==================== leaf_uplink_port
Fig. 1: leaf_uplink_port, the clock network
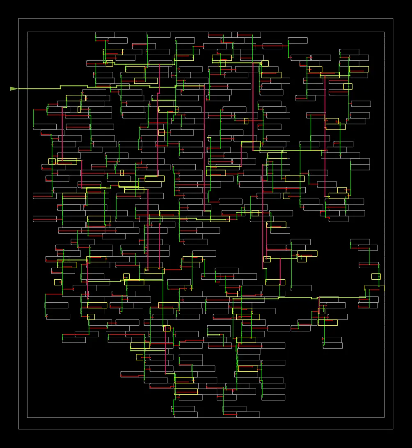
Fig. 2: leaf_uplink_port, routed clock nets over the placement
Scale: 3 px per um.
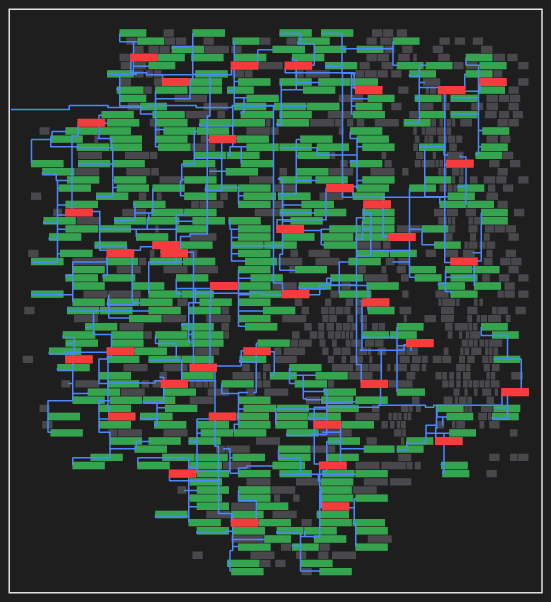
Fig. 3: leaf_uplink_port, the metal 2 layer
Scale: 2 px per um. Cells faint in the background.
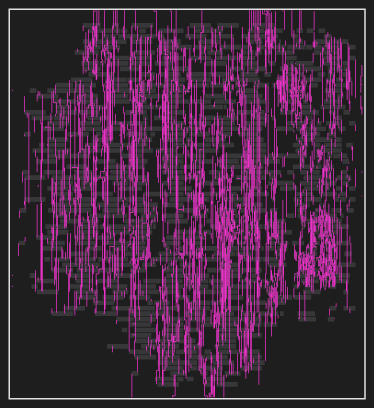
[src/rtl/leaf_uplink_port.sv]
// Leaf-side spine link endpoint: TX buffers one local packet and bursts it with a routing
// header and trailing idle gap; RX decodes spine bursts, delivers own traffic, counts drops.
module leaf_uplink_port #(
  parameter logic [3:0]  GROUP_ID   = 4'b0110,
  parameter logic [1:0]  LEAF_ID    = 2'd0,
  parameter int unsigned DWIDTH     = 16,
  parameter int unsigned FIFO_DEPTH = 16,
  parameter int unsigned MAX_LEN    = 8,
  parameter int unsigned TX_GAP     = 2
) (
  input  logic              clk,
  input  logic              reset,
  input  logic [DWIDTH-1:0] loc_data,
  input  logic [5:0]        loc_dest,
  input  logic              loc_valid,
  input  logic              loc_last,
  output logic              loc_ready,
  output logic [DWIDTH-1:0] up_data,
  output logic              up_valid,
  input  logic [DWIDTH-1:0] dn_data,
  input  logic              dn_valid,
  output logic [DWIDTH-1:0] rx_data,
  output logic              rx_valid,
  output logic              rx_last,
  output logic [7:0]        rx_drop_cnt,
  output logic              tx_busy
);

  localparam int unsigned AW      = (FIFO_DEPTH > 1) ? $clog2(FIFO_DEPTH) : 1;
  localparam logic [3:0]  MaxLen  = 4'(MAX_LEN);
  localparam logic [7:0]  GapLast = 8'(TX_GAP - 1);
  localparam logic [5:0]  OwnAddr = {GROUP_ID, LEAF_ID};

  typedef enum logic [1:0] {StFill, StHdr, StPay, StGap} tx_state_e;
  typedef enum logic {StRHdr, StRPay} rx_state_e;

  tx_state_e         tx_state_q, tx_state_d;
  logic [3:0]        cnt_q, cnt_d;
  logic [3:0]        rd_q, rd_d;
  logic [7:0]        gap_q, gap_d;
  logic [5:0]        dest_q, dest_d;
  logic [DWIDTH-1:0] up_data_q, up_data_d;
  logic              up_valid_q, up_valid_d;
  logic [DWIDTH-1:0] mem_q [FIFO_DEPTH];
  logic [AW-1:0]     wr_idx, rd_idx;
  logic              accept;

  rx_state_e         rx_state_q, rx_state_d;
  logic [3:0]        rem_q, rem_d;
  logic              del_q, del_d;
  logic [DWIDTH-1:0] rx_data_q, rx_data_d;
  logic              rx_valid_q, rx_valid_d;
  logic              rx_last_q, rx_last_d;
  logic [7:0]        drop_q, drop_d;
  logic              drop_inc;

  // Gated by reset so the local side sees not-ready throughout reset.
  assign loc_ready = reset && (tx_state_q == StFill);
  assign accept    = loc_valid && loc_ready;
  assign wr_idx    = AW'(cnt_q);
  assign rd_idx    = AW'(rd_q);

  always_ff @(posedge clk) begin
    if (accept) begin
      mem_q[wr_idx] <= loc_data;
    end
  end

  always_comb begin
    tx_state_d = tx_state_q;
    cnt_d      = cnt_q;
    rd_d       = rd_q;
    gap_d      = gap_q;
    dest_d     = dest_q;
    up_valid_d = 1'b0;
    up_data_d  = '0;
    unique case (tx_state_q)
      StFill: begin
        if (accept) begin
          cnt_d = cnt_q + 4'd1;
          if (cnt_q == 4'd0) dest_d = loc_dest;
          // MAX_LEN-th word closes the packet even without loc_last (truncation).
          if (loc_last || (cnt_q + 4'd1 == MaxLen)) tx_state_d = StHdr;
        end
      end
      StHdr: begin
        up_valid_d = 1'b1;
        up_data_d  = {dest_q, GROUP_ID, LEAF_ID, cnt_q};
        rd_d       = 4'd0;
        tx_state_d = StPay;
      end
      StPay: begin
        up_valid_d = 1'b1;
        up_data_d  = mem_q[rd_idx];
        rd_d       = rd_q + 4'd1;
        if (rd_q == cnt_q - 4'd1) begin
          cnt_d      = 4'd0;
          gap_d      = 8'd0;
          tx_state_d = (TX_GAP == 0) ? StFill : StGap;
        end
      end
      StGap: begin
        if (gap_q == GapLast) tx_state_d = StFill;
        else                  gap_d      = gap_q + 8'd1;
      end
      default: tx_state_d = StFill;
    endcase
  end

  always_comb begin
    rx_state_d = rx_state_q;
    rem_d      = rem_q;
    del_d      = del_q;
    rx_data_d  = rx_data_q;
    rx_valid_d = 1'b0;
    rx_last_d  = 1'b0;
    drop_inc   = 1'b0;
    unique case (rx_state_q)
      StRHdr: begin
        if (dn_valid) begin
          if (dn_data[3:0] == 4'd0) begin
            drop_inc = 1'b1;
          end else begin
            rem_d      = dn_data[3:0];
            del_d      = (dn_data[15:10] == OwnAddr);
            rx_state_d = StRPay;
          end
        end
      end
      StRPay: begin
        if (dn_valid) begin
          rem_d = rem_q - 4'd1;
          if (del_q) begin
            rx_valid_d = 1'b1;
            rx_data_d  = dn_data;
            rx_last_d  = (rem_q == 4'd1);
          end else if (rem_q == 4'd1) begin
            drop_inc = 1'b1;
          end
          if (rem_q == 4'd1) rx_state_d = StRHdr;
        end
      end
      default: rx_state_d = StRHdr;
    endcase
    drop_d = (drop_inc && (drop_q != 8'hFF)) ? drop_q + 8'd1 : drop_q;
  end

  always_ff @(posedge clk or negedge reset) begin
    if (!reset) begin
      tx_state_q <= StFill;
      cnt_q      <= '0;
      rd_q       <= '0;
      gap_q      <= '0;
      dest_q     <= '0;
      up_data_q  <= '0;
      up_valid_q <= 1'b0;
      rx_state_q <= StRHdr;
      rem_q      <= '0;
      del_q      <= 1'b0;
      rx_data_q  <= '0;
      rx_valid_q <= 1'b0;
      rx_last_q  <= 1'b0;
      drop_q     <= '0;
    end else begin
      tx_state_q <= tx_state_d;
      cnt_q      <= cnt_d;
      rd_q       <= rd_d;
      gap_q      <= gap_d;
      dest_q     <= dest_d;
      up_data_q  <= up_data_d;
      up_valid_q <= up_valid_d;
      rx_state_q <= rx_state_d;
      rem_q      <= rem_d;
      del_q      <= del_d;
      rx_data_q  <= rx_data_d;
      rx_valid_q <= rx_valid_d;
      rx_last_q  <= rx_last_d;
      drop_q     <= drop_d;
    end
  end

  assign up_data     = up_data_q;
  assign up_valid    = up_valid_q;
  assign rx_data     = rx_data_q;
  assign rx_valid    = rx_valid_q;
  assign rx_last     = rx_last_q;
  assign rx_drop_cnt = drop_q;
  assign tx_busy     = (tx_state_q != StFill);

endmodule
[config.mk]
export PLATFORM = sky130hd
export DESIGN_NAME = leaf_uplink_port
export DESIGN_NICKNAME = d
export VERILOG_FILES = /design/src/rtl/leaf_uplink_port.sv
export SDC_FILE = /design/constraint.sdc
export NUM_CORES = 1
export LEC_CHECK = 0
export CAP_MARGIN = 20
export CORE_ASPECT_RATIO = 1.1
export CORE_MARGIN = 4
export CORE_UTILIZATION = 42
export CTS_CLUSTER_DIAMETER = 40
export CTS_CLUSTER_SIZE = 25
export DETAILED_ROUTE_END_ITERATION = 12
export SYNTH_ARGS = -nofsm -noshare
export SYNTH_HDL_FRONTEND = slang
export SYNTH_SLANG_ARGS = --single-unit
[constraint.sdc]
create_clock -name clk -period 3 [get_ports clk]
set_input_delay 0.3 -clock clk [delete_from_list [all_inputs] [get_ports clk]]
set_output_delay 0.3 -clock clk [all_outputs]
set_load 0.01 [all_outputs]
==> Slide: Implementation Results <==
Implementation Results

Final layout
  – Top reg by flops: mem_q
  – Design Area, Final: roughly 16000 um2
  – Max reg flops: about 260
  – Comb/total area: between 20 and 25%
  – Plain + repair buffers: around 120
  – Most frequent logic cell in the layout: edfxtp_1
  – Area-dominant class: sequential cells
  – MI comb cells: between 300 and 400

Setup path
  – Crit path to: cnt_q[0]$_DFFE_PN0P_
  – Setup crit end kind: flip-flop
  – WP buf/inv: 1
  – Critical Path AT: about 3 ns

Final timing
  – Tmin final: 2.54 ns
  – Setup TNS: 0 ns
  – RSZ-0062 raised after global routing: no
  – Period utilization: between 80% and 90%
  – Final Setup Violations: 0

Power and ir drop
  – Clock Power Share: a little over a third
  – P per Cell Area: approximately 850 nW/um2
  – P_comb: 3.14 mW
  – P_leak: roughly 5.7 nW
  – Max IR drop VDD: roughly 0.39 mV

Yosys
  – Cell type with the largest total area: edfxtp_1
  – Mapped Nets: 775
  – Top cells, area: edfxtp_1, dfrtp_1, mux4_2
  – Top area contributor share: a little under 60%
  – Yosys xor share: 1.03%
  – Top post-synthesis cells by count: edfxtp_1, dfrtp_1, mux4_2
  – Comb area leader: multiplexers

Min path
  – Hold Crit Class: input pin to asynchronous set/reset pin

GRT
  – Tot GR Track Use: between 15 and 20%

CTS
  – Total CTS buffers: 38
  – CTS H-tree depth: 2
  – CTS tree: done

Detailed routing
  – Post-Route WL: roughly 29000 um
  – Antenna Nets Post-Route: 0
  – First DRT Iteration DRCs: approximately 570

Die
  – I/O pins: about 90

Outcome
  – Outcome: finished clean

Placed design
  – Area after DPL: about 15000 um2
  – Post-placement cell count: between 1000 and 1500
  – Hpwl dp: ~18000 um
  – Gpl congestion: 0.825
## Picture notes: Fig. 1
Clock net power: 4.86 mW
Flops: 329
Clock Skew: 0.0232 ns

## Picture notes: Fig. 2
[blue] clock wires | length: 3700 um
[red] clock-net drivers | count: 38
[green] flip-flops | count: 329
routed clock nets: 39

## Picture notes: Fig. 3
nets with wire on the layer: 815
wire length on this layer: 14900 um
longest straight run: 99.6 um
main direction: vertical
share of all routed wire: 52%

-- per-layer routing --
| layer | GRT usage, % | up-vias |
|---|---|---|
| met4 | 4.41 | 2 |
| met2 | 29.0 | 216 |
| met3 | 2.81 | 48 |
| li1 | - | 3137 |
| met5 | 0 | - |
| met1 | 22.9 | 3718 |
-- repair_timing --
| action | 4_1_cts | 5_1_grt |
|---|---|---|
| hold buffers | 1 | 0 |
| hold endpoints to repair | 25 | 0 |
| buffers inserted | 0 | 0 |

==================== ascon_apb_frontend
$ cat config.mk
export PLATFORM = sky130hd
export DESIGN_NAME = ascon_apb_frontend
export DESIGN_NICKNAME = d
export VERILOG_FILES = /design/src/rtl/ascon_apb_pkg.sv /design/src/rtl/ascon_sync_fifo.sv /design/src/rtl/ascon_apb_frontend.sv
export SDC_FILE = /design/constraint.sdc
export NUM_CORES = 1
export LEC_CHECK = 0
export CAP_MARGIN = 20
export CORE_MARGIN = 4
export CORE_UTILIZATION = 35
export DETAILED_ROUTE_END_ITERATION = 8
export PLACE_DENSITY = 0.62
export RECOVER_POWER = 25
export SETUP_SLACK_MARGIN = 0.2
export SYNTH_ARGS = -nofsm -noshare
export SYNTH_HDL_FRONTEND = slang
export SYNTH_SLANG_ARGS = --single-unit
export TNS_END_PERCENT = 5
$ cat constraint.sdc
create_clock -name clk_in -period 3.71 [get_ports clk_in]
set_input_delay 0.742 -clock clk_in [delete_from_list [all_inputs] [get_ports clk_in]]
set_output_delay 0.742 -clock clk_in [all_outputs]
set_load 0.1 [all_outputs]
$ cat src/rtl/ascon_apb_pkg.sv
// Shared register map, bit positions and data types for the ASCON APB front end.
package ascon_apb_pkg;

   // Register indices as decoded from PADDR[4:2]
   localparam logic [2:0] REG_CTRL    = 3'd0;
   localparam logic [2:0] REG_STATUS  = 3'd1;
   localparam logic [2:0] REG_DIN_LO  = 3'd2;
   localparam logic [2:0] REG_DIN_HI  = 3'd3;
   localparam logic [2:0] REG_DOUT_LO = 3'd4;
   localparam logic [2:0] REG_DOUT_HI = 3'd5;
   localparam logic [2:0] REG_IRQ_CLR = 3'd6;
   localparam logic [2:0] REG_RSVD    = 3'd7;

   localparam int CTRL_START_BIT = 4;
   localparam int CTRL_FLUSH_BIT = 5;

   localparam int ST_IN_FULL       = 0;
   localparam int ST_IN_EMPTY      = 1;
   localparam int ST_OUT_NONEMPTY  = 2;
   localparam int ST_CORE_BUSY     = 3;
   localparam int ST_IRQ_PENDING   = 4;
   localparam int ST_IN_COUNT_LSB  = 8;
   localparam int ST_OUT_COUNT_LSB = 12;

   typedef logic [63:0] blk_t;

endpackage

$ cat src/rtl/ascon_sync_fifo.sv
// Single-clock FIFO with wrap-bit pointers; flush has priority over push and pop.
module ascon_sync_fifo
   import ascon_apb_pkg::*;
#(
   parameter int DEPTH = 4,
   parameter int WIDTH = $bits(blk_t)
) (
   input  logic                     clk_i,
   input  logic                     rst_ni,
   input  logic                     push_i,
   input  logic [WIDTH-1:0]         data_i,
   input  logic                     pop_i,
   input  logic                     flush_i,
   output logic                     full_o,
   output logic                     empty_o,
   output logic [$clog2(DEPTH):0]   count_o,
   output logic [WIDTH-1:0]         head_o
);

   localparam int AW = $clog2(DEPTH);

   logic [AW:0]      wrPtr_q, wrPtr_d;
   logic [AW:0]      rdPtr_q, rdPtr_d;
   logic [WIDTH-1:0] mem_q [DEPTH];
   logic             doPush;
   logic             doPop;

   assign full_o  = (wrPtr_q[AW-1:0] == rdPtr_q[AW-1:0]) && (wrPtr_q[AW] != rdPtr_q[AW]);
   assign empty_o = (wrPtr_q == rdPtr_q);
   assign count_o = wrPtr_q - rdPtr_q;

   // Full/empty are taken before this cycle's pop, so a push into a full FIFO is refused
   assign doPush  = push_i & ~full_o & ~flush_i;
   assign doPop   = pop_i & ~empty_o & ~flush_i;
   assign head_o  = empty_o ? '0 : mem_q[rdPtr_q[AW-1:0]];

   always_comb begin
      wrPtr_d = wrPtr_q;
      rdPtr_d = rdPtr_q;
      if (flush_i) begin
         wrPtr_d = '0;
         rdPtr_d = '0;
      end else begin
         if (doPush) wrPtr_d = wrPtr_q + 1'b1;
         if (doPop)  rdPtr_d = rdPtr_q + 1'b1;
      end
   end

   always_ff @(posedge clk_i or negedge rst_ni) begin
      if (!rst_ni) begin
         wrPtr_q <= '0;
         rdPtr_q <= '0;
         for (int i = 0; i < DEPTH; i++) mem_q[i] <= '0;
      end else begin
         wrPtr_q <= wrPtr_d;
         rdPtr_q <= rdPtr_d;
         if (doPush) mem_q[wrPtr_q[AW-1:0]] <= data_i;
      end
   end

endmodule

$ cat src/rtl/ascon_apb_frontend.sv
// Zero-wait-state APB slave packing 32-bit writes into 64-bit blocks for the ASCON core
// and buffering core results for readback, with a result-available interrupt.
module ascon_apb_frontend
   import ascon_apb_pkg::*;
#(
   parameter int FIFO_DEPTH = 4,
   parameter int MODE_W     = 2
) (
   input  logic              clk_in,
   input  logic              reset_int,
   input  logic [31:0]       PADDR,
   input  logic              PENABLE,
   input  logic              PSEL,
   input  logic [31:0]       PWDATA,
   input  logic              PWRITE,
   output logic [31:0]       PRDATA,
   output logic              PREADY,
   output logic              PSLVERR,
   input  logic              irq_en_1,
   output logic              irq_1,
   output logic [63:0]       blk_data_o,
   output logic              blk_valid_o,
   input  logic              blk_ready_i,
   input  logic [63:0]       res_data_i,
   input  logic              res_valid_i,
   output logic              res_ready_o,
   output logic              core_start_o,
   output logic [MODE_W-1:0] core_mode_o,
   input  logic              core_busy_i
);

   localparam int CW = $clog2(FIFO_DEPTH) + 1;

   logic [2:0]        regIdx;
   logic              access;
   logic              okWrite;
   logic              okRead;
   logic              unusedAddr;

   logic [MODE_W-1:0] mode_q, mode_d;
   logic              start_q, start_d;
   logic [31:0]       dinLo_q, dinLo_d;
   logic              irqPending_q, irqPending_d;
   logic              irqOut_q, irqOut_d;
   logic              ready_q;

   logic              flush;
   logic              inPush, inFull, inEmpty;
   logic [CW-1:0]     inCount;
   blk_t              inHead;
   logic              outPush, outPop, outFull, outEmpty;
   logic [CW-1:0]     outCount;
   blk_t              outHead;
   logic              irqSet, irqClr;
   logic [31:0]       statusWord;

   assign regIdx     = PADDR[4:2];
   assign unusedAddr = ^{PADDR[31:5], PADDR[1:0]};
   assign access     = PSEL & PENABLE;
   assign PREADY     = 1'b1;

   // Error decode; an errored access must leave every register untouched
   always_comb begin
      PSLVERR = 1'b0;
      if (access) begin
         case (regIdx)
            REG_CTRL:    PSLVERR = 1'b0;
            REG_STATUS:  PSLVERR = PWRITE;
            REG_DIN_LO:  PSLVERR = ~PWRITE;
            REG_DIN_HI:  PSLVERR = PWRITE ? inFull : 1'b1;
            REG_DOUT_LO: PSLVERR = PWRITE | outEmpty;
            REG_DOUT_HI: PSLVERR = PWRITE | outEmpty;
            REG_IRQ_CLR: PSLVERR = 1'b0;
            default:     PSLVERR = 1'b1;
         endcase
      end
   end

   assign okWrite = access & PWRITE & ~PSLVERR;
   assign okRead  = access & ~PWRITE & ~PSLVERR;

   always_comb begin
      statusWord                                = '0;
      statusWord[ST_IN_FULL]                    = inFull;
      statusWord[ST_IN_EMPTY]                   = inEmpty;
      statusWord[ST_OUT_NONEMPTY]               = ~outEmpty;
      statusWord[ST_CORE_BUSY]                  = core_busy_i;
      statusWord[ST_IRQ_PENDING]                = irqPending_q;
      statusWord[ST_IN_COUNT_LSB  +: 4]         = 4'(inCount);
      statusWord[ST_OUT_COUNT_LSB +: 4]         = 4'(outCount);
   end

   always_comb begin
      PRDATA = '0;
      if (okRead) begin
         case (regIdx)
            REG_CTRL:    PRDATA[MODE_W-1:0] = mode_q;
            REG_STATUS:  PRDATA = statusWord;
            REG_DOUT_LO: PRDATA = outHead[31:0];
            REG_DOUT_HI: PRDATA = outHead[63:32];
            default:     PRDATA = '0;
         endcase
      end
   end

   assign flush   = okWrite && (regIdx == REG_CTRL) && PWDATA[CTRL_FLUSH_BIT];
   assign inPush  = okWrite && (regIdx == REG_DIN_HI);
   assign outPop  = okRead && (regIdx == REG_DOUT_HI);
   assign outPush = res_valid_i & res_ready_o;

   // A flushed push never lands, so it cannot raise the interrupt
   assign irqSet  = outEmpty & outPush & ~flush;
   assign irqClr  = flush | (okWrite && (regIdx == REG_IRQ_CLR) && PWDATA[0]);

   always_comb begin
      mode_d       = (okWrite && (regIdx == REG_CTRL)) ? PWDATA[MODE_W-1:0] : mode_q;
      start_d      = okWrite && (regIdx == REG_CTRL) && PWDATA[CTRL_START_BIT];
      dinLo_d      = (okWrite && (regIdx == REG_DIN_LO)) ? PWDATA : dinLo_q;
      irqPending_d = irqSet | (irqPending_q & ~irqClr);
      irqOut_d     = irqPending_q & irq_en_1;
   end

   always_ff @(posedge clk_in or negedge reset_int) begin
      if (!reset_int) begin
         mode_q       <= '0;
         start_q      <= 1'b0;
         dinLo_q      <= '0;
         irqPending_q <= 1'b0;
         irqOut_q     <= 1'b0;
         ready_q      <= 1'b0;
      end else begin
         mode_q       <= mode_d;
         start_q      <= start_d;
         dinLo_q      <= dinLo_d;
         irqPending_q <= irqPending_d;
         irqOut_q     <= irqOut_d;
         ready_q      <= 1'b1;
      end
   end

   assign core_mode_o  = mode_q;
   assign core_start_o = start_q;
   assign irq_1        = irqOut_q;
   assign blk_valid_o  = ~inEmpty;
   assign blk_data_o   = inHead;
   assign res_ready_o  = ready_q & ~outFull;

   ascon_sync_fifo #(.DEPTH(FIFO_DEPTH), .WIDTH($bits(blk_t))) uInFifo (
      .clk_i   (clk_in),
      .rst_ni  (reset_int),
      .push_i  (inPush),
      .data_i  ({PWDATA, dinLo_q}),
      .pop_i   (blk_valid_o & blk_ready_i),
      .flush_i (flush),
      .full_o  (inFull),
      .empty_o (inEmpty),
      .count_o (inCount),
      .head_o  (inHead)
   );

   ascon_sync_fifo #(.DEPTH(FIFO_DEPTH), .WIDTH($bits(blk_t))) uOutFifo (
      .clk_i   (clk_in),
      .rst_ni  (reset_int),
      .push_i  (outPush),
      .data_i  (res_data_i),
      .pop_i   (outPop),
      .flush_i (flush),
      .full_o  (outFull),
      .empty_o (outEmpty),
      .count_o (outCount),
      .head_o  (outHead)
   );

endmodule
Fig. 4: ascon_apb_frontend, routed clock nets over the placement
Scale: 2 px per um.
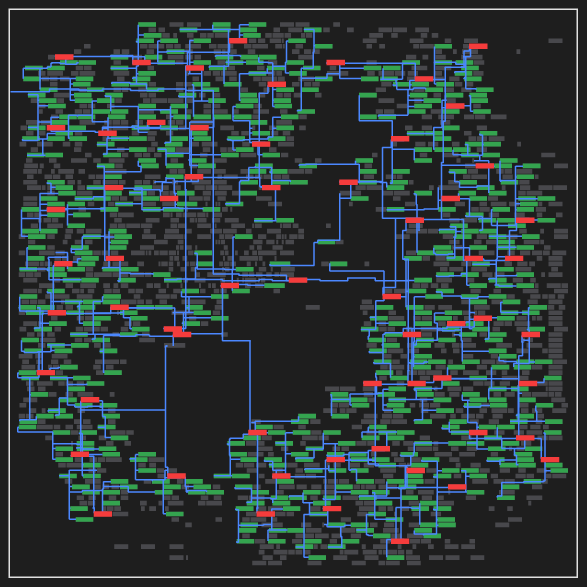
[red] clock-net drivers | count: 61
[green] flip-flops | count: 562
[blue] clock wires | length: 7690 um
flops lie: widely spread
routed clock nets: 62

==> Slide: Implementation Results <==
Implementation Results

Outcome
  – Outcome: finished, violations left
  – Failing checks: max-capacitance violations, max-slew violations

Yosys
  – Synth warn: 0
  – Top post-synthesis cells by count: dfrtp_1, mux2_2, mux2_4
  – Mux area share: between 30% and 40%
  – Syn Inst Count: between 1500 and 2000

Detailed routing
  – Average wire per standard cell: roughly 23 um

Min path
  – Worst Hold Depth: 1
  – Worst Hold End: uOutFifo.mem_q[202]$_DFFE_PN0P_

Final timing
  – RSZ-0062 raised after global routing: yes
  – Final slew viol count: roughly 87

Job
  – Max cap viols: 1

CTS
  – Total CTS buffers: a little over 60

Setup path
  – CP max stage cell: dfrtp_4
  – Reg2reg start: uOutFifo.rdPtr_q[0]$_DFFE_PN0P_

Final layout
  – Logic area: between 10000 and 15000 um2
  – Comb/total area: roughly 36%

Die
  – Fp_density: 35.5%

GRT
  – Gr busiest metal: met2
[metrics by stage]
stage	setup TNS, ns	hold slack [ns]	setup slack, ns
4_1_cts	0	0.193	0.159
5_1_grt	0	0.507	0.0944
3_3_place_gp	0	0.468	0.370
2_1_floorplan	-10.93	0.446	-0.287
6_report	0	0.487	0.255
3_5_place_dp	0	0.480	0.350
[where the power goes]
group / leakage [nW] / internal (mW) / total [mW] / switching (mW)
combinational: 6.14 / 4.56 / 9.08 / 4.52
clock: 1.07 / 3.91 / 6.48 / 2.57
sequential: 7.23 / 8.05 / 9.11 / 1.06

==================== alu_seq_ctrl
Fig. 5: alu_seq_ctrl, the metal 2 layer
Scale: 4 px per um. Cells faint in the background.
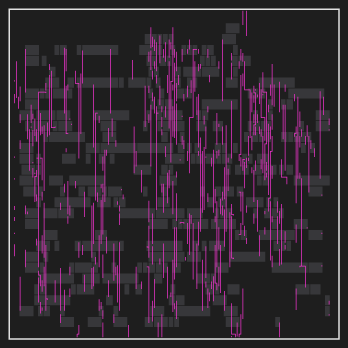
Fig. 6: alu_seq_ctrl, the clock network
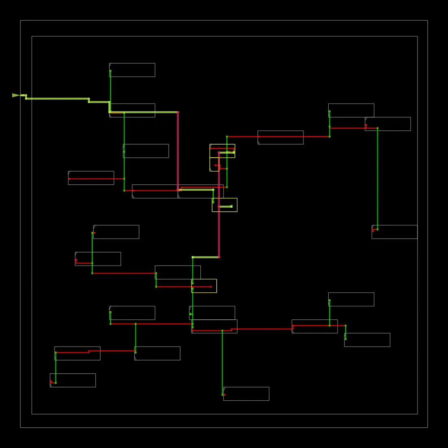
Fig. 7: alu_seq_ctrl, I/O pins on the die edge
Scale: 3 px per um. Pins as bars across the die edge, other pins in gray.
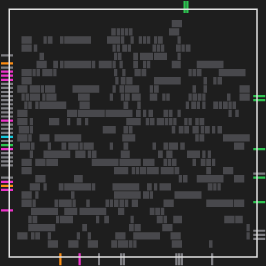
[src/rtl/alu_seq_ctrl.sv]
// Multi-cycle fetch/decode/execute sequencer for an 8-bit ALU datapath.
// Fetches 9-bit instructions, drives register-file and ALU controls, and latches flags for branches.
module alu_seq_ctrl #(
  parameter int PCW = 8,
  parameter int IW  = 9
) (
  input  logic           Clk,
  input  logic           Reset,
  input  logic           Start,
  output logic           InstReq,
  output logic [PCW-1:0] InstAddr,
  input  logic           InstValid,
  input  logic [IW-1:0]  InstData,
  output logic [2:0]     AluOp,
  output logic [2:0]     RegRdAddrA,
  output logic [2:0]     RegRdAddrB,
  output logic           RegWrEn,
  output logic [2:0]     RegWrAddr,
  output logic           WrSelImm,
  output logic [7:0]     Imm,
  input  logic           AluZero,
  input  logic           AluParity,
  input  logic           AluOdd,
  output logic           FlagZ,
  output logic           FlagP,
  output logic           FlagO,
  output logic           Busy,
  output logic           Done
);

  typedef enum logic [2:0] {
    S_IDLE   = 3'd0,
    S_FETCH  = 3'd1,
    S_DECODE = 3'd2,
    S_EXEC   = 3'd3,
    S_WB     = 3'd4,
    S_BRANCH = 3'd5,
    S_HALTED = 3'd6
  } state_t;

  localparam logic [1:0] CTRL_LDI  = 2'b00;
  localparam logic [1:0] CTRL_BRZ  = 2'b01;
  localparam logic [1:0] CTRL_BRO  = 2'b10;

  state_t         state, next_state;
  logic [PCW-1:0] pc;
  logic [IW-1:0]  ir;
  logic           flag_z, flag_p, flag_o;

  logic           is_ctrl;
  logic [1:0]     ctrl;
  logic [2:0]     rd;
  logic [1:0]     rb;
  logic [5:0]     imm6;
  logic [PCW-1:0] br_off;
  logic           taken;

  assign is_ctrl = ir[8];
  assign ctrl    = ir[7:6];
  assign rd      = ir[4:2];
  assign rb      = ir[1:0];
  assign imm6    = ir[5:0];
  assign br_off  = {{(PCW-6){imm6[5]}}, imm6};
  assign taken   = ((ctrl == CTRL_BRZ) && flag_z) || ((ctrl == CTRL_BRO) && flag_o);

  // NOTE: sequential state uses non-blocking assignments under an async active-low reset,
  // so every register sees pre-edge values and clears the instant Reset falls.
  always_ff @(posedge Clk or negedge Reset) begin
    if (!Reset) state <= S_IDLE;
    else        state <= next_state;
  end

  always_ff @(posedge Clk or negedge Reset) begin
    if (!Reset) begin
      pc     <= '0;
      ir     <= '0;
      flag_z <= 1'b0;
      flag_p <= 1'b0;
      flag_o <= 1'b0;
    end else begin
      unique case (state)
        S_IDLE, S_HALTED: if (Start) pc <= '0;
        S_FETCH:          if (InstValid) ir <= InstData;
        S_EXEC: begin
          flag_z <= AluZero;
          flag_p <= AluParity;
          flag_o <= AluOdd;
          pc     <= pc + PCW'(1);
        end
        S_WB:     pc <= pc + PCW'(1);
        S_BRANCH: pc <= taken ? pc + br_off : pc + PCW'(1);
        default: ;
      endcase
    end
  end

  // NOTE: every combinational output gets a default before the case, so no path can infer a latch.
  always_comb begin
    next_state = state;
    unique case (state)
      S_IDLE:   if (Start) next_state = S_FETCH;
      S_FETCH:  if (InstValid) next_state = S_DECODE;
      S_DECODE: begin
        if (!is_ctrl) next_state = S_EXEC;
        else begin
          unique case (ctrl)
            CTRL_LDI:           next_state = S_WB;
            CTRL_BRZ, CTRL_BRO: next_state = S_BRANCH;
            default:            next_state = S_HALTED;
          endcase
        end
      end
      S_EXEC, S_WB, S_BRANCH: next_state = S_FETCH;
      S_HALTED: if (Start) next_state = S_FETCH;
      default:  next_state = S_IDLE;
    endcase
  end

  always_comb begin
    InstReq    = 1'b0;
    AluOp      = 3'd0;
    RegRdAddrA = 3'd0;
    RegRdAddrB = 3'd0;
    RegWrEn    = 1'b0;
    RegWrAddr  = 3'd0;
    WrSelImm   = 1'b0;
    Imm        = 8'd0;
    Busy       = 1'b0;
    Done       = 1'b0;
    unique case (state)
      S_FETCH: begin
        InstReq = 1'b1;
        Busy    = 1'b1;
      end
      S_DECODE: begin
        AluOp      = ir[7:5];
        RegRdAddrA = rd;
        RegRdAddrB = {1'b0, rb};
        Busy       = 1'b1;
      end
      S_EXEC: begin
        AluOp      = ir[7:5];
        RegRdAddrA = rd;
        RegRdAddrB = {1'b0, rb};
        RegWrEn    = 1'b1;
        RegWrAddr  = rd;
        Busy       = 1'b1;
      end
      S_WB: begin
        RegWrEn  = 1'b1;
        WrSelImm = 1'b1;
        Imm      = {2'b00, imm6};
        Busy     = 1'b1;
      end
      S_BRANCH: Busy = 1'b1;
      S_HALTED: Done = 1'b1;
      default: ;
    endcase
  end

  assign InstAddr = pc;
  assign FlagZ    = flag_z;
  assign FlagP    = flag_p;
  assign FlagO    = flag_o;

endmodule

[config.mk]
export PLATFORM = sky130hd
export DESIGN_NAME = alu_seq_ctrl
export DESIGN_NICKNAME = d
export VERILOG_FILES = /design/src/rtl/alu_seq_ctrl.sv
export SDC_FILE = /design/constraint.sdc
export NUM_CORES = 1
export LEC_CHECK = 0
export ABC_AREA = 1
export CORE_MARGIN = 2
export CORE_UTILIZATION = 29
export DETAILED_ROUTE_END_ITERATION = 6
export PLACE_DENSITY_LB_ADDON = 0.05
export SLEW_MARGIN = 20
export SYNTH_ARGS = -nofsm -noshare
export SYNTH_HDL_FRONTEND = slang
export SYNTH_SLANG_ARGS = --single-unit
[constraint.sdc]
create_clock -name Clk -period 4.74 [get_ports Clk]
set_input_delay 0.474 -clock Clk [delete_from_list [all_inputs] [get_ports Clk]]
set_output_delay 0.474 -clock Clk [all_outputs]
set_load 0.01 [all_outputs]
==> Slide: Implementation Results <==
Implementation Results

Final timing
  – RSZ-0062 raised after global routing: no
  – Period utilization: ~48%
  – Setup ws final: between 2 and 2.5 ns
  – Tmin final: 2.28 ns

Power and ir drop
  – Combinational share of power: about 66%
  – Part of the power in registers: approximately a quarter

Final layout
  – Top cells excl fill/tap: nand2_1, clkdlybuf4s50_1, nor2_1, inv_1, nand3_1
  – Max reg flops: 9

Setup path
  – Critical Path AT: around 1.8 ns
  – Reg2reg start: InstAddr[2]$_DFFE_PN0P_
  – Top Family by Delay on Critical Path: buffers and inverters

Yosys
  – Yosys top cell by instances: nand2_1
  – Flops after synth: 23
  – Yosys cell count: around 260
  – Synth warn: 0

Job
  – Max cap viols: 0
  – OpenROAD warning count: 28

Die
  – Tap Cells: 75
  – Fp_density: 29.9%

GRT
  – Initial antenna violation count: 0
  – Largest net degree at the start of global routing: 24
  – First-pass GRT wire length: between 8000 and 9000 um

Placed design
  – Hpwl dp: between 3000 and 4000 um

Outcome
  – Outcome: finished clean
Notes on Fig. 5 above:
nets with wire on the layer: 253
longest straight run: 43.7 um
wire length on this layer: 2080 um
main direction: vertical

Notes on Fig. 6 above:
Late-Pin Clk Latency: 0.27 ns
Sink Count: 23
Clock net power: 130 uW

Notes on Fig. 7 above:
[magenta] InstData | pins: 9 | direction: input | edge: 8 left, 1 bottom
[cyan] AluOdd | pins: 1 | direction: input | edge: left
[green] InstAddr | pins: 8 | direction: output | edge: 5 right, 2 top, 1 left
[orange] AluOp | pins: 3 | direction: output | edge: 2 left, 1 bottom

## worst max path at each step
stage,depth (start not counted),slack (ns),end,from
4_1_cts,4,2.43,RegWrEn,state[2]$_DFFE_PN0P_
3_3_place_gp,4,2.75,RegWrEn,state[2]$_DFFE_PN0P_
3_5_place_dp,4,2.75,RegWrEn,state[2]$_DFFE_PN0P_
2_1_floorplan,7,3.08,InstAddr[4]$_DFFE_PN0P_,InstAddr[0]$_DFFE_PN0P_
6_report,4,2.46,RegWrEn,state[2]$_DFFE_PN0P_
5_1_grt,5,2.33,RegWrEn,state[1]$_DFFE_PN0P_

==================== shape_raster_engine_flat
Fig. 8: shape_raster_engine_flat, placement by cell class
Scale: 1.5 px per um. Fill, decap, tap and diode cells in gray.
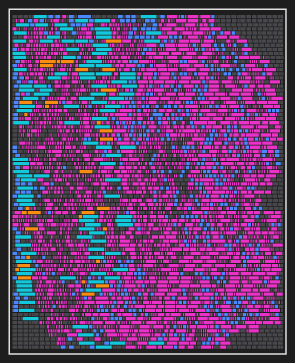
Fig. 9: shape_raster_engine_flat, routed clock nets over the placement
Scale: 2 px per um.
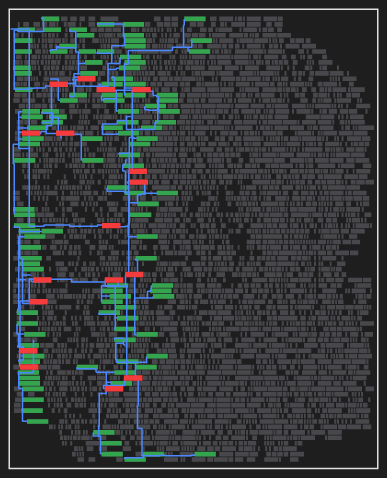
## src/rtl/shape_raster_engine_if.sv

```systemverilog
// -----------------------------------------------------------------------------
// shape_raster_if
// Bundles the draw-command handshake and the framebuffer write port of the
// shape rasteriser.
//   master : command issuer / framebuffer owner (drives cmd_*, fb_ready)
//   slave  : the rasteriser (drives cmd_ready, fb_we, fb_addr, fb_data)
// Widths are derived from the screen size exactly as inside the engine, so
// both must be given the same H_RES / V_RES / COLOR_W.
// -----------------------------------------------------------------------------
interface shape_raster_if #(
   parameter int H_RES   = 640,
   parameter int V_RES   = 480,
   parameter int COLOR_W = 2
);
   localparam int X_W    = $clog2(H_RES) + 1;
   localparam int Y_W    = $clog2(V_RES) + 1;
   localparam int ADDR_W = $clog2(H_RES * V_RES);

   logic                      cmd_valid;
   logic                      cmd_ready;
   logic [1:0]                cmd_op;
   logic                      cmd_erase;
   logic [COLOR_W-1:0]        cmd_color;
   logic signed [X_W-1:0]     cmd_x;
   logic signed [Y_W-1:0]     cmd_y;
   logic [X_W-2:0]            cmd_w;
   logic [Y_W-2:0]            cmd_hr;

   logic                      fb_we;
   logic [ADDR_W-1:0]         fb_addr;
   logic [COLOR_W-1:0]        fb_data;
   logic                      fb_ready;

   modport master (
      output cmd_valid, cmd_op, cmd_erase, cmd_color, cmd_x, cmd_y, cmd_w, cmd_hr,
      output fb_ready,
      input  cmd_ready, fb_we, fb_addr, fb_data
   );

   modport slave (
      input  cmd_valid, cmd_op, cmd_erase, cmd_color, cmd_x, cmd_y, cmd_w, cmd_hr,
      input  fb_ready,
      output cmd_ready, fb_we, fb_addr, fb_data
   );
endinterface

```

## src/rtl/shape_raster_engine.sv

```systemverilog
// -----------------------------------------------------------------------------
// shape_raster_engine
// Rasterises rectangles, filled circles and full-screen clears into a
// framebuffer, one candidate pixel per cycle, clipped to the screen.
// Ports:
//   clk, rst_n  : clock, asynchronous active-low reset
//   bus (slave) : cmd_valid/cmd_ready command handshake with op, erase, colour,
//                 signed x/y, width, height-or-radius; fb_we/fb_addr/fb_data
//                 write port with fb_ready backpressure
//   busy        : command in progress (SETUP, SCAN, DONE)
//   done        : one-cycle completion pulse
//   pix_count   : framebuffer writes completed for the last/current command
// -----------------------------------------------------------------------------
module shape_raster_engine #(
   parameter int  H_RES   = 640,
   parameter int  V_RES   = 480,
   parameter int  COLOR_W = 2,
   localparam int X_W     = $clog2(H_RES) + 1,
   localparam int Y_W     = $clog2(V_RES) + 1,
   localparam int ADDR_W  = $clog2(H_RES * V_RES)
) (
   input  logic            clk,
   input  logic            rst_n,
   shape_raster_if.slave   bus,
   output logic            busy,
   output logic            done,
   output logic [ADDR_W:0] pix_count
);
   // Common signed width: holds x+w-1, cx+r and px-cx without overflow.
   localparam int CW = ((X_W > Y_W) ? X_W : Y_W) + 3;
   // Squared-distance width: a sum of two squares of CW-bit values.
   localparam int SW = 2 * CW + 1;
   localparam logic signed [CW-1:0] ZERO = '0;
   localparam logic signed [CW-1:0] ONE  = CW'(1);
   localparam logic signed [CW-1:0] XMAX = CW'(H_RES - 1);
   localparam logic signed [CW-1:0] YMAX = CW'(V_RES - 1);

   typedef enum logic [1:0] {IDLE, SETUP, SCAN, DONE} state_t;
   state_t state, state_nxt;

   logic [1:0]            op_r;
   logic                  erase_r;
   logic [COLOR_W-1:0]    color_r;
   logic signed [X_W-1:0] x_r;
   logic signed [Y_W-1:0] y_r;
   logic [X_W-2:0]        w_r;
   logic [Y_W-2:0]        hr_r;
   logic [X_W-2:0]        bx0_r, bx1_r, px_r;
   logic [Y_W-2:0]        by0_r, by1_r, py_r;

   function automatic logic signed [CW-1:0] clamp(input logic signed [CW-1:0] v,
                                                  input logic signed [CW-1:0] hi);
      if (v < ZERO) return ZERO;
      if (v > hi)   return hi;
      return v;
   endfunction

   logic accept;
   assign accept = bus.cmd_valid && (state == IDLE);

   logic signed [CW-1:0] xs, ys, ws, rs, pxs, pys;
   assign xs  = {{(CW-X_W){x_r[X_W-1]}}, x_r};
   assign ys  = {{(CW-Y_W){y_r[Y_W-1]}}, y_r};
   assign ws  = {{(CW-X_W+1){1'b0}}, w_r};
   assign rs  = {{(CW-Y_W+1){1'b0}}, hr_r};
   assign pxs = {{(CW-X_W+1){1'b0}}, px_r};
   assign pys = {{(CW-Y_W+1){1'b0}}, py_r};

   // Unclipped bounding box; clear and reserved use the whole screen, the
   // reserved op is then forced empty.
   logic signed [CW-1:0] lo_x, hi_x, lo_y, hi_y;
   logic                 box_empty;
   always_comb begin
      lo_x = ZERO;
      hi_x = XMAX;
      lo_y = ZERO;
      hi_y = YMAX;
      case (op_r)
         2'b00: begin
            lo_x = xs;      hi_x = xs + ws - ONE;
            lo_y = ys;      hi_y = ys + rs - ONE;
         end
         2'b01: begin
            lo_x = xs - rs; hi_x = xs + rs;
            lo_y = ys - rs; hi_y = ys + rs;
         end
         default: ;
      endcase
      // Emptiness must be judged before clamping, which would otherwise pull
      // an off-screen box onto the screen edge.
      box_empty = (op_r == 2'b11) || (hi_x < lo_x) || (hi_y < lo_y) ||
                  (lo_x > XMAX) || (hi_x < ZERO) || (lo_y > YMAX) || (hi_y < ZERO);
   end

   // Circle membership for the current scan pixel.
   logic signed [CW-1:0] dx, dy;
   logic signed [SW-1:0] dxe, dye, re, dist2, r2;
   logic                 in_shape;
   assign dx       = pxs - xs;
   assign dy       = pys - ys;
   assign dxe      = {{(SW-CW){dx[CW-1]}}, dx};
   assign dye      = {{(SW-CW){dy[CW-1]}}, dy};
   assign re       = {{(SW-CW){rs[CW-1]}}, rs};
   assign dist2    = dxe * dxe + dye * dye;
   assign r2       = re * re;
   assign in_shape = (op_r != 2'b01) || (dist2 <= r2);

   logic              advance, last_x, last_y;
   logic [ADDR_W-1:0] lin_addr;
   assign advance  = !in_shape || bus.fb_ready;
   assign last_x   = (px_r == bx1_r);
   assign last_y   = (py_r == by1_r);
   assign lin_addr = ADDR_W'(py_r) * ADDR_W'(H_RES) + ADDR_W'(px_r);

   always_ff @(posedge clk or negedge rst_n) begin
      if (!rst_n) state <= IDLE;
      else        state <= state_nxt;
   end

   always_comb begin
      state_nxt = state;
      case (state)
         IDLE:    if (bus.cmd_valid) state_nxt = SETUP;
         SETUP:   state_nxt = box_empty ? DONE : SCAN;
         SCAN:    if (advance && last_x && last_y) state_nxt = DONE;
         DONE:    state_nxt = IDLE;
         default: state_nxt = IDLE;
      endcase
   end

   // Write port is forced quiet outside SCAN, so the datapath registers need
   // no reset.
   always_comb begin
      bus.cmd_ready = (state == IDLE);
      busy          = (state != IDLE);
      done          = (state == DONE);
      bus.fb_we     = (state == SCAN) && in_shape;
      bus.fb_addr   = (state == SCAN) ? lin_addr : '0;
      bus.fb_data   = ((state == SCAN) && !erase_r) ? color_r : '0;
   end

   always_ff @(posedge clk) begin
      if (accept) begin
         op_r    <= bus.cmd_op;
         erase_r <= bus.cmd_erase;
         color_r <= bus.cmd_color;
         x_r     <= bus.cmd_x;
         y_r     <= bus.cmd_y;
         w_r     <= bus.cmd_w;
         hr_r    <= bus.cmd_hr;
      end
      if (state == SETUP) begin
         bx0_r <= (X_W-1)'(clamp(lo_x, XMAX));
         bx1_r <= (X_W-1)'(clamp(hi_x, XMAX));
         by0_r <= (Y_W-1)'(clamp(lo_y, YMAX));
         by1_r <= (Y_W-1)'(clamp(hi_y, YMAX));
         px_r  <= (X_W-1)'(clamp(lo_x, XMAX));
         py_r  <= (Y_W-1)'(clamp(lo_y, YMAX));
      end else if ((state == SCAN) && advance) begin
         if (last_x) begin
            px_r <= bx0_r;
            py_r <= py_r + 1'b1;
         end else begin
            px_r <= px_r + 1'b1;
         end
      end
   end

   always_ff @(posedge clk or negedge rst_n) begin
      if (!rst_n)                        pix_count <= '0;
      else if (accept)                   pix_count <= '0;
      else if (bus.fb_we && bus.fb_ready) pix_count <= pix_count + (ADDR_W+1)'(1);
   end
endmodule
```

## src/flat_wrapper.sv

```systemverilog
// flat-port wrapper written by rule: the top's interface ports become plain ports
module shape_raster_engine_flat 
#(
   parameter int  H_RES   = 640,
   parameter int  V_RES   = 480,
   parameter int  COLOR_W = 2,
   localparam int X_W     = $clog2(H_RES) + 1,
   localparam int Y_W     = $clog2(V_RES) + 1,
   localparam int ADDR_W  = $clog2(H_RES * V_RES)
)
  (clk, rst_n, busy, done, pix_count, bus_cmd_valid, bus_cmd_op, bus_cmd_erase, bus_cmd_color, bus_cmd_x, bus_cmd_y, bus_cmd_w, bus_cmd_hr, bus_fb_ready, bus_cmd_ready, bus_fb_we, bus_fb_addr, bus_fb_data);
  shape_raster_if #(.H_RES(H_RES), .V_RES(V_RES), .COLOR_W(COLOR_W)) bus_i ();
  input  logic clk;
  input  logic rst_n;
  output logic busy;
  output logic done;
  output logic [ADDR_W:0] pix_count;
  input wire logic [$bits(bus_i.cmd_valid)-1:0] bus_cmd_valid;
  input wire logic [$bits(bus_i.cmd_op)-1:0] bus_cmd_op;
  input wire logic [$bits(bus_i.cmd_erase)-1:0] bus_cmd_erase;
  input wire logic [$bits(bus_i.cmd_color)-1:0] bus_cmd_color;
  input wire logic [$bits(bus_i.cmd_x)-1:0] bus_cmd_x;
  input wire logic [$bits(bus_i.cmd_y)-1:0] bus_cmd_y;
  input wire logic [$bits(bus_i.cmd_w)-1:0] bus_cmd_w;
  input wire logic [$bits(bus_i.cmd_hr)-1:0] bus_cmd_hr;
  input wire logic [$bits(bus_i.fb_ready)-1:0] bus_fb_ready;
  output wire logic [$bits(bus_i.cmd_ready)-1:0] bus_cmd_ready;
  output wire logic [$bits(bus_i.fb_we)-1:0] bus_fb_we;
  output wire logic [$bits(bus_i.fb_addr)-1:0] bus_fb_addr;
  output wire logic [$bits(bus_i.fb_data)-1:0] bus_fb_data;
  assign bus_i.cmd_valid = bus_cmd_valid;
  assign bus_i.cmd_op = bus_cmd_op;
  assign bus_i.cmd_erase = bus_cmd_erase;
  assign bus_i.cmd_color = bus_cmd_color;
  assign bus_i.cmd_x = bus_cmd_x;
  assign bus_i.cmd_y = bus_cmd_y;
  assign bus_i.cmd_w = bus_cmd_w;
  assign bus_i.cmd_hr = bus_cmd_hr;
  assign bus_i.fb_ready = bus_fb_ready;
  assign bus_cmd_ready = bus_i.cmd_ready;
  assign bus_fb_we = bus_i.fb_we;
  assign bus_fb_addr = bus_i.fb_addr;
  assign bus_fb_data = bus_i.fb_data;
  shape_raster_engine #(.H_RES(H_RES), .V_RES(V_RES), .COLOR_W(COLOR_W)) u_core (.clk(clk), .rst_n(rst_n), .bus(bus_i), .busy(busy), .done(done), .pix_count(pix_count));
endmodule
```

## config.mk

```make
export PLATFORM = sky130hd
export DESIGN_NAME = shape_raster_engine_flat
export DESIGN_NICKNAME = d
export VERILOG_FILES = /design/src/rtl/shape_raster_engine_if.sv /design/src/rtl/shape_raster_engine.sv /design/src/flat_wrapper.sv
export SDC_FILE = /design/constraint.sdc
export NUM_CORES = 1
export LEC_CHECK = 0
export ABC_AREA = 1
export CAP_MARGIN = 20
export CORE_ASPECT_RATIO = 1.25
export CORE_UTILIZATION = 58
export DETAILED_ROUTE_END_ITERATION = 8
export PLACE_DENSITY = 0.8
export SKIP_LAST_GASP = 1
export SYNTH_ARGS = -nofsm -noshare
export SYNTH_HDL_FRONTEND = slang
export SYNTH_SLANG_ARGS = --single-unit
```

## constraint.sdc

```tcl
create_clock -name clk -period 11 [get_ports clk]
set_clock_uncertainty 0.2 [all_clocks]
set_input_delay 3.3 -clock clk [delete_from_list [all_inputs] [get_ports clk]]
set_output_delay 3.3 -clock clk [all_outputs]
set_load 0.005 [all_outputs]
```

==> Slide: Implementation Results <==
Implementation Results

Final timing
  – Final Setup Violations: 1
  – Setup ws final: -1.69 ns
  – Worst slew pin tran: roughly 1 ns

Setup path
  – CP peak stage delay: around 0.52 ns
  – Crit path to: bus_fb_we
  – WP buf/inv: 10
  – Worst r2r dst: u_core.py_r[5]$_DFFE_PP_

Job
  – Max cap viols: 0

Die
  – I/O pins: around 94
  – Placement row count: slightly above 80

Yosys
  – Top_reg_cell synth: edfxtp_1
  – And-or/or-and share of the synthesized area: under 10%
  – Ys async rst share: 19.1%
  – Sequential area share after synthesis: around 14%
  – Mux area share: less than 1%
  – Yosys cell count: ~3200

Placed design
  – Area after DPL: 28300 um2
  – Port Buf Inserts: ~93
  – Post-placement cell count: roughly 4200

Outcome
  – Failing checks: negative setup slack
  – Outcome: finished, violations left

Final layout
  – Max reg flops: 20
  – Layout area overhead: 26.6%
  – NumNets Final: approximately 4300

Min path
  – Hold path startpoint: u_core.state[1]$_DFFE_PN0P_
  – Hold Crit Class: flip-flop to flip-flop

GRT
  – Grt met1 use: a little under two fifths
  – First-pass GRT wire length: between 100000 and 150000 um
  – Grt ovf: 0
## Picture notes: Fig. 8
[orange] clock drivers and dummy loads | cells: 32
[blue] remaining buffers and delay cells | cells: 538
[cyan] registers | cells: 115
[magenta] remaining logic cells | cells: 3030

## Picture notes: Fig. 9
[red] clock-net drivers | count: 17
[blue] clock wires | length: 1790 um
[green] flip-flops | count: 115
routed clock nets: 18

what timing repair did:
item                                    in CTS  in global routing
hold buffers                                 0                  0
resized                                     74                151
endpoints found under the setup margin       1                  1
pin swaps                                   64                109
setup buffers                               23                 22
area by class of cell:
type	count	area, um2	share of cell area, %
repair buffers	538	4310	14.2
clock inverters	15	194	0.641
inverters	796	3000	9.91
multi-input cells	2234	18300	60.5
flip-flops and latches	115	3340	11.1
well taps	546	683	2.26
clock buffers	17	425	1.41

==================== btn_scan
### src/rtl/btn_scan.sv
// ---------------------------------------------------------------------------
// btn_scan
//
// Debounces n button channels with a single shared up/down filter. A
// prescaler paces the scan, and on each service slot one channel (selected
// by a scan pointer) has its saturating counter nudged towards its raw input
// level. The debounced output flips only when the counter reaches an end
// stop, giving hysteresis. Every flip of a debounced output is reported as
// one event on a valid/ready handshake. While an event is refused by the
// consumer, the whole scan freezes, so no transition can ever be lost.
//
// Parameters
//   n    number of button channels (n >= 2)
//   len  filter length in services per channel (len >= 2)
//   div  clk cycles per service slot (div >= 1)
//
// Ports
//   clk       single clock, all logic on its rising edge
//   rst       synchronous active-high reset
//   in        raw button levels, already synchronised to clk
//   out       debounced button levels
//   ev_valid  an event is held on ev_chan / ev_press
//   ev_ready  consumer accepts the held event
//   ev_chan   channel index of the held event
//   ev_press  1 = press (out rose), 0 = release (out fell)
// ---------------------------------------------------------------------------
module btn_scan #(
  parameter int n   = 8,
  parameter int len = 64,
  parameter int div = 16
) (
  input  logic                 clk,
  input  logic                 rst,
  input  logic [n-1:0]         in,
  output logic [n-1:0]         out,
  output logic                 ev_valid,
  input  logic                 ev_ready,
  output logic [$clog2(n)-1:0] ev_chan,
  output logic                 ev_press
);

  localparam int CW = $clog2(len);
  localparam int PW = $clog2(n);
  // With div == 1 the prescaler degenerates to a constant zero, but it still
  // needs at least one bit to exist as a register.
  localparam int SW = (div > 1) ? $clog2(div) : 1;

  localparam logic [CW-1:0] CTR_MAX   = CW'(len - 1);
  localparam logic [PW-1:0] PTR_MAX   = PW'(n - 1);
  localparam logic [SW-1:0] SCALE_MAX = SW'(div - 1);

  logic [CW-1:0] ctr_q [n];
  logic [CW-1:0] ctr_d [n];
  logic [n-1:0]  out_q, out_d;
  logic [PW-1:0] ptr_q, ptr_d;
  logic [SW-1:0] scale_q, scale_d;
  logic          ev_valid_q, ev_valid_d;
  logic [PW-1:0] ev_chan_q, ev_chan_d;
  logic          ev_press_q, ev_press_d;

  logic          blocked;
  logic          service;
  logic          cur_in;
  logic          cur_out;
  logic          new_out;
  logic          fire;
  logic [CW-1:0] cur_ctr;
  logic [CW-1:0] new_ctr;

  // Filter step for the channel under the scan pointer. These values are only
  // committed on a service cycle; outside of one they are simply ignored.
  always_comb begin
    blocked = ev_valid_q & ~ev_ready;
    service = ~blocked & (scale_q == SCALE_MAX);

    cur_in  = in[ptr_q];
    cur_ctr = ctr_q[ptr_q];
    cur_out = out_q[ptr_q];

    new_ctr = cur_ctr;
    if (cur_in && (cur_ctr != CTR_MAX)) begin
      new_ctr = cur_ctr + 1'b1;
    end else if (!cur_in && (cur_ctr != '0)) begin
      new_ctr = cur_ctr - 1'b1;
    end

    // Output only moves when the counter arrives at an end stop, so a counter
    // already sitting at a stop (saturating) never produces a new transition.
    new_out = cur_out;
    if ((new_ctr == CTR_MAX) && (cur_ctr != CTR_MAX)) begin
      new_out = 1'b1;
    end else if ((new_ctr == '0) && (cur_ctr != '0)) begin
      new_out = 1'b0;
    end

    fire = service & (new_out != cur_out);
  end

  // Next-state for the scan, the per-channel storage and the event holder.
  // A service can never happen while the holder is blocked, so a newly fired
  // event only ever replaces an empty or just-accepted slot.
  always_comb begin
    ctr_d      = ctr_q;
    out_d      = out_q;
    ptr_d      = ptr_q;
    scale_d    = scale_q;
    ev_valid_d = ev_valid_q;
    ev_chan_d  = ev_chan_q;
    ev_press_d = ev_press_q;

    if (!blocked) begin
      scale_d = (scale_q == SCALE_MAX) ? '0 : scale_q + 1'b1;
    end

    if (service) begin
      ctr_d[ptr_q] = new_ctr;
      out_d[ptr_q] = new_out;
      ptr_d        = (ptr_q == PTR_MAX) ? '0 : ptr_q + 1'b1;
    end

    if (ev_valid_q && ev_ready) begin
      ev_valid_d = 1'b0;
    end

    if (fire) begin
      ev_valid_d = 1'b1;
      ev_chan_d  = ptr_q;
      ev_press_d = new_out;
    end
  end

  // State registers; reset wins over any handshake or service in flight.
  always_ff @(posedge clk) begin
    if (rst) begin
      for (int k = 0; k < n; k++) begin
        ctr_q[k] <= '0;
      end
      out_q      <= '0;
      ptr_q      <= '0;
      scale_q    <= '0;
      ev_valid_q <= 1'b0;
      ev_chan_q  <= '0;
      ev_press_q <= 1'b0;
    end else begin
      ctr_q      <= ctr_d;
      out_q      <= out_d;
      ptr_q      <= ptr_d;
      scale_q    <= scale_d;
      ev_valid_q <= ev_valid_d;
      ev_chan_q  <= ev_chan_d;
      ev_press_q <= ev_press_d;
    end
  end

  assign out      = out_q;
  assign ev_valid = ev_valid_q;
  assign ev_chan  = ev_chan_q;
  assign ev_press = ev_press_q;

endmodule

### config.mk
export PLATFORM = sky130hd
export DESIGN_NAME = btn_scan
export DESIGN_NICKNAME = d
export VERILOG_FILES = /design/src/rtl/btn_scan.sv
export SDC_FILE = /design/constraint.sdc
export NUM_CORES = 1
export LEC_CHECK = 0
export ABC_AREA = 1
export CAP_MARGIN = 20
export CORE_MARGIN = 3
export CORE_UTILIZATION = 25
export CTS_CLUSTER_SIZE = 30
export DETAILED_ROUTE_END_ITERATION = 10
export DONT_BUFFER_PORTS = 1
export GPL_ROUTABILITY_DRIVEN = 0
export GPL_TIMING_DRIVEN = 0
export PLACE_DENSITY = 0.37
export SETUP_SLACK_MARGIN = 0.05
export SYNTH_ARGS = -nofsm -noshare
export SYNTH_HDL_FRONTEND = slang
export SYNTH_SLANG_ARGS = --single-unit
### constraint.sdc
create_clock -name clk -period 7 [get_ports clk]
set_clock_uncertainty 0.1 [all_clocks]
set_input_delay 2.1 -clock clk [delete_from_list [all_inputs] [get_ports clk]]
set_output_delay 2.1 -clock clk [all_outputs]
set_load 0.01 [all_outputs]
==> Slide: Implementation Results <==
Implementation Results

Outcome
  – Outcome: finished clean

Setup path
  – R2r setup slk: between 3 and 4 ns

Power and ir drop
  – Max IR drop VDD: around 0.11 mV
  – Internal power: about 670 uW

Yosys
  – Yosys cell count: between 600 and 700
  – Top post-synthesis cells by count: nand2_1, inv_1, dfxtp_1
  – Top area contributor share: roughly a third
  – Mapped Nets: 662

Final layout
  – Layout clock buffers: 9
  – Final non-filler cell total: approximately 880

GRT
  – First-pass GRT wire length: around 20000 um

Final timing
  – Tmin final: just over 4 ns

Placed design
  – Area after DPL: 4360 um2
  – Post-placement cell count: between 800 and 900

Detailed routing
  – Average wire per standard cell: 14.5 um

CTS
  – CTS H-tree depth: 3
worst max-delay path: stages:
cell,delay (ns)
nor2_1,0.30
inv_1,0.17
nand2_1,0.24
inv_1,0.15
clkbuf_1,0.31
nand2_1,0.25
buf_1,0.45
a21oi_1,0.11
o21ai_0,0.10
inv_1,0.05
power groups by stage:
stage / registers, mW / clock network, mW / logic [mW]
after floorplan: 0.398 / 0 / 0.0147
after global placement: 0.398 / 0 / 0.0222
after detailed placement: 0.398 / 0 / 0.0224
after CTS: 0.389 / 0.484 / 0.0225
after global routing: 0.390 / 0.502 / 0.0252
final: 0.390 / 0.464 / 0.0220
Fig. 10: btn_scan, the metal 2 layer
Scale: 3 px per um. Cells faint in the background.
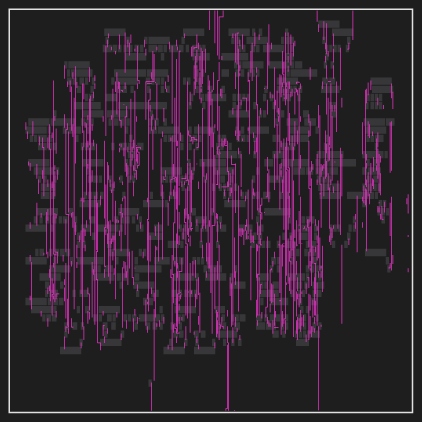
longest straight run: 70.4 um
main direction: vertical
nets with wire on the layer: 487
share of all routed wire: 47%

Fig. 11: btn_scan, I/O pins on the die edge
Scale: 2 px per um. Pins as bars across the die edge, other pins in gray.
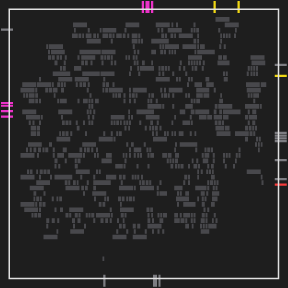
[yellow] ev_chan | pins: 3 | direction: output | edge: 2 top, 1 right
[magenta] out | pins: 8 | direction: output | edge: 4 top, 4 left
[red] ev_ready | pins: 1 | direction: input | edge: right
all pins by edge: 9 right, 6 top, 5 left, 4 bottom


==================== proc_ctrl
## src/rtl/proc_ctrl.sv

```systemverilog
`default_nettype none
// ============================================================================
// proc_ctrl : T0..T3 sequencer and decoder for a simple bus-based processor.
// Revision  : 1.0
// ============================================================================
module proc_ctrl (
    input  logic       clk,
    input  logic       rstn,
    input  logic       run,
    input  logic [8:0] din,
    output logic [7:0] rEn,
    output logic       aEn,
    output logic       gEn,
    output logic       addSub,
    output logic [3:0] busSel,
    output logic       done
);

    typedef enum logic [1:0] {
        T0 = 2'd0,
        T1 = 2'd1,
        T2 = 2'd2,
        T3 = 2'd3
    } state_t;

    localparam logic [3:0] BUS_G   = 4'd8;
    localparam logic [3:0] BUS_DIN = 4'd9;

    localparam logic [2:0] OP_MV  = 3'b000;
    localparam logic [2:0] OP_MVI = 3'b001;
    localparam logic [2:0] OP_ADD = 3'b010;
    localparam logic [2:0] OP_SUB = 3'b011;

    state_t     state_q, state_d;
    logic [8:0] ir_q, ir_d;

    logic [2:0] opcode;
    logic [2:0] rx;
    logic [2:0] ry;
    logic [7:0] rx_onehot;

    assign opcode    = ir_q[8:6];
    assign rx        = ir_q[5:3];
    assign ry        = ir_q[2:0];
    assign rx_onehot = 8'b0000_0001 << rx;

    always_ff @(posedge clk or negedge rstn) begin
        if (!rstn) begin
            state_q <= T0;
            ir_q    <= 9'd0;
        end else begin
            state_q <= state_d;
            ir_q    <= ir_d;
        end
    end

    // Outputs depend only on state_q and ir_q; run and din only steer next state.
    always_comb begin
        state_d = state_q;
        ir_d    = ir_q;
        rEn     = 8'd0;
        aEn     = 1'b0;
        gEn     = 1'b0;
        addSub  = 1'b0;
        busSel  = BUS_DIN;
        done    = 1'b0;

        unique case (state_q)
            T0: begin
                if (run) begin
                    ir_d    = din;
                    state_d = T1;
                end
            end
            T1: begin
                unique case (opcode)
                    OP_MV: begin
                        busSel  = {1'b0, ry};
                        rEn     = rx_onehot;
                        done    = 1'b1;
                        state_d = T0;
                    end
                    OP_MVI: begin
                        busSel  = BUS_DIN;
                        rEn     = rx_onehot;
                        done    = 1'b1;
                        state_d = T0;
                    end
                    OP_ADD, OP_SUB: begin
                        busSel  = {1'b0, rx};
                        aEn     = 1'b1;
                        state_d = T2;
                    end
                    default: begin
                        // Opcodes 1xx: retire immediately with no register writes.
                        done    = 1'b1;
                        state_d = T0;
                    end
                endcase
            end
            T2: begin
                busSel  = {1'b0, ry};
                gEn     = 1'b1;
                addSub  = ir_q[6];
                state_d = T3;
            end
            T3: begin
                busSel  = BUS_G;
                rEn     = rx_onehot;
                done    = 1'b1;
                state_d = T0;
            end
            default: begin
                state_d = T0;
            end
        endcase
    end

endmodule
`default_nettype wire

```

## config.mk

```make
export PLATFORM = sky130hd
export DESIGN_NAME = proc_ctrl
export DESIGN_NICKNAME = d
export VERILOG_FILES = /design/src/rtl/proc_ctrl.sv
export SDC_FILE = /design/constraint.sdc
export NUM_CORES = 1
export LEC_CHECK = 0
export ABC_AREA = 1
export CORE_MARGIN = 2
export CORE_UTILIZATION = 40
export CTS_CLUSTER_DIAMETER = 40
export DETAILED_ROUTE_END_ITERATION = 10
export PLACE_DENSITY = 0.77
export SYNTH_ARGS = -nofsm -noshare
export SYNTH_HDL_FRONTEND = slang
export SYNTH_SLANG_ARGS = --single-unit
```

## constraint.sdc

```tcl
create_clock -name clk -period 1.5 [get_ports clk]
set_input_delay 0.3 -clock clk [delete_from_list [all_inputs] [get_ports clk]]
set_output_delay 0.3 -clock clk [all_outputs]
set_load 0.01 [all_outputs]
```

Fig. 12: proc_ctrl, the clock network
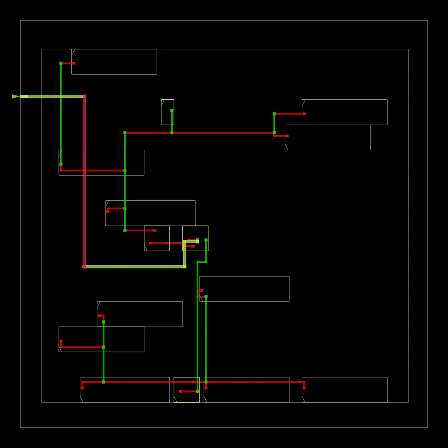
Clock net power: 208 uW
total CTS buffers: 3
Late-Pin Clk Latency: 0.27 ns
Clock Skew: 0.00270 ns
Sink Count: 11

Fig. 13: proc_ctrl, routed clock nets over the placement
Scale: 12 px per um.
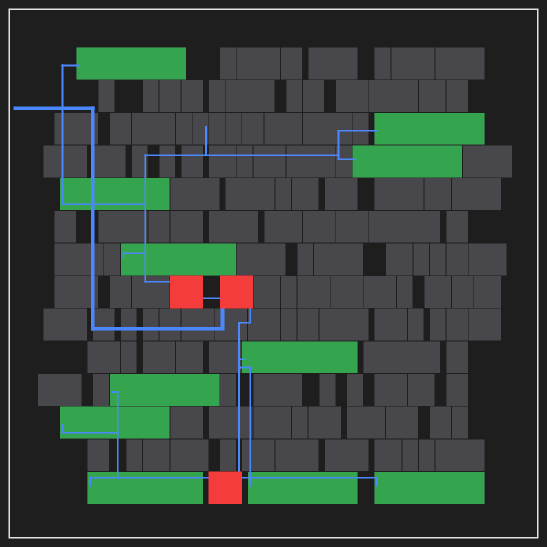
[red] clock-net drivers | count: 3
[green] flip-flops | count: 11
[blue] clock wires | length: 176 um
routed clock nets: 4

Fig. 14: proc_ctrl, I/O pins on the die edge
Scale: 6 px per um. Pins as bars across the die edge, other pins in gray.
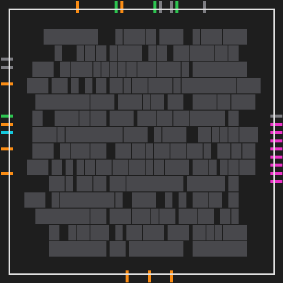
[magenta] rEn | pins: 8 | direction: output | edge: right
[green] busSel | pins: 4 | direction: output | edge: 3 top, 1 left
[cyan] aEn | pins: 1 | direction: output | edge: left
[orange] din | pins: 9 | direction: input | edge: 4 left, 3 bottom, 2 top
all pins by edge: 9 right, 8 left, 8 top, 3 bottom

## through the flow
stage	worst slack (ns)	cell area, um2	power [mW]
final	-0.155	1240	2.77
after global routing	-0.197	1240	2.93
after CTS	-0.124	1160	2.42
after detailed placement	-0.243	1040	1.89
after global placement	-0.254	1040	1.87
after floorplan	0.225	637	1.18
## cells by family (layout without fill, tap and decap cells)
family                 count (synthesis)  after routing  synth area share (%)
DFF                                   11             11                  43.2
and+or+nand+nor                       61             61                  42.0
AOI/OAI and AO/OA                      9              9                  9.43
buffers and inverters                  7             67                  5.30
## sequential cells by signal (all words and copies together) (netlist names), named ones only
register  cells
ir_q          9
state_q       1
==> Slide: Implementation Results <==
Implementation Results

Outcome
  – Outcome: finished, violations left
  – Failing checks: negative setup slack

Setup path
  – Worst r2r dst: ir_q[7]$_DFFE_PN0P_
  – Critical Path AT: ~1.4 ns
  – Setup crit end kind: output port

Detailed routing
  – Met3 WL: approximately 160 um
  – Vias: roughly 870

Power and ir drop
  – Pwr top: combinational cells
  – P_leak: roughly 0.63 nW
  – Sequential logic power: between 600 and 700 uW

Final timing
  – Setup ws final: -0.155 ns
  – Final Setup Violations: 16

GRT
  – M3 GR Usage: between 3 and 4%
  – Vias in the first global route: between 800 and 900

CTS
  – CTS max path bufs: 2

Die
  – Die Area: between 1500 and 2000 um2

==================== opfetch
### src/rtl/opfetch.sv
// opfetch -- operand-fetch stage between decode and execute.
//
// Accepts one decoded instruction per cycle (i_valid/o_ready), drives the
// register-file read indices combinationally, and captures opcode, operands
// and destination info into a one-entry output register (o_valid/i_ready).
// A 32-bit pending-write scoreboard stalls read-after-write hazards.
//
// Optional feature macro: OPF_FWD_EN
//   defined   -> writeback value bypasses into operand select and clears the
//                hazard in the same cycle it is written back.
//   undefined -> no bypass; any nonzero pending source stalls, i_wb_val unused.
//
// Ports:
//   i_clk, i_rst                  clock, async active-high reset
//   i_valid / o_ready             decode-side handshake
//   i_op, i_rs0, i_rs1, i_rd,
//   i_rd_we, i_imm                decoded instruction fields
//   o_reg0, o_reg1                register-file read indices
//   i_reg0_val, i_reg1_val        register-file read data (same cycle)
//   i_wb_en, i_wb_reg, i_wb_val   writeback commit
//   o_valid / i_ready             execute-side handshake
//   o_op, o_a, o_b, o_rd,
//   o_rd_we, o_imm                registered instruction and operands
//   o_stalls                      saturating hazard-stall cycle count
module opfetch (
  input  logic        i_clk,
  input  logic        i_rst,
  input  logic        i_valid,
  output logic        o_ready,
  input  logic [5:0]  i_op,
  input  logic [4:0]  i_rs0,
  input  logic [4:0]  i_rs1,
  input  logic [4:0]  i_rd,
  input  logic        i_rd_we,
  input  logic [31:0] i_imm,
  output logic [4:0]  o_reg0,
  output logic [4:0]  o_reg1,
  input  logic [31:0] i_reg0_val,
  input  logic [31:0] i_reg1_val,
  input  logic        i_wb_en,
  input  logic [4:0]  i_wb_reg,
  input  logic [31:0] i_wb_val,
  output logic        o_valid,
  input  logic        i_ready,
  output logic [5:0]  o_op,
  output logic [31:0] o_a,
  output logic [31:0] o_b,
  output logic [4:0]  o_rd,
  output logic        o_rd_we,
  output logic [31:0] o_imm,
  output logic [15:0] o_stalls
);

  logic [31:0] r_pend;
  logic [31:0] w_pend_nxt;
  logic        r_valid;
  logic [5:0]  r_op;
  logic [31:0] r_a;
  logic [31:0] r_b;
  logic [4:0]  r_rd;
  logic        r_rd_we;
  logic [31:0] r_imm;
  logic [15:0] r_stalls;

  logic        w_byp0;
  logic        w_byp1;
  logic        w_hz0;
  logic        w_hz1;
  logic        w_hazard;
  logic        w_issue;
  logic [31:0] w_a;
  logic [31:0] w_b;

`ifdef OPF_FWD_EN
  assign w_byp0 = i_wb_en && (i_wb_reg == i_rs0);
  assign w_byp1 = i_wb_en && (i_wb_reg == i_rs1);
`else
  logic w_unused_wb_val;
  assign w_byp0          = 1'b0;
  assign w_byp1          = 1'b0;
  assign w_unused_wb_val = ^i_wb_val;
`endif

  assign o_reg0 = i_rs0;
  assign o_reg1 = i_rs1;

  assign w_hz0    = (i_rs0 != '0) && r_pend[i_rs0] && !w_byp0;
  assign w_hz1    = (i_rs1 != '0) && r_pend[i_rs1] && !w_byp1;
  assign w_hazard = i_valid && (w_hz0 || w_hz1);
  assign o_ready  = (!r_valid || i_ready) && !w_hazard;
  assign w_issue  = i_valid && o_ready;

  always_comb begin
    w_a = i_reg0_val;
    w_b = i_reg1_val;
`ifdef OPF_FWD_EN
    if (w_byp0) w_a = i_wb_val;
    if (w_byp1) w_b = i_wb_val;
`endif
    if (i_rs0 == '0) w_a = '0;
    if (i_rs1 == '0) w_b = '0;
  end

  // Clear before set: a same-cycle issue to the written-back register belongs
  // to a younger writer, so its pending bit must survive.
  always_comb begin
    w_pend_nxt = r_pend;
    if (i_wb_en) w_pend_nxt[i_wb_reg] = 1'b0;
    if (w_issue && i_rd_we && (i_rd != '0)) w_pend_nxt[i_rd] = 1'b1;
  end

  always_ff @(posedge i_clk or posedge i_rst) begin
    if (i_rst) begin
      r_pend   <= '0;
      r_valid  <= 1'b0;
      r_op     <= '0;
      r_a      <= '0;
      r_b      <= '0;
      r_rd     <= '0;
      r_rd_we  <= 1'b0;
      r_imm    <= '0;
      r_stalls <= '0;
    end else begin
      r_pend <= w_pend_nxt;
      if (w_issue) begin
        r_valid <= 1'b1;
        r_op    <= i_op;
        r_a     <= w_a;
        r_b     <= w_b;
        r_rd    <= i_rd;
        r_rd_we <= i_rd_we;
        r_imm   <= i_imm;
      end else if (i_ready) begin
        r_valid <= 1'b0;
      end
      if (w_hazard && (r_stalls != '1)) r_stalls <= r_stalls + 16'd1;
    end
  end

  assign o_valid  = r_valid;
  assign o_op     = r_op;
  assign o_a      = r_a;
  assign o_b      = r_b;
  assign o_rd     = r_rd;
  assign o_rd_we  = r_rd_we;
  assign o_imm    = r_imm;
  assign o_stalls = r_stalls;

endmodule

### config.mk
export PLATFORM = sky130hd
export DESIGN_NAME = opfetch
export DESIGN_NICKNAME = d
export VERILOG_FILES = /design/src/rtl/opfetch.sv
export SDC_FILE = /design/constraint.sdc
export NUM_CORES = 1
export LEC_CHECK = 0
export ABC_AREA = 0
export CAP_MARGIN = 5
export CORE_MARGIN = 10
export CORE_UTILIZATION = 44
export DETAILED_ROUTE_END_ITERATION = 6
export PLACE_DENSITY = 0.82
export SLEW_MARGIN = 20
export SYNTH_ARGS = -nofsm -noshare
export SYNTH_HDL_FRONTEND = slang
export SYNTH_SLANG_ARGS = --single-unit
export TNS_END_PERCENT = 100
### constraint.sdc
create_clock -name i_clk -period 5.83 [get_ports i_clk]
set_clock_uncertainty 0.1 [all_clocks]
set_input_delay 1.166 -clock i_clk [delete_from_list [all_inputs] [get_ports i_clk]]
set_output_delay 1.166 -clock i_clk [all_outputs]
set_load 0.01 [all_outputs]
==> Slide: Implementation Results <==
Implementation Results

Final timing
  – Setup TNS: 0 ns
  – Final Setup Violations: 0
  – Final Hold Viols: 0

Die
  – Placement row count: roughly 46
  – Die Height: about 150 um

Setup path
  – Crit Path Category: input pin to output port
  – Largest fanout on the critical path: 7
  – Critical Path AT: 4.00 ns
  – CP max stage cell: clkdlybuf4s50_1
  – Crit path to: o_ready
  – Top Family by Delay on Critical Path: buffers and inverters

Yosys
  – Yosys xor share: 1.81%
  – Top post-synthesis cells by count: dfrtp_1, nand2_1, o21ai_1
  – Ys async rst share: 100%
  – Top_reg_cell synth: dfrtp_1
  – Yosys cell count: between 600 and 700
  – Flops after synth: about 160
  – EDFF count, synth: 0

Placed design
  – Post-placement cell count: roughly 1100
  – Port Buf Inserts: about 260

Power and ir drop
  – Part of the power in registers: around two fifths
  – Clock net power: about 1.1 mW
  – P_leak: approximately 4.7 nW
  – Pwr top: sequential cells
  – Power, Total: a little under 4 mW

GRT
  – Tot GR Track Use: 19.2%
  – Initial antenna violation count: 0
  – Largest net degree at the start of global routing: between 100 and 150

Final layout
  – Antenna cells: 0
  – Layout area overhead: 45.1%
  – # fillers: about 1200
  – Most frequent logic cell in the layout: clkdlybuf4s50_1

Job
  – Max cap viols: 0
  – OpenROAD warning count: roughly 60

Min path
  – Worst Hold End: o_b[31]$_DFFE_PP0P_

Detailed routing
  – Metal-1 WL: 8520 um
  – First-pass DRT Iterations: 5
  – Remaining DRCs: 0

CTS
  – Late-Pin Clk Latency: 0.42 ns
  – Postcts setup bufs: 0
  – Clock root cell: clkbuf_16

Outcome
  – Outcome: finished clean
final cells by class:
| class | count | share of cell area [%] |
|---|---|---|
| clock inverters | 11 | 1.49 |
| clock buffers | 21 | 4.27 |
| flip-flops and latches | 157 | 37.3 |
| multi-input cells | 447 | 28.6 |
| repair buffers | 271 | 25.6 |
| well taps | 216 | 2.56 |
| inverters | 4 | 0.190 |
kinds of logic after synthesis:
logic type,Yosys count
fa+ha+maj,1
xor+xnor,15
flops,157
mux,74
buf+inv,56
compound gates,144
simple gates,213
Fig. 15: opfetch, placement by cell class
Scale: 2 px per um. Fill, decap, tap and diode cells in gray.
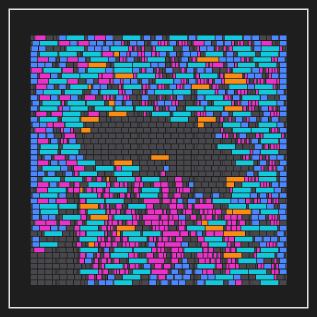
[orange] clock drivers and dummy loads | cells: 32
[magenta] remaining logic cells | cells: 451
[cyan] registers | cells: 157
[blue] remaining buffers and delay cells | cells: 271


==================== encoding_slot_dm_gen
### config.mk
export PLATFORM = sky130hd
export DESIGN_NAME = encoding_slot_dm_gen
export DESIGN_NICKNAME = d
export VERILOG_FILES = /design/src/rtl/encoding_slot_dm_gen_pkg.sv /design/src/rtl/encoding_slot_dm_gen_packer.sv /design/src/rtl/encoding_slot_dm_gen.sv
export SDC_FILE = /design/constraint.sdc
export NUM_CORES = 2
export LEC_CHECK = 0
export CELL_PAD_IN_SITES_DETAIL_PLACEMENT = 0
export CELL_PAD_IN_SITES_GLOBAL_PLACEMENT = 2
export CORE_ASPECT_RATIO = 1.1
export CORE_MARGIN = 4
export CORE_UTILIZATION = 46
export DETAILED_ROUTE_END_ITERATION = 8
export PLACE_DENSITY = 0.91
export SETUP_SLACK_MARGIN = 0.5
export SLEW_MARGIN = 15
export SYNTH_ARGS = -nofsm -noshare
export SYNTH_HDL_FRONTEND = slang
export SYNTH_SLANG_ARGS = --single-unit
export TNS_END_PERCENT = 20
### constraint.sdc
create_clock -name clk -period 9.7 [get_ports clk]
set_clock_uncertainty 0.15 [all_clocks]
set_input_delay 1.94 -clock clk [delete_from_list [all_inputs] [get_ports clk]]
set_output_delay 1.94 -clock clk [all_outputs]
set_load 0.01 [all_outputs]
### src/rtl/encoding_slot_dm_gen_pkg.sv
// Shared types and helpers for the multichannel delta-modulation encoding slot.
package encoding_pkg;

    localparam int SPIKE_W = 2;

    typedef struct packed {
        logic pos;
        logic neg;
    } spike_pair_t;

    // Bits needed to index 'value' entries, never less than one.
    function automatic int clogb2(input int value);
        int bits;
        bits = 0;
        for (int v = value - 1; v > 0; v = v >> 1) begin
            bits++;
        end
        return (bits < 1) ? 1 : bits;
    endfunction

    // Slot i occupies {pos,neg} at bits [i*2+1 : i*2], so slot 0 is the group's first channel.
    function automatic int slot_lsb(input int slot);
        return slot * SPIKE_W;
    endfunction

endpackage

### src/rtl/encoding_slot_dm_gen_packer.sv
// Serial-to-parallel packer: gathers P consecutive {pos,neg} pairs into one 2P-bit word.
module dm_packer
    import encoding_pkg::*;
#(
    parameter int P = 2
) (
    input  logic                 clk,
    input  logic                 rst,
    input  logic                 clr,
    input  logic                 in_valid,
    input  spike_pair_t          in,
    output logic [SPIKE_W*P-1:0] word,
    output logic                 valid,
    output logic                 active_group
);

    localparam int KW = clogb2(P);
    localparam int WW = SPIKE_W * P;

    logic [KW-1:0] k_q, k_d;
    logic [WW-1:0] slots_q, slots_d;
    logic [WW-1:0] word_q, word_d;
    logic          valid_q, valid_d;
    logic          active_q, active_d;

    // The completed word is assembled from the stored partial slots plus the pair arriving now.
    always_comb begin
        k_d      = k_q;
        slots_d  = slots_q;
        word_d   = word_q;
        valid_d  = 1'b0;
        active_d = 1'b0;
        if (clr) begin
            k_d     = '0;
            slots_d = '0;
        end else if (in_valid) begin
            slots_d[slot_lsb(int'(k_q)) +: SPIKE_W] = in;
            if (k_q == KW'(P - 1)) begin
                word_d   = slots_d;
                valid_d  = 1'b1;
                active_d = |slots_d;
                k_d      = '0;
                slots_d  = '0;
            end else begin
                k_d = k_q + 1'b1;
            end
        end
    end

    always_ff @(posedge clk or negedge rst) begin
        if (!rst) begin
            k_q      <= '0;
            slots_q  <= '0;
            word_q   <= '0;
            valid_q  <= 1'b0;
            active_q <= 1'b0;
        end else begin
            k_q      <= k_d;
            slots_q  <= slots_d;
            word_q   <= word_d;
            valid_q  <= valid_d;
            active_q <= active_d;
        end
    end

    assign word         = word_q;
    assign valid        = valid_q;
    assign active_group = active_q;

endmodule

### src/rtl/encoding_slot_dm_gen.sv
// Time-multiplexed multichannel delta modulator with per-channel reference store,
// programmable threshold latched per frame, and packed spike output.
module encoding_slot_dm_gen
    import encoding_pkg::*;
#(
    parameter int CHANNELS = 128,
    parameter int DW       = 8,
    parameter int P        = 2
) (
    input  logic                 clk,
    input  logic                 rst,
    input  logic                 en,
    input  logic                 soft_clr,
    input  logic [DW-1:0]        data_in,
    input  logic [DW-1:0]        delta,
    output logic [SPIKE_W*P-1:0] spike_bin,
    output logic                 valid_bin,
    output logic                 active_group_out_bin,
    output logic                 frame_done
);

    localparam int                    CW      = clogb2(CHANNELS);
    localparam logic [CW-1:0]         LAST_CH = CW'(CHANNELS - 1);
    localparam logic signed [DW+1:0]  REF_MAX = $signed({3'b000, {(DW-1){1'b1}}});
    localparam logic signed [DW+1:0]  REF_MIN = $signed({3'b111, {(DW-1){1'b0}}});

    logic [CW-1:0]       ch_q;
    logic [DW-1:0]       delta_q;
    logic                s1_valid_q;
    logic [DW-1:0]       s1_data_q;
    logic [DW-1:0]       s1_ref_q;
    logic                s1_init_q;
    logic [CW-1:0]       s1_ch_q;
    logic [DW-1:0]       ref_q [CHANNELS];
    logic [CHANNELS-1:0] init_q;
    logic                frame_q;

    logic signed [DW:0]   diff, dqs;
    logic signed [DW+1:0] ref_up, ref_dn;
    logic [DW-1:0]        ref_new;
    logic                 ref_wr, init_set;
    spike_pair_t          s2_pair;

    // Stage 1: capture the sample with its channel's reference; the threshold only moves at channel 0.
    always_ff @(posedge clk or negedge rst) begin
        if (!rst) begin
            ch_q       <= '0;
            delta_q    <= '0;
            s1_valid_q <= 1'b0;
            s1_data_q  <= '0;
            s1_ref_q   <= '0;
            s1_init_q  <= 1'b0;
            s1_ch_q    <= '0;
        end else begin
            s1_valid_q <= en && !soft_clr;
            if (soft_clr) begin
                ch_q <= '0;
            end else if (en) begin
                ch_q      <= (ch_q == LAST_CH) ? '0 : ch_q + 1'b1;
                s1_data_q <= data_in;
                s1_ref_q  <= ref_q[ch_q];
                s1_init_q <= init_q[ch_q];
                s1_ch_q   <= ch_q;
                if (ch_q == '0) begin
                    delta_q <= delta;
                end
            end
        end
    end

    // Stage 2: compare in DW+1 bits so the difference never wraps; reference moves saturate.
    always_comb begin
        diff     = $signed({s1_data_q[DW-1], s1_data_q}) - $signed({s1_ref_q[DW-1], s1_ref_q});
        dqs      = $signed({1'b0, delta_q});
        ref_up   = $signed({{2{s1_ref_q[DW-1]}}, s1_ref_q}) + $signed({2'b00, delta_q});
        ref_dn   = $signed({{2{s1_ref_q[DW-1]}}, s1_ref_q}) - $signed({2'b00, delta_q});
        s2_pair  = '0;
        ref_new  = s1_ref_q;
        ref_wr   = 1'b0;
        init_set = 1'b0;
        if (s1_valid_q) begin
            if (!s1_init_q) begin
                ref_new  = s1_data_q;
                ref_wr   = 1'b1;
                init_set = 1'b1;
            end else if (delta_q == '0) begin
                ref_new = s1_data_q;
                ref_wr  = 1'b1;
            end else if (diff >= dqs) begin
                s2_pair.pos = 1'b1;
                ref_new     = (ref_up > REF_MAX) ? REF_MAX[DW-1:0] : ref_up[DW-1:0];
                ref_wr      = 1'b1;
            end else if (diff <= -dqs) begin
                s2_pair.neg = 1'b1;
                ref_new     = (ref_dn < REF_MIN) ? REF_MIN[DW-1:0] : ref_dn[DW-1:0];
                ref_wr      = 1'b1;
            end
        end
    end

    // A soft clear discards the in-flight writeback; references are deliberately left stale.
    always_ff @(posedge clk or negedge rst) begin
        if (!rst) begin
            for (int c = 0; c < CHANNELS; c++) begin
                ref_q[c] <= '0;
            end
            init_q  <= '0;
            frame_q <= 1'b0;
        end else begin
            frame_q <= s1_valid_q && !soft_clr && (s1_ch_q == LAST_CH);
            if (soft_clr) begin
                init_q <= '0;
            end else begin
                if (ref_wr) begin
                    ref_q[s1_ch_q] <= ref_new;
                end
                if (init_set) begin
                    init_q[s1_ch_q] <= 1'b1;
                end
            end
        end
    end

    dm_packer #(.P(P)) u_packer (
        .clk          (clk),
        .rst          (rst),
        .clr          (soft_clr),
        .in_valid     (s1_valid_q),
        .in           (s2_pair),
        .word         (spike_bin),
        .valid        (valid_bin),
        .active_group (active_group_out_bin)
    );

    assign frame_done = frame_q;

endmodule

==> Slide: Implementation Results <==
Implementation Results

Setup path
  – Critical Path AT: between 7 and 8 ns
  – Reg2reg start: s1_ref_q[1]$_DFFE_PN0P_
  – Setup crit end kind: flip-flop
  – Worst r2r dst: ref_q[702]$_DFFE_PN0P_

Min path
  – Worst Hold End: ref_q[846]$_DFFE_PN0P_

Final timing
  – Final Setup Violations: 0
  – Final Hold Slack: around 0.32 ns
  – FMAX: ~0.15 GHz
  – RSZ-0062 raised after global routing: no
  – Period utilization: a little over two thirds

Final layout
  – Invs w/o clock: 38
  – Non-clk buf share: under 10%
  – Plain + repair buffers: roughly 120
  – Register area: ~30000 um2

Outcome
  – Outcome: finished clean

Power and ir drop
  – Combinational share of power: about 15%

Detailed routing
  – Via/cell ratio: around 5.8

Yosys
  – Yosys xor share: less than 1%
  – Syn Inst Count: approximately 5200
  – Cell type with the largest total area: dfrtp_1

Die
  – Core footprint: about 120000 um2
  – Fp_density: around 46%

Job
  – OpenROAD warning count: 58

CTS
  – Clock root cell: clkbuf_16
[metal layers]
layer	GRT usage [%]	wire, um	up-vias
li1	-	-	18065
met1	35.4	67700	19254
met2	39.3	70600	1027
met3	4.80	8790	287
met4	9.84	6090	2
met5	0.788	135	-
[worst min-delay path, cell delays in order (launching register included)]
cell     delay, ns
dfrtp_1       0.34
nand2_1       0.05
o31ai_1       0.05
Fig. 16: encoding_slot_dm_gen, the clock network
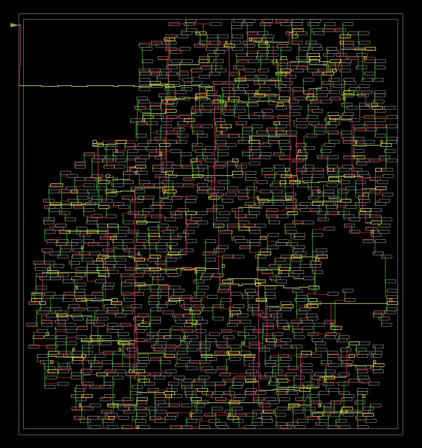
Late-Pin Clk Latency: 0.77 ns
Layout clock buffers: 192
Flops: 1202
total CTS buffers: 131
Sink Count: 1202

Fig. 17: encoding_slot_dm_gen, the metal 2 layer
Scale: 1 px per um. Cells faint in the background.
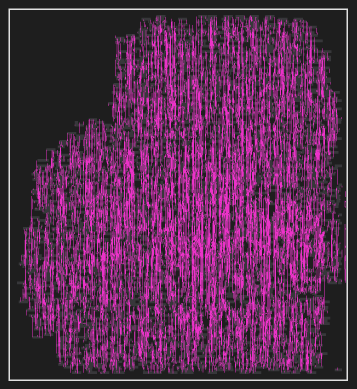
longest straight run: 94.5 um
nets with wire on the layer: 3839
wire length on this layer: 70.6 mm
share of all routed wire: 46%


==================== dp_ex_wb_elastic_stage
<file path="src/rtl/dp_ex_wb_elastic_stage.sv">
// EX->WB elastic pipeline stage: valid/ready handshake with a 2-entry skid buffer and hazard-unit stall/flush.
// Optional perf counters (stall cycles, discarding flushes) when DP_STAGE_PERF_EN is defined.
module dp_ex_wb_elastic_stage #(
  parameter int DATA_W = 32,
  parameter int ADDR_W = 5,
  parameter int NUM_WB = 2,
  parameter int CNT_W  = 16
) (
  input  logic                     clk,
  input  logic                     reset_n,
  input  logic                     flush,
  input  logic                     stall,
  input  logic                     in_valid,
  output logic                     in_ready,
  input  logic [NUM_WB*ADDR_W-1:0] in_addr,
  input  logic [DATA_W-1:0]        in_result,
  input  logic [DATA_W-1:0]        in_store,
  input  logic [DATA_W-1:0]        in_pc_next,
  output logic                     out_valid,
  input  logic                     out_ready,
  output logic [NUM_WB*ADDR_W-1:0] out_addr,
  output logic [DATA_W-1:0]        out_result,
  output logic [DATA_W-1:0]        out_store,
`ifdef DP_STAGE_PERF_EN
  output logic [CNT_W-1:0]         perf_stall_cnt,
  output logic [CNT_W-1:0]         perf_flush_cnt,
`endif
  output logic [DATA_W-1:0]        out_pc_next
);

  localparam int AW = NUM_WB * ADDR_W;

  typedef enum logic [1:0] {
    EMPTY = 2'd0,
    ONE   = 2'd1,
    TWO   = 2'd2
  } state_t;

  state_t state_q;
  state_t state_d;

  logic              in_fire;
  logic              out_fire;
  logic              load_main_in;
  logic              load_main_skid;
  logic              load_skid_in;

  logic [AW-1:0]     main_addr;
  logic [DATA_W-1:0] main_result;
  logic [DATA_W-1:0] main_store;
  logic [DATA_W-1:0] main_pc_next;
  logic [AW-1:0]     skid_addr;
  logic [DATA_W-1:0] skid_result;
  logic [DATA_W-1:0] skid_store;
  logic [DATA_W-1:0] skid_pc_next;

  // Handshake flags come straight from the state register so ready never sees out_ready.
  assign in_ready  = (state_q != TWO);
  assign out_valid = (state_q != EMPTY);
  assign in_fire   = in_valid & in_ready;
  assign out_fire  = out_valid & out_ready & ~stall;

  always_ff @(posedge clk or negedge reset_n) begin
    if (!reset_n) begin
      state_q <= EMPTY;
    end else begin
      state_q <= state_d;
    end
  end

  always_comb begin
    state_d        = state_q;
    load_main_in   = 1'b0;
    load_main_skid = 1'b0;
    load_skid_in   = 1'b0;
    if (flush) begin
      state_d = EMPTY;
    end else begin
      unique case (state_q)
        EMPTY: begin
          if (in_fire) begin
            state_d      = ONE;
            load_main_in = 1'b1;
          end
        end
        ONE: begin
          if (in_fire && out_fire) begin
            load_main_in = 1'b1;
          end else if (in_fire) begin
            state_d      = TWO;
            load_skid_in = 1'b1;
          end else if (out_fire) begin
            state_d = EMPTY;
          end
        end
        TWO: begin
          if (out_fire) begin
            state_d        = ONE;
            load_main_skid = 1'b1;
          end
        end
        default: state_d = EMPTY;
      endcase
    end
  end

  // ---- main register: drives the WB outputs ----
  always_ff @(posedge clk or negedge reset_n) begin
    if (!reset_n) begin
      main_addr    <= '0;
      main_result  <= '0;
      main_store   <= '0;
      main_pc_next <= '0;
    end else if (flush) begin
      main_addr    <= '0;
      main_result  <= '0;
      main_store   <= '0;
      main_pc_next <= '0;
    end else if (load_main_in) begin
      main_addr    <= in_addr;
      main_result  <= in_result;
      main_store   <= in_store;
      main_pc_next <= in_pc_next;
    end else if (load_main_skid) begin
      main_addr    <= skid_addr;
      main_result  <= skid_result;
      main_store   <= skid_store;
      main_pc_next <= skid_pc_next;
    end
  end

  // ---- skid register: catches the entry accepted while WB is blocked ----
  always_ff @(posedge clk or negedge reset_n) begin
    if (!reset_n) begin
      skid_addr    <= '0;
      skid_result  <= '0;
      skid_store   <= '0;
      skid_pc_next <= '0;
    end else if (flush) begin
      skid_addr    <= '0;
      skid_result  <= '0;
      skid_store   <= '0;
      skid_pc_next <= '0;
    end else if (load_skid_in) begin
      skid_addr    <= in_addr;
      skid_result  <= in_result;
      skid_store   <= in_store;
      skid_pc_next <= in_pc_next;
    end
  end

  // Bubbles present address 0 so forwarding comparators never match them.
  assign out_addr    = out_valid ? main_addr : '0;
  assign out_result  = main_result;
  assign out_store   = main_store;
  assign out_pc_next = main_pc_next;

`ifdef DP_STAGE_PERF_EN
  function automatic logic [CNT_W-1:0] sat_inc(input logic [CNT_W-1:0] v);
    return (&v) ? v : v + {{(CNT_W-1){1'b0}}, 1'b1};
  endfunction

  // Counters survive flush; only reset clears them.
  always_ff @(posedge clk or negedge reset_n) begin
    if (!reset_n) begin
      perf_stall_cnt <= '0;
      perf_flush_cnt <= '0;
    end else begin
      if (out_valid && !out_fire) begin
        perf_stall_cnt <= sat_inc(perf_stall_cnt);
      end
      if (flush && out_valid) begin
        perf_flush_cnt <= sat_inc(perf_flush_cnt);
      end
    end
  end
`endif

endmodule
</file>
<file path="config.mk">
export PLATFORM = sky130hd
export DESIGN_NAME = dp_ex_wb_elastic_stage
export DESIGN_NICKNAME = d
export VERILOG_FILES = /design/src/rtl/dp_ex_wb_elastic_stage.sv
export SDC_FILE = /design/constraint.sdc
export NUM_CORES = 1
export LEC_CHECK = 0
export ABC_CLOCK_PERIOD_IN_PS = 3700
export CORE_ASPECT_RATIO = 1.5
export CORE_MARGIN = 10
export CORE_UTILIZATION = 45
export DETAILED_ROUTE_END_ITERATION = 6
export PLACE_DENSITY = 0.77
export SLEW_MARGIN = 0
export SYNTH_ARGS = -nofsm -noshare
export SYNTH_HDL_FRONTEND = slang
export SYNTH_SLANG_ARGS = --single-unit
export TNS_END_PERCENT = 50
</file>
<file path="constraint.sdc">
create_clock -name clk -period 3.7 [get_ports clk]
set_input_delay 0.555 -clock clk [delete_from_list [all_inputs] [get_ports clk]]
set_output_delay 0.555 -clock clk [all_outputs]
set_load 0.01 [all_outputs]
</file>
Fig. 18: dp_ex_wb_elastic_stage, placement by cell class
Scale: 2 px per um. Fill, decap, tap and diode cells in gray.
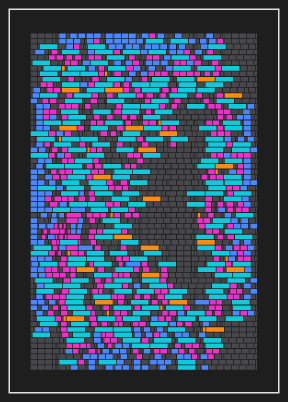
[blue] remaining buffers and delay cells | cells: 231
[magenta] remaining logic cells | cells: 350
[orange] clock drivers and dummy loads | cells: 35
[cyan] registers | cells: 214

==> Slide: Implementation Results <==
Implementation Results

Yosys
  – Synthesized cell area: around 9000 um2
  – Mux area share: 12.1%
  – Synth warn: 0
  – Comb area leader: AND-OR/OR-AND gates
  – Top cells, area: dfrtp_1, mux2i_1, a22o_1
  – YS chip area: 8770 um2

CTS
  – CTS tree: done
  – # resized after CTS: 0
  – CTS max path bufs: 3
  – Late-Pin Clk Latency: around 0.5 ns
  – Clock root cell: clkbuf_16
  – Sink Count: 214

Final timing
  – RSZ-0062 raised after global routing: no
  – Setup TNS: 0 ns
  – Setup ws final: 0.799 ns
  – Max-slew headroom: between 40% and 50%

Outcome
  – Outcome: finished clean

GRT
  – First-pass GRT wire length: a little over 40000 um
  – Vias in the first global route: ~7000
  – Tot GR Track Use: 19.3%

Detailed routing
  – Antenna Nets Post-Route: 0
  – Average wire per standard cell: 23.2 um

Final layout
  – Share of cells above drive strength 1: approximately 5.2%
  – Comb/total area: approximately 27%
  – Top cells excl fill/tap: clkdlybuf4s50_1, dfrtp_1, mux2i_1, o2bb2ai_1, a22o_1
  – Antenna cells: 0
  – Layout area overhead: 34.0%

Setup path
  – Worst EP required: roughly 3.1 ns
  – Startpoint Class: flip-flop
  – CP peak stage delay: approximately 0.64 ns
  – Worst r2r dst: out_result[13]$_DFFE_PN0P_

Job
  – Max cap viols: 0
  – OpenROAD warning count: 28

Placed design
  – Gpl congestion: ~0.80

Die
  – Die Wd: around 130 um
Fig. 19: dp_ex_wb_elastic_stage, I/O pins on the die edge
Scale: 1.5 px per um. Pins as bars across the die edge, other pins in gray.
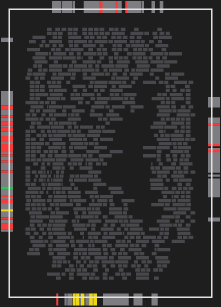
[green] in_ready | pins: 1 | direction: output | edge: left
[yellow] out_addr | pins: 10 | direction: output | edge: 9 bottom, 1 left
[red] out_result | pins: 32 | direction: output | edge: 24 left, 4 top, 3 right, 1 bottom

flip-flops by register name, indices dropped and copies added, names as in the netlist:
signal	cells
skid_addr	10
out_result	32
skid_pc_next	32
skid_result	32
state_q	2
out_store	32
out_pc_next	32
skid_store	32
main_addr	10
report_power, final:
part	internal, mW	total, mW	switching, mW
clock	1.05	1.91	0.855
combinational	0.363	0.742	0.379
sequential	2.44	2.51	0.0692
per-layer routing:
layer / GRT usage [%] / wire length [um] / up-vias
met5: 0 / 0 / -
met4: 4.41 / 398 / 0
met3: 4.41 / 1640 / 28
met2: 33.3 / 13000 / 225
met1: 24.0 / 10200 / 3317
li1: - / - / 2776

==================== apb_master_gen
--- config.mk ---
export PLATFORM = sky130hd
export DESIGN_NAME = apb_master_gen
export DESIGN_NICKNAME = d
export VERILOG_FILES = /design/src/rtl/apb_pkg.sv /design/src/rtl/apb_wait_timer.sv /design/src/rtl/apb_master_gen.sv
export SDC_FILE = /design/constraint.sdc
export NUM_CORES = 1
export LEC_CHECK = 0
export CAP_MARGIN = 20
export CORE_MARGIN = 3
export CORE_UTILIZATION = 39
export CTS_CLUSTER_DIAMETER = 30
export DETAILED_ROUTE_END_ITERATION = 10
export PLACE_DENSITY = 0.92
export SYNTH_ARGS = -nofsm -noshare
export SYNTH_HDL_FRONTEND = slang
export SYNTH_SLANG_ARGS = --single-unit
--- constraint.sdc ---
create_clock -name pclk -period 3.9 [get_ports pclk]
set_clock_uncertainty 0.05 [all_clocks]
set_input_delay 0.78 -clock pclk [delete_from_list [all_inputs] [get_ports pclk]]
set_output_delay 0.78 -clock pclk [all_outputs]
set_load 0.01 [all_outputs]
--- src/rtl/apb_pkg.sv ---
// ----------------------------------------------------------------------------
// apb_pkg
// Shared types and constants for the parametrised APB4 master.
//   apb_state_t  : bus-phase state encoding (IDLE / SETUP / ACCESS)
//   PPROT_*      : bit positions inside the 3-bit pprot field
//   wait_cnt_w() : width of the wait-state counter for a given TIMEOUT
// ----------------------------------------------------------------------------
package apb_pkg;

    typedef enum logic [1:0] {
        IDLE   = 2'b00,
        SETUP  = 2'b01,
        ACCESS = 2'b10
    } apb_state_t;

    // pprot bit positions
    localparam int PPROT_PRIV  = 0;
    localparam int PPROT_NSEC  = 1;
    localparam int PPROT_INSTR = 2;

    // The counter must be able to hold TIMEOUT-1. A disabled timeout
    // (TIMEOUT == 0) still gets a 1-bit counter so the vector is never empty.
    function automatic int wait_cnt_w(input int timeout);
        if (timeout > 0) begin
            return $clog2(timeout + 1);
        end
        return 1;
    endfunction

endpackage

--- src/rtl/apb_wait_timer.sv ---
// ----------------------------------------------------------------------------
// apb_wait_timer
// Counts consecutive ACCESS cycles with pready low and flags the cycle on
// which the transfer must be aborted.
//   pclk   in  clock, rising edge
//   preset in  synchronous active-high reset
//   clr    in  clear the counter (transfer entering SETUP)
//   en     in  current cycle is ACCESS with pready low
//   hit    out this is the TIMEOUT-th consecutive waited ACCESS cycle
// ----------------------------------------------------------------------------
module apb_wait_timer
    import apb_pkg::*;
#(
    parameter int TIMEOUT = 16
) (
    input  logic pclk,
    input  logic preset,
    input  logic clr,
    input  logic en,
    output logic hit
);

    localparam int CW = wait_cnt_w(TIMEOUT);
    localparam logic [CW-1:0] LAST = CW'((TIMEOUT > 0) ? (TIMEOUT - 1) : 0);
    localparam logic TMO_ON = (TIMEOUT != 0);

    logic [CW-1:0] cnt_q;
    logic [CW-1:0] cnt_d;

    // Only qualified by en, so a late pready on the last allowed cycle
    // never raises hit and the slave wins the race.
    assign hit = TMO_ON && en && (cnt_q == LAST);

    always_comb begin
        cnt_d = cnt_q;
        if (clr) begin
            cnt_d = '0;
        end else if (en && !hit && TMO_ON) begin
            cnt_d = cnt_q + 1'b1;
        end
    end

    always_ff @(posedge pclk) begin
        if (preset) begin
            cnt_q <= '0;
        end else begin
            cnt_q <= cnt_d;
        end
    end

endmodule

--- src/rtl/apb_master_gen.sv ---
// ----------------------------------------------------------------------------
// apb_master_gen
// Parametrised APB4 master. Commands arrive on a valid/ready channel, are
// registered, and then driven onto the APB bus purely from flops. Each
// completed transfer produces a one-cycle response pulse.
//
// Ports
//   pclk, preset           clock / synchronous active-high reset
//   cmd_valid/cmd_ready    command handshake
//   cmd_write, cmd_addr, cmd_wdata, cmd_strb, cmd_prot  command fields
//   rsp_valid              one-cycle completion pulse
//   rsp_rdata/err/timeout  completion status (all 0 when rsp_valid is 0)
//   psel..pprot            APB request outputs
//   pready, prdata, pslverr APB slave inputs
//
// state  | meaning
// -------+------------------------------------------------------------
// IDLE   | no transfer; psel=0, penable=0; ready for a command
// SETUP  | first bus cycle; psel=1, penable=0
// ACCESS | psel=1, penable=1; waits for pready or the wait-state timeout
// ----------------------------------------------------------------------------
module apb_master_gen
    import apb_pkg::*;
#(
    parameter int ADDR_W  = 8,
    parameter int DATA_W  = 32,
    parameter int TIMEOUT = 16
) (
    input  logic                  pclk,
    input  logic                  preset,

    input  logic                  cmd_valid,
    output logic                  cmd_ready,
    input  logic                  cmd_write,
    input  logic [ADDR_W-1:0]     cmd_addr,
    input  logic [DATA_W-1:0]     cmd_wdata,
    input  logic [DATA_W/8-1:0]   cmd_strb,
    input  logic [2:0]            cmd_prot,

    output logic                  rsp_valid,
    output logic [DATA_W-1:0]     rsp_rdata,
    output logic                  rsp_err,
    output logic                  rsp_timeout,

    output logic                  psel,
    output logic                  penable,
    output logic                  pwrite,
    output logic [ADDR_W-1:0]     paddr,
    output logic [DATA_W-1:0]     pwdata,
    output logic [DATA_W/8-1:0]   pstrb,
    output logic [2:0]            pprot,
    input  logic                  pready,
    input  logic [DATA_W-1:0]     prdata,
    input  logic                  pslverr
);

    localparam int SW = DATA_W / 8;

    apb_state_t          state_q,       state_d;
    logic                psel_q,        psel_d;
    logic                penable_q,     penable_d;
    logic                pwrite_q,      pwrite_d;
    logic [ADDR_W-1:0]   paddr_q,       paddr_d;
    logic [DATA_W-1:0]   pwdata_q,      pwdata_d;
    logic [SW-1:0]       pstrb_q,       pstrb_d;
    logic [2:0]          pprot_q,       pprot_d;
    logic                rsp_valid_q,   rsp_valid_d;
    logic [DATA_W-1:0]   rsp_rdata_q,   rsp_rdata_d;
    logic                rsp_err_q,     rsp_err_d;
    logic                rsp_timeout_q, rsp_timeout_d;

    logic in_access;
    logic tmo_hit;
    logic done;
    logic accept;

    assign in_access = (state_q == ACCESS);
    assign done      = in_access && (pready || tmo_hit);
    assign cmd_ready = !preset && ((state_q == IDLE) || done);
    assign accept    = cmd_valid && cmd_ready;

    apb_wait_timer #(
        .TIMEOUT (TIMEOUT)
    ) u_wait_timer (
        .pclk   (pclk),
        .preset (preset),
        .clr    (accept),
        .en     (in_access && !pready),
        .hit    (tmo_hit)
    );

    always_comb begin
        state_d       = state_q;
        pwrite_d      = pwrite_q;
        paddr_d       = paddr_q;
        pwdata_d      = pwdata_q;
        pstrb_d       = pstrb_q;
        pprot_d       = pprot_q;
        rsp_valid_d   = 1'b0;
        rsp_rdata_d   = '0;
        rsp_err_d     = 1'b0;
        rsp_timeout_d = 1'b0;

        unique case (state_q)
            IDLE: begin
                if (accept) begin
                    state_d = SETUP;
                end
            end
            SETUP: begin
                state_d = ACCESS;
            end
            ACCESS: begin
                if (done) begin
                    rsp_valid_d = 1'b1;
                    if (pready) begin
                        rsp_err_d   = pslverr;
                        rsp_rdata_d = pwrite_q ? '0 : prdata;
                    end else begin
                        rsp_err_d     = 1'b1;
                        rsp_timeout_d = 1'b1;
                    end
                    if (accept) begin
                        state_d = SETUP;
                    end else begin
                        state_d  = IDLE;
                        pwrite_d = 1'b0;
                        paddr_d  = '0;
                        pwdata_d = '0;
                        pstrb_d  = '0;
                        pprot_d  = '0;
                    end
                end
            end
            default: begin
                state_d = IDLE;
            end
        endcase

        // Reads carry no write payload so the bus never shows stale data.
        if (accept) begin
            pwrite_d = cmd_write;
            paddr_d  = cmd_addr;
            pprot_d  = cmd_prot;
            pwdata_d = cmd_write ? cmd_wdata : '0;
            pstrb_d  = cmd_write ? cmd_strb  : '0;
        end

        psel_d    = (state_d != IDLE);
        penable_d = (state_d == ACCESS);
    end

    always_ff @(posedge pclk) begin
        if (preset) begin
            state_q       <= IDLE;
            psel_q        <= 1'b0;
            penable_q     <= 1'b0;
            pwrite_q      <= 1'b0;
            paddr_q       <= '0;
            pwdata_q      <= '0;
            pstrb_q       <= '0;
            pprot_q       <= '0;
            rsp_valid_q   <= 1'b0;
            rsp_rdata_q   <= '0;
            rsp_err_q     <= 1'b0;
            rsp_timeout_q <= 1'b0;
        end else begin
            state_q       <= state_d;
            psel_q        <= psel_d;
            penable_q     <= penable_d;
            pwrite_q      <= pwrite_d;
            paddr_q       <= paddr_d;
            pwdata_q      <= pwdata_d;
            pstrb_q       <= pstrb_d;
            pprot_q       <= pprot_d;
            rsp_valid_q   <= rsp_valid_d;
            rsp_rdata_q   <= rsp_rdata_d;
            rsp_err_q     <= rsp_err_d;
            rsp_timeout_q <= rsp_timeout_d;
        end
    end

    assign psel        = psel_q;
    assign penable     = penable_q;
    assign pwrite      = pwrite_q;
    assign paddr       = paddr_q;
    assign pwdata      = pwdata_q;
    assign pstrb       = pstrb_q;
    assign pprot       = pprot_q;
    assign rsp_valid   = rsp_valid_q;
    assign rsp_rdata   = rsp_rdata_q;
    assign rsp_err     = rsp_err_q;
    assign rsp_timeout = rsp_timeout_q;

endmodule

==> Slide: Implementation Results <==
Implementation Results

Outcome
  – Outcome: finished clean

Power and ir drop
  – P per Cell Area: ~390 nW/um2
  – Max IR drop VDD: between 0.2 and 0.25 mV
  – P_leak: 1.84 nW

Detailed routing
  – Antenna Nets Post-Route: 0
  – Highest metal layer with signal wires: met4
  – Post-Route WL: between 7000 and 8000 um

GRT
  – Met2 Track Usage GR: 30.9%
  – M3 GR Usage: roughly 6.7%
  – Grt ovf: 0

Setup path
  – CP max stage cell: clkdlybuf4s50_1
  – Setup crit end kind: output port
  – Largest fanout on the critical path: 8
  – Crit path top cell by count: clkdlybuf4s50_1
  – Critical Path AT: ~2.2 ns
  – Top Family by Delay on Critical Path: buffers and inverters
  – Worst EP required: just over 3 ns

Die
  – Fp_density: approximately two fifths
  – I/O pins: roughly 170

CTS
  – CTS max path bufs: 2
  – CTS tree: done
  – # resized after CTS: 0
  – Late-Pin Clk Latency: between 0.3 and 0.4 ns
  – # hold bufs at CTS: 0

Final timing
  – Tmin final: just over 3 ns
  – Final Hold Viols: 0
  – Setup ws final: around 0.83 ns

Yosys
  – Synth warn: 0
  – Top post-synthesis cells by count: dfxtp_1, a22o_1, and2_1

Final layout
  – NumNets Final: 482
  – Top cells excl fill/tap: clkdlybuf4s50_1, dfxtp_1, a22o_1, and2_1, clkbuf_8

Job
  – OpenROAD warning count: 26

Min path
  – Hold Crit Class: flip-flop to flip-flop
[final cells by class]
| class | instances | area (um2) |
|---|---|---|
| multi-input combinational | 116 | 856 |
| fill | 522 | 2120 |
| tap | 96 | 120 |
| inverter | 5 | 18.8 |
| timing repair buffer | 171 | 1710 |
| clock inverter | 7 | 83.8 |
| clock buffer | 9 | 124 |
| sequential | 92 | 1840 |
[cells by family after synthesis]
logic type               Yosys count
buffers and inverters             19
AND-OR/OR-AND                     60
AND/OR/NAND/NOR                   53
adder cells (fa/ha/maj)            2
XOR/XNOR                           1
flip-flops                        92
Fig. 20: apb_master_gen, I/O pins on the die edge
Scale: 3 px per um. Pins as bars across the die edge, other pins in gray.
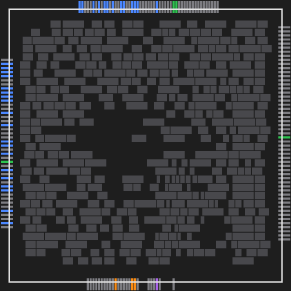
[blue] cmd_wdata | pins: 32 | direction: input | edge: 19 left, 13 top
[green] pstrb | pins: 4 | direction: output | edge: 2 top, 1 right, 1 left
[orange] pprot | pins: 3 | direction: output | edge: bottom
[purple] psel | pins: 1 | direction: output | edge: bottom

Fig. 21: apb_master_gen, placement by cell class
Scale: 4 px per um. Fill, decap, tap and diode cells in gray.
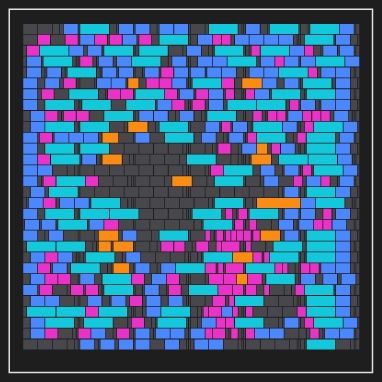
[cyan] registers | cells: 92
[magenta] remaining logic cells | cells: 121
[blue] remaining buffers and delay cells | cells: 171
[orange] clock drivers and dummy loads | cells: 16


==================== adder_inv_pipe
Fig. 22: adder_inv_pipe, the metal 2 layer
Scale: 4 px per um. Cells faint in the background.
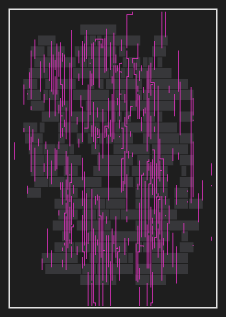
Fig. 23: adder_inv_pipe, placement by cell class
Scale: 4 px per um. Fill, decap, tap and diode cells in gray.
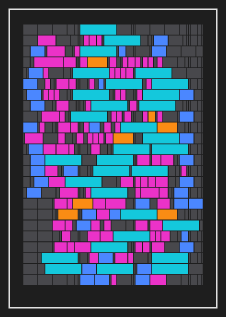
File: src/rtl/adder_inv_pkg.sv
// Shared constants, payload type and difference helper for adder_inv_pipe.
// With ADDER_INV_CHECK_EN defined the payload also carries the out-of-range flag.
package adder_inv_pkg;

    localparam int WIDTH_DEF   = 4;
    localparam int LATENCY_MAX = 8;

    typedef struct packed {
`ifdef ADDER_INV_CHECK_EN
        logic                 err;
`endif
        logic [WIDTH_DEF-1:0] a;
    } adder_inv_payload_t;

    // Two extra bits: the top one marks a negative result, the next one marks >= 2**WIDTH.
    function automatic logic [WIDTH_DEF+1:0] adder_inv_diff(
        input logic [WIDTH_DEF:0]   res,
        input logic [WIDTH_DEF-1:0] b,
        input logic                 ci
    );
        adder_inv_diff = {1'b0, res} - {2'b00, b} - {{(WIDTH_DEF+1){1'b0}}, ci};
    endfunction

endpackage

File: src/rtl/adder_inv_stage.sv
// One pipeline slot: a valid bit plus payload, shifted in when advance_i is high.
// Bubbles load a zero payload so idle outputs read as zero.
module adder_inv_stage #(
    parameter int PW = 4
) (
    input  logic          clk,
    input  logic          rst_n,
    input  logic          advance_i,
    input  logic          valid_i,
    input  logic [PW-1:0] payload_i,
    output logic          valid_o,
    output logic [PW-1:0] payload_o
);

    logic          valid_q;
    logic          valid_d;
    logic [PW-1:0] payload_q;
    logic [PW-1:0] payload_d;

    always_comb begin
        valid_d   = valid_q;
        payload_d = payload_q;
        if (advance_i) begin
            valid_d   = valid_i;
            payload_d = valid_i ? payload_i : '0;
        end
    end

    always_ff @(posedge clk or negedge rst_n) begin
        if (!rst_n) begin
            valid_q   <= 1'b0;
            payload_q <= '0;
        end else begin
            valid_q   <= valid_d;
            payload_q <= payload_d;
        end
    end

    assign valid_o   = valid_q;
    assign payload_o = payload_q;

endmodule

File: src/rtl/adder_inv_pipe.sv
// Recovers operand a = {co,sum} - b - ci through a fixed-latency, globally stalled pipeline.
// Optional feature macro ADDER_INV_CHECK_EN adds the err output for unreachable results.
module adder_inv_pipe
    import adder_inv_pkg::*;
#(
    parameter int WIDTH   = WIDTH_DEF,
    parameter int LATENCY = 3
) (
    input  logic             clk,
    input  logic             rst_n,
    input  logic             in_valid,
    output logic             in_ready,
    input  logic [WIDTH:0]   res,
    input  logic [WIDTH-1:0] b,
    input  logic             ci,
    output logic             out_valid,
    input  logic             out_ready,
    output logic [WIDTH-1:0] a,
`ifdef ADDER_INV_CHECK_EN
    output logic             err,
`endif
    output logic [15:0]      done_cnt
);

    localparam int DW = WIDTH + 2;
`ifdef ADDER_INV_CHECK_EN
    localparam int PW = WIDTH + 1;
`else
    localparam int PW = WIDTH;
`endif

    logic [DW-1:0]            diff;
    logic [PW-1:0]            pay_in;
    logic                     advance;
    logic [LATENCY:0]         valid_s;
    logic [LATENCY:0][PW-1:0] pay_s;
    logic [15:0]              done_cnt_q;
    logic [15:0]              done_cnt_d;

    if (WIDTH == WIDTH_DEF) begin : g_diff_pkg
        assign diff = adder_inv_diff(res, b, ci);
    end else begin : g_diff_gen
        assign diff = {1'b0, res} - {2'b00, b} - {{(DW-1){1'b0}}, ci};
    end

`ifdef ADDER_INV_CHECK_EN
    assign pay_in = {|diff[DW-1:WIDTH], WIDTH'(diff)};
`else
    assign pay_in = WIDTH'(diff);
`endif

    // Valid/ready: a transfer happens on an edge where valid && ready; the whole
    // pipeline shifts whenever the last slot is empty or is being drained.
    assign advance    = out_ready || !out_valid;
    assign in_ready   = advance;
    assign valid_s[0] = in_valid;
    assign pay_s[0]   = pay_in;

    for (genvar i = 0; i < LATENCY; i++) begin : g_stage
        adder_inv_stage #(.PW(PW)) u_stage (
            .clk       (clk),
            .rst_n     (rst_n),
            .advance_i (advance),
            .valid_i   (valid_s[i]),
            .payload_i (pay_s[i]),
            .valid_o   (valid_s[i+1]),
            .payload_o (pay_s[i+1])
        );
    end

    assign out_valid = valid_s[LATENCY];
    assign a         = pay_s[LATENCY][WIDTH-1:0];
`ifdef ADDER_INV_CHECK_EN
    assign err       = pay_s[LATENCY][WIDTH];
`endif

    assign done_cnt_d = (out_valid && out_ready) ? done_cnt_q + 16'd1 : done_cnt_q;

    always_ff @(posedge clk or negedge rst_n) begin
        if (!rst_n) begin
            done_cnt_q <= '0;
        end else begin
            done_cnt_q <= done_cnt_d;
        end
    end

    assign done_cnt = done_cnt_q;

endmodule

File: config.mk
export PLATFORM = sky130hd
export DESIGN_NAME = adder_inv_pipe
export DESIGN_NICKNAME = d
export VERILOG_FILES = /design/src/rtl/adder_inv_pkg.sv /design/src/rtl/adder_inv_stage.sv /design/src/rtl/adder_inv_pipe.sv
export SDC_FILE = /design/constraint.sdc
export NUM_CORES = 1
export LEC_CHECK = 0
export CAP_MARGIN = 25
export CORE_ASPECT_RATIO = 1.5
export CORE_MARGIN = 3
export CORE_UTILIZATION = 46
export DETAILED_ROUTE_END_ITERATION = 7
export GPL_TIMING_DRIVEN = 0
export PLACE_DENSITY = 0.82
export SLEW_MARGIN = 20
export SYNTH_ARGS = -nofsm -noshare
export SYNTH_HDL_FRONTEND = slang
export SYNTH_SLANG_ARGS = --single-unit
export TNS_END_PERCENT = 30
File: constraint.sdc
create_clock -name clk -period 2.4 [get_ports clk]
set_input_delay 0.6 -clock clk [delete_from_list [all_inputs] [get_ports clk]]
set_output_delay 0.6 -clock clk [all_outputs]
set_load 0.02 [all_outputs]
==> Slide: Implementation Results <==
Implementation Results

GRT
  – Tot GR Track Use: around 18%
  – Grt ovf: 0
  – Grt met1 use: about 18%

CTS
  – CTS max path bufs: 2
  – Sink Count: 31

Yosys
  – Flops after synth: 31
  – Top cells, area: dfrtp_1, xnor2_1, nand2_1
  – EDFF count, synth: 0

Setup path
  – Startpoint Class: input pin

Final layout
  – Design Area, Final: about 1900 um2
  – Invs w/o clock: 9
  – Antenna cells: 0
  – Area-dominant class: sequential cells

Power and ir drop
  – Internal power: 1.10 mW
  – Clock net power: between 400 and 500 uW
  – P_comb: ~490 uW

Detailed routing
  – Via/cell ratio: just over 5
  – First DRT Iteration DRCs: 16
  – Post-Route WL: between 2000 and 3000 um

Die
  – Die Wd: between 50 and 60 um

Placed design
  – Area after DPL: 1810 um2

Outcome
  – Outcome: finished clean
## Picture notes: Fig. 22
wire length on this layer: 1570 um
share of all routed wire: 55%
longest straight run: 28.9 um
main direction: vertical
nets with wire on the layer: 172

## Picture notes: Fig. 23
[orange] clock drivers and dummy loads | cells: 7
[magenta] remaining logic cells | cells: 104
[blue] remaining buffers and delay cells | cells: 37
[cyan] registers | cells: 31

## stage by stage
step | utilization (%) | setup TNS (ns) | total power [mW]
finish | 64.9 | 0 | 1.65
global placement | 61.8 | -0.841 | 1.22
global route | 64.9 | 0 | 1.75
detailed placement | 61.6 | -0.963 | 1.24
floorplan | - | 0 | 1.00
CTS | 64.9 | 0 | 1.66
## repair_timing
action,4_1_cts,5_1_grt
gates resized,4,4
endpoints found under the setup margin,1,2
setup buffers,1,0
hold buffers,0,0
## state kept, by name, summed over array words and instances (netlist names)
register,flops
g_stage.u_stage.payload_o,12
done_cnt,16
g_stage.u_stage.valid_o,3

==================== serdesphy_rx_align
Fig. 24: serdesphy_rx_align, the metal 2 layer
Scale: 4 px per um. Cells faint in the background.
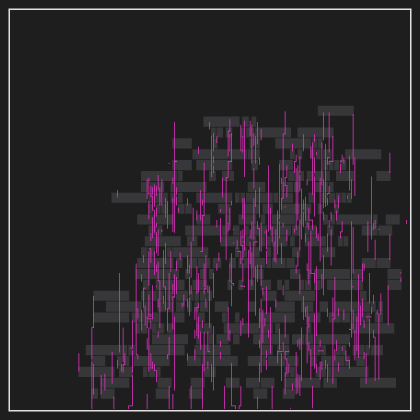
===== src/rtl/serdesphy_rx_align.sv =====
// serdesphy_rx_align: receive-side comma hunter, symbol aligner and nibble decoder.
// The serial stream arrives MSB-first. The block hunts bit by bit for COMMA and
// confirms alignment with LOCK_CNT commas that fall on the symbol boundary. Once
// locked it decodes {2'b10, d, ~d} symbols to nibbles. Every output is registered.
module serdesphy_rx_align #(
    parameter logic [9:0]  COMMA     = 10'b0011111010,
    parameter int unsigned LOCK_CNT  = 3,
    parameter int unsigned ERR_LIMIT = 4
) (
    input  logic       clk_240m_rx,
    input  logic       rst_n_240m_rx,
    input  logic       rx_en,
    input  logic       rx_align_rst,
    input  logic       rx_serial_data,
    input  logic       rx_serial_valid,
    output logic [3:0] rx_data,
    output logic       rx_valid,
    output logic       rx_idle,
    output logic       rx_aligned,
    output logic       rx_error,
    output logic [7:0] sym_err_cnt
);

    typedef enum logic [1:0] {HUNT, VERIFY, LOCKED} state_t;

    localparam logic [3:0] LOCK_N = 4'(LOCK_CNT);
    localparam logic [3:0] ERR_N  = 4'(ERR_LIMIT);

    state_t     state_q, state_d;
    logic [9:0] sr_q, sr_d;
    logic [3:0] bit_cnt_q, bit_cnt_d;
    logic [3:0] comma_cnt_q, comma_cnt_d;
    logic [3:0] bad_cnt_q, bad_cnt_d;
    logic [3:0] rx_data_q, rx_data_d;
    logic       rx_valid_q, rx_valid_d;
    logic       rx_idle_q, rx_idle_d;
    logic       rx_aligned_q, rx_aligned_d;
    logic       rx_error_q, rx_error_d;
    logic [7:0] sym_err_cnt_q, sym_err_cnt_d;

    logic [9:0] nxt;
    logic       sym_done;
    logic       is_comma;
    logic       is_data;

    // The symbol that would sit in the shift register once the current bit is taken.
    assign nxt      = {sr_q[8:0], rx_serial_data};
    assign sym_done = (bit_cnt_q == 4'd9);
    assign is_comma = (nxt == COMMA);
    assign is_data  = (nxt[9:8] == 2'b10) && (nxt[3:0] == ~nxt[7:4]);

    // Next-state logic: the control overrides take priority over bit processing.
    always_comb begin
        state_d       = state_q;
        sr_d          = sr_q;
        bit_cnt_d     = bit_cnt_q;
        comma_cnt_d   = comma_cnt_q;
        bad_cnt_d     = bad_cnt_q;
        rx_data_d     = rx_data_q;
        rx_valid_d    = 1'b0;
        rx_idle_d     = 1'b0;
        rx_error_d    = 1'b0;
        rx_aligned_d  = rx_aligned_q;
        sym_err_cnt_d = sym_err_cnt_q;

        if (rx_align_rst || !rx_en) begin
            state_d      = HUNT;
            sr_d         = '0;
            bit_cnt_d    = '0;
            comma_cnt_d  = '0;
            bad_cnt_d    = '0;
            rx_aligned_d = 1'b0;
            // Disabling the aligner holds the error history; only an alignment reset clears it.
            if (rx_align_rst) sym_err_cnt_d = '0;
        end else if (rx_serial_valid) begin
            sr_d      = nxt;
            bit_cnt_d = sym_done ? 4'd0 : bit_cnt_q + 4'd1;
            unique case (state_q)
                HUNT: begin
                    // The bit counter is anchored by the comma that ends here.
                    bit_cnt_d = '0;
                    if (is_comma) begin
                        comma_cnt_d = 4'd1;
                        bad_cnt_d   = '0;
                        if (LOCK_N == 4'd1) begin
                            state_d      = LOCKED;
                            rx_aligned_d = 1'b1;
                        end else begin
                            state_d = VERIFY;
                        end
                    end
                end
                VERIFY: begin
                    if (sym_done) begin
                        if (is_comma) begin
                            comma_cnt_d = comma_cnt_q + 4'd1;
                            if (comma_cnt_q + 4'd1 >= LOCK_N) begin
                                state_d      = LOCKED;
                                rx_aligned_d = 1'b1;
                            end
                        end else begin
                            state_d = HUNT;
                        end
                    end
                end
                LOCKED: begin
                    if (sym_done) begin
                        if (is_comma) begin
                            rx_idle_d = 1'b1;
                            bad_cnt_d = '0;
                        end else if (is_data) begin
                            rx_data_d  = nxt[7:4];
                            rx_valid_d = 1'b1;
                            bad_cnt_d  = '0;
                        end else begin
                            rx_error_d = 1'b1;
                            if (sym_err_cnt_q != 8'hFF) sym_err_cnt_d = sym_err_cnt_q + 8'd1;
                            bad_cnt_d = bad_cnt_q + 4'd1;
                            // The lock drops on the same edge as the strobe of the last bad symbol.
                            if (bad_cnt_q + 4'd1 >= ERR_N) begin
                                state_d      = HUNT;
                                rx_aligned_d = 1'b0;
                                bad_cnt_d    = '0;
                                comma_cnt_d  = '0;
                            end
                        end
                    end
                end
                default: state_d = HUNT;
            endcase
        end
    end

    // All state and output registers, cleared asynchronously.
    always_ff @(posedge clk_240m_rx or negedge rst_n_240m_rx) begin
        if (!rst_n_240m_rx) begin
            state_q       <= HUNT;
            sr_q          <= '0;
            bit_cnt_q     <= '0;
            comma_cnt_q   <= '0;
            bad_cnt_q     <= '0;
            rx_data_q     <= '0;
            rx_valid_q    <= 1'b0;
            rx_idle_q     <= 1'b0;
            rx_aligned_q  <= 1'b0;
            rx_error_q    <= 1'b0;
            sym_err_cnt_q <= '0;
        end else begin
            state_q       <= state_d;
            sr_q          <= sr_d;
            bit_cnt_q     <= bit_cnt_d;
            comma_cnt_q   <= comma_cnt_d;
            bad_cnt_q     <= bad_cnt_d;
            rx_data_q     <= rx_data_d;
            rx_valid_q    <= rx_valid_d;
            rx_idle_q     <= rx_idle_d;
            rx_aligned_q  <= rx_aligned_d;
            rx_error_q    <= rx_error_d;
            sym_err_cnt_q <= sym_err_cnt_d;
        end
    end

    assign rx_data     = rx_data_q;
    assign rx_valid    = rx_valid_q;
    assign rx_idle     = rx_idle_q;
    assign rx_aligned  = rx_aligned_q;
    assign rx_error    = rx_error_q;
    assign sym_err_cnt = sym_err_cnt_q;

endmodule

===== config.mk =====
export PLATFORM = sky130hd
export DESIGN_NAME = serdesphy_rx_align
export DESIGN_NICKNAME = d
export VERILOG_FILES = /design/src/rtl/serdesphy_rx_align.sv
export SDC_FILE = /design/constraint.sdc
export NUM_CORES = 1
export LEC_CHECK = 0
export ABC_AREA = 1
export CORE_MARGIN = 2
export CORE_UTILIZATION = 25
export DETAILED_ROUTE_END_ITERATION = 6
export SETUP_SLACK_MARGIN = 0.02
export SYNTH_ARGS = -nofsm -noshare
export SYNTH_HDL_FRONTEND = slang
export SYNTH_SLANG_ARGS = --single-unit

===== constraint.sdc =====
create_clock -name clk_240m_rx -period 1.95 [get_ports clk_240m_rx]
set_input_delay 0.195 -clock clk_240m_rx [delete_from_list [all_inputs] [get_ports clk_240m_rx]]
set_output_delay 0.195 -clock clk_240m_rx [all_outputs]
set_load 0.02 [all_outputs]

==> Slide: Implementation Results <==
Implementation Results

Placed design
  – Hpwl dp: about 3500 um
  – Area after DPL: between 2000 and 3000 um2
  – Post-placement cell count: 417
  – Port Buf Inserts: 21
  – Setup WS pre-CTS: roughly 0.039 ns

Yosys
  – Yosys top cell by instances: nand2_1
  – Top cells, area: dfrtp_1, nand2_1, nand3_1
  – YS chip area: around 2300 um2
  – Yosys cell count: 280
  – Post-Synth Adder-Cell Area: 4.89%
  – Synth warn: 0
  – Top area contributor share: ~42%

Setup path
  – Crit-path cells: inv_1, ha_1, inv_1, nor3_2, nand3_1, nand2_2, o211ai_4, nand2_1, o21ai_2
  – Setup crit end kind: flip-flop
  – Top Family by Delay on Critical Path: simple AND/OR/NAND/NOR gates
  – WP buf/inv: 2
  – Setup crit start: state_q[0]$_DFFE_PN0P_
  – Startpoint Class: flip-flop

Detailed routing
  – Post-Route WL: approximately 4600 um
  – Remaining DRCs: 0

CTS
  – Postcts setup bufs: 0
  – CTS max path bufs: 2
  – CTS tree: done

Job
  – OpenROAD warning count: 30

Power and ir drop
  – P per Cell Area: about 580 nW/um2
  – P_leak: between 1 and 1.5 nW
  – Pwr top: sequential cells

Final timing
  – Tmin final: roughly 1.7 ns
  – Final Hold Slack: roughly 0.23 ns

Final layout
  – MI comb cells: 198
  – NumNets Final: about 330
  – Clock-cell share: under 10%
  – Comb/total area: 40.7%
  – Area-dominant class: logic gates
  – Final non-filler cell total: between 400 and 500
  – Design Area, Final: 2800 um2
  – Top cells excl fill/tap: nand2_1, dfrtp_1, inv_1, nand3_1, clkdlybuf4s50_1

Die
  – Fp_density: about 25%
  – Placement row count: 35

GRT
  – Vias in the first global route: roughly 1800

Outcome
  – Outcome: finished clean
About Fig. 24:
longest straight run: 28.9 um
main direction: vertical
nets with wire on the layer: 244
share of all routed wire: 44%
wire length on this layer: 2030 um

==> layer usage <==
| layer | vias up | routed length [um] | track usage, % |
|---|---|---|---|
| met5 | - | 0 | 0 |
| met4 | 0 | 99 | 4.43 |
| met3 | 10 | 176 | 2.30 |
| met1 | 845 | 2290 | 14.4 |
| met2 | 22 | 2030 | 15.3 |
| li1 | 976 | - | - |
==> registers in the layout, indices dropped and copies added (netlist names) <==
name         cells
state_q          2
sr_q             9
rx_data          4
comma_cnt_q      4
rx_valid         1
bad_cnt_q        4
bit_cnt_q        4
rx_idle          1
rx_aligned       1
rx_error         1
sym_err_cnt      8

==================== pwm_ramp_controller_flat
==> src/rtl/pwm_ctrl_pkg.sv <==
// Shared types and constants for the PWM ramp controller.
// PWM_RAMP_FAULT_EN enables the FAULT state in the controller.
package pwm_ctrl_pkg;

   localparam int unsigned DEF_DUTY_W   = 8;
   localparam int unsigned DEF_FREQ_W   = 16;
   localparam int unsigned DEF_STEP_W   = 16;
   localparam int unsigned STEP_DIV_MIN = 1;

   typedef enum logic [1:0] {
      ST_IDLE  = 2'd0,
      ST_RAMP  = 2'd1,
      ST_HOLD  = 2'd2,
      ST_FAULT = 2'd3
   } ctrl_state_e;

endpackage

==> src/rtl/pwm_ramp_controller_if.sv <==
// Config valid/ready handshake between the register block and the ramp controller.
interface pwm_ramp_controller_if
   import pwm_ctrl_pkg::*;
#(
   parameter int unsigned DUTY_W = DEF_DUTY_W,
   parameter int unsigned FREQ_W = DEF_FREQ_W,
   parameter int unsigned STEP_W = DEF_STEP_W
) ();

   logic              cfg_valid;
   logic              cfg_ready;
   logic [DUTY_W-1:0] cfg_target;
   logic [STEP_W-1:0] cfg_step_div;
   logic [FREQ_W-1:0] cfg_frequency;

   modport master (
      output cfg_valid, cfg_target, cfg_step_div, cfg_frequency,
      input  cfg_ready
   );

   modport slave (
      input  cfg_valid, cfg_target, cfg_step_div, cfg_frequency,
      output cfg_ready
   );

endinterface

==> src/rtl/pwm_step_timer.sv <==
// Step-interval counter: ticks every step_div enabled cycles, clears on tick or clear.
module pwm_step_timer
   import pwm_ctrl_pkg::*;
#(
   parameter int unsigned STEP_W = DEF_STEP_W
) (
   input  logic              clk,
   input  logic              reset,
   input  logic              clear,
   input  logic              enable,
   input  logic [STEP_W-1:0] step_div,
   output logic              tick_c
);

   logic [STEP_W-1:0] cnt_q, cnt_d;

   // step_div is never stored below STEP_DIV_MIN, so the subtraction cannot wrap
   assign tick_c = enable && (cnt_q == (step_div - STEP_W'(STEP_DIV_MIN)));

   always_comb begin
      cnt_d = cnt_q;
      if (clear || tick_c) begin
         cnt_d = '0;
      end else if (enable) begin
         cnt_d = cnt_q + STEP_W'(1);
      end
   end

   always_ff @(posedge clk or posedge reset) begin
      if (reset) begin
         cnt_q <= '0;
      end else begin
         cnt_q <= cnt_d;
      end
   end

endmodule

==> src/rtl/pwm_ramp_controller.sv <==
// Soft-start/soft-stop sequencer for a pwm_generator; keeps a shadow of its duty register.
// Optional macro PWM_RAMP_FAULT_EN adds fault/fault_clr/fault_latched and a FAULT state.
module pwm_ramp_controller
   import pwm_ctrl_pkg::*;
#(
   parameter int unsigned DUTY_W = DEF_DUTY_W,
   parameter int unsigned FREQ_W = DEF_FREQ_W,
   parameter int unsigned STEP_W = DEF_STEP_W
) (
   input  logic                  clk,
   input  logic                  reset,
   pwm_ramp_controller_if.slave  cfg,
   input  logic                  run,
   input  logic                  abort,
   output logic                  pwm_enable,
   output logic [FREQ_W-1:0]     pwm_frequency,
   output logic                  duty_inc,
   output logic                  duty_dec,
   output logic [DUTY_W-1:0]     duty_mirror,
   output logic                  busy,
   output logic                  done
`ifdef PWM_RAMP_FAULT_EN
   ,
   input  logic                  fault,
   input  logic                  fault_clr,
   output logic                  fault_latched
`endif
);

   ctrl_state_e       state_q, state_d;
   logic [DUTY_W-1:0] target_q, target_d;
   logic [STEP_W-1:0] step_div_q, step_div_d;
   logic [FREQ_W-1:0] freq_q, freq_d;
   logic [DUTY_W-1:0] mirror_q, mirror_d;
   logic              inc_q, inc_d, dec_q, dec_d, done_q, done_d;
   logic              en_q, en_d, busy_q, busy_d, ready_q, ready_d;
   logic              flt_q, flt_d;
   logic              fault_c, fault_clr_c, accept_c, tick_c;

`ifdef PWM_RAMP_FAULT_EN
   assign fault_c       = fault;
   assign fault_clr_c   = fault_clr;
   assign fault_latched = flt_q;
`else
   assign fault_c     = 1'b0;
   assign fault_clr_c = 1'b0;
`endif

   assign accept_c = cfg.cfg_valid && ready_q;

   pwm_step_timer #(.STEP_W(STEP_W)) u_step_timer (
      .clk      (clk),
      .reset    (reset),
      .clear    (accept_c),
      .enable   (run && (state_q == ST_RAMP)),
      .step_div (step_div_q),
      .tick_c   (tick_c)
   );

   // Next-state and registered-output logic; fault outranks accept, abort and step
   always_comb begin
      state_d    = state_q;
      target_d   = target_q;
      step_div_d = step_div_q;
      freq_d     = freq_q;
      mirror_d   = mirror_q;
      flt_d      = flt_q;
      inc_d      = 1'b0;
      dec_d      = 1'b0;
      done_d     = 1'b0;

      if (fault_c) begin
         state_d = ST_FAULT;
         flt_d   = 1'b1;
      end else begin
         case (state_q)
            ST_IDLE, ST_HOLD: begin
               if (accept_c) begin
                  target_d   = cfg.cfg_target;
                  step_div_d = (cfg.cfg_step_div == '0) ? STEP_W'(STEP_DIV_MIN) : cfg.cfg_step_div;
                  freq_d     = cfg.cfg_frequency;
                  state_d    = ST_RAMP;
               end
            end
            ST_RAMP: begin
               if (abort) begin
                  state_d = ST_HOLD;
               end else if (mirror_q == target_q) begin
                  state_d = ST_HOLD;
                  done_d  = 1'b1;
               end else if (tick_c) begin
                  if (mirror_q < target_q) begin
                     inc_d    = 1'b1;
                     mirror_d = mirror_q + DUTY_W'(1);
                  end else begin
                     dec_d    = 1'b1;
                     mirror_d = mirror_q - DUTY_W'(1);
                  end
               end
            end
            ST_FAULT: begin
               if (fault_clr_c) begin
                  state_d = ST_IDLE;
                  flt_d   = 1'b0;
               end
            end
            default: state_d = ST_IDLE;
         endcase
      end

      en_d    = run && !fault_c && ((state_q == ST_RAMP) || (state_q == ST_HOLD));
      busy_d  = (state_d == ST_RAMP);
      ready_d = (state_d == ST_IDLE) || (state_d == ST_HOLD);
   end

   always_ff @(posedge clk or posedge reset) begin
      if (reset) begin
         state_q    <= ST_IDLE;
         target_q   <= '0;
         step_div_q <= STEP_W'(STEP_DIV_MIN);
         freq_q     <= '0;
         mirror_q   <= '0;
         inc_q      <= 1'b0;
         dec_q      <= 1'b0;
         done_q     <= 1'b0;
         en_q       <= 1'b0;
         busy_q     <= 1'b0;
         ready_q    <= 1'b1;
         flt_q      <= 1'b0;
      end else begin
         state_q    <= state_d;
         target_q   <= target_d;
         step_div_q <= step_div_d;
         freq_q     <= freq_d;
         mirror_q   <= mirror_d;
         inc_q      <= inc_d;
         dec_q      <= dec_d;
         done_q     <= done_d;
         en_q       <= en_d;
         busy_q     <= busy_d;
         ready_q    <= ready_d;
         flt_q      <= flt_d;
      end
   end

   assign cfg.cfg_ready = ready_q;
   assign pwm_enable    = en_q;
   assign pwm_frequency = freq_q;
   assign duty_inc      = inc_q;
   assign duty_dec      = dec_q;
   assign duty_mirror   = mirror_q;
   assign busy          = busy_q;
   assign done          = done_q;

endmodule
==> src/flat_wrapper.sv <==
// flat-port wrapper written by rule: the top's interface ports become plain ports
module pwm_ramp_controller_flat import pwm_ctrl_pkg::*;
#(
   parameter int unsigned DUTY_W = DEF_DUTY_W,
   parameter int unsigned FREQ_W = DEF_FREQ_W,
   parameter int unsigned STEP_W = DEF_STEP_W
)
  (clk, reset, run, abort, pwm_enable, pwm_frequency, duty_inc, duty_dec, duty_mirror, busy, done, cfg_cfg_valid, cfg_cfg_target, cfg_cfg_step_div, cfg_cfg_frequency, cfg_cfg_ready);
  pwm_ramp_controller_if #(.DUTY_W(DUTY_W), .FREQ_W(FREQ_W), .STEP_W(STEP_W)) cfg_i ();
  input  logic clk;
  input  logic reset;
  input  logic run;
  input  logic abort;
  output logic pwm_enable;
  output logic [FREQ_W-1:0] pwm_frequency;
  output logic duty_inc;
  output logic duty_dec;
  output logic [DUTY_W-1:0] duty_mirror;
  output logic busy;
  output logic done;
  input wire logic [$bits(cfg_i.cfg_valid)-1:0] cfg_cfg_valid;
  input wire logic [$bits(cfg_i.cfg_target)-1:0] cfg_cfg_target;
  input wire logic [$bits(cfg_i.cfg_step_div)-1:0] cfg_cfg_step_div;
  input wire logic [$bits(cfg_i.cfg_frequency)-1:0] cfg_cfg_frequency;
  output wire logic [$bits(cfg_i.cfg_ready)-1:0] cfg_cfg_ready;
  assign cfg_i.cfg_valid = cfg_cfg_valid;
  assign cfg_i.cfg_target = cfg_cfg_target;
  assign cfg_i.cfg_step_div = cfg_cfg_step_div;
  assign cfg_i.cfg_frequency = cfg_cfg_frequency;
  assign cfg_cfg_ready = cfg_i.cfg_ready;
  pwm_ramp_controller #(.DUTY_W(DUTY_W), .FREQ_W(FREQ_W), .STEP_W(STEP_W)) u_core (.clk(clk), .reset(reset), .cfg(cfg_i), .run(run), .abort(abort), .pwm_enable(pwm_enable), .pwm_frequency(pwm_frequency), .duty_inc(duty_inc), .duty_dec(duty_dec), .duty_mirror(duty_mirror), .busy(busy), .done(done));
endmodule
==> config.mk <==
export PLATFORM = sky130hd
export DESIGN_NAME = pwm_ramp_controller_flat
export DESIGN_NICKNAME = d
export VERILOG_FILES = /design/src/rtl/pwm_ctrl_pkg.sv /design/src/rtl/pwm_ramp_controller_if.sv /design/src/rtl/pwm_step_timer.sv /design/src/rtl/pwm_ramp_controller.sv /design/src/flat_wrapper.sv
export SDC_FILE = /design/constraint.sdc
export NUM_CORES = 1
export LEC_CHECK = 0
export ABC_AREA = 1
export CORE_ASPECT_RATIO = 0.9
export CORE_MARGIN = 3
export CORE_UTILIZATION = 25
export DETAILED_ROUTE_END_ITERATION = 6
export GPL_ROUTABILITY_DRIVEN = 0
export SLEW_MARGIN = 5
export SYNTH_ARGS = -nofsm -noshare
export SYNTH_HDL_FRONTEND = slang
export SYNTH_SLANG_ARGS = --single-unit
==> constraint.sdc <==
create_clock -name clk -period 3.2 [get_ports clk]
set_input_delay 0.8 -clock clk [delete_from_list [all_inputs] [get_ports clk]]
set_output_delay 0.8 -clock clk [all_outputs]
set_load 0.01 [all_outputs]
Fig. 25: pwm_ramp_controller_flat, routed clock nets over the placement
Scale: 4 px per um.
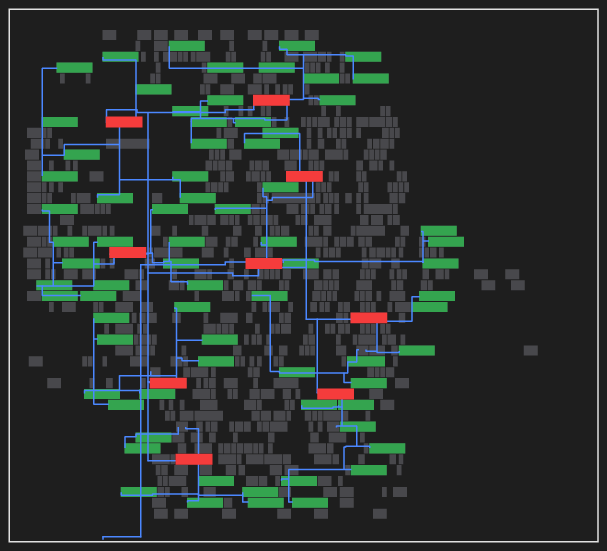
[red] clock-net drivers | count: 9
[green] flip-flops | count: 72
[blue] clock wires | length: 1200 um
routed clock nets: 10

Fig. 26: pwm_ramp_controller_flat, the metal 2 layer
Scale: 2 px per um. Cells faint in the background.
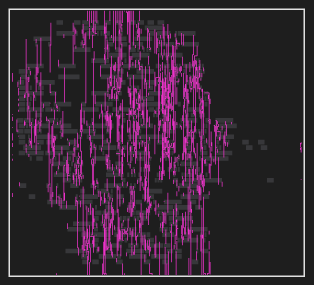
wire length on this layer: 5030 um
share of all routed wire: 45%
nets with wire on the layer: 562

Fig. 27: pwm_ramp_controller_flat, I/O pins on the die edge
Scale: 2 px per um. Pins as bars across the die edge, other pins in gray.
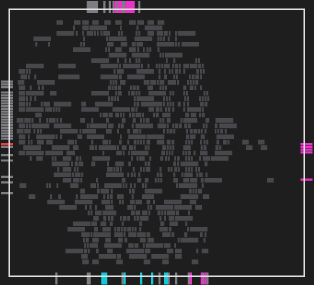
[red] cfg_cfg_ready | pins: 1 | direction: output | edge: left
[magenta] cfg_cfg_step_div | pins: 16 | direction: input | edge: 8 top, 5 right, 3 bottom
[cyan] duty_mirror | pins: 8 | direction: output | edge: bottom
all pins by edge: 28 left, 21 top, 21 bottom, 5 right

==> Slide: Implementation Results <==
Implementation Results

Detailed routing
  – First-pass DRT Iterations: 4
  – Vias: about 4000
  – Remaining DRCs: 0
  – Via/cell ratio: 4.28

Setup path
  – Worst Reg2Reg Path Length in Cells: 15
  – Setup crit end kind: flip-flop
  – Startpoint Class: flip-flop
  – Worst EP required: about 3.4 ns
  – Critical Path AT: about 3.1 ns
  – R2r setup slk: about 0.34 ns

Yosys
  – Yosys cell count: between 500 and 600
  – Sequential area share after synthesis: between 40% and 50%
  – Flops after synth: a little over 70
  – Syn avg cell area: around 7.5 um2
  – EDFF count, synth: 0
  – Top area contributor share: roughly two fifths
  – YS chip area: around 4500 um2

CTS
  – # hold bufs at CTS: 0
  – CTS max path bufs: 2
  – Sink Count: just over 70
  – Clock root cell: clkbuf_16

Final layout
  – Antenna cells: 0
  – Most frequent logic cell in the layout: nand2_1
  – Final non-filler cell total: just over 900
  – Layout area overhead: 31.0%
  – Share of cells above drive strength 1: under 10%

Final timing
  – Final Hold Slack: between 0.4 and 0.5 ns
  – Clock Skew: 0.00820 ns

Placed design
  – Port Buf Inserts: between 70 and 80
  – Setup WS pre-CTS: 0.289 ns
  – Area after DPL: ~5500 um2
  – Hpwl dp: roughly 8700 um

Outcome
  – Outcome: finished clean

Power and ir drop
  – Clock Power Share: 23.9%
  – Combinational share of power: around 45%

Job
  – OpenROAD warning count: 30

Die
  – Die Wd: ~150 um
==> final cells by class <==
class | count | share of cell area [%]
Multi-Input combinational cell | 450 | 40.6
Sequential cell | 72 | 30.9
Timing Repair Buffer | 81 | 13.8
Tap cell | 235 | 5.03
Inverter | 65 | 4.17
Clock buffer | 10 | 3.92
Clock inverter | 6 | 1.61
==> per-layer routing <==
metal  part of all wire (%)  vias to the layer above  routed length (um)  global-route usage [%]
met3                    4.4                       14                 500                    2.77
li1                       -                     2060                   -                       -
met5                      0                        -                   0                       0
met2                     45                       62                5030                    19.2
met4                    2.2                        0                 243                    5.12
met1                     49                     1798                5510                    16.2

==================== ldpc_encoder
Fig. 28: ldpc_encoder, I/O pins on the die edge
Scale: 1.5 px per um. Pins as bars across the die edge, other pins in gray.
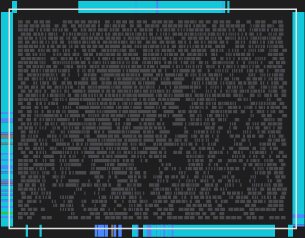
===== src/rtl/ldpc_encoder.sv =====
// ---------------------------------------------------------------------------
// ldpc_encoder -- serial-in, parallel-out systematic LDPC encoder.
//
// Message bits arrive one per accepted handshake, index 0 first. Each
// accepted '1' XORs the matching row of the generator p_mat into an N_C-bit
// GF(2) parity accumulator. After the K-th bit the codeword
// {message, parity} is presented on `codeword` until the consumer accepts it.
//
// Optional feature macro: ENC_LLR_OUT_EN
//   When defined, adds the `llr_out` port. Each entry is the ideal channel
//   LLR for its codeword bit: +LLR_MAG for 0 and -LLR_MAG for 1. It is
//   registered together with `codeword`.
//   When undefined, the port and its logic are absent.
//
// Parameters
//   N_V      codeword length in bits
//   N_C      parity bits per codeword
//   K        message bits per codeword, must equal N_V-N_C
//   LLR_MAG  channel-LLR magnitude, used only with ENC_LLR_OUT_EN
//
// Ports
//   clk        sole clock, rising edge
//   rst        synchronous active-high reset
//   p_mat      [0:K-1][0:N_C-1] parity generator, static during a frame
//   in_valid   in_bit is valid
//   in_ready   encoder can accept a message bit (S_LOAD)
//   in_bit     serial message bit
//   out_valid  codeword is valid (S_OUT)
//   out_ready  consumer accepts the codeword
//   codeword   [0:N_V-1]: message in [0:K-1], parity in [K:N_V-1]
//   llr_out    per-bit channel LLR (ENC_LLR_OUT_EN only)
// ---------------------------------------------------------------------------
module ldpc_encoder #(
  parameter int                 N_V     = 44,
  parameter int                 N_C     = 12,
  parameter int                 K       = N_V - N_C,
  parameter logic signed [7:0]  LLR_MAG = 8'sd64
) (
  input  logic                      clk,
  input  logic                      rst,
  input  logic [0:K-1][0:N_C-1]     p_mat,
  input  logic                      in_valid,
  output logic                      in_ready,
  input  logic                      in_bit,
  output logic                      out_valid,
  input  logic                      out_ready,
  output logic [0:N_V-1]            codeword
`ifdef ENC_LLR_OUT_EN
  ,
  output logic signed [7:0]         llr_out [0:N_V-1]
`endif
);

  // bit_cnt indexes 0..K-1; keep at least one bit for degenerate K.
  localparam int CNT_W = (K > 1) ? $clog2(K) : 1;

  // Elaboration-time sanity checks on the configuration.
  if (K != N_V - N_C) begin : g_bad_k
    $error("ldpc_encoder: K must equal N_V-N_C");
  end
  if (LLR_MAG <= 8'sd0) begin : g_bad_llr
    $error("ldpc_encoder: LLR_MAG must be positive");
  end

  typedef enum logic {
    S_LOAD = 1'b0,
    S_OUT  = 1'b1
  } state_e;

  state_e             state_q, state_d;
  logic [CNT_W-1:0]   bit_cnt_q, bit_cnt_d;
  logic [0:N_C-1]     parity_q, parity_d;
  logic [0:N_V-1]     codeword_q, codeword_d;

  // -------------------------------------------------------------------------
  // Next-state logic
  // -------------------------------------------------------------------------
  always_comb begin
    // NOTE: every signal written here gets a default first, so no path
    // leaves one unassigned and no latch is inferred.
    state_d    = state_q;
    bit_cnt_d  = bit_cnt_q;
    parity_d   = parity_q;
    codeword_d = codeword_q;
    in_ready   = (state_q == S_LOAD);
    out_valid  = (state_q == S_OUT);

    unique case (state_q)
      S_LOAD: begin
        // in_ready is 1 here, so in_valid alone completes the handshake.
        if (in_valid) begin
          // Compare-based selection instead of a variable index keeps the
          // index width independent of N_V and K.
          for (int i = 0; i < K; i++) begin
            if (CNT_W'(i) == bit_cnt_q) begin
              codeword_d[i] = in_bit;
              if (in_bit) begin
                parity_d = parity_q ^ p_mat[i];
              end
            end
          end

          if (bit_cnt_q == CNT_W'(K - 1)) begin
            // Final parity already includes the last bit's row.
            codeword_d[K:N_V-1] = parity_d;
            bit_cnt_d           = '0;
            state_d             = S_OUT;
          end else begin
            bit_cnt_d = bit_cnt_q + CNT_W'(1);
          end
        end
      end

      S_OUT: begin
        // in_bit/in_valid are ignored; codeword holds until accepted.
        if (out_ready) begin
          parity_d = '0;
          state_d  = S_LOAD;
        end
      end

      default: begin
        state_d = S_LOAD;
      end
    endcase
  end

  // -------------------------------------------------------------------------
  // State registers
  // -------------------------------------------------------------------------
  always_ff @(posedge clk) begin
    // NOTE: codeword is a plain flop bank, not a RAM, so it can be cleared
    // on reset; that gives a defined all-zero output right after rst.
    if (rst) begin
      state_q    <= S_LOAD;
      bit_cnt_q  <= '0;
      parity_q   <= '0;
      codeword_q <= '0;
    end else begin
      // NOTE: non-blocking assignments so every register samples the
      // pre-edge values computed above, independent of statement order.
      state_q    <= state_d;
      bit_cnt_q  <= bit_cnt_d;
      parity_q   <= parity_d;
      codeword_q <= codeword_d;
    end
  end

  assign codeword = codeword_q;

`ifdef ENC_LLR_OUT_EN
  // -------------------------------------------------------------------------
  // Channel LLR mapping, registered alongside codeword so both change on the
  // same edge and both hold while a codeword waits for out_ready.
  // -------------------------------------------------------------------------
  logic signed [7:0] llr_q [0:N_V-1];
  logic signed [7:0] llr_d [0:N_V-1];

  always_comb begin
    for (int i = 0; i < N_V; i++) begin
      llr_d[i] = codeword_d[i] ? -LLR_MAG : LLR_MAG;
    end
  end

  always_ff @(posedge clk) begin
    for (int i = 0; i < N_V; i++) begin
      if (rst) begin
        llr_q[i] <= '0;
      end else begin
        llr_q[i] <= llr_d[i];
      end
    end
  end

  assign llr_out = llr_q;
`endif

endmodule


===== config.mk =====
export PLATFORM = sky130hd
export DESIGN_NAME = ldpc_encoder
export DESIGN_NICKNAME = d
export VERILOG_FILES = /design/src/rtl/ldpc_encoder.sv
export SDC_FILE = /design/constraint.sdc
export NUM_CORES = 1
export LEC_CHECK = 0
export ABC_AREA = 1
export CAP_MARGIN = 30
export CORE_ASPECT_RATIO = 0.75
export CORE_MARGIN = 5
export CORE_UTILIZATION = 46
export CTS_CLUSTER_SIZE = 12
export DETAILED_ROUTE_END_ITERATION = 8
export MAX_ROUTING_LAYER = met4
export PLACE_DENSITY = 0.82
export SLEW_MARGIN = 5
export SYNTH_ARGS = -nofsm -noshare
export SYNTH_HDL_FRONTEND = slang
export SYNTH_SLANG_ARGS = --single-unit
export TNS_END_PERCENT = 5

===== constraint.sdc =====
create_clock -name clk -period 3.4 [get_ports clk]
set_clock_uncertainty 0.15 [all_clocks]
set_input_delay 0.51 -clock clk [delete_from_list [all_inputs] [get_ports clk]]
set_output_delay 0.51 -clock clk [all_outputs]
set_load 0.01 [all_outputs]

==> Slide: Implementation Results <==
Implementation Results

Final timing
  – Final Setup Violations: 22
  – Max-slew headroom: 34.5%
  – Final Hold Slack: around 0.32 ns
  – Period utilization: 107%
  – Setup TNS: -2.93 ns
  – Setup ws final: -0.234 ns
  – Final slew viol count: 0

Placed design
  – Hpwl dp: 41400 um
  – Area after DPL: about 16000 um2
  – Post-placement cell count: between 2000 and 3000

Setup path
  – Crit path to: codeword[35]$_SDFFE_PP0P_
  – Startpoint Class: flip-flop
  – Crit Path Category: flip-flop to flip-flop
  – R2r setup slk: -0.23 ns
  – Top Family by Delay on Critical Path: simple AND/OR/NAND/NOR gates

Yosys
  – Flops after synth: between 60 and 70
  – Synthesized cell area: about 11000 um2
  – Yosys cell count: 1884
  – YS chip area: about 11000 um2
  – Mapped Nets: 2279
  – Synth warn: 0
  – Yosys top cell by instances: nand2_1

GRT
  – Gr busiest metal: met2
  – First-pass GRT wire length: between 70000 and 80000 um
  – Grt met1 use: 50.2%
  – Tot GR Track Use: 37.5%

Min path
  – Worst Hold End: codeword[43]$_SDFFE_PP0P_
  – Worst Hold Depth: 2
  – Hold path startpoint: codeword[43]$_SDFFE_PP0P_

Final layout
  – Fin util: roughly 70%
  – Antenna cells: 2
  – Register area: about 1300 um2
  – Comb/total area: 49.1%

Die
  – Fp_density: 46.8%
  – Die Area: 27600 um2

Detailed routing
  – Average wire per standard cell: a little over 20 um
  – Metal-1 WL: 23100 um
  – First DRT Iteration DRCs: about 1300

CTS
  – CTS H-tree depth: 3

Outcome
  – Outcome: finished, violations left
  – Failing checks: negative setup slack
About Fig. 28:
[cyan] p_mat | pins: 384 | direction: input | edge: 106 top, 102 right, 92 bottom, 84 left
[blue] codeword | pins: 44 | direction: output | edge: 21 bottom, 16 left, 4 top, 3 right
[green] in_ready | pins: 1 | direction: output | edge: left
all pins by edge: 115 bottom, 110 top, 105 left, 105 right

==> cells by family after synthesis <==
logic type      synth area share (%)
simple gates                    24.4
compound gates                  20.1
buf+inv                         17.1
xor+xnor                        26.6
flops                           11.1
fa+ha+maj                      0.669
==> worst min-delay path: cells and delay by family, from the launching register on <==
family           cells  cell delay, ns
AND/OR/NAND/NOR      2            0.11
flip-flops           1            0.32
==> where the power goes <==
group	internal, mW	switching [mW]	total [mW]
sequential	0.752	0.0918	0.843
combinational	1.09	1.18	2.28
clock	0.653	0.373	1.03
total	2.50	1.65	4.15

==================== mult_server
===== src/rtl/mult_server.sv =====
// Purpose: shared signed Q-format multiplier; round-robin arbitration over NCLI client ports.
// Latency: LAT enabled edges from the accepting edge to result_valid; one accept per cycle.
// Backpressure: clients hold req and operands until grant; en=0 freezes everything.
// Ports: clk/rst (async, active-high), en (global freeze), req/dataa/datab (packed per client),
//        grant (one-hot, combinational), result/result_valid/result_id (registered),
//        pending (accepted operations whose result has not yet left the output stage).
module mult_server #(
  parameter int WIDTH = 27,
  parameter int FRAC  = 16,
  parameter int NCLI  = 2,
  parameter int LAT   = 4,
  parameter int ID_W  = (NCLI > 1) ? $clog2(NCLI) : 1
) (
  input  logic                    clk,
  input  logic                    rst,
  input  logic                    en,
  input  logic [NCLI-1:0]         req,
  input  logic [NCLI*WIDTH-1:0]   dataa,
  input  logic [NCLI*WIDTH-1:0]   datab,
  output logic [NCLI-1:0]         grant,
  output logic [WIDTH-1:0]        result,
  output logic                    result_valid,
  output logic [ID_W-1:0]         result_id,
  output logic [3:0]              pending
);

  localparam int PW = 2 * WIDTH;
  localparam logic signed [PW-1:0] SAT_MAX = {{(WIDTH+1){1'b0}}, {(WIDTH-1){1'b1}}};
  localparam logic signed [PW-1:0] SAT_MIN = {{(WIDTH+1){1'b1}}, {(WIDTH-1){1'b0}}};

  // ---------------- arbitration ----------------
  logic [ID_W-1:0] ptr_q, ptr_d;
  logic [ID_W-1:0] gnt_id;
  logic [ID_W-1:0] idx;
  logic            acc;
  logic signed [WIDTH-1:0] sel_a, sel_b;

  always_comb begin
    grant  = '0;
    gnt_id = '0;
    idx    = '0;
    acc    = 1'b0;
    if (en && !rst) begin
      // First requester at or above the pointer, wrapping past NCLI-1.
      for (int i = 0; i < NCLI; i++) begin
        idx = ID_W'((int'(ptr_q) + i) % NCLI);
        if (!acc && req[idx]) begin
          acc    = 1'b1;
          gnt_id = idx;
        end
      end
      if (acc) grant[gnt_id] = 1'b1;
    end
  end

  always_comb begin
    ptr_d = ptr_q;
    if (acc) ptr_d = (gnt_id == ID_W'(NCLI - 1)) ? '0 : gnt_id + 1'b1;
  end

  always_comb begin
    sel_a = '0;
    sel_b = '0;
    for (int i = 0; i < NCLI; i++) begin
      if (gnt_id == ID_W'(i)) begin
        sel_a = dataa[i*WIDTH +: WIDTH];
        sel_b = datab[i*WIDTH +: WIDTH];
      end
    end
  end

  // ---------------- valid / id chain (element LAT-1 is the output stage) ----------------
  logic [LAT-1:0]            vld_q, vld_d;
  logic [LAT-1:0][ID_W-1:0]  id_q, id_d;
  logic [3:0]                pending_q, pending_d;

  always_comb begin
    vld_d     = vld_q;
    id_d      = id_q;
    pending_d = pending_q;
    if (en) begin
      vld_d     = LAT'({vld_q, acc});
      id_d      = (LAT*ID_W)'({id_q, gnt_id});
      // A result is counted out at the edge that ends its presentation cycle.
      pending_d = pending_q + {3'b000, acc} - {3'b000, vld_q[LAT-1]};
    end
  end

  // ---------------- datapath ----------------
  logic signed [PW-1:0] fin_prod;  // product feeding the output stage
  logic                 fin_vld;   // output stage loads a new result this edge

  generate
    if (LAT == 1) begin : g_lat1
      assign fin_prod = sel_a * sel_b;
      assign fin_vld  = acc;
    end else begin : g_ops
      logic signed [WIDTH-1:0] a_q, a_d, b_q, b_d;
      logic signed [PW-1:0]    mult;

      always_comb begin
        a_d = a_q;
        b_d = b_q;
        if (acc) begin
          a_d = sel_a;
          b_d = sel_b;
        end
      end

      always_ff @(posedge clk or posedge rst) begin
        if (rst) begin
          a_q <= '0;
          b_q <= '0;
        end else begin
          a_q <= a_d;
          b_q <= b_d;
        end
      end

      assign mult    = a_q * b_q;
      assign fin_vld = en && vld_q[LAT-2];

      if (LAT == 2) begin : g_noprod
        assign fin_prod = mult;
      end else begin : g_prod
        logic signed [PW-1:0] prod_q [LAT-2];
        logic signed [PW-1:0] prod_d [LAT-2];

        always_comb begin
          prod_d = prod_q;
          if (en) begin
            prod_d[0] = mult;
            for (int i = 1; i < LAT-2; i++) prod_d[i] = prod_q[i-1];
          end
        end

        always_ff @(posedge clk or posedge rst) begin
          if (rst) begin
            for (int i = 0; i < LAT-2; i++) prod_q[i] <= '0;
          end else begin
            prod_q <= prod_d;
          end
        end

        assign fin_prod = prod_q[LAT-3];
      end
    end
  endgenerate

  // ---------------- output stage: floor shift, then saturate ----------------
  logic signed [PW-1:0] shifted;
  logic [WIDTH-1:0]     result_q, result_d;

  always_comb begin
    shifted  = fin_prod >>> FRAC;
    result_d = result_q;
    if (fin_vld) begin
      if (shifted > SAT_MAX)      result_d = SAT_MAX[WIDTH-1:0];
      else if (shifted < SAT_MIN) result_d = SAT_MIN[WIDTH-1:0];
      else                        result_d = shifted[WIDTH-1:0];
    end
  end

  always_ff @(posedge clk or posedge rst) begin
    if (rst) begin
      ptr_q     <= '0;
      vld_q     <= '0;
      id_q      <= '0;
      pending_q <= '0;
      result_q  <= '0;
    end else begin
      ptr_q     <= ptr_d;
      vld_q     <= vld_d;
      id_q      <= id_d;
      pending_q <= pending_d;
      result_q  <= result_d;
    end
  end

  assign result       = result_q;
  assign result_valid = vld_q[LAT-1];
  assign result_id    = id_q[LAT-1];
  assign pending      = pending_q;

endmodule

===== config.mk =====
export PLATFORM = sky130hd
export DESIGN_NAME = mult_server
export DESIGN_NICKNAME = d
export VERILOG_FILES = /design/src/rtl/mult_server.sv
export SDC_FILE = /design/constraint.sdc
export NUM_CORES = 2
export LEC_CHECK = 0
export CELL_PAD_IN_SITES_DETAIL_PLACEMENT = 2
export CELL_PAD_IN_SITES_GLOBAL_PLACEMENT = 2
export CORE_ASPECT_RATIO = 0.7
export CORE_UTILIZATION = 41
export DETAILED_ROUTE_END_ITERATION = 10
export PLACE_DENSITY = 0.81
export SLEW_MARGIN = 15
export SYNTH_ARGS = -nofsm -noshare
export SYNTH_HDL_FRONTEND = slang
export SYNTH_SLANG_ARGS = --single-unit

===== constraint.sdc =====
create_clock -name clk -period 8.54 [get_ports clk]
set_input_delay 1.281 -clock clk [delete_from_list [all_inputs] [get_ports clk]]
set_output_delay 1.281 -clock clk [all_outputs]
set_load 0.03 [all_outputs]

==> Slide: Implementation Results <==
Implementation Results

Setup path
  – Top Family by Delay on Critical Path: adder cells
  – Reg2reg start: g_ops.a_q[26]$_DFFE_PP0P_
  – Critical Path AT: a little under 9 ns
  – Startpoint Class: flip-flop
  – Crit Path Category: flip-flop to flip-flop
  – WP buf/inv: 6
  – Largest fanout on the critical path: 7
  – Worst Reg2Reg Path Length in Cells: 25
  – Levels on crit path: 25

Yosys
  – Synth warn: 0
  – Top post-synthesis cells by count: inv_1, fa_1, nand2_1
  – Ys async rst share: 100%
  – Comb area leader: adder cells
  – Simple-Gate Area Share: 13.3%
  – And-or/or-and share of the synthesized area: under 10%
  – Synthesized cell area: approximately 33000 um2

GRT
  – Tot GR Track Use: a little over a third
  – Grt ovf: 0
  – Met2 Track Usage GR: around 58%

Detailed routing
  – Remaining DRCs: 0
  – Post-Route WL: about 140000 um
  – Via/cell ratio: roughly 5.6

Final layout
  – Invs w/o clock: roughly 860
  – # fillers: 8311
  – Share of cells above drive strength 1: about 6.7%
  – Antenna cells: 0
  – NumNets Final: 4579

CTS
  – Clock root cell: clkbuf_16
  – CTS H-tree depth: 4
  – Late-Pin Clk Latency: ~0.52 ns

Outcome
  – Outcome: finished clean

Final timing
  – Setup ws final: ~0.11 ns
  – Worst slew pin tran: around 1.1 ns
  – Final Hold Slack: 0.468 ns

Placed design
  – Area after DPL: approximately 36000 um2
  – Setup WS pre-CTS: around 0.11 ns

Min path
  – Hold path startpoint: pending[3]$_DFFE_PP0P_
  – Worst Hold End: pending[3]$_DFFE_PP0P_
  – Worst Hold Depth: 1
sequential cells by signal (all words and copies together) (netlist names):
name                 count
vld_q                    4
result                  27
pending                  4
result_id                1
id_q                     3
g_ops.g_prod.prod_q     38
ptr_q                    1
fin_prod                38
g_ops.b_q               27
g_ops.a_q               27
cells by family after synthesis:
kind of cell,count (synthesis)
buffers and inverters,1054
flip-flops,170
adder cells (fa/ha/maj),918
multiplexers,86
AND-OR/OR-AND,255
AND/OR/NAND/NOR,934
XOR/XNOR,53
Fig. 29: mult_server, routed clock nets over the placement
Scale: 1.5 px per um.
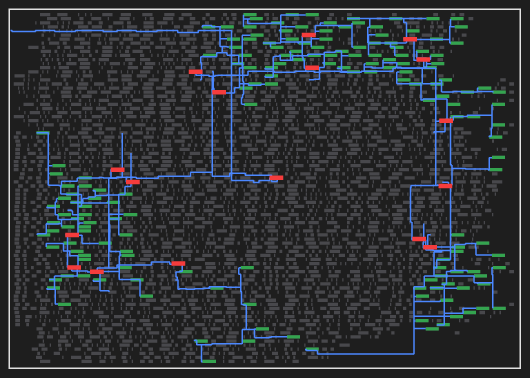
[red] clock-net drivers | count: 17
[green] flip-flops | count: 170
[blue] clock wires | length: 3600 um
flops lie: widely spread


==================== lpddr_cfg_apb_stub
Fig. 30: lpddr_cfg_apb_stub, the metal 2 layer
Scale: 1 px per um. Cells faint in the background.
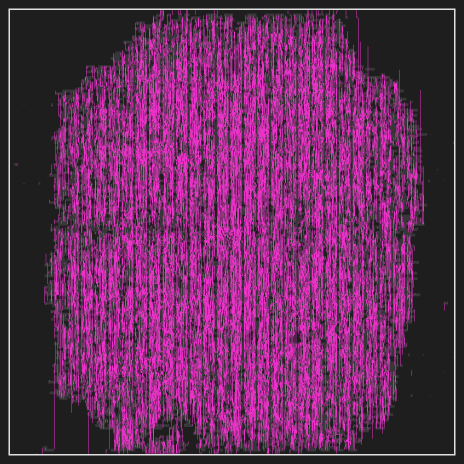
Fig. 31: lpddr_cfg_apb_stub, placement by cell class
Scale: 1 px per um. Fill, decap, tap and diode cells in gray.
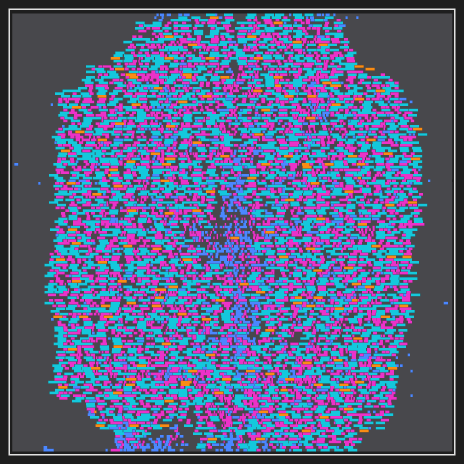
### src/rtl/lpddr_cfg_apb_stub.sv
// ----------------------------------------------------------------------------
// lpddr_cfg_apb_stub
//
// APB4 configuration slave for the LPDDR partition DV stub. It stands in for
// the tied-off cfg APB port and sits between the NoC cfg APB fence and the
// fake memory model, clocked on the LPDDR clock.
//
// Contents:
//   - Register file addressed by paddr[log2(NUM_REGS)+1:2]:
//       0 CTRL     bit0 START (self-clearing), bit1 INJ_FAIL (RW),
//                  bit2 CLR (write-1 pulse)
//       1 STATUS   RO: bit0 busy, bit1 init_cmplt, bit2 trng_cmplt,
//                  bit3 trng_fail
//       2 TRNG_CNT RO: remaining training cycles
//       3..        scratch, byte-masked by pstrb
//   - Programmable wait states before pready.
//   - PSLVERR for out-of-range or misaligned addresses.
//   - PHY training emulation: START launches a TRNG_CYCLES countdown that ends
//     in init-complete or training-fail, with registered level interrupts.
//
// Ports:
//   i_clk, i_rst_n           LPDDR clock, asynchronous active-low reset
//   i_paddr .. i_pprot       APB4 requester signals (i_pprot ignored)
//   o_prdata, o_pready,
//   o_pslverr                APB4 completer signals
//   o_phy_*_intr             level interrupts mirroring STATUS[3:1]
//   o_busy                   training in progress
// ----------------------------------------------------------------------------
module lpddr_cfg_apb_stub #(
  parameter int NUM_REGS    = 64,   // power of two, >= 4
  parameter int WAIT_STATES = 1,    // 0..15
  parameter int TRNG_CYCLES = 1000, // >= 1
  parameter int CNT_W       = 16    // TRNG_CYCLES < 2**CNT_W, CNT_W <= 32
) (
  input  logic        i_clk,
  input  logic        i_rst_n,
  input  logic [31:0] i_paddr,
  input  logic        i_psel,
  input  logic        i_penable,
  input  logic        i_pwrite,
  input  logic [31:0] i_pwdata,
  input  logic [3:0]  i_pstrb,
  input  logic [2:0]  i_pprot,
  output logic [31:0] o_prdata,
  output logic        o_pready,
  output logic        o_pslverr,
  output logic        o_phy_init_cmplt_intr,
  output logic        o_phy_trng_cmplt_intr,
  output logic        o_phy_trng_fail_intr,
  output logic        o_busy
);

  localparam int               IDX_W      = $clog2(NUM_REGS);
  localparam logic [31:0]      ADDR_LIMIT = 32'(NUM_REGS * 4);
  localparam logic [3:0]       WS         = 4'(WAIT_STATES);
  localparam logic [CNT_W-1:0] CNT_LOAD   = CNT_W'(TRNG_CYCLES - 1);

  typedef enum logic [1:0] {
    ST_IDLE   = 2'd0,
    ST_SETUP  = 2'd1,
    ST_ACCESS = 2'd2
  } apb_state_e;

  typedef enum logic [1:0] {
    T_IDLE = 2'd0,
    T_RUN  = 2'd1,
    T_DONE = 2'd2
  } trng_state_e;

  // APB protection attributes carry no meaning for this stub.
  logic w_unused_pprot;
  assign w_unused_pprot = ^i_pprot;

  // --------------------------------------------------------------------------
  // APB transfer FSM
  // --------------------------------------------------------------------------
  apb_state_e r_apb_state;
  apb_state_e w_apb_state_nxt;
  logic [3:0] r_wcnt;
  logic       w_pready;

  always_ff @(posedge i_clk or negedge i_rst_n) begin
    if (!i_rst_n) begin
      r_apb_state <= ST_IDLE;
    end else begin
      r_apb_state <= w_apb_state_nxt;
    end
  end

  always_comb begin
    w_apb_state_nxt = r_apb_state;
    case (r_apb_state)
      ST_IDLE: begin
        if (i_psel && !i_penable) w_apb_state_nxt = ST_SETUP;
      end
      ST_SETUP: begin
        w_apb_state_nxt = i_psel ? ST_ACCESS : ST_IDLE;
      end
      ST_ACCESS: begin
        // A requester that drops penable while keeping psel has started a
        // new setup phase, so re-enter SETUP instead of idling.
        if (!i_psel)             w_apb_state_nxt = ST_IDLE;
        else if (!i_penable)     w_apb_state_nxt = ST_SETUP;
        else if (w_pready)       w_apb_state_nxt = ST_IDLE;
      end
      default: w_apb_state_nxt = ST_IDLE;
    endcase
  end

  always_comb begin
    w_pready = (r_apb_state == ST_ACCESS) && (r_wcnt == WS);
  end

  // Wait counter: cleared on entry to SETUP, counts stalled ACCESS cycles.
  always_ff @(posedge i_clk or negedge i_rst_n) begin
    if (!i_rst_n) begin
      r_wcnt <= '0;
    end else if (w_apb_state_nxt == ST_SETUP) begin
      r_wcnt <= '0;
    end else if ((r_apb_state == ST_ACCESS) && !w_pready) begin
      r_wcnt <= r_wcnt + 4'd1;
    end
  end

  // --------------------------------------------------------------------------
  // Address decode and transfer qualification
  // --------------------------------------------------------------------------
  logic             w_err;
  logic [IDX_W-1:0] w_idx;
  logic             w_xfer_done;
  logic             w_wr_commit;
  logic             w_rd_valid;
  logic             w_ctrl_wr;
  logic             w_start;
  logic             w_clr;

  assign w_err       = (i_paddr >= ADDR_LIMIT) || (i_paddr[1:0] != 2'b00);
  assign w_idx       = i_paddr[IDX_W+1:2];
  assign w_xfer_done = i_psel && i_penable && w_pready;
  assign w_wr_commit = w_xfer_done && i_pwrite && !w_err;
  assign w_rd_valid  = w_xfer_done && !i_pwrite && !w_err;

  // CTRL fields all live in byte 0, so they follow pstrb[0].
  assign w_ctrl_wr = w_wr_commit && (w_idx == IDX_W'(0)) && i_pstrb[0];
  assign w_start   = w_ctrl_wr && i_pwdata[0];
  assign w_clr     = w_ctrl_wr && i_pwdata[2];

  assign o_pready  = w_pready;
  assign o_pslverr = w_pready && w_err;

  // --------------------------------------------------------------------------
  // CTRL.INJ_FAIL and scratch registers
  // --------------------------------------------------------------------------
  logic        r_inj_fail;
  logic [31:0] r_scratch [NUM_REGS];

  always_ff @(posedge i_clk or negedge i_rst_n) begin
    if (!i_rst_n) begin
      r_inj_fail <= 1'b0;
    end else if (w_ctrl_wr) begin
      r_inj_fail <= i_pwdata[1];
    end
  end

  // Entries 0..2 are never written; they exist only to keep the index simple.
  always_ff @(posedge i_clk or negedge i_rst_n) begin
    if (!i_rst_n) begin
      for (int i = 0; i < NUM_REGS; i++) begin
        r_scratch[i] <= '0;
      end
    end else if (w_wr_commit && (w_idx >= IDX_W'(3))) begin
      for (int b = 0; b < 4; b++) begin
        if (i_pstrb[b]) r_scratch[w_idx][8*b +: 8] <= i_pwdata[8*b +: 8];
      end
    end
  end

  // --------------------------------------------------------------------------
  // Training FSM
  // --------------------------------------------------------------------------
  trng_state_e      r_trng_state;
  trng_state_e      w_trng_state_nxt;
  logic [CNT_W-1:0] r_cnt;
  logic             r_init_cmplt;
  logic             r_trng_cmplt;
  logic             r_trng_fail;
  logic             w_busy;
  logic             w_trng_done;

  always_ff @(posedge i_clk or negedge i_rst_n) begin
    if (!i_rst_n) begin
      r_trng_state <= T_IDLE;
    end else begin
      r_trng_state <= w_trng_state_nxt;
    end
  end

  always_comb begin
    w_trng_state_nxt = r_trng_state;
    case (r_trng_state)
      T_IDLE, T_DONE: begin
        if (w_start) w_trng_state_nxt = T_RUN;
      end
      T_RUN: begin
        if (r_cnt == '0) w_trng_state_nxt = T_DONE;
      end
      default: w_trng_state_nxt = T_IDLE;
    endcase
  end

  always_comb begin
    w_busy      = (r_trng_state == T_RUN);
    w_trng_done = (r_trng_state == T_RUN) && (r_cnt == '0);
  end

  // Completion takes priority over a coincident CLR; START cannot coincide
  // with completion because it is ignored while running. INJ_FAIL is looked
  // at only here, so it may be changed while a run is in flight.
  always_ff @(posedge i_clk or negedge i_rst_n) begin
    if (!i_rst_n) begin
      r_cnt        <= '0;
      r_init_cmplt <= 1'b0;
      r_trng_cmplt <= 1'b0;
      r_trng_fail  <= 1'b0;
    end else if (w_trng_done) begin
      r_trng_cmplt <= 1'b1;
      r_trng_fail  <= r_inj_fail;
      r_init_cmplt <= !r_inj_fail;
    end else if (w_start && !w_busy) begin
      r_cnt        <= CNT_LOAD;
      r_init_cmplt <= 1'b0;
      r_trng_cmplt <= 1'b0;
      r_trng_fail  <= 1'b0;
    end else begin
      if (w_clr) begin
        r_init_cmplt <= 1'b0;
        r_trng_cmplt <= 1'b0;
        r_trng_fail  <= 1'b0;
      end
      if (w_busy) r_cnt <= r_cnt - CNT_W'(1);
    end
  end

  // --------------------------------------------------------------------------
  // Interrupt outputs: registered copies of STATUS[3:1]
  // --------------------------------------------------------------------------
  logic r_init_intr;
  logic r_trng_intr;
  logic r_fail_intr;

  always_ff @(posedge i_clk or negedge i_rst_n) begin
    if (!i_rst_n) begin
      r_init_intr <= 1'b0;
      r_trng_intr <= 1'b0;
      r_fail_intr <= 1'b0;
    end else begin
      r_init_intr <= r_init_cmplt;
      r_trng_intr <= r_trng_cmplt;
      r_fail_intr <= r_trng_fail;
    end
  end

  assign o_phy_init_cmplt_intr = r_init_intr;
  assign o_phy_trng_cmplt_intr = r_trng_intr;
  assign o_phy_trng_fail_intr  = r_fail_intr;
  assign o_busy                = w_busy;

  // --------------------------------------------------------------------------
  // Read data: driven only in the pready cycle of a legal read
  // --------------------------------------------------------------------------
  logic [31:0] w_rdata;

  always_comb begin
    w_rdata = '0;
    case (w_idx)
      IDX_W'(0): w_rdata = {29'd0, 1'b0, r_inj_fail, 1'b0};
      IDX_W'(1): w_rdata = {28'd0, r_trng_fail, r_trng_cmplt, r_init_cmplt, w_busy};
      IDX_W'(2): w_rdata = 32'(r_cnt);
      default:   w_rdata = r_scratch[w_idx];
    endcase
  end

  assign o_prdata = w_rd_valid ? w_rdata : 32'd0;

endmodule

### config.mk
export PLATFORM = sky130hd
export DESIGN_NAME = lpddr_cfg_apb_stub
export DESIGN_NICKNAME = d
export VERILOG_FILES = /design/src/rtl/lpddr_cfg_apb_stub.sv
export SDC_FILE = /design/constraint.sdc
export NUM_CORES = 2
export LEC_CHECK = 0
export CAP_MARGIN = 15
export CORE_MARGIN = 2
export CORE_UTILIZATION = 49
export CTS_CLUSTER_DIAMETER = 200
export CTS_CLUSTER_SIZE = 16
export DETAILED_ROUTE_END_ITERATION = 7
export PLACE_DENSITY = 0.75
export SYNTH_ARGS = -nofsm -noshare
export SYNTH_HDL_FRONTEND = slang
export SYNTH_SLANG_ARGS = --single-unit
### constraint.sdc
create_clock -name i_clk -period 3.7 [get_ports i_clk]
set_input_delay 0.74 -clock i_clk [delete_from_list [all_inputs] [get_ports i_clk]]
set_output_delay 0.74 -clock i_clk [all_outputs]
set_load 0.01 [all_outputs]
==> Slide: Implementation Results <==
Implementation Results

Power and ir drop
  – Internal power: around 31 mW
  – Switch share: around 25%
  – Pwr top: sequential cells
  – Combinational share of power: under 10%
  – Clock Power Share: a little under two fifths

Detailed routing
  – Antenna Nets Post-Route: 0
  – First-pass DRT Iterations: 7
  – Met3 WL: roughly 30000 um

Yosys
  – Top cells, area: dfrtp_1, mux2_2, mux4_2
  – Comb area leader: multiplexers
  – Distinct lib cells used: about 74
  – Mux area share: a little under a third
  – YS chip area: 94900 um2
  – Sequential area share after synthesis: a little over half
  – Yosys xor share: less than 1%
  – Syn Inst Count: just under 7000

Final layout
  – Top cells excl fill/tap: mux2_2, dfrtp_1, buf_4, nand2_2, mux2i_1
  – Logic area: 40700 um2
  – Fin util: ~57%
  – Share of cells above drive strength 1: 50.5%

GRT
  – Grt met1 use: between 40% and 50%
  – Tot GR Track Use: around a third

Final timing
  – Final Setup Violations: 33
  – Tmin final: about 4.2 ns
  – Max-slew headroom: just over 6%
  – Setup ws final: -0.549 ns

Setup path
  – Worst Reg2Reg Path Length in Cells: 31
  – Worst r2r dst: r_wcnt[1]$_DFFE_PN0P_
  – CP peak stage delay: about 0.38 ns
  – Crit path to: r_wcnt[1]$_DFFE_PN0P_

Job
  – Max cap viols: 0

Placed design
  – Area after DPL: between 100000 and 150000 um2

Outcome
  – Outcome: finished, violations left
  – Failing checks: negative setup slack

Die
  – Die Area: between 150000 and 200000 um2

Min path
  – Worst Hold End: r_scratch[1915]$_DFFE_PN0P_
About Fig. 30:
wire length on this layer: 142 mm
main direction: vertical
share of all routed wire: 45%
nets with wire on the layer: 7010
longest straight run: 106 um

About Fig. 31:
[cyan] registers | cells: 2079
[orange] clock drivers and dummy loads | cells: 163
[magenta] remaining logic cells | cells: 4162
[blue] remaining buffers and delay cells | cells: 993

cell type report:
cell class / count / area share, %
clock inverter: 15 / 0.306
antenna: 5 / 0.0114
timing repair buffer: 993 / 9.00
multi-input combinational: 4153 / 37.1
clock buffer: 148 / 3.35
sequential: 2079 / 47.4
tap: 2526 / 2.88
inverter: 9 / 0.0387
metrics by stage:
step | setup TNS, ns | std cells | total power, mW
after global routing | -15.35 | 9925 | 42.8
after CTS | -10.20 | 9898 | 41.6
after detailed placement | -265.48 | 9664 | 26.4
final | -12.31 | 9928 | 41.7
after floorplan | 0 | 6853 | 24.4
after global placement | -260.57 | 9663 | 26.3

==================== pulse_stretcher_flat
Fig. 32: pulse_stretcher_flat, routed clock nets over the placement
Scale: 10 px per um.
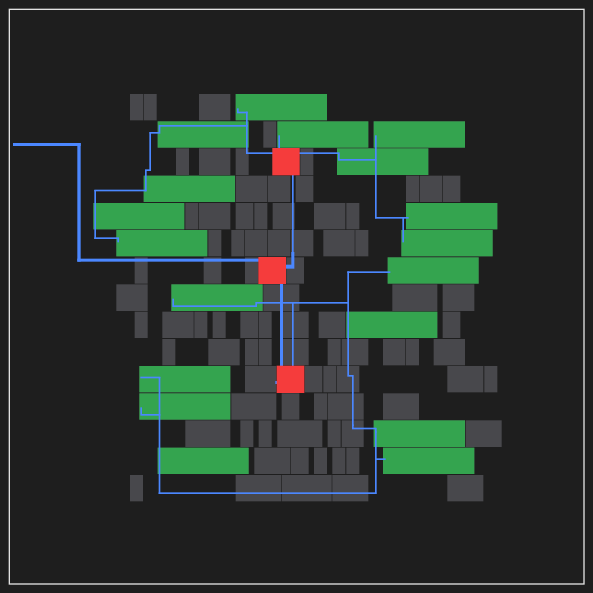
Fig. 33: pulse_stretcher_flat, the metal 2 layer
Scale: 6 px per um. Cells faint in the background.
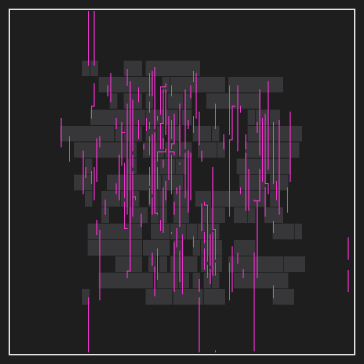
Fig. 34: pulse_stretcher_flat, the clock network
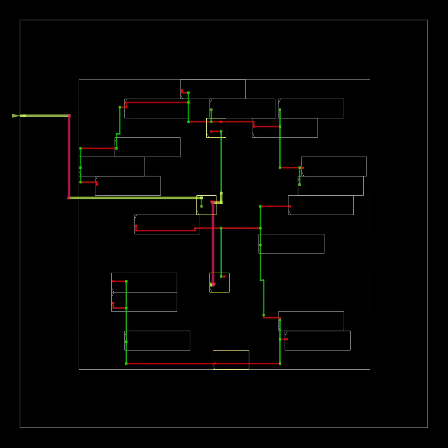
$ cat src/rtl/pulse_stretcher_if.sv
// Signal bundle between event producers and the pulse stretcher.
// Carries the event strobe in and the stretched level plus status out.
interface pulse_stretcher_if #(
    parameter int PEND_W = 3
) ();
    logic              Pulse_in;
    logic              Level_out;
    logic              Busy;
    logic [PEND_W-1:0] Pending;
    logic              Dropped;

    // Event source side: drives strobes, observes the stretched output.
    modport master (
        output Pulse_in,
        input  Level_out,
        input  Busy,
        input  Pending,
        input  Dropped
    );

    // Stretcher side: consumes strobes, produces the stretched output.
    modport slave (
        input  Pulse_in,
        output Level_out,
        output Busy,
        output Pending,
        output Dropped
    );
endinterface

$ cat src/rtl/pulse_stretcher.sv
// Pulse stretcher: turns single-cycle event strobes into LED-friendly levels.
// Each accepted event produces ON_TICKS cycles high followed by at least
// OFF_TICKS cycles low. A pulse seen in the last low cycle chains straight
// into the next blink.
// Optional macro PULSE_STRETCH_QUEUE_EN: events arriving while busy are
// counted in a saturating pending counter and replayed as back-to-back
// blinks. Without it, such events are discarded and Pending reads zero.
module pulse_stretcher #(
    parameter int ON_TICKS  = 2000,
    parameter int OFF_TICKS = 2000,
    parameter int CNT_W     = 14,
    parameter int PEND_W    = 3
) (
    input  logic               CLK,
    input  logic               RESET,
    pulse_stretcher_if.slave   bus
);

    typedef enum logic [1:0] {
        ST_IDLE = 2'b00,
        ST_ON   = 2'b01,
        ST_OFF  = 2'b10
    } state_e;

    localparam logic [CNT_W-1:0] ON_LAST  = CNT_W'(ON_TICKS - 1);
    localparam logic [CNT_W-1:0] OFF_LAST = CNT_W'(OFF_TICKS - 1);

    state_e            state_q, state_d;
    logic [CNT_W-1:0]  cnt_q, cnt_d;
    logic              level_q, level_d;
    logic              dropped_q, dropped_d;

    logic              busy_s;
    logic              off_end_s;
    logic              has_pend_s;

    assign busy_s    = (state_q != ST_IDLE);
    assign off_end_s = (state_q == ST_OFF) && (cnt_q == OFF_LAST);

`ifdef PULSE_STRETCH_QUEUE_EN
    localparam logic [PEND_W-1:0] PEND_MAX = {PEND_W{1'b1}};

    logic [PEND_W-1:0] pending_q, pending_d;
    logic              inc_s;
    logic              dec_s;

    assign has_pend_s = (pending_q != {PEND_W{1'b0}});
    // A pulse in the last low cycle with an empty queue is used directly, not queued.
    assign inc_s      = bus.Pulse_in && busy_s && !(off_end_s && !has_pend_s);
    assign dec_s      = off_end_s && has_pend_s;

    // Pending counter update with saturation and drop reporting.
    always_comb begin
        pending_d = pending_q;
        dropped_d = 1'b0;
        if (inc_s && dec_s) begin
            pending_d = pending_q;
        end else if (inc_s) begin
            if (pending_q == PEND_MAX) begin
                pending_d = pending_q;
                dropped_d = 1'b1;
            end else begin
                pending_d = pending_q + PEND_W'(1);
            end
        end else if (dec_s) begin
            pending_d = pending_q - PEND_W'(1);
        end else begin
            pending_d = pending_q;
        end
    end

    // Pending counter register; cleared immediately by reset.
    always_ff @(posedge CLK or posedge RESET) begin
        if (RESET) begin
            pending_q <= {PEND_W{1'b0}};
        end else begin
            pending_q <= pending_d;
        end
    end

    assign bus.Pending = pending_q;
`else
    assign has_pend_s = 1'b0;

    // Without a queue, any pulse while busy is lost unless it lands on the last low cycle.
    always_comb begin
        dropped_d = 1'b0;
        if (bus.Pulse_in && busy_s && !off_end_s) begin
            dropped_d = 1'b1;
        end else begin
            dropped_d = 1'b0;
        end
    end

    assign bus.Pending = {PEND_W{1'b0}};
`endif

    // Blink sequencer: next state, tick counter and output level.
    always_comb begin
        state_d = state_q;
        cnt_d   = cnt_q;
        level_d = level_q;
        case (state_q)
            ST_IDLE: begin
                if (bus.Pulse_in) begin
                    state_d = ST_ON;
                    cnt_d   = {CNT_W{1'b0}};
                    level_d = 1'b1;
                end else begin
                    state_d = ST_IDLE;
                    cnt_d   = {CNT_W{1'b0}};
                    level_d = 1'b0;
                end
            end
            ST_ON: begin
                if (cnt_q == ON_LAST) begin
                    state_d = ST_OFF;
                    cnt_d   = {CNT_W{1'b0}};
                    level_d = 1'b0;
                end else begin
                    cnt_d   = cnt_q + CNT_W'(1);
                    level_d = 1'b1;
                end
            end
            ST_OFF: begin
                if (cnt_q == OFF_LAST) begin
                    if (has_pend_s || bus.Pulse_in) begin
                        state_d = ST_ON;
                        cnt_d   = {CNT_W{1'b0}};
                        level_d = 1'b1;
                    end else begin
                        state_d = ST_IDLE;
                        cnt_d   = {CNT_W{1'b0}};
                        level_d = 1'b0;
                    end
                end else begin
                    cnt_d   = cnt_q + CNT_W'(1);
                    level_d = 1'b0;
                end
            end
            default: begin
                state_d = ST_IDLE;
                cnt_d   = {CNT_W{1'b0}};
                level_d = 1'b0;
            end
        endcase
    end

    // Sequencer and output registers; reset aborts any blink in progress.
    always_ff @(posedge CLK or posedge RESET) begin
        if (RESET) begin
            state_q   <= ST_IDLE;
            cnt_q     <= {CNT_W{1'b0}};
            level_q   <= 1'b0;
            dropped_q <= 1'b0;
        end else begin
            state_q   <= state_d;
            cnt_q     <= cnt_d;
            level_q   <= level_d;
            dropped_q <= dropped_d;
        end
    end

    assign bus.Level_out = level_q;
    assign bus.Busy      = busy_s;
    assign bus.Dropped   = dropped_q;

endmodule

$ cat src/flat_wrapper.sv
// flat-port wrapper written by rule: the top's interface ports become plain ports
module pulse_stretcher_flat 
#(
    parameter int ON_TICKS  = 2000,
    parameter int OFF_TICKS = 2000,
    parameter int CNT_W     = 14,
    parameter int PEND_W    = 3
)
  (CLK, RESET, bus_Pulse_in, bus_Level_out, bus_Busy, bus_Pending, bus_Dropped);
  pulse_stretcher_if #(.PEND_W(PEND_W)) bus_i ();
  input  logic CLK;
  input  logic RESET;
  input wire logic [$bits(bus_i.Pulse_in)-1:0] bus_Pulse_in;
  output wire logic [$bits(bus_i.Level_out)-1:0] bus_Level_out;
  output wire logic [$bits(bus_i.Busy)-1:0] bus_Busy;
  output wire logic [$bits(bus_i.Pending)-1:0] bus_Pending;
  output wire logic [$bits(bus_i.Dropped)-1:0] bus_Dropped;
  assign bus_i.Pulse_in = bus_Pulse_in;
  assign bus_Level_out = bus_i.Level_out;
  assign bus_Busy = bus_i.Busy;
  assign bus_Pending = bus_i.Pending;
  assign bus_Dropped = bus_i.Dropped;
  pulse_stretcher #(.ON_TICKS(ON_TICKS), .OFF_TICKS(OFF_TICKS), .CNT_W(CNT_W), .PEND_W(PEND_W)) u_core (.CLK(CLK), .RESET(RESET), .bus(bus_i));
endmodule
$ cat config.mk
export PLATFORM = sky130hd
export DESIGN_NAME = pulse_stretcher_flat
export DESIGN_NICKNAME = d
export VERILOG_FILES = /design/src/rtl/pulse_stretcher_if.sv /design/src/rtl/pulse_stretcher.sv /design/src/flat_wrapper.sv
export SDC_FILE = /design/constraint.sdc
export NUM_CORES = 1
export LEC_CHECK = 0
export ABC_AREA = 0
export ABC_CLOCK_PERIOD_IN_PS = 2300
export CAP_MARGIN = 10
export CORE_MARGIN = 8
export CORE_UTILIZATION = 54
export DETAILED_ROUTE_END_ITERATION = 8
export PLACE_DENSITY = 0.76
export SLEW_MARGIN = 20
export SYNTH_ARGS = -nofsm -noshare
export SYNTH_HDL_FRONTEND = slang
export SYNTH_SLANG_ARGS = --single-unit
$ cat constraint.sdc
create_clock -name CLK -period 2.3 [get_ports CLK]
set_clock_uncertainty 0.1 [all_clocks]
set_input_delay 0.345 -clock CLK [delete_from_list [all_inputs] [get_ports CLK]]
set_output_delay 0.345 -clock CLK [all_outputs]
set_load 0.01 [all_outputs]
==> Slide: Implementation Results <==
Implementation Results

Detailed routing
  – Antenna Nets Post-Route: 0
  – Post-Route WL: 1570 um

Setup path
  – Crit-path cells: or4b_1, or4_1, or2_0, a31oi_1
  – Setup crit start: u_core.cnt_q[4]$_DFF_PP0_
  – CP max stage cell: or4_1
  – Levels on crit path: 4

Power and ir drop
  – Part of the power in registers: roughly three fifths
  – Clock Power Share: between 30% and 40%
  – Max IR drop VDD: about 0.29 mV
  – P_comb: 15.2 uW

Yosys
  – Yosys cell count: roughly 96
  – Top post-synthesis cells by count: dfrtp_1, nor2_1, nand2_1, xnor2_1, inv_1
  – Cell type with the largest total area: dfrtp_1

CTS
  – Clk pin slew, worst setup/hold paths: 0.10 ns
  – Sink Count: 18

Final layout
  – Top cells excl fill/tap: dfrtp_1, nor2_1, nand2_1, xnor2_1, inv_1

Die
  – Die Wd: between 50 and 60 um
  – Fp_density: a little under three fifths
  – Core footprint: 1670 um2

Final timing
  – FMAX: approximately 0.46 GHz
  – Final Setup Violations: 0

Outcome
  – Outcome: finished clean
About Fig. 32:
[red] clock-net drivers | count: 3
[green] flip-flops | count: 18
[blue] clock wires | length: 221 um
routed clock nets: 4

About Fig. 33:
share of all routed wire: 47%
longest straight run: 31.6 um

About Fig. 34:
Flops: 18
Layout clock buffers: 4

## final cells by class
type                    count  area (um2)  share of cell area [%]
clock buffers               4        36.3                    3.56
inverters                   6        22.5                    2.21
multi-input cells          69         424                    41.6
flip-flops and latches     18         450                    44.2
well taps                  17        21.3                    2.09
repair buffers              7        65.1                    6.38
## layer usage
metal / vias up / track usage [%] / part of all wire, %
met3: 4 / 3.59 / 3.2
met2: 11 / 16.9 / 47
met1: 296 / 13.7 / 48
met5: - / 0 / 0
met4: 0 / 7.50 / 1.5
li1: 323 / - / -

==================== frame_capture_packer
Fig. 35: frame_capture_packer, routed clock nets over the placement
Scale: 6 px per um.
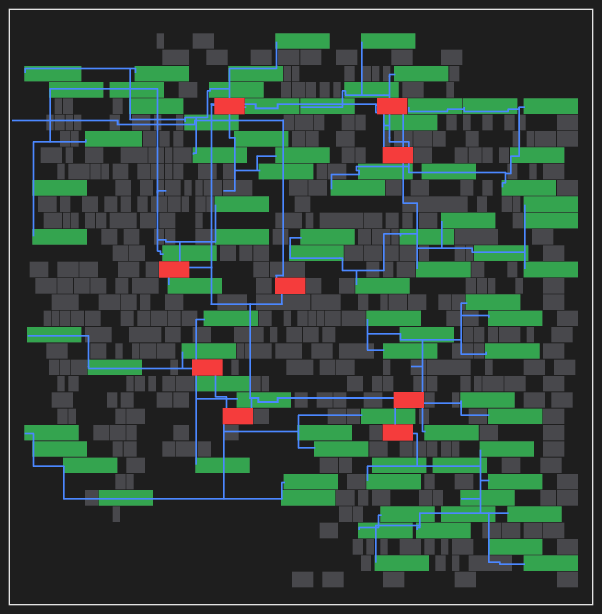
Fig. 36: frame_capture_packer, the clock network
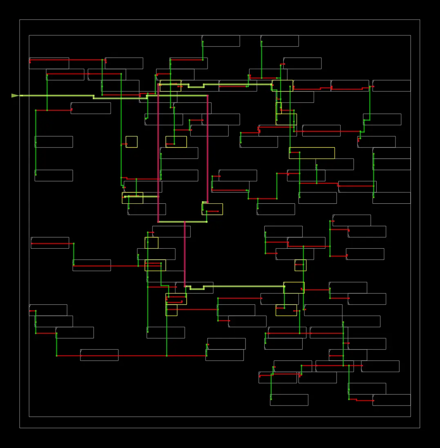
Fig. 37: frame_capture_packer, the metal 2 layer
Scale: 4 px per um. Cells faint in the background.
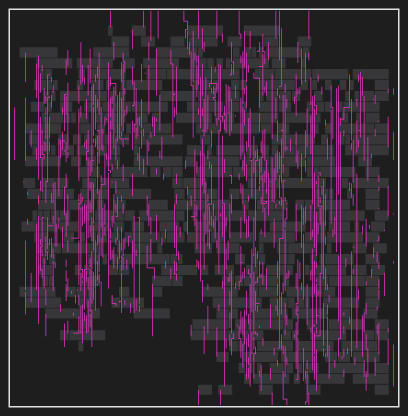
### config.mk
export PLATFORM = sky130hd
export DESIGN_NAME = frame_capture_packer
export DESIGN_NICKNAME = d
export VERILOG_FILES = /design/src/rtl/frame_capture_packer.sv
export SDC_FILE = /design/constraint.sdc
export NUM_CORES = 1
export LEC_CHECK = 0
export CAP_MARGIN = 20
export CORE_AREA = 2 2 95 97
export DETAILED_ROUTE_END_ITERATION = 8
export DIE_AREA = 0 0 97 99
export HOLD_SLACK_MARGIN = 0.05
export PLACE_DENSITY = 0.69
export SETUP_SLACK_MARGIN = 0.15
export SLEW_MARGIN = 30
export SYNTH_ARGS = -nofsm -noshare
export SYNTH_HDL_FRONTEND = slang
export SYNTH_SLANG_ARGS = --single-unit
### constraint.sdc
create_clock -name clk -period 2.2 [get_ports clk]
set_input_delay 0.44 -clock clk [delete_from_list [all_inputs] [get_ports clk]]
set_output_delay 0.44 -clock clk [all_outputs]
set_load 0.02 [all_outputs]
### src/rtl/frame_capture_packer.sv
// frame_capture_packer: arms on request, locks to the next SOF and packs one frame
// of pixels little-endian into OUT_WIDTH write strobes with line/SOF error flags.
module frame_capture_packer #(
    parameter int PIXEL_WIDTH = 8,
    parameter int OUT_WIDTH   = 32,
    parameter int IMG_WIDTH   = 640,
    parameter int IMG_HEIGHT  = 480
) (
    input  logic                   clk,
    input  logic                   rst_n,
    input  logic                   arm,
    input  logic                   s_valid,
    output logic                   s_ready,
    input  logic [PIXEL_WIDTH-1:0] s_data,
    input  logic                   s_sof,
    input  logic                   s_eol,
    output logic                   wr_en,
    output logic [OUT_WIDTH-1:0]   wr_data,
    output logic                   busy,
    output logic                   frame_done,
    output logic                   err_line,
    output logic                   err_sof
);
    localparam int PPW = OUT_WIDTH / PIXEL_WIDTH;
    localparam int KW  = PPW > 1 ? $clog2(PPW) : 1;
    localparam int CW  = IMG_WIDTH > 1 ? $clog2(IMG_WIDTH) : 1;
    localparam int RW  = IMG_HEIGHT > 1 ? $clog2(IMG_HEIGHT) : 1;

    typedef enum logic [1:0] {IDLE, WAIT_SOF, CAPTURE} state_t;

    state_t               state_q;
    logic [KW-1:0]        k_q, k_eff;
    logic [CW-1:0]        col_q, col_eff;
    logic [RW-1:0]        row_q, row_eff;
    logic [OUT_WIDTH-1:0] pack_q, pack_d, wr_data_q;
    logic                 wr_en_q, frame_done_q, err_line_q, err_sof_q;
    logic                 take, eol_exp, last_slot, last_pix;

    // An SOF beat always restarts position tracking, whether locking or resyncing.
    always_comb begin
        take      = s_valid && (state_q == CAPTURE || (state_q == WAIT_SOF && s_sof));
        k_eff     = s_sof ? '0 : k_q;
        col_eff   = s_sof ? '0 : col_q;
        row_eff   = s_sof ? '0 : row_q;
        pack_d    = pack_q;
        pack_d[int'(k_eff)*PIXEL_WIDTH +: PIXEL_WIDTH] = s_data;
        eol_exp   = col_eff == CW'(IMG_WIDTH - 1);
        last_slot = k_eff == KW'(PPW - 1);
        last_pix  = eol_exp && row_eff == RW'(IMG_HEIGHT - 1);
    end

    always_ff @(posedge clk or negedge rst_n) begin
        if (!rst_n) begin
            state_q      <= IDLE;
            k_q          <= '0;
            col_q        <= '0;
            row_q        <= '0;
            pack_q       <= '0;
            wr_data_q    <= '0;
            wr_en_q      <= 1'b0;
            frame_done_q <= 1'b0;
            err_line_q   <= 1'b0;
            err_sof_q    <= 1'b0;
        end else begin
            wr_en_q      <= 1'b0;
            frame_done_q <= 1'b0;
            if (state_q == IDLE && arm) begin
                state_q    <= WAIT_SOF;
                err_line_q <= 1'b0;
                err_sof_q  <= 1'b0;
            end
            if (take) begin
                pack_q       <= pack_d;
                k_q          <= last_slot ? '0 : k_eff + 1'b1;
                col_q        <= eol_exp ? '0 : col_eff + 1'b1;
                row_q        <= eol_exp ? row_eff + 1'b1 : row_eff;
                state_q      <= last_pix ? IDLE : CAPTURE;
                frame_done_q <= last_pix;
                if (last_slot) begin
                    wr_en_q   <= 1'b1;
                    wr_data_q <= pack_d;
                end
                if (s_eol != eol_exp) err_line_q <= 1'b1;
                if (state_q == CAPTURE && s_sof) err_sof_q <= 1'b1;
            end
        end
    end

    assign s_ready    = 1'b1;
    assign wr_en      = wr_en_q;
    assign wr_data    = wr_data_q;
    assign busy       = state_q != IDLE;
    assign frame_done = frame_done_q;
    assign err_line   = err_line_q;
    assign err_sof    = err_sof_q;
endmodule

==> Slide: Implementation Results <==
Implementation Results

Yosys
  – Syn Inst Count: 394
  – Mux area share: 0%
  – YS chip area: between 3000 and 4000 um2
  – Top area contributor share: 52.1%
  – Mapped Nets: 415
  – Post-Synth Adder-Cell Area: around 2.2%
  – Flops after synth: roughly 83
  – EDFF count, synth: 0
  – And-or/or-and share of the synthesized area: between 10% and 20%
  – Distinct lib cells used: 51
  – Top post-synthesis cells by count: dfrtp_1, nand2_1, o21ai_0
  – Sequential area share after synthesis: a little over half

Power and ir drop
  – Part of the power in registers: 43.7%
  – P_comb: roughly 1.3 mW
  – Switch share: between 30% and 40%
  – Internal power: between 2 and 3 mW

GRT
  – Grt ovf: 0
  – Vias in the first global route: roughly 3000
  – Gr busiest metal: met2
  – Largest net degree at the start of global routing: 66

Outcome
  – Outcome: finished clean

Final timing
  – RSZ-0062 raised after global routing: no
  – Final Hold Viols: 0

Placed design
  – Area after DPL: about 4800 um2
  – Port Buf Inserts: roughly 50

Setup path
  – R2r setup slk: approximately 0.43 ns
  – Setup crit start: s_sof
  – CP peak stage delay: between 0.3 and 0.4 ns
  – Crit Path Category: input pin to flip-flop
  – Top Family by Delay on Critical Path: simple AND/OR/NAND/NOR gates

Final layout
  – NumNets Final: roughly 480
  – Fin util: 59.0%

CTS
  – CTS H-tree depth: 3
  – Clk pin slew, worst setup/hold paths: around 0.090 ns

Detailed routing
  – First-pass DRT Iterations: 4
  – Average wire per standard cell: between 15 and 20 um

Min path
  – Worst Hold Depth: 2
  – Hold path startpoint: wr_data[23]$_DFFE_PN0P_

Job
  – OpenROAD warning count: 31
Notes on Fig. 35 above:
[green] flip-flops | count: 83
[red] clock-net drivers | count: 9
[blue] clock wires | length: 1020 um
routed clock nets: 10

Notes on Fig. 36 above:
Clock Skew: 0.00982 ns
total CTS buffers: 9

Notes on Fig. 37 above:
main direction: vertical
longest straight run: 51.7 um
wire length on this layer: 4140 um
share of all routed wire: 47%
nets with wire on the layer: 396

[final cells by class]
class | count | area [um2]
sequential | 83 | 2080
tap | 108 | 135
multi-input combinational | 274 | 1750
timing repair buffer | 90 | 852
clock buffer | 11 | 141
inverter | 5 | 21.3
clock inverter | 5 | 61.3
fill | 750 | 3510
[what timing repair did]
action / 4_1_cts / 5_1_grt
gates resized: 3 / 1
buffers inserted: 0 / 0
hold buffers: 1 / 0
hold endpoints to repair: 18 / 0
endpoints found under the setup margin: 3 / 1
[layer usage]
metal	part of all wire, %	vias to the layer above
met5	0	-
met1	48	1553
li1	-	1523
met2	47	68
met4	1.0	0
met3	3.8	9

==================== cpu_execute_unit
Fig. 38: cpu_execute_unit, the metal 2 layer
Scale: 1.5 px per um. Cells faint in the background.
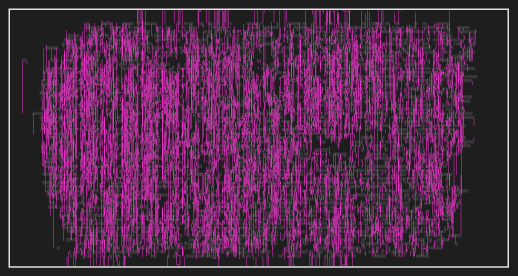
## src/rtl/cpu_execute_unit.sv

```systemverilog
// Multi-cycle execute stage: single-cycle ALU ops plus a 32-step shift-add multiply,
// with one registered writeback cycle toward the register file.
module cpu_execute_unit #(
  parameter int         WIDTH       = 32,
  parameter logic [3:0] IDLE_WR_SEL = 4'hF
) (
  input  logic             CLK,
  input  logic             ACLR_N,
  input  logic             START,
  input  logic [2:0]       OPCODE,
  input  logic [3:0]       DEST_SEL,
  input  logic [WIDTH-1:0] OP0_IN,
  input  logic [WIDTH-1:0] OP1_IN,
  output logic             READY,
  output logic [WIDTH-1:0] REG_INPUT_BUS,
  output logic [3:0]       REG_WR_SEL,
  output logic             DONE,
  output logic [3:0]       FLAGS
);

  typedef enum logic [1:0] {S_IDLE, S_MUL, S_WB} state_t;

  localparam logic [2:0] OP_ADD = 3'd0, OP_SUB = 3'd1, OP_AND = 3'd2, OP_OR  = 3'd3,
                         OP_XOR = 3'd4, OP_SLL = 3'd5, OP_SRL = 3'd6, OP_MUL = 3'd7;

  state_t           state_q;
  logic             ready_q, done_q;
  logic [3:0]       wr_sel_q, dest_q, flags_q;
  logic [WIDTH-1:0] data_q, acc_q, mcand_q, mplier_q;
  logic [4:0]       cnt_q;

  logic [WIDTH:0]   sum_d, diff_d;
  logic [WIDTH-1:0] alu_res_d, acc_d;
  logic             alu_c_d, alu_v_d;

  function automatic logic [3:0] mk_flags(input logic [WIDTH-1:0] r, input logic c,
                                          input logic v);
    return {r == '0, r[WIDTH-1], c, v};
  endfunction

  always_comb begin
    sum_d     = {1'b0, OP0_IN} + {1'b0, OP1_IN};
    diff_d    = {1'b0, OP0_IN} - {1'b0, OP1_IN};
    alu_res_d = '0;
    alu_c_d   = 1'b0;
    alu_v_d   = 1'b0;
    case (OPCODE)
      OP_ADD: begin
        alu_res_d = sum_d[WIDTH-1:0];
        alu_c_d   = sum_d[WIDTH];
        alu_v_d   = (OP0_IN[WIDTH-1] == OP1_IN[WIDTH-1]) &&
                    (alu_res_d[WIDTH-1] != OP0_IN[WIDTH-1]);
      end
      OP_SUB: begin
        alu_res_d = diff_d[WIDTH-1:0];
        alu_c_d   = ~diff_d[WIDTH];  // no borrow means A >= B
        alu_v_d   = (OP0_IN[WIDTH-1] != OP1_IN[WIDTH-1]) &&
                    (alu_res_d[WIDTH-1] != OP0_IN[WIDTH-1]);
      end
      OP_AND:  alu_res_d = OP0_IN & OP1_IN;
      OP_OR:   alu_res_d = OP0_IN | OP1_IN;
      OP_XOR:  alu_res_d = OP0_IN ^ OP1_IN;
      OP_SLL:  alu_res_d = OP0_IN << OP1_IN[4:0];
      OP_SRL:  alu_res_d = OP0_IN >> OP1_IN[4:0];
      default: alu_res_d = '0;
    endcase
    acc_d = mplier_q[0] ? (acc_q + mcand_q) : acc_q;
  end

  always_ff @(posedge CLK or negedge ACLR_N) begin
    if (!ACLR_N) begin
      state_q  <= S_IDLE;
      ready_q  <= 1'b1;
      done_q   <= 1'b0;
      wr_sel_q <= IDLE_WR_SEL;
      dest_q   <= '0;
      flags_q  <= '0;
      data_q   <= '0;
      acc_q    <= '0;
      mcand_q  <= '0;
      mplier_q <= '0;
      cnt_q    <= '0;
    end else begin
      done_q   <= 1'b0;
      wr_sel_q <= IDLE_WR_SEL;
      case (state_q)
        S_IDLE: begin
          if (START) begin
            ready_q <= 1'b0;
            if (OPCODE == OP_MUL) begin
              acc_q    <= '0;
              mcand_q  <= OP0_IN;
              mplier_q <= OP1_IN;
              cnt_q    <= '0;
              dest_q   <= DEST_SEL;
              state_q  <= S_MUL;
            end else begin
              data_q   <= alu_res_d;
              wr_sel_q <= DEST_SEL;
              done_q   <= 1'b1;
              flags_q  <= mk_flags(alu_res_d, alu_c_d, alu_v_d);
              state_q  <= S_WB;
            end
          end
        end
        S_MUL: begin
          acc_q    <= acc_d;
          mcand_q  <= mcand_q << 1;
          mplier_q <= mplier_q >> 1;
          cnt_q    <= cnt_q + 5'd1;
          if (cnt_q == 5'd31) begin
            data_q   <= acc_d;
            wr_sel_q <= dest_q;
            done_q   <= 1'b1;
            flags_q  <= mk_flags(acc_d, 1'b0, 1'b0);
            state_q  <= S_WB;
          end
        end
        S_WB: begin
          state_q <= S_IDLE;
          ready_q <= 1'b1;
        end
        default: begin
          state_q <= S_IDLE;
          ready_q <= 1'b1;
        end
      endcase
    end
  end

  assign READY         = ready_q;
  assign DONE          = done_q;
  assign REG_WR_SEL    = wr_sel_q;
  assign REG_INPUT_BUS = data_q;
  assign FLAGS         = flags_q;

endmodule

```

## config.mk

```make
export PLATFORM = sky130hd
export DESIGN_NAME = cpu_execute_unit
export DESIGN_NICKNAME = d
export VERILOG_FILES = /design/src/rtl/cpu_execute_unit.sv
export SDC_FILE = /design/constraint.sdc
export NUM_CORES = 1
export LEC_CHECK = 0
export CORE_ASPECT_RATIO = 0.5
export CORE_MARGIN = 5
export CORE_UTILIZATION = 35
export CTS_CLUSTER_DIAMETER = 50
export DETAILED_ROUTE_END_ITERATION = 10
export SYNTH_ARGS = -nofsm -noshare
export SYNTH_HDL_FRONTEND = slang
export SYNTH_SLANG_ARGS = --single-unit
```

## constraint.sdc

```tcl
create_clock -name CLK -period 3.71 [get_ports CLK]
set_input_delay 0.9275 -clock CLK [delete_from_list [all_inputs] [get_ports CLK]]
set_output_delay 0.9275 -clock CLK [all_outputs]
set_load 0.1 [all_outputs]
```

==> Slide: Implementation Results <==
Implementation Results

Placed design
  – Port Buf Inserts: between 100 and 150
  – Gpl congestion: 1.07

Yosys
  – Syn Inst Count: 2343

Min path
  – Worst Hold Depth: 2

Detailed routing
  – Via/cell ratio: 5.99
  – First DRT Iteration DRCs: 2949

Final layout
  – Fraction of area in registers: 13.1%
  – Logic area: 14700 um2
  – Invs w/o clock: approximately 110
  – Layout area overhead: 55.9%

Setup path
  – Crit-path cells: dlygate4sd2_1, buf_4, mux4_2, mux2_2, mux2i_1, buf_4, nor2_1, nor4_2, buf_4, o211a_1, o2111ai_2, nor4_4, buf_4, and4_1, a21oi_1, nand2_1
  – Setup crit start: OP0_IN[24]
  – Critical Path AT: between 4 and 5 ns

Power and ir drop
  – P per Cell Area: about 460 nW/um2
  – Clock net power: between 1.5 and 2 mW

Outcome
  – Failing checks: negative setup slack
  – Outcome: finished, violations left

Final timing
  – Setup ws final: -0.211 ns
  – Final Setup Violations: 3
## Picture notes: Fig. 38
nets with wire on the layer: 2878
wire length on this layer: 40.4 mm
share of all routed wire: 41%
main direction: vertical
longest straight run: 89.8 um

[per-stage QoR]
stage / cell area, um2 / setup WS [ns] / TNS (ns) / util [%]
floorplan: 18300 / -0.627 / -1.34 / -
global placement: 25600 / -1.45 / -21.85 / 50.4
detailed placement: 25600 / -1.28 / -22.44 / 50.4
CTS: 27500 / -0.153 / -0.188 / 54.2
global route: 28200 / -0.344 / -0.724 / 55.7
finish: 28200 / -0.211 / -0.404 / 55.7

==================== lsu_ctrl
Fig. 39: lsu_ctrl, I/O pins on the die edge
Scale: 2 px per um. Pins as bars across the die edge, other pins in gray.
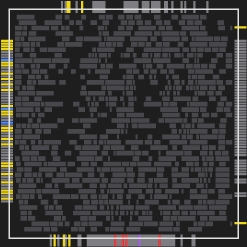
Fig. 40: lsu_ctrl, routed clock nets over the placement
Scale: 4 px per um.
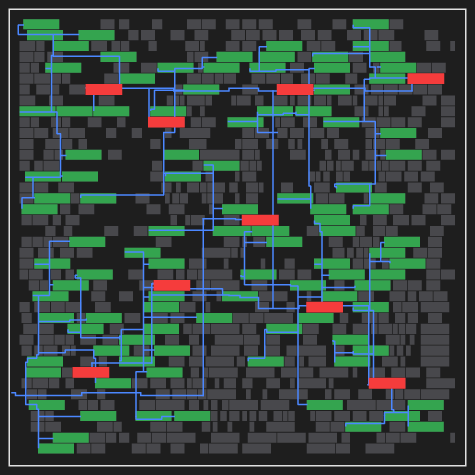
**src/rtl/lsu_ctrl_pkg.sv**
```systemverilog
// Shared definitions for the load/store unit: funct3 codes, access-size decode,
// funct3 legality and the controller FSM state encoding.
package lsu_ctrl_pkg;

  // RISC-V LOAD funct3 codes
  localparam logic [2:0] Funct3Lb  = 3'b000;
  localparam logic [2:0] Funct3Lh  = 3'b001;
  localparam logic [2:0] Funct3Lw  = 3'b010;
  localparam logic [2:0] Funct3Ld  = 3'b011;
  localparam logic [2:0] Funct3Lbu = 3'b100;
  localparam logic [2:0] Funct3Lhu = 3'b101;
  localparam logic [2:0] Funct3Lwu = 3'b110;

  // RISC-V STORE funct3 codes
  localparam logic [2:0] Funct3Sb = 3'b000;
  localparam logic [2:0] Funct3Sh = 3'b001;
  localparam logic [2:0] Funct3Sw = 3'b010;
  localparam logic [2:0] Funct3Sd = 3'b011;

  typedef enum logic [2:0] {
    StIdle,
    StCmd0,
    StRsp0,
    StCmd1,
    StRsp1,
    StDone
  } state_e;

  // Access size in bytes: 1, 2, 4 or 8.
  function automatic logic [3:0] size_bytes(input logic [2:0] funct3);
    return 4'd1 << funct3[1:0];
  endfunction

  // Doubleword and LWU only exist on a 64-bit datapath.
  function automatic logic funct3_legal(input logic we, input logic [2:0] funct3,
                                        input logic rv64);
    if (we) begin
      return (funct3 == Funct3Sb) || (funct3 == Funct3Sh) || (funct3 == Funct3Sw) ||
             (rv64 && (funct3 == Funct3Sd));
    end
    return (funct3 != 3'b111) && (rv64 || ((funct3 != Funct3Ld) && (funct3 != Funct3Lwu)));
  endfunction

endpackage

```
**src/rtl/lsu_align.sv**
```systemverilog
// Combinational byte-lane datapath: store strobe/data shifting and load
// extraction with sign/zero extension. The second-beat ports exist only when
// LSU_MISALIGN_EN is defined.
module lsu_align
  import lsu_ctrl_pkg::*;
#(
  parameter int unsigned XLEN = 32,
  localparam int unsigned NB = XLEN / 8,
  localparam int unsigned OFFW = $clog2(NB)
) (
  input  logic [2:0]      funct3,
  input  logic [OFFW-1:0] off,
  input  logic [XLEN-1:0] wdata,
  input  logic [XLEN-1:0] rdata0,
  output logic [NB-1:0]   wstrb0,
  output logic [XLEN-1:0] wdata0,
`ifdef LSU_MISALIGN_EN
  input  logic [XLEN-1:0] rdata1,
  output logic [NB-1:0]   wstrb1,
  output logic [XLEN-1:0] wdata1,
`endif
  output logic [XLEN-1:0] ldata
);

  typedef logic [2*NB-1:0]   strb2_t;
  typedef logic [2*XLEN-1:0] data2_t;

  logic [3:0]      size;
  logic [7:0]      byte_mask;
  strb2_t          strb_full;
  data2_t          wdata_full;
  logic [XLEN-1:0] shifted;
  int unsigned     nbits;
  logic            sign_en;
  logic            sign_bit;

  assign size      = size_bytes(funct3);
  // 8'd1 << 8 wraps to 0, so a doubleword still yields 8'hFF.
  assign byte_mask = (8'd1 << size) - 8'd1;

  // Build strobes/data double-width; the upper half spills into the second beat.
  always_comb begin
    strb_full  = strb2_t'(byte_mask) << off;
    wdata_full = data2_t'(wdata) << {off, 3'b000};
    wstrb0     = strb_full[NB-1:0];
    wdata0     = wdata_full[XLEN-1:0];
`ifdef LSU_MISALIGN_EN
    wstrb1     = strb_full[2*NB-1:NB];
    wdata1     = wdata_full[2*XLEN-1:XLEN];
`endif
  end

  // Right-justify the loaded bytes, then extend above the access width.
  always_comb begin
`ifdef LSU_MISALIGN_EN
    shifted = XLEN'({rdata1, rdata0} >> {off, 3'b000});
`else
    shifted = rdata0 >> {off, 3'b000};
`endif
    nbits    = {25'd0, size, 3'b000};
    sign_en  = (funct3 == Funct3Lb) || (funct3 == Funct3Lh) || (funct3 == Funct3Lw);
    sign_bit = 1'b0;
    for (int unsigned i = 0; i < XLEN; i++) begin
      if (i == nbits - 1) sign_bit = shifted[i];
    end
    for (int unsigned i = 0; i < XLEN; i++) begin
      ldata[i] = (i < nbits) ? shifted[i] : (sign_en & sign_bit);
    end
  end

endmodule

```
**src/rtl/lsu_ctrl.sv**
```systemverilog
// Load/store controller between execute and an aligned data-memory bus.
// One request outstanding; each request yields exactly one rsp_valid pulse.
// Define LSU_MISALIGN_EN to split bus-crossing accesses into two beats;
// otherwise misaligned accesses are rejected with rsp_err.
module lsu_ctrl
  import lsu_ctrl_pkg::*;
#(
  parameter int unsigned XLEN    = 32,
  parameter int unsigned TIMEOUT = 0
) (
  input  logic              clk,
  input  logic              rst,
  input  logic              req_valid,
  output logic              req_ready,
  input  logic              req_we,
  input  logic [2:0]        req_funct3,
  input  logic [XLEN-1:0]   req_addr,
  input  logic [XLEN-1:0]   req_wdata,
  output logic              rsp_valid,
  output logic              rsp_err,
  output logic [XLEN-1:0]   rsp_rdata,
  output logic              mem_valid,
  input  logic              mem_ready,
  output logic              mem_we,
  output logic [XLEN-1:0]   mem_addr,
  output logic [XLEN/8-1:0] mem_wstrb,
  output logic [XLEN-1:0]   mem_wdata,
  input  logic              mem_rvalid,
  input  logic [XLEN-1:0]   mem_rdata,
  input  logic              mem_err
);

  localparam int unsigned NB   = XLEN / 8;
  localparam int unsigned OFFW = $clog2(NB);
  localparam logic        Rv64 = (XLEN == 64);

  state_e          state_q, state_d;
  logic            we_q;
  logic [2:0]      funct3_q;
  logic [XLEN-1:0] addr_q, wdata_q;
  logic            rsp_err_q, rsp_err_d;
  logic [XLEN-1:0] rsp_rdata_q, rsp_rdata_d;
  logic [31:0]     tmo_q, tmo_d;
  logic            tmo_hit, req_bad;
  logic [OFFW-1:0] off;
  logic [XLEN-1:0] base_addr, rdata0_in, ldata, wdata0;
  logic [NB-1:0]   wstrb0;
`ifdef LSU_MISALIGN_EN
  logic [XLEN-1:0] rdata0_q, rdata1_in, wdata1;
  logic [NB-1:0]   wstrb1;
  logic            split;
`else
  logic [3:0]      req_size_m1;
`endif

  assign off       = addr_q[OFFW-1:0];
  assign base_addr = {addr_q[XLEN-1:OFFW], {OFFW{1'b0}}};
  assign tmo_hit   = (TIMEOUT != 0) && (tmo_q == TIMEOUT - 1);
  assign rsp_err   = rsp_err_q;
  assign rsp_rdata = rsp_rdata_q;

`ifdef LSU_MISALIGN_EN
  assign req_bad   = !funct3_legal(req_we, req_funct3, Rv64);
  assign split     = (32'(off) + 32'(size_bytes(funct3_q))) > NB;
  // In RSP1 the first beat comes from its register, the second straight off the bus.
  assign rdata0_in = (state_q == StRsp1) ? rdata0_q : mem_rdata;
  assign rdata1_in = (state_q == StRsp1) ? mem_rdata : '0;
`else
  assign req_size_m1 = size_bytes(req_funct3) - 4'd1;
  assign req_bad     = !funct3_legal(req_we, req_funct3, Rv64) ||
                       ((req_addr[OFFW-1:0] & req_size_m1[OFFW-1:0]) != '0);
  assign rdata0_in   = mem_rdata;
`endif

  lsu_align #(
    .XLEN(XLEN)
  ) u_align (
    .funct3 (funct3_q),
    .off    (off),
    .wdata  (wdata_q),
    .rdata0 (rdata0_in),
    .wstrb0 (wstrb0),
    .wdata0 (wdata0),
`ifdef LSU_MISALIGN_EN
    .rdata1 (rdata1_in),
    .wstrb1 (wstrb1),
    .wdata1 (wdata1),
`endif
    .ldata  (ldata)
  );

  // State, timeout counter and response registers.
  always_ff @(posedge clk or posedge rst) begin
    if (rst) begin
      state_q     <= StIdle;
      tmo_q       <= '0;
      rsp_err_q   <= 1'b0;
      rsp_rdata_q <= '0;
    end else begin
      state_q     <= state_d;
      tmo_q       <= tmo_d;
      rsp_err_q   <= rsp_err_d;
      rsp_rdata_q <= rsp_rdata_d;
    end
  end

  // Request latch on accept; first-beat read data capture for split loads.
  always_ff @(posedge clk or posedge rst) begin
    if (rst) begin
      we_q     <= 1'b0;
      funct3_q <= '0;
      addr_q   <= '0;
      wdata_q  <= '0;
`ifdef LSU_MISALIGN_EN
      rdata0_q <= '0;
`endif
    end else begin
      if (req_valid && (state_q == StIdle)) begin
        we_q     <= req_we;
        funct3_q <= req_funct3;
        addr_q   <= req_addr;
        wdata_q  <= req_wdata;
      end
`ifdef LSU_MISALIGN_EN
      if ((state_q == StRsp0) && mem_rvalid) rdata0_q <= mem_rdata;
`endif
    end
  end

  // Next-state, timeout and response-value logic.
  always_comb begin
    state_d     = state_q;
    tmo_d       = '0;
    rsp_err_d   = rsp_err_q;
    rsp_rdata_d = rsp_rdata_q;
    unique case (state_q)
      StIdle: begin
        if (req_valid) begin
          if (req_bad) begin
            state_d     = StDone;
            rsp_err_d   = 1'b1;
            rsp_rdata_d = '0;
          end else begin
            state_d = StCmd0;
          end
        end
      end
      StCmd0: if (mem_ready) state_d = StRsp0;
      StRsp0: begin
        if (mem_rvalid) begin
          state_d     = StDone;
          rsp_err_d   = mem_err;
          rsp_rdata_d = (mem_err || we_q) ? '0 : ldata;
`ifdef LSU_MISALIGN_EN
          if (!mem_err && split) state_d = StCmd1;
`endif
        end else if (tmo_hit) begin
          state_d     = StDone;
          rsp_err_d   = 1'b1;
          rsp_rdata_d = '0;
        end else if (TIMEOUT != 0) begin
          tmo_d = tmo_q + 32'd1;
        end
      end
`ifdef LSU_MISALIGN_EN
      StCmd1: if (mem_ready) state_d = StRsp1;
      StRsp1: begin
        if (mem_rvalid) begin
          state_d     = StDone;
          rsp_err_d   = mem_err;
          rsp_rdata_d = (mem_err || we_q) ? '0 : ldata;
        end else if (tmo_hit) begin
          state_d     = StDone;
          rsp_err_d   = 1'b1;
          rsp_rdata_d = '0;
        end else if (TIMEOUT != 0) begin
          tmo_d = tmo_q + 32'd1;
        end
      end
`endif
      StDone:  state_d = StIdle;
      default: state_d = StIdle;
    endcase
  end

  // Handshake and bus command outputs; bus fields read zero outside command states.
  always_comb begin
    req_ready = (state_q == StIdle);
    rsp_valid = (state_q == StDone);
    mem_valid = 1'b0;
    mem_we    = 1'b0;
    mem_addr  = '0;
    mem_wstrb = '0;
    mem_wdata = '0;
    if (state_q == StCmd0) begin
      mem_valid = 1'b1;
      mem_we    = we_q;
      mem_addr  = base_addr;
      mem_wstrb = we_q ? wstrb0 : '0;
      mem_wdata = we_q ? wdata0 : '0;
    end
`ifdef LSU_MISALIGN_EN
    if (state_q == StCmd1) begin
      mem_valid = 1'b1;
      mem_we    = we_q;
      mem_addr  = base_addr + XLEN'(NB);
      mem_wstrb = we_q ? wstrb1 : '0;
      mem_wdata = we_q ? wdata1 : '0;
    end
`endif
  end

endmodule

```
**config.mk**
```make
export PLATFORM = sky130hd
export DESIGN_NAME = lsu_ctrl
export DESIGN_NICKNAME = d
export VERILOG_FILES = /design/src/rtl/lsu_ctrl_pkg.sv /design/src/rtl/lsu_align.sv /design/src/rtl/lsu_ctrl.sv
export SDC_FILE = /design/constraint.sdc
export NUM_CORES = 1
export LEC_CHECK = 0
export CAP_MARGIN = 20
export CORE_MARGIN = 2
export CORE_UTILIZATION = 44
export CTS_CLUSTER_DIAMETER = 100
export DETAILED_ROUTE_END_ITERATION = 8
export PLACE_DENSITY_LB_ADDON = 0.25
export SYNTH_ARGS = -nofsm -noshare
export SYNTH_HDL_FRONTEND = slang
export SYNTH_SLANG_ARGS = --single-unit
```
**constraint.sdc**
```tcl
create_clock -name clk -period 4.15 [get_ports clk]
set_input_delay 0.83 -clock clk [delete_from_list [all_inputs] [get_ports clk]]
set_output_delay 0.83 -clock clk [all_outputs]
set_load 0.1 [all_outputs]
```
==> Slide: Implementation Results <==
Implementation Results

Yosys
  – Ys async rst share: 100%
  – Distinct lib cells used: 40
  – Sequential area share after synthesis: about half
  – Comb area leader: multiplexers
  – Yosys top cell by instances: dfrtp_1
  – Top cells, area: dfrtp_1, mux2_2, mux2i_1
  – Synth warn: 0
  – Syn avg cell area: between 10 and 15 um2

CTS
  – Clk pin slew, worst setup/hold paths: around 0.070 ns
  – Sink Count: between 100 and 150
  – Total CTS buffers: 9
  – CTS tree: done

Setup path
  – Reg2reg start: addr_q[1]$_DFFE_PP0P_
  – Crit path to: mem_wdata[6]
  – Crit Path Category: flip-flop to output port
  – Crit-path cells: inv_1, nand3_2, nor2_2, and2_1, buf_12
  – Top Family by Delay on Critical Path: simple AND/OR/NAND/NOR gates

Detailed routing
  – First-pass DRT Iterations: 4
  – Antenna Nets Post-Route: 0
  – Via/cell ratio: 5.43
  – Highest metal layer with signal wires: met4
  – Met2 wire length: around 7400 um

Final timing
  – Clock Skew: 0.00618 ns
  – Tmin final: 3.39 ns
  – Final Setup Violations: 0
  – Setup TNS: 0 ns

Die
  – Tap Cells: ~150
  – Core footprint: 11900 um2

Final layout
  – Logic area: roughly 2500 um2
  – Register area: 2610 um2
  – Comb/total area: a little under a third
  – Invs w/o clock: 8
  – Layout clock buffers: 11
  – Top cells excl fill/tap: clkdlybuf4s50_1, dfrtp_1, mux2_2, nor2_1, buf_4
  – Fraction of area in registers: about a third

Outcome
  – Outcome: finished clean

GRT
  – Vias in the first global route: about 4600
  – First-pass GRT wire length: 24600 um
  – Grt met1 use: a little under a third

Power and ir drop
  – Part of the power in registers: 25.7%
Notes on Fig. 39 above:
[red] mem_wstrb | pins: 4 | direction: output | edge: bottom
[yellow] mem_addr | pins: 32 | direction: output | edge: 24 left, 3 bottom, 3 top, 2 right
[blue] req_funct3 | pins: 3 | direction: input | edge: left
[purple] mem_we | pins: 1 | direction: output | edge: bottom
all pins by edge: 60 left, 59 bottom, 55 right, 37 top

Notes on Fig. 40 above:
[blue] clock wires | length: 1360 um
[green] flip-flops | count: 104
[red] clock-net drivers | count: 9
routed clock nets: 10

power groups by stage:
stage	Combinational (mW)	Clock [mW]	Sequential (mW)
after floorplan	3.25	0	2.08
after global placement	4.60	0	1.87
after detailed placement	4.66	0	1.89
after CTS	4.67	0.794	1.88
after global routing	4.87	0.839	1.95
final	4.65	0.774	1.88
stage by stage:
stage	std cells	power [mW]	cell area, um2	hold slack (ns)
6_report	809	7.30	8030	0.493
5_1_grt	809	7.65	8030	0.510
4_1_cts	809	7.35	8030	0.497
3_5_place_dp	794	6.55	7770	0.482
3_3_place_gp	794	6.46	7770	0.474
2_1_floorplan	466	5.33	5320	0.472

==================== scc_mem_arbiter
Fig. 41: scc_mem_arbiter, the clock network
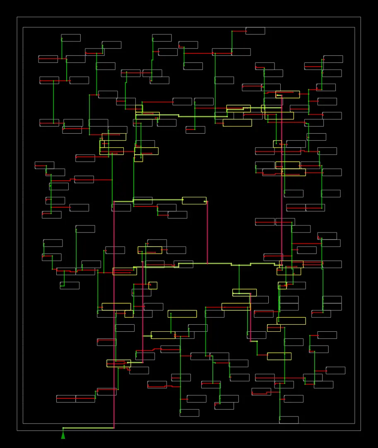
Fig. 42: scc_mem_arbiter, I/O pins on the die edge
Scale: 1.5 px per um. Pins as bars across the die edge, other pins in gray.
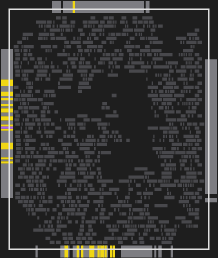
$ cat config.mk
export PLATFORM = sky130hd
export DESIGN_NAME = scc_mem_arbiter
export DESIGN_NICKNAME = d
export VERILOG_FILES = /design/src/rtl/scc_mem_arbiter.sv
export SDC_FILE = /design/constraint.sdc
export NUM_CORES = 1
export LEC_CHECK = 0
export CAP_MARGIN = 40
export CORE_AREA = 2 2 130 157
export CTS_CLUSTER_SIZE = 10
export DETAILED_ROUTE_END_ITERATION = 6
export DIE_AREA = 0 0 132 159
export SYNTH_ARGS = -nofsm -noshare
export SYNTH_HDL_FRONTEND = slang
export SYNTH_SLANG_ARGS = --single-unit
$ cat constraint.sdc
create_clock -name clk -period 2.71 [get_ports clk]
set_clock_uncertainty 0.2 [all_clocks]
set_input_delay 0.271 -clock clk [delete_from_list [all_inputs] [get_ports clk]]
set_output_delay 0.271 -clock clk [all_outputs]
set_load 0.03 [all_outputs]
$ cat src/rtl/scc_mem_arbiter.sv
// Single-port memory arbiter between SCC fetch and data ports.
// Data has priority; fetch wins after MAX_D_BURST back-to-back data grants.
module scc_mem_arbiter #(
    parameter int                 ADDR_W      = 32,
    parameter int                 DATA_W      = 32,
    parameter int                 RD_LATENCY  = 1,
    parameter logic [ADDR_W-1:0]  DATA_BASE   = 'h0000_1000,
    parameter int                 MAX_D_BURST = 4
) (
    input  logic              clk,
    input  logic              reset_s,
    input  logic              if_req,
    input  logic [ADDR_W-1:0] if_addr,
    output logic [DATA_W-1:0] if_rdata,
    output logic              if_valid,
    input  logic              d_rd,
    input  logic              d_wr,
    input  logic [ADDR_W-1:0] d_addr,
    input  logic [DATA_W-1:0] d_wdata,
    output logic [DATA_W-1:0] d_rdata,
    output logic              d_valid,
    output logic              mem_en,
    output logic              mem_we,
    output logic [ADDR_W-1:0] mem_addr,
    output logic [DATA_W-1:0] mem_wdata,
    input  logic [DATA_W-1:0] mem_rdata,
    output logic              core_stall
);

    typedef enum logic [1:0] {
        S_IDLE,
        S_ISSUE,
        S_WAIT,
        S_DONE
    } state_t;

    localparam logic [2:0] LAT_LAST  = 3'(RD_LATENCY - 1);
    localparam logic [3:0] BURST_MAX = 4'(MAX_D_BURST);

    state_t            state_q;
    state_t            state_d;
    logic              gnt_d_q;
    logic              is_wr_q;
    logic [2:0]        lat_cnt_q;
    logic [3:0]        d_streak_q;
    logic [ADDR_W-1:0] mem_addr_q;
    logic [DATA_W-1:0] mem_wdata_q;
    logic [DATA_W-1:0] if_rdata_q;
    logic [DATA_W-1:0] d_rdata_q;

    logic d_req;
    logic any_req;
    logic take_d;
    logic lat_last;
    logic grant;

    always_comb begin
        d_req    = d_rd | d_wr;
        any_req  = if_req | d_req;
        take_d   = d_req & ~(if_req & (d_streak_q == BURST_MAX));
        lat_last = (lat_cnt_q == LAT_LAST);
        grant    = (state_q == S_IDLE) & any_req;
    end

    always_comb begin
        state_d = state_q;
        unique case (state_q)
            S_IDLE:  if (any_req) state_d = S_ISSUE;
            S_ISSUE: state_d = is_wr_q ? S_DONE : S_WAIT;
            S_WAIT:  if (lat_last) state_d = S_DONE;
            S_DONE:  state_d = S_IDLE;
        endcase
    end

    always_ff @(posedge clk) begin
        if (reset_s) begin
            state_q     <= S_IDLE;
            gnt_d_q     <= 1'b0;
            is_wr_q     <= 1'b0;
            lat_cnt_q   <= '0;
            d_streak_q  <= '0;
            mem_addr_q  <= '0;
            mem_wdata_q <= '0;
            if_rdata_q  <= '0;
            d_rdata_q   <= '0;
        end else begin
            state_q <= state_d;
            if (grant) begin
                gnt_d_q <= take_d;
                // d_rd together with d_wr resolves to a write
                is_wr_q <= take_d & d_wr;
                if (take_d) begin
                    mem_addr_q  <= d_addr + DATA_BASE;
                    mem_wdata_q <= d_wdata;
                end else begin
                    mem_addr_q <= if_addr;
                end
                if (take_d && if_req) begin
                    if (d_streak_q != BURST_MAX)
                        d_streak_q <= d_streak_q + 4'd1;
                end else begin
                    d_streak_q <= '0;
                end
            end
            if (state_q == S_ISSUE)
                lat_cnt_q <= '0;
            else if (state_q == S_WAIT)
                lat_cnt_q <= lat_cnt_q + 3'd1;
            if (state_q == S_WAIT && lat_last) begin
                if (gnt_d_q)
                    d_rdata_q <= mem_rdata;
                else
                    if_rdata_q <= mem_rdata;
            end
        end
    end

    always_comb begin
        mem_en     = ~reset_s & (state_q == S_ISSUE);
        mem_we     = mem_en & is_wr_q;
        mem_addr   = mem_addr_q;
        mem_wdata  = mem_wdata_q;
        if_rdata   = if_rdata_q;
        d_rdata    = d_rdata_q;
        if_valid   = ~reset_s & (state_q == S_DONE) & ~gnt_d_q;
        d_valid    = ~reset_s & (state_q == S_DONE) & gnt_d_q;
        core_stall = ~reset_s & ((state_q == S_ISSUE) |
                                 (state_q == S_WAIT) |
                                 ((state_q == S_IDLE) & any_req));
    end

endmodule
==> Slide: Implementation Results <==
Implementation Results

Outcome
  – Outcome: finished clean

Final layout
  – Top cells excl fill/tap: clkdlybuf4s50_1, nand2_1, dfxtp_1, a21oi_1, nor2_1
  – NumNets Final: ~1100
  – Final non-filler cell total: 1249
  – Most frequent logic cell in the layout: clkdlybuf4s50_1

Die
  – Core footprint: between 15000 and 20000 um2
  – Die Height: between 150 and 200 um
  – Die Area: roughly 21000 um2
  – Placement row count: between 50 and 60

GRT
  – Met2 Track Usage GR: between 30% and 40%
  – Gr busiest metal: met2
  – Tot GR Track Use: ~17%
  – First-pass GRT wire length: approximately 29000 um
  – Grt ovf: 0

Final timing
  – Final slew viol count: 0
  – Setup ws final: about 0.19 ns
  – Period utilization: 92.9%
  – Max-slew headroom: a little under three fifths

Detailed routing
  – Post-Route WL: between 15000 and 20000 um
  – Met2 wire length: slightly above 9000 um
  – Average wire per standard cell: ~15 um
  – Highest metal layer with signal wires: met4

Power and ir drop
  – P_leak: 3.35 nW
  – Power, Total: just over 9 mW
  – Switching power: 3.34 mW
  – Pwr top: combinational cells
  – Combinational share of power: about 40%

Yosys
  – Synthesized cell area: ~5700 um2
  – Flops after synth: approximately 140

Job
  – OpenROAD warning count: 31

CTS
  – Sink Count: around 140
  – CTS max path bufs: 2
  – Postcts setup bufs: 0

Setup path
  – Setup crit end kind: output port

Placed design
  – Post-placement cell count: ~1200

Min path
  – Worst Hold Depth: 2
## Picture notes: Fig. 41
Flops: 139
Layout clock buffers: 19
Late-Pin Clk Latency: 0.42 ns

## Picture notes: Fig. 42
[purple] mem_we | pins: 1 | direction: output | edge: left
[yellow] mem_addr | pins: 32 | direction: output | edge: 18 left, 13 bottom, 1 top

[timing repair]
item,in CTS,in global routing
resized,0,1
setup endpoints to repair,0,1
hold buffers,0,0
[cell type report]
class,count,area [um2]
Tap cell,261,327
Clock buffer,19,443
Sequential cell,139,2780
Timing Repair Buffer,281,2800
Clock inverter,13,236
Fill cell,1918,10100
Inverter,9,33.8
Multi-Input combinational cell,527,2680
[worst max-delay path: cells and delay by family, from the launching register on]
kind | cells | cell delay, ns
buf+inv | 2 | 0.83
fa+ha+maj | 1 | 0.26
simple gates | 1 | 0.19
flops | 1 | 0.34

==================== prefix_add_arbiter
Fig. 43: prefix_add_arbiter, routed clock nets over the placement
Scale: 4 px per um.
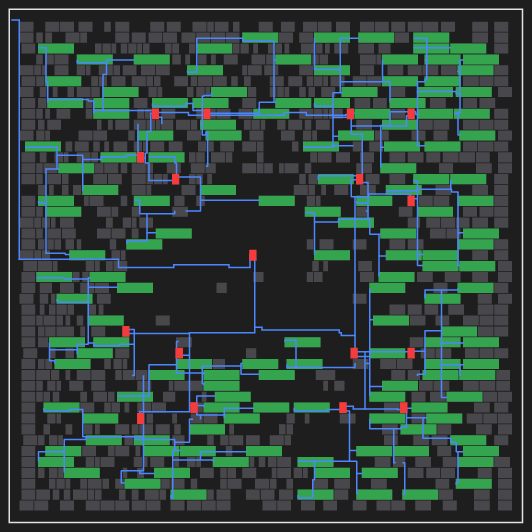
`src/rtl/prefix_add_arbiter.sv`:
```
// Round-robin arbiter that shares one pipelined prefix adder between two requesters.
// Each issue carries a requester tag alongside the adder pipeline, so the result returns to the requester that issued it.
module prefix_add_arbiter #(
  parameter int WIDTH = 32,
  parameter int LAT   = 4
) (
  input  logic                      clk,
  input  logic                      rst,
  input  logic                      en,
  input  logic                      req0_valid,
  output logic                      req0_ready,
  input  logic [WIDTH-1:0]          req0_x,
  input  logic [WIDTH-1:0]          req0_y,
  input  logic                      req0_c,
  input  logic                      req1_valid,
  output logic                      req1_ready,
  input  logic [WIDTH-1:0]          req1_x,
  input  logic [WIDTH-1:0]          req1_y,
  input  logic                      req1_c,
  output logic [WIDTH-1:0]          add_x,
  output logic [WIDTH-1:0]          add_y,
  output logic                      add_c,
  input  logic [WIDTH-1:0]          add_s,
  input  logic                      add_cout,
  output logic                      rsp0_valid,
  output logic [WIDTH-1:0]          rsp0_s,
  output logic                      rsp0_cout,
  output logic                      rsp1_valid,
  output logic [WIDTH-1:0]          rsp1_s,
  output logic                      rsp1_cout,
  output logic [$clog2(LAT+2)-1:0]  inflight,
  output logic                      idle
);
  localparam int CW = $clog2(LAT+2);

  logic          r_ptr;
  logic [LAT:0]  r_tag_vld;
  logic [LAT:0]  r_tag_id;
  logic [CW-1:0] r_inflight;
  logic          w_gnt0;
  logic          w_gnt1;
  logic          w_issue;
  logic          w_emit;

  // Pointer names the requester that wins when both are valid.
  always_comb begin
    w_gnt0 = en & req0_valid & (~req1_valid | ~r_ptr);
    w_gnt1 = en & req1_valid & (~req0_valid |  r_ptr);
  end

  assign req0_ready = w_gnt0;
  assign req1_ready = w_gnt1;
  assign w_issue    = w_gnt0 | w_gnt1;
  assign w_emit     = r_tag_vld[LAT];
  assign inflight   = r_inflight;
  assign idle       = (r_inflight == '0);

  // Stage 0 is loaded together with add_*; stage LAT lines up with add_s/add_cout.
  always_ff @(posedge clk or posedge rst) begin
    if (rst) begin
      r_ptr      <= 1'b0;
      r_tag_vld  <= '0;
      r_tag_id   <= '0;
      r_inflight <= '0;
      add_x      <= '0;
      add_y      <= '0;
      add_c      <= 1'b0;
    end else begin
      r_tag_vld <= {r_tag_vld[LAT-1:0], w_issue};
      r_tag_id  <= {r_tag_id[LAT-1:0], w_gnt1};
      if (w_issue) begin
        r_ptr <= w_gnt0;
        add_x <= w_gnt1 ? req1_x : req0_x;
        add_y <= w_gnt1 ? req1_y : req0_y;
        add_c <= w_gnt1 ? req1_c : req0_c;
      end
      case ({w_issue, w_emit})
        2'b10:   r_inflight <= r_inflight + CW'(1);
        2'b01:   r_inflight <= r_inflight - CW'(1);
        default: r_inflight <= r_inflight;
      endcase
    end
  end

  always_ff @(posedge clk or posedge rst) begin
    if (rst) begin
      rsp0_valid <= 1'b0;
      rsp0_s     <= '0;
      rsp0_cout  <= 1'b0;
      rsp1_valid <= 1'b0;
      rsp1_s     <= '0;
      rsp1_cout  <= 1'b0;
    end else begin
      rsp0_valid <= w_emit & ~r_tag_id[LAT];
      rsp1_valid <= w_emit &  r_tag_id[LAT];
      if (w_emit && !r_tag_id[LAT]) begin
        rsp0_s    <= add_s;
        rsp0_cout <= add_cout;
      end
      if (w_emit && r_tag_id[LAT]) begin
        rsp1_s    <= add_s;
        rsp1_cout <= add_cout;
      end
    end
  end
endmodule

```
`config.mk`:
```
export PLATFORM = sky130hd
export DESIGN_NAME = prefix_add_arbiter
export DESIGN_NICKNAME = d
export VERILOG_FILES = /design/src/rtl/prefix_add_arbiter.sv
export SDC_FILE = /design/constraint.sdc
export NUM_CORES = 1
export LEC_CHECK = 0
export CAP_MARGIN = 10
export CORE_MARGIN = 2
export CORE_UTILIZATION = 40
export CTS_BUF_LIST = sky130_fd_sc_hd__clkbuf_2
export CTS_CLUSTER_DIAMETER = 150
export DETAILED_ROUTE_END_ITERATION = 12
export PLACE_DENSITY = 0.8
export SYNTH_ARGS = -nofsm -noshare
export SYNTH_HDL_FRONTEND = slang
export SYNTH_SLANG_ARGS = --single-unit
```
`constraint.sdc`:
```
create_clock -name clk -period 6.41 [get_ports clk]
set_input_delay 0.9615 -clock clk [delete_from_list [all_inputs] [get_ports clk]]
set_output_delay 0.9615 -clock clk [all_outputs]
set_load 0.01 [all_outputs]
```
==> Slide: Implementation Results <==
Implementation Results

Setup path
  – Levels on crit path: 4
  – Startpoint Class: input pin
  – CP peak stage delay: between 0.5 and 0.6 ns

CTS
  – Postcts setup bufs: 0

Final layout
  – Invs w/o clock: 6
  – Share of cells above drive strength 1: 13.3%
  – Fin util: 62.8%
  – Final non-filler cell total: 1033
  – Layout area overhead: 54.3%
  – Most frequent logic cell in the layout: clkdlybuf4s50_1
  – Fraction of area in registers: just under 40%

GRT
  – Grt met1 use: a little over a quarter
  – Grt ovf: 0
  – M3 GR Usage: just under 10%
  – First-pass GRT wire length: 28900 um
  – Met2 Track Usage GR: a little under two fifths

Yosys
  – Mapped Nets: 718
  – Top cells, area: dfrtp_1, mux2_2, a31oi_1
  – Cell type with the largest total area: dfrtp_1
  – Syn Inst Count: 548

Power and ir drop
  – Power, Total: around 2.5 mW
  – Max IR drop VDD: approximately 0.16 mV
  – Switch share: 32.6%

Detailed routing
  – Antenna Nets Post-Route: 0
  – Post-Route WL: roughly 19000 um
  – Met2 wire length: 9110 um
  – Remaining DRCs: 0

Placed design
  – Hpwl dp: 13200 um

Min path
  – Worst Hold End: r_tag_vld[4]$_DFF_PP0_

Die
  – Tap Cells: between 150 and 200

Final timing
  – Setup ws final: slightly below 3 ns
  – RSZ-0062 raised after global routing: no
  – Setup TNS: 0 ns

Outcome
  – Outcome: finished clean
About Fig. 43:
[blue] clock wires | length: 1760 um
[red] clock-net drivers | count: 17
[green] flip-flops | count: 147
routed clock nets: 18

cells by family after synthesis:
logic type | share of synthesized area [%]
AND-OR/OR-AND | 12.2
XOR/XNOR | 0.428
adder cells (fa/ha/maj) | 0.529
buffers and inverters | 4.64
flip-flops | 59.9
multiplexers | 12.3
AND/OR/NAND/NOR | 10.1
synth_stat cells (all sizes together):
library cell,count
nand2,4
dfrtp,147
and2,1
mux2,66
inv,6
mux2i,1
xnor2,1
nand2b,1
a31oi,65
clkbuf,13
nand3,65
a21oi,1
nor2b,1
nor2,67
fa,1
buf,36
ha,1
and2b,1
o21ai,67
nor3,1
xor2,2

==================== rank_store_ctrl_flat
Fig. 44: rank_store_ctrl_flat, routed clock nets over the placement
Scale: 4 px per um.
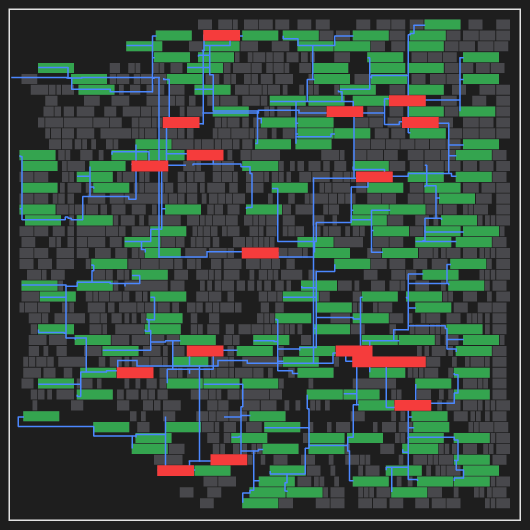
Fig. 45: rank_store_ctrl_flat, the metal 2 layer
Scale: 3 px per um. Cells faint in the background.
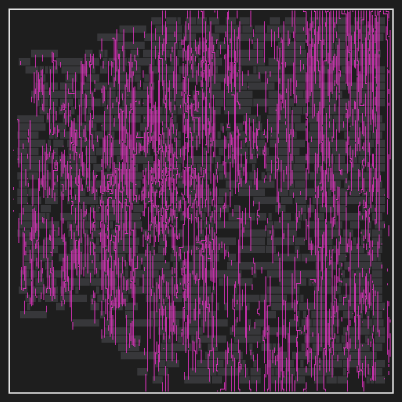
===== config.mk =====
export PLATFORM = sky130hd
export DESIGN_NAME = rank_store_ctrl_flat
export DESIGN_NICKNAME = d
export VERILOG_FILES = /design/src/rtl/rank_store_ctrl_if.sv /design/src/rtl/rank_store_ctrl.sv /design/src/flat_wrapper.sv
export SDC_FILE = /design/constraint.sdc
export NUM_CORES = 1
export LEC_CHECK = 0
export CAP_MARGIN = 20
export CORE_MARGIN = 2
export CORE_UTILIZATION = 55
export CTS_CLUSTER_SIZE = 25
export DETAILED_ROUTE_END_ITERATION = 12
export PLACE_DENSITY = 0.86
export SLEW_MARGIN = 5
export SYNTH_ARGS = -nofsm -noshare
export SYNTH_HDL_FRONTEND = slang
export SYNTH_SLANG_ARGS = --single-unit

===== constraint.sdc =====
create_clock -name clk -period 9.73 [get_ports clk]
set_clock_uncertainty 0.05 [all_clocks]
set_input_delay 1.946 -clock clk [delete_from_list [all_inputs] [get_ports clk]]
set_output_delay 1.946 -clock clk [all_outputs]
set_load 0.05 [all_outputs]

===== src/rtl/rank_store_ctrl_if.sv =====
// Handshake and store-side bus of rank_store_ctrl: classifier enqueue, PIFO-tree dequeue,
// flow status, and the push/pop port of the per-flow rank store.
interface rank_store_ctrl_if #(
  parameter int FLOWS = 10,
  parameter int FW    = (FLOWS > 1) ? $clog2(FLOWS) : 1
);
  logic              enq_valid;
  logic [FW-1:0]     enq_flow;
  logic [31:0]       enq_rank;
  logic              enq_ready;
  logic              deq_req;
  logic              deq_ready;
  logic              deq_valid;
  logic [31:0]       deq_rank;
  logic [FW-1:0]     deq_flow;
  logic [FLOWS-1:0]  flow_empty;
  logic [FLOWS-1:0]  flow_full;
  logic              rs_push;
  logic [31:0]       rs_push_value;
  logic [FLOWS-1:0]  rs_push_flow;
  logic              rs_pop;
  logic [FLOWS-1:0]  rs_pop_flow;
  logic [31:0]       rs_pop_value;
  logic              rs_pop_valid;

  modport master (
    input  enq_valid, enq_flow, enq_rank, deq_req, rs_pop_value, rs_pop_valid,
    output enq_ready, deq_ready, deq_valid, deq_rank, deq_flow, flow_empty, flow_full,
           rs_push, rs_push_value, rs_push_flow, rs_pop, rs_pop_flow
  );

  modport slave (
    output enq_valid, enq_flow, enq_rank, deq_req, rs_pop_value, rs_pop_valid,
    input  enq_ready, deq_ready, deq_valid, deq_rank, deq_flow, flow_empty, flow_full,
           rs_push, rs_push_value, rs_push_flow, rs_pop, rs_pop_flow
  );
endinterface


===== src/rtl/rank_store_ctrl.sv =====
// rank_store_ctrl: per-flow occupancy, enqueue admission and round-robin dequeue sequencing
// in front of the rank store. Define STRICT_PRIO_EN to grant the lowest-index non-empty flow.
module rank_store_ctrl #(
  parameter int FLOWS = 10,
  parameter int SIZE  = 50,
  parameter int FW    = (FLOWS > 1) ? $clog2(FLOWS) : 1,
  parameter int CW    = $clog2(SIZE + 1)
) (
  input logic               clk,
  input logic               rst_n,
  rank_store_ctrl_if.master bus
);
  typedef enum logic [1:0] {IDLE = 2'd0, ISSUE = 2'd1, WAIT = 2'd2} state_e;

  state_e           state_q, state_d;
  logic [CW-1:0]    count_q [FLOWS];
  logic [CW-1:0]    count_d [FLOWS];
  logic [FW-1:0]    gnt_flow_q, gnt_flow_d;
  logic             push_q, push_d;
  logic [31:0]      push_value_q, push_value_d;
  logic [FLOWS-1:0] push_flow_q, push_flow_d;
  logic             pop_q, pop_d;
  logic [FLOWS-1:0] pop_flow_q, pop_flow_d;
  logic             deq_valid_q, deq_valid_d;
  logic [31:0]      deq_rank_q, deq_rank_d;
  logic [FW-1:0]    deq_flow_q, deq_flow_d;

  logic             enq_ready_s, enq_fire_s, grant_s, gnt_found_s;
  logic [FW-1:0]    gnt_idx_s, scan_start_s;
  logic [FLOWS-1:0] nonempty_s, full_s;

  function automatic logic [FLOWS-1:0] onehot(input logic [FW-1:0] idx);
    logic [FLOWS-1:0] v;
    v = '0;
    for (int f = 0; f < FLOWS; f++) begin
      v[f] = (idx == FW'(f));
    end
    return v;
  endfunction

`ifdef STRICT_PRIO_EN
  assign scan_start_s = '0;
`else
  logic [FW-1:0] ptr_q, ptr_d;

  // Round-robin pointer: one past the last granted flow, wrapping at FLOWS.
  always_comb begin
    if (grant_s) begin
      ptr_d = (gnt_idx_s == FW'(FLOWS - 1)) ? '0 : gnt_idx_s + FW'(1);
    end else begin
      ptr_d = ptr_q;
    end
  end

  // Round-robin pointer register.
  always_ff @(posedge clk or negedge rst_n) begin
    if (!rst_n) begin
      ptr_q <= '0;
    end else begin
      ptr_q <= ptr_d;
    end
  end

  assign scan_start_s = ptr_q;
`endif

  // Occupancy status and enqueue admission, all from pre-edge counts.
  always_comb begin
    enq_ready_s = 1'b0;
    for (int f = 0; f < FLOWS; f++) begin
      nonempty_s[f] = (count_q[f] != CW'(0));
      full_s[f]     = (count_q[f] == CW'(SIZE));
      enq_ready_s   = (bus.enq_flow == FW'(f)) ? !full_s[f] : enq_ready_s;
    end
    enq_fire_s = bus.enq_valid && enq_ready_s;
  end

  // Cyclic search: lowest non-empty flow at/after the start, else lowest non-empty overall.
  always_comb begin
    logic          hi_found;
    logic [FW-1:0] hi_idx, lo_idx;
    hi_found    = 1'b0;
    hi_idx      = '0;
    lo_idx      = '0;
    gnt_found_s = 1'b0;
    for (int f = FLOWS - 1; f >= 0; f--) begin
      lo_idx      = nonempty_s[f] ? FW'(f) : lo_idx;
      gnt_found_s = gnt_found_s | nonempty_s[f];
      hi_idx      = (nonempty_s[f] && (FW'(f) >= scan_start_s)) ? FW'(f) : hi_idx;
      hi_found    = hi_found | (nonempty_s[f] && (FW'(f) >= scan_start_s));
    end
    gnt_idx_s = hi_found ? hi_idx : lo_idx;
  end

  // Dequeue sequencer: grant in IDLE, pop in ISSUE, capture the store's answer in WAIT.
  always_comb begin
    state_d     = state_q;
    grant_s     = 1'b0;
    gnt_flow_d  = gnt_flow_q;
    pop_d       = 1'b0;
    pop_flow_d  = '0;
    deq_valid_d = 1'b0;
    deq_rank_d  = deq_rank_q;
    deq_flow_d  = deq_flow_q;
    case (state_q)
      IDLE: begin
        if (bus.deq_req && gnt_found_s) begin
          grant_s    = 1'b1;
          gnt_flow_d = gnt_idx_s;
          pop_d      = 1'b1;
          pop_flow_d = onehot(gnt_idx_s);
          state_d    = ISSUE;
        end else begin
          state_d = IDLE;
        end
      end
      ISSUE: state_d = WAIT;
      WAIT: begin
        state_d = IDLE;
        if (bus.rs_pop_valid) begin
          deq_valid_d = 1'b1;
          deq_rank_d  = bus.rs_pop_value;
          deq_flow_d  = gnt_flow_q;
        end else begin
          deq_valid_d = 1'b0;
        end
      end
      default: state_d = IDLE;
    endcase
  end

  // Next counts and push staging; an accept and a grant on one flow cancel out.
  always_comb begin
    logic inc, dec;
    for (int f = 0; f < FLOWS; f++) begin
      inc = enq_fire_s && (bus.enq_flow == FW'(f));
      dec = grant_s && (gnt_idx_s == FW'(f));
      if (inc && !dec) begin
        count_d[f] = count_q[f] + CW'(1);
      end else if (dec && !inc) begin
        count_d[f] = count_q[f] - CW'(1);
      end else begin
        count_d[f] = count_q[f];
      end
    end
    push_d       = enq_fire_s;
    push_value_d = enq_fire_s ? bus.enq_rank : push_value_q;
    push_flow_d  = enq_fire_s ? onehot(bus.enq_flow) : '0;
  end

  // State, counts and all registered outputs.
  always_ff @(posedge clk or negedge rst_n) begin
    if (!rst_n) begin
      state_q      <= IDLE;
      gnt_flow_q   <= '0;
      push_q       <= 1'b0;
      push_value_q <= 32'd0;
      push_flow_q  <= '0;
      pop_q        <= 1'b0;
      pop_flow_q   <= '0;
      deq_valid_q  <= 1'b0;
      deq_rank_q   <= 32'd0;
      deq_flow_q   <= '0;
      for (int f = 0; f < FLOWS; f++) begin
        count_q[f] <= '0;
      end
    end else begin
      state_q      <= state_d;
      gnt_flow_q   <= gnt_flow_d;
      push_q       <= push_d;
      push_value_q <= push_value_d;
      push_flow_q  <= push_flow_d;
      pop_q        <= pop_d;
      pop_flow_q   <= pop_flow_d;
      deq_valid_q  <= deq_valid_d;
      deq_rank_q   <= deq_rank_d;
      deq_flow_q   <= deq_flow_d;
      for (int f = 0; f < FLOWS; f++) begin
        count_q[f] <= count_d[f];
      end
    end
  end

  assign bus.enq_ready     = enq_ready_s;
  assign bus.deq_ready     = (state_q == IDLE);
  assign bus.deq_valid     = deq_valid_q;
  assign bus.deq_rank      = deq_rank_q;
  assign bus.deq_flow      = deq_flow_q;
  assign bus.flow_empty    = ~nonempty_s;
  assign bus.flow_full     = full_s;
  assign bus.rs_push       = push_q;
  assign bus.rs_push_value = push_value_q;
  assign bus.rs_push_flow  = push_flow_q;
  assign bus.rs_pop        = pop_q;
  assign bus.rs_pop_flow   = pop_flow_q;
endmodule


===== src/flat_wrapper.sv =====
// flat-port wrapper written by rule: the top's interface ports become plain ports
module rank_store_ctrl_flat 
#(
  parameter int FLOWS = 10,
  parameter int SIZE  = 50,
  parameter int FW    = (FLOWS > 1) ? $clog2(FLOWS) : 1,
  parameter int CW    = $clog2(SIZE + 1)
)
  (clk, rst_n, bus_enq_valid, bus_enq_flow, bus_enq_rank, bus_deq_req, bus_rs_pop_value, bus_rs_pop_valid, bus_enq_ready, bus_deq_ready, bus_deq_valid, bus_deq_rank, bus_deq_flow, bus_flow_empty, bus_flow_full, bus_rs_push, bus_rs_push_value, bus_rs_push_flow, bus_rs_pop, bus_rs_pop_flow);
  rank_store_ctrl_if #(.FLOWS(FLOWS), .FW(FW)) bus_i ();
  input logic clk;
  input logic rst_n;
  input wire logic [$bits(bus_i.enq_valid)-1:0] bus_enq_valid;
  input wire logic [$bits(bus_i.enq_flow)-1:0] bus_enq_flow;
  input wire logic [$bits(bus_i.enq_rank)-1:0] bus_enq_rank;
  input wire logic [$bits(bus_i.deq_req)-1:0] bus_deq_req;
  input wire logic [$bits(bus_i.rs_pop_value)-1:0] bus_rs_pop_value;
  input wire logic [$bits(bus_i.rs_pop_valid)-1:0] bus_rs_pop_valid;
  output wire logic [$bits(bus_i.enq_ready)-1:0] bus_enq_ready;
  output wire logic [$bits(bus_i.deq_ready)-1:0] bus_deq_ready;
  output wire logic [$bits(bus_i.deq_valid)-1:0] bus_deq_valid;
  output wire logic [$bits(bus_i.deq_rank)-1:0] bus_deq_rank;
  output wire logic [$bits(bus_i.deq_flow)-1:0] bus_deq_flow;
  output wire logic [$bits(bus_i.flow_empty)-1:0] bus_flow_empty;
  output wire logic [$bits(bus_i.flow_full)-1:0] bus_flow_full;
  output wire logic [$bits(bus_i.rs_push)-1:0] bus_rs_push;
  output wire logic [$bits(bus_i.rs_push_value)-1:0] bus_rs_push_value;
  output wire logic [$bits(bus_i.rs_push_flow)-1:0] bus_rs_push_flow;
  output wire logic [$bits(bus_i.rs_pop)-1:0] bus_rs_pop;
  output wire logic [$bits(bus_i.rs_pop_flow)-1:0] bus_rs_pop_flow;
  assign bus_i.enq_valid = bus_enq_valid;
  assign bus_i.enq_flow = bus_enq_flow;
  assign bus_i.enq_rank = bus_enq_rank;
  assign bus_i.deq_req = bus_deq_req;
  assign bus_i.rs_pop_value = bus_rs_pop_value;
  assign bus_i.rs_pop_valid = bus_rs_pop_valid;
  assign bus_enq_ready = bus_i.enq_ready;
  assign bus_deq_ready = bus_i.deq_ready;
  assign bus_deq_valid = bus_i.deq_valid;
  assign bus_deq_rank = bus_i.deq_rank;
  assign bus_deq_flow = bus_i.deq_flow;
  assign bus_flow_empty = bus_i.flow_empty;
  assign bus_flow_full = bus_i.flow_full;
  assign bus_rs_push = bus_i.rs_push;
  assign bus_rs_push_value = bus_i.rs_push_value;
  assign bus_rs_push_flow = bus_i.rs_push_flow;
  assign bus_rs_pop = bus_i.rs_pop;
  assign bus_rs_pop_flow = bus_i.rs_pop_flow;
  rank_store_ctrl #(.FLOWS(FLOWS), .SIZE(SIZE), .FW(FW), .CW(CW)) u_core (.clk(clk), .rst_n(rst_n), .bus(bus_i));
endmodule

==> Slide: Implementation Results <==
Implementation Results

Power and ir drop
  – Part of the power in registers: 30.8%
  – Switch share: a little over two fifths
  – P per Cell Area: ~340 nW/um2

GRT
  – Initial antenna violation count: 0
  – Met2 Track Usage GR: between 40% and 50%
  – M3 GR Usage: between 9 and 10%

Setup path
  – R2r setup slk: about 5 ns
  – Crit path to: bus_enq_ready
  – Reg2reg start: u_core.count_q[36]$_DFFE_PN0P_
  – Worst Reg2Reg Path Length in Cells: 19
  – Startpoint Class: input pin
  – Critical Path AT: ~4.6 ns

Final layout
  – MI comb cells: approximately 580
  – Flops: 160
  – NumNets Final: between 1000 and 1500
  – Logic area: about 4000 um2
  – Fin util: 72.8%

Outcome
  – Outcome: finished clean

CTS
  – CTS max path bufs: 2

Yosys
  – And-or/or-and share of the synthesized area: a little over 10%
  – Yosys xor share: 6.28%

Detailed routing
  – Average wire per standard cell: roughly 17 um
  – Met3 WL: 1760 um

Die
  – Fp_density: 55.7%

Min path
  – Worst Hold Depth: 1
## Picture notes: Fig. 44
[blue] clock wires | length: 1800 um
[green] flip-flops | count: 160
[red] clock-net drivers | count: 17
flops lie: widely spread

## Picture notes: Fig. 45
share of all routed wire: 49%
wire length on this layer: 10100 um
nets with wire on the layer: 983
main direction: vertical

==> power by group through the flow <==
stage	combinational [mW]	clock, mW	sequential, mW
after detailed placement	1.87	0	1.14
after CTS	1.88	0.697	1.14
after global routing	2.04	0.729	1.17
after global placement	1.81	0	1.13
final	1.87	0.683	1.14
after floorplan	1.02	0	1.46
==> worst max-delay path, delay by kind of cell <==
| kind | cells | cell delay (ns) |
|---|---|---|
| mux | 1 | 0.55 |
| simple gates | 1 | 0.14 |
| compound gates | 1 | 0.38 |
| buf+inv | 2 | 1.60 |

==================== regfile_wr_arbiter
## src/rtl/regfile_wr_arbiter_pkg.sv

```systemverilog
// Shared definitions for the register-file write arbiter.
//   arb_state_e   : arbiter FSM states (idle / head waiting / stall requested)
//   REG_ZERO      : hard-wired zero register, never written
//   DATA_FROM_*   : WB-stage data mux selects used elsewhere in the pipeline
package regfile_wr_arbiter_pkg;

    typedef enum logic [1:0] {
        ARB_IDLE  = 2'd0,
        ARB_WAIT  = 2'd1,
        ARB_STALL = 2'd2
    } arb_state_e;

    localparam logic [4:0] REG_ZERO = 5'd0;

    localparam logic DATA_FROM_MEM = 1'b0;
    localparam logic DATA_FROM_ALU = 1'b1;

endpackage

```

## src/rtl/regfile_wr_arbiter_wr_req_fifo.sv

```systemverilog
// Small valid/ready FIFO of pending register writes {addr, data}.
//   i_clk, i_rst_n           : clock, asynchronous active-low reset
//   i_push, i_push_addr/data : enqueue (ignored while full)
//   i_pop                    : dequeue head (ignored while empty)
//   o_head_addr/data         : current head entry (valid when !o_empty)
//   o_count, o_full, o_empty : occupancy, all from registered state
module wr_req_fifo #(
    parameter int unsigned DEPTH   = 2,
    parameter int unsigned NB_ADDR = 5,
    parameter int unsigned NB_BITS = 32,
    localparam int unsigned CNT_W  = $clog2(DEPTH + 1)
) (
    input  logic               i_clk,
    input  logic               i_rst_n,
    input  logic               i_push,
    input  logic [NB_ADDR-1:0] i_push_addr,
    input  logic [NB_BITS-1:0] i_push_data,
    input  logic               i_pop,
    output logic [NB_ADDR-1:0] o_head_addr,
    output logic [NB_BITS-1:0] o_head_data,
    output logic [CNT_W-1:0]   o_count,
    output logic               o_full,
    output logic               o_empty
);

    localparam int unsigned PTR_W = (DEPTH > 1) ? $clog2(DEPTH) : 1;

    logic [NB_ADDR-1:0] mem_addr [DEPTH];
    logic [NB_BITS-1:0] mem_data [DEPTH];
    logic [PTR_W-1:0]   wr_ptr;
    logic [PTR_W-1:0]   rd_ptr;
    logic [CNT_W-1:0]   count;
    logic               do_push;
    logic               do_pop;

    // Pointers wrap explicitly so non-power-of-two depths also work.
    function automatic logic [PTR_W-1:0] ptr_inc(input logic [PTR_W-1:0] p);
        return (p == PTR_W'(DEPTH - 1)) ? '0 : p + PTR_W'(1);
    endfunction

    assign o_full  = (count == CNT_W'(DEPTH));
    assign o_empty = (count == '0);
    assign do_push = i_push && !o_full;
    assign do_pop  = i_pop && !o_empty;

    always_ff @(posedge i_clk or negedge i_rst_n) begin
        if (!i_rst_n) begin
            wr_ptr <= '0;
            rd_ptr <= '0;
            count  <= '0;
            for (int unsigned i = 0; i < DEPTH; i++) begin
                mem_addr[i] <= '0;
                mem_data[i] <= '0;
            end
        end else begin
            if (do_push) begin
                mem_addr[wr_ptr] <= i_push_addr;
                mem_data[wr_ptr] <= i_push_data;
                wr_ptr           <= ptr_inc(wr_ptr);
            end
            if (do_pop) begin
                rd_ptr <= ptr_inc(rd_ptr);
            end
            count <= count + CNT_W'(do_push) - CNT_W'(do_pop);
        end
    end

    assign o_head_addr = mem_addr[rd_ptr];
    assign o_head_data = mem_data[rd_ptr];
    assign o_count     = count;

endmodule

```

## src/rtl/regfile_wr_arbiter.sv

```systemverilog
// Arbitrates the single register-file write port between the pipeline WB
// stage (always wins) and a secondary requester buffered in a 2-entry FIFO.
// A head entry that waits too long raises a stall request so the hazard
// unit inserts a WB bubble in which the entry drains.
//   i_clk, i_rst_n            : clock, asynchronous active-low reset
//   i_wb_we/addr/data         : pipeline write-back request
//   i_sec_valid/addr/data     : secondary write request, o_sec_ready = FIFO not full
//   o_rf_we/addr/data         : registered regfile write port (addr/data hold when idle)
//   o_stall_req               : registered request for a one-cycle WB bubble
//   o_pend_valid/o_pend_addr  : FIFO head, for hazard-unit RAW checks
module regfile_wr_arbiter
    import regfile_wr_arbiter_pkg::*;
#(
    parameter int unsigned NB_BITS  = 32,
    parameter int unsigned NB_ADDR  = 5,
    parameter int unsigned MAX_WAIT = 8
) (
    input  logic               i_clk,
    input  logic               i_rst_n,
    input  logic               i_wb_we,
    input  logic [NB_ADDR-1:0] i_wb_addr,
    input  logic [NB_BITS-1:0] i_wb_data,
    input  logic               i_sec_valid,
    input  logic [NB_ADDR-1:0] i_sec_addr,
    input  logic [NB_BITS-1:0] i_sec_data,
    output logic               o_sec_ready,
    output logic               o_rf_we,
    output logic [NB_ADDR-1:0] o_rf_addr,
    output logic [NB_BITS-1:0] o_rf_data,
    output logic               o_stall_req,
    output logic               o_pend_valid,
    output logic [NB_ADDR-1:0] o_pend_addr
);

    localparam int unsigned FIFO_DEPTH = 2;
    localparam int unsigned CNT_W      = $clog2(FIFO_DEPTH + 1);
    localparam int unsigned WAIT_W     = $clog2(MAX_WAIT) + 1;

    arb_state_e         state;
    arb_state_e         state_nxt;
    logic [WAIT_W-1:0]  wait_cnt;
    logic [WAIT_W-1:0]  wait_nxt;
    logic               stall_nxt;

    logic [NB_ADDR-1:0] head_addr;
    logic [NB_BITS-1:0] head_data;
    logic [CNT_W-1:0]   fifo_count;
    logic               fifo_full;
    logic               fifo_empty;

    logic               push;
    logic               pop;
    logic               wb_win;
    logic               sec_wr;
    logic               fifo_drains;

    logic               rf_we_nxt;
    logic [NB_ADDR-1:0] rf_addr_nxt;
    logic [NB_BITS-1:0] rf_data_nxt;

    wr_req_fifo #(
        .DEPTH   (FIFO_DEPTH),
        .NB_ADDR (NB_ADDR),
        .NB_BITS (NB_BITS)
    ) u_fifo (
        .i_clk       (i_clk),
        .i_rst_n     (i_rst_n),
        .i_push      (push),
        .i_push_addr (i_sec_addr),
        .i_push_data (i_sec_data),
        .i_pop       (pop),
        .o_head_addr (head_addr),
        .o_head_data (head_data),
        .o_count     (fifo_count),
        .o_full      (fifo_full),
        .o_empty     (fifo_empty)
    );

    assign o_sec_ready  = !fifo_full;
    assign push         = i_sec_valid && o_sec_ready;

    // A WB write to the zero register does not consume the slot.
    assign wb_win       = i_wb_we && (i_wb_addr != NB_ADDR'(REG_ZERO));
    // Zero-address entries still take the free slot to pop, but never write.
    assign pop          = !fifo_empty && !wb_win;
    assign sec_wr       = pop && (head_addr != NB_ADDR'(REG_ZERO));
    assign fifo_drains  = pop && !push && (fifo_count == CNT_W'(1));

    assign o_pend_valid = !fifo_empty;
    assign o_pend_addr  = fifo_empty ? '0 : head_addr;

    // State register
    always_ff @(posedge i_clk or negedge i_rst_n) begin
        if (!i_rst_n) begin
            state       <= ARB_IDLE;
            wait_cnt    <= '0;
            o_stall_req <= 1'b0;
        end else begin
            state       <= state_nxt;
            wait_cnt    <= wait_nxt;
            o_stall_req <= stall_nxt;
        end
    end

    // Next-state logic
    always_comb begin
        state_nxt = state;
        wait_nxt  = wait_cnt;
        unique case (state)
            ARB_IDLE: begin
                wait_nxt = '0;
                if (push) begin
                    state_nxt = ARB_WAIT;
                end
            end
            ARB_WAIT, ARB_STALL: begin
                if (pop) begin
                    wait_nxt  = '0;
                    state_nxt = fifo_drains ? ARB_IDLE : ARB_WAIT;
                end else if (state == ARB_WAIT) begin
                    wait_nxt = (wait_cnt == '1) ? wait_cnt : wait_cnt + WAIT_W'(1);
                    if (wait_cnt == WAIT_W'(MAX_WAIT - 1)) begin
                        state_nxt = ARB_STALL;
                    end
                end
            end
            default: begin
                state_nxt = ARB_IDLE;
                wait_nxt  = '0;
            end
        endcase
    end

    // Output logic: stall flag and write-port selection
    always_comb begin
        stall_nxt   = (state_nxt == ARB_STALL);
        rf_we_nxt   = 1'b0;
        rf_addr_nxt = o_rf_addr;
        rf_data_nxt = o_rf_data;
        if (wb_win) begin
            rf_we_nxt   = 1'b1;
            rf_addr_nxt = i_wb_addr;
            rf_data_nxt = i_wb_data;
        end else if (sec_wr) begin
            rf_we_nxt   = 1'b1;
            rf_addr_nxt = head_addr;
            rf_data_nxt = head_data;
        end
    end

    always_ff @(posedge i_clk or negedge i_rst_n) begin
        if (!i_rst_n) begin
            o_rf_we   <= 1'b0;
            o_rf_addr <= '0;
            o_rf_data <= '0;
        end else begin
            o_rf_we   <= rf_we_nxt;
            o_rf_addr <= rf_addr_nxt;
            o_rf_data <= rf_data_nxt;
        end
    end

endmodule

```

## config.mk

```make
export PLATFORM = sky130hd
export DESIGN_NAME = regfile_wr_arbiter
export DESIGN_NICKNAME = d
export VERILOG_FILES = /design/src/rtl/regfile_wr_arbiter_pkg.sv /design/src/rtl/regfile_wr_arbiter_wr_req_fifo.sv /design/src/rtl/regfile_wr_arbiter.sv
export SDC_FILE = /design/constraint.sdc
export NUM_CORES = 1
export LEC_CHECK = 0
export ABC_AREA = 1
export CORE_UTILIZATION = 51
export CTS_CLUSTER_SIZE = 25
export DETAILED_ROUTE_END_ITERATION = 16
export PLACE_DENSITY = 0.8
export SLEW_MARGIN = 20
export SYNTH_ARGS = -nofsm -noshare
export SYNTH_HDL_FRONTEND = slang
export SYNTH_SLANG_ARGS = --single-unit
```

## constraint.sdc

```tcl
create_clock -name i_clk -period 2.2 [get_ports i_clk]
set_input_delay 0.33 -clock i_clk [delete_from_list [all_inputs] [get_ports i_clk]]
set_output_delay 0.33 -clock i_clk [all_outputs]
set_load 0.01 [all_outputs]
```

Fig. 46: regfile_wr_arbiter, I/O pins on the die edge
Scale: 2 px per um. Pins as bars across the die edge, other pins in gray.
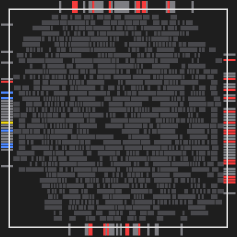
[red] i_wb_data | pins: 32 | direction: input | edge: 14 right, 10 top, 7 bottom, 1 left
[yellow] i_wb_we | pins: 1 | direction: input | edge: left
[blue] i_sec_addr | pins: 5 | direction: input | edge: left
all pins by edge: 39 right, 35 top, 27 left, 23 bottom

Fig. 47: regfile_wr_arbiter, the clock network
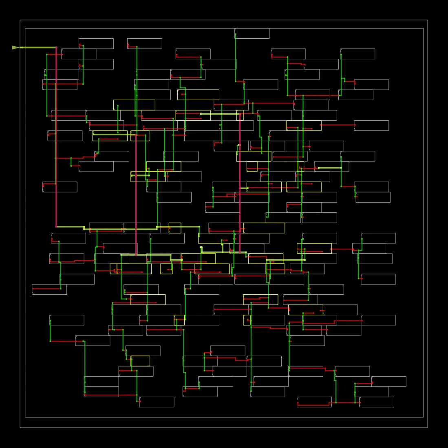
Sink Count: 123
total CTS buffers: 17
Clock net power: 2.85 mW
Clock Skew: 0.00723 ns
Layout clock buffers: 20

==> Slide: Implementation Results <==
Implementation Results

Die
  – Placement row count: 38
  – Die Wd: 108 um

Yosys
  – Top_reg_cell synth: dfrtp_1
  – Simple-Gate Area Share: 25.3%
  – Synth warn: 0
  – Yosys top cell by instances: nand2_1
  – Mapped Nets: around 780
  – EDFF count, synth: 0

CTS
  – CTS max path bufs: 2
  – # hold bufs at CTS: 1

Outcome
  – Outcome: finished clean

Final layout
  – Share of cells above drive strength 1: 10.7%
  – Leading registers by flop count: u_fifo.mem_data (64), o_rf_data (32), u_fifo.mem_addr (10)
  – Antenna cells: 0

Setup path
  – Crit Path Category: flip-flop to output port
  – Setup crit start: u_fifo.rd_ptr$_DFFE_PN0P_

Final timing
  – Period utilization: 96.2%
  – FMAX: between 0.4 and 0.5 GHz
  – Setup ws final: a little over 0.08 ns

Power and ir drop
  – P_comb: 4.50 mW
  – Switching power: 4.05 mW
  – Clock Power Share: approximately a quarter

GRT
  – Vias in the first global route: 5094

Min path
  – Worst Hold End: u_fifo.mem_data[29]$_DFFE_PN0P_

Detailed routing
  – First-pass DRT Iterations: 5
worst max-delay path, stage by stage (launching register included):
cell             delay (ns)
dfrtp_2                0.48
inv_4                  0.13
nand2_1                0.08
a21oi_1                0.13
clkdlybuf4s50_1        0.56
per-layer routing:
metal	wire [um]	vias to the layer above
met5	0	-
met4	277	0
met3	914	23
met2	7280	196
met1	6010	2431
li1	-	2453
layout make-up:
class                      count  area share [%]
tap                          140            2.26
sequential                   123            39.8
timing repair buffer         140            18.5
clock inverter                11            1.84
inverter                      53            2.60
clock buffer                  20            6.03
multi-input combinational    475            29.0


==> layout pictures side by side <==
The clock network.
(a)
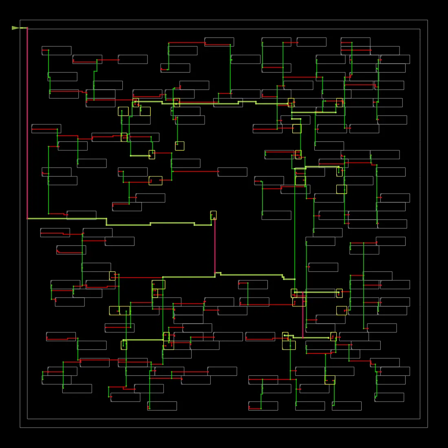
(b)
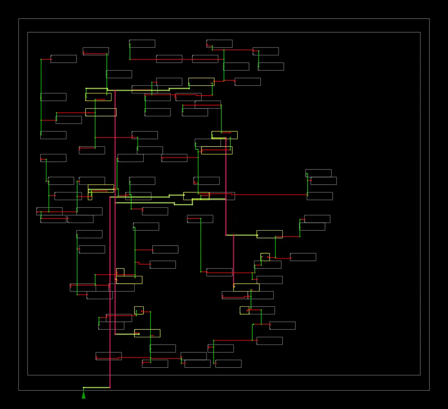
(c)
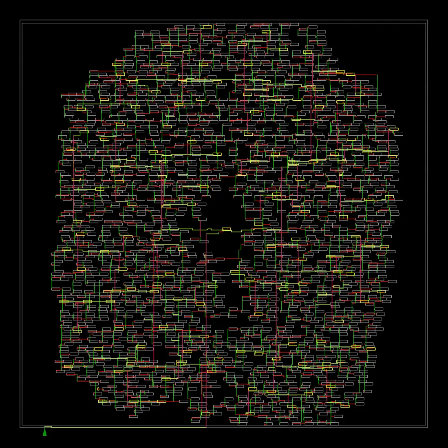
(d)
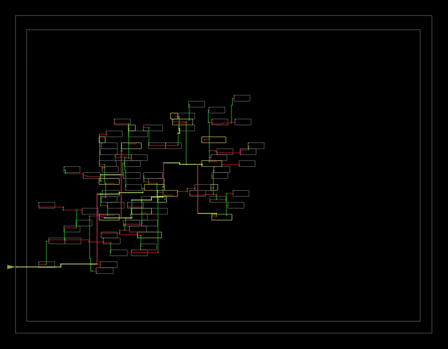
(e)
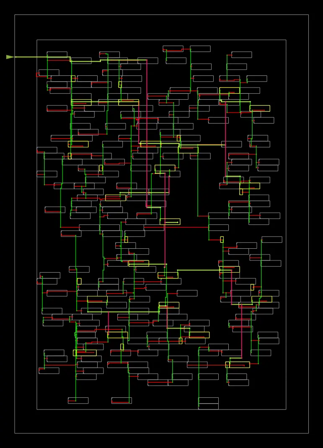
(f)
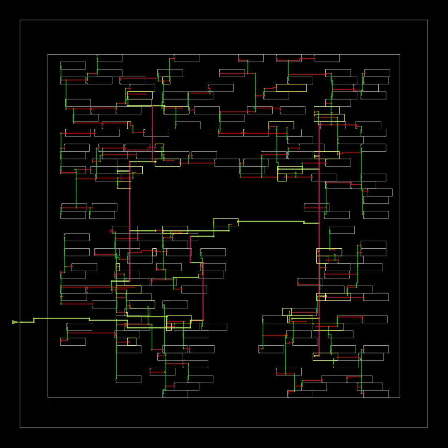
prefix_add_arbiter -> (a)
lpddr_cfg_apb_stub -> (c)
pwm_ramp_controller_flat -> (b)
ldpc_encoder -> (d)
dp_ex_wb_elastic_stage -> (e)
opfetch -> (f)
The one with the most clock buffers is (c).


==> screenshots <==
The clock network.
picture 1
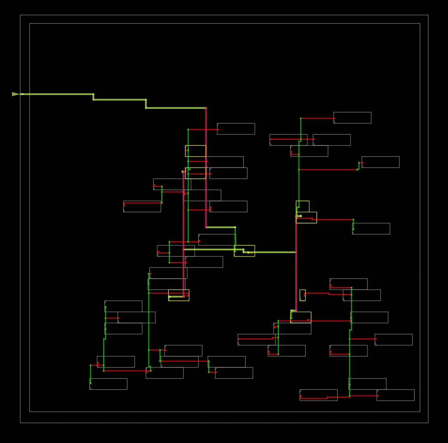
picture 2
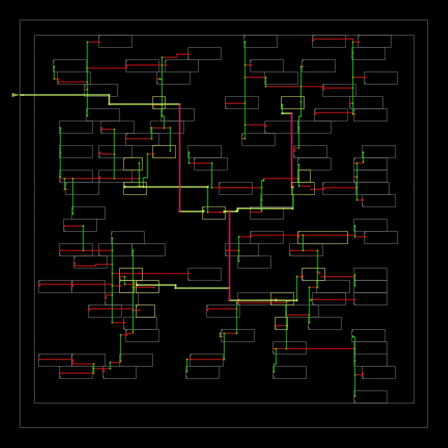
picture 3
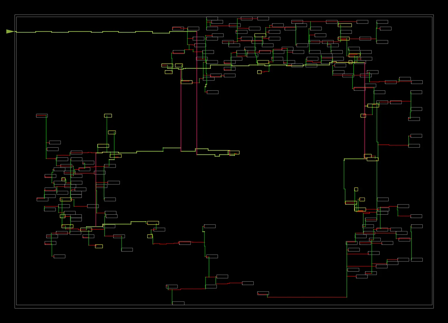
picture 4
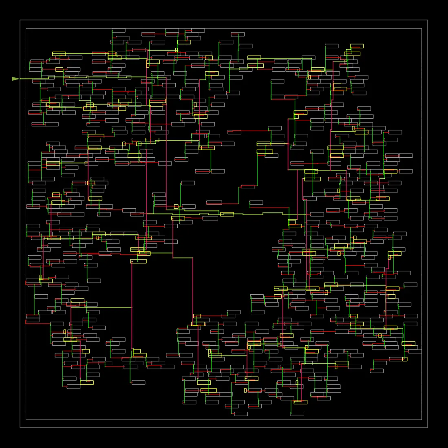
picture 5
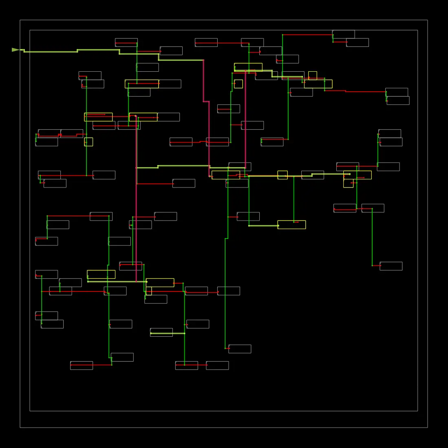
picture 6
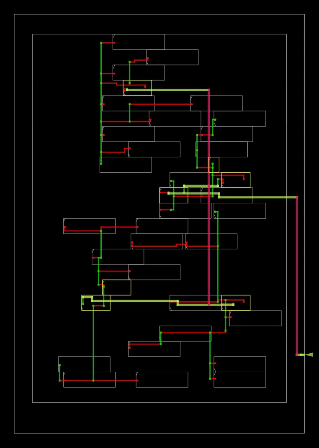
The one with the most sequential cells is picture 4.
The one with the most clock buffers is picture 4.
picture 2 -> apb_master_gen
picture 3 -> mult_server
picture 1 -> serdesphy_rx_align
picture 4 -> ascon_apb_frontend
picture 6 -> adder_inv_pipe
picture 5 -> btn_scan

No activity file was given, so power comes from the tool's default toggle rates.
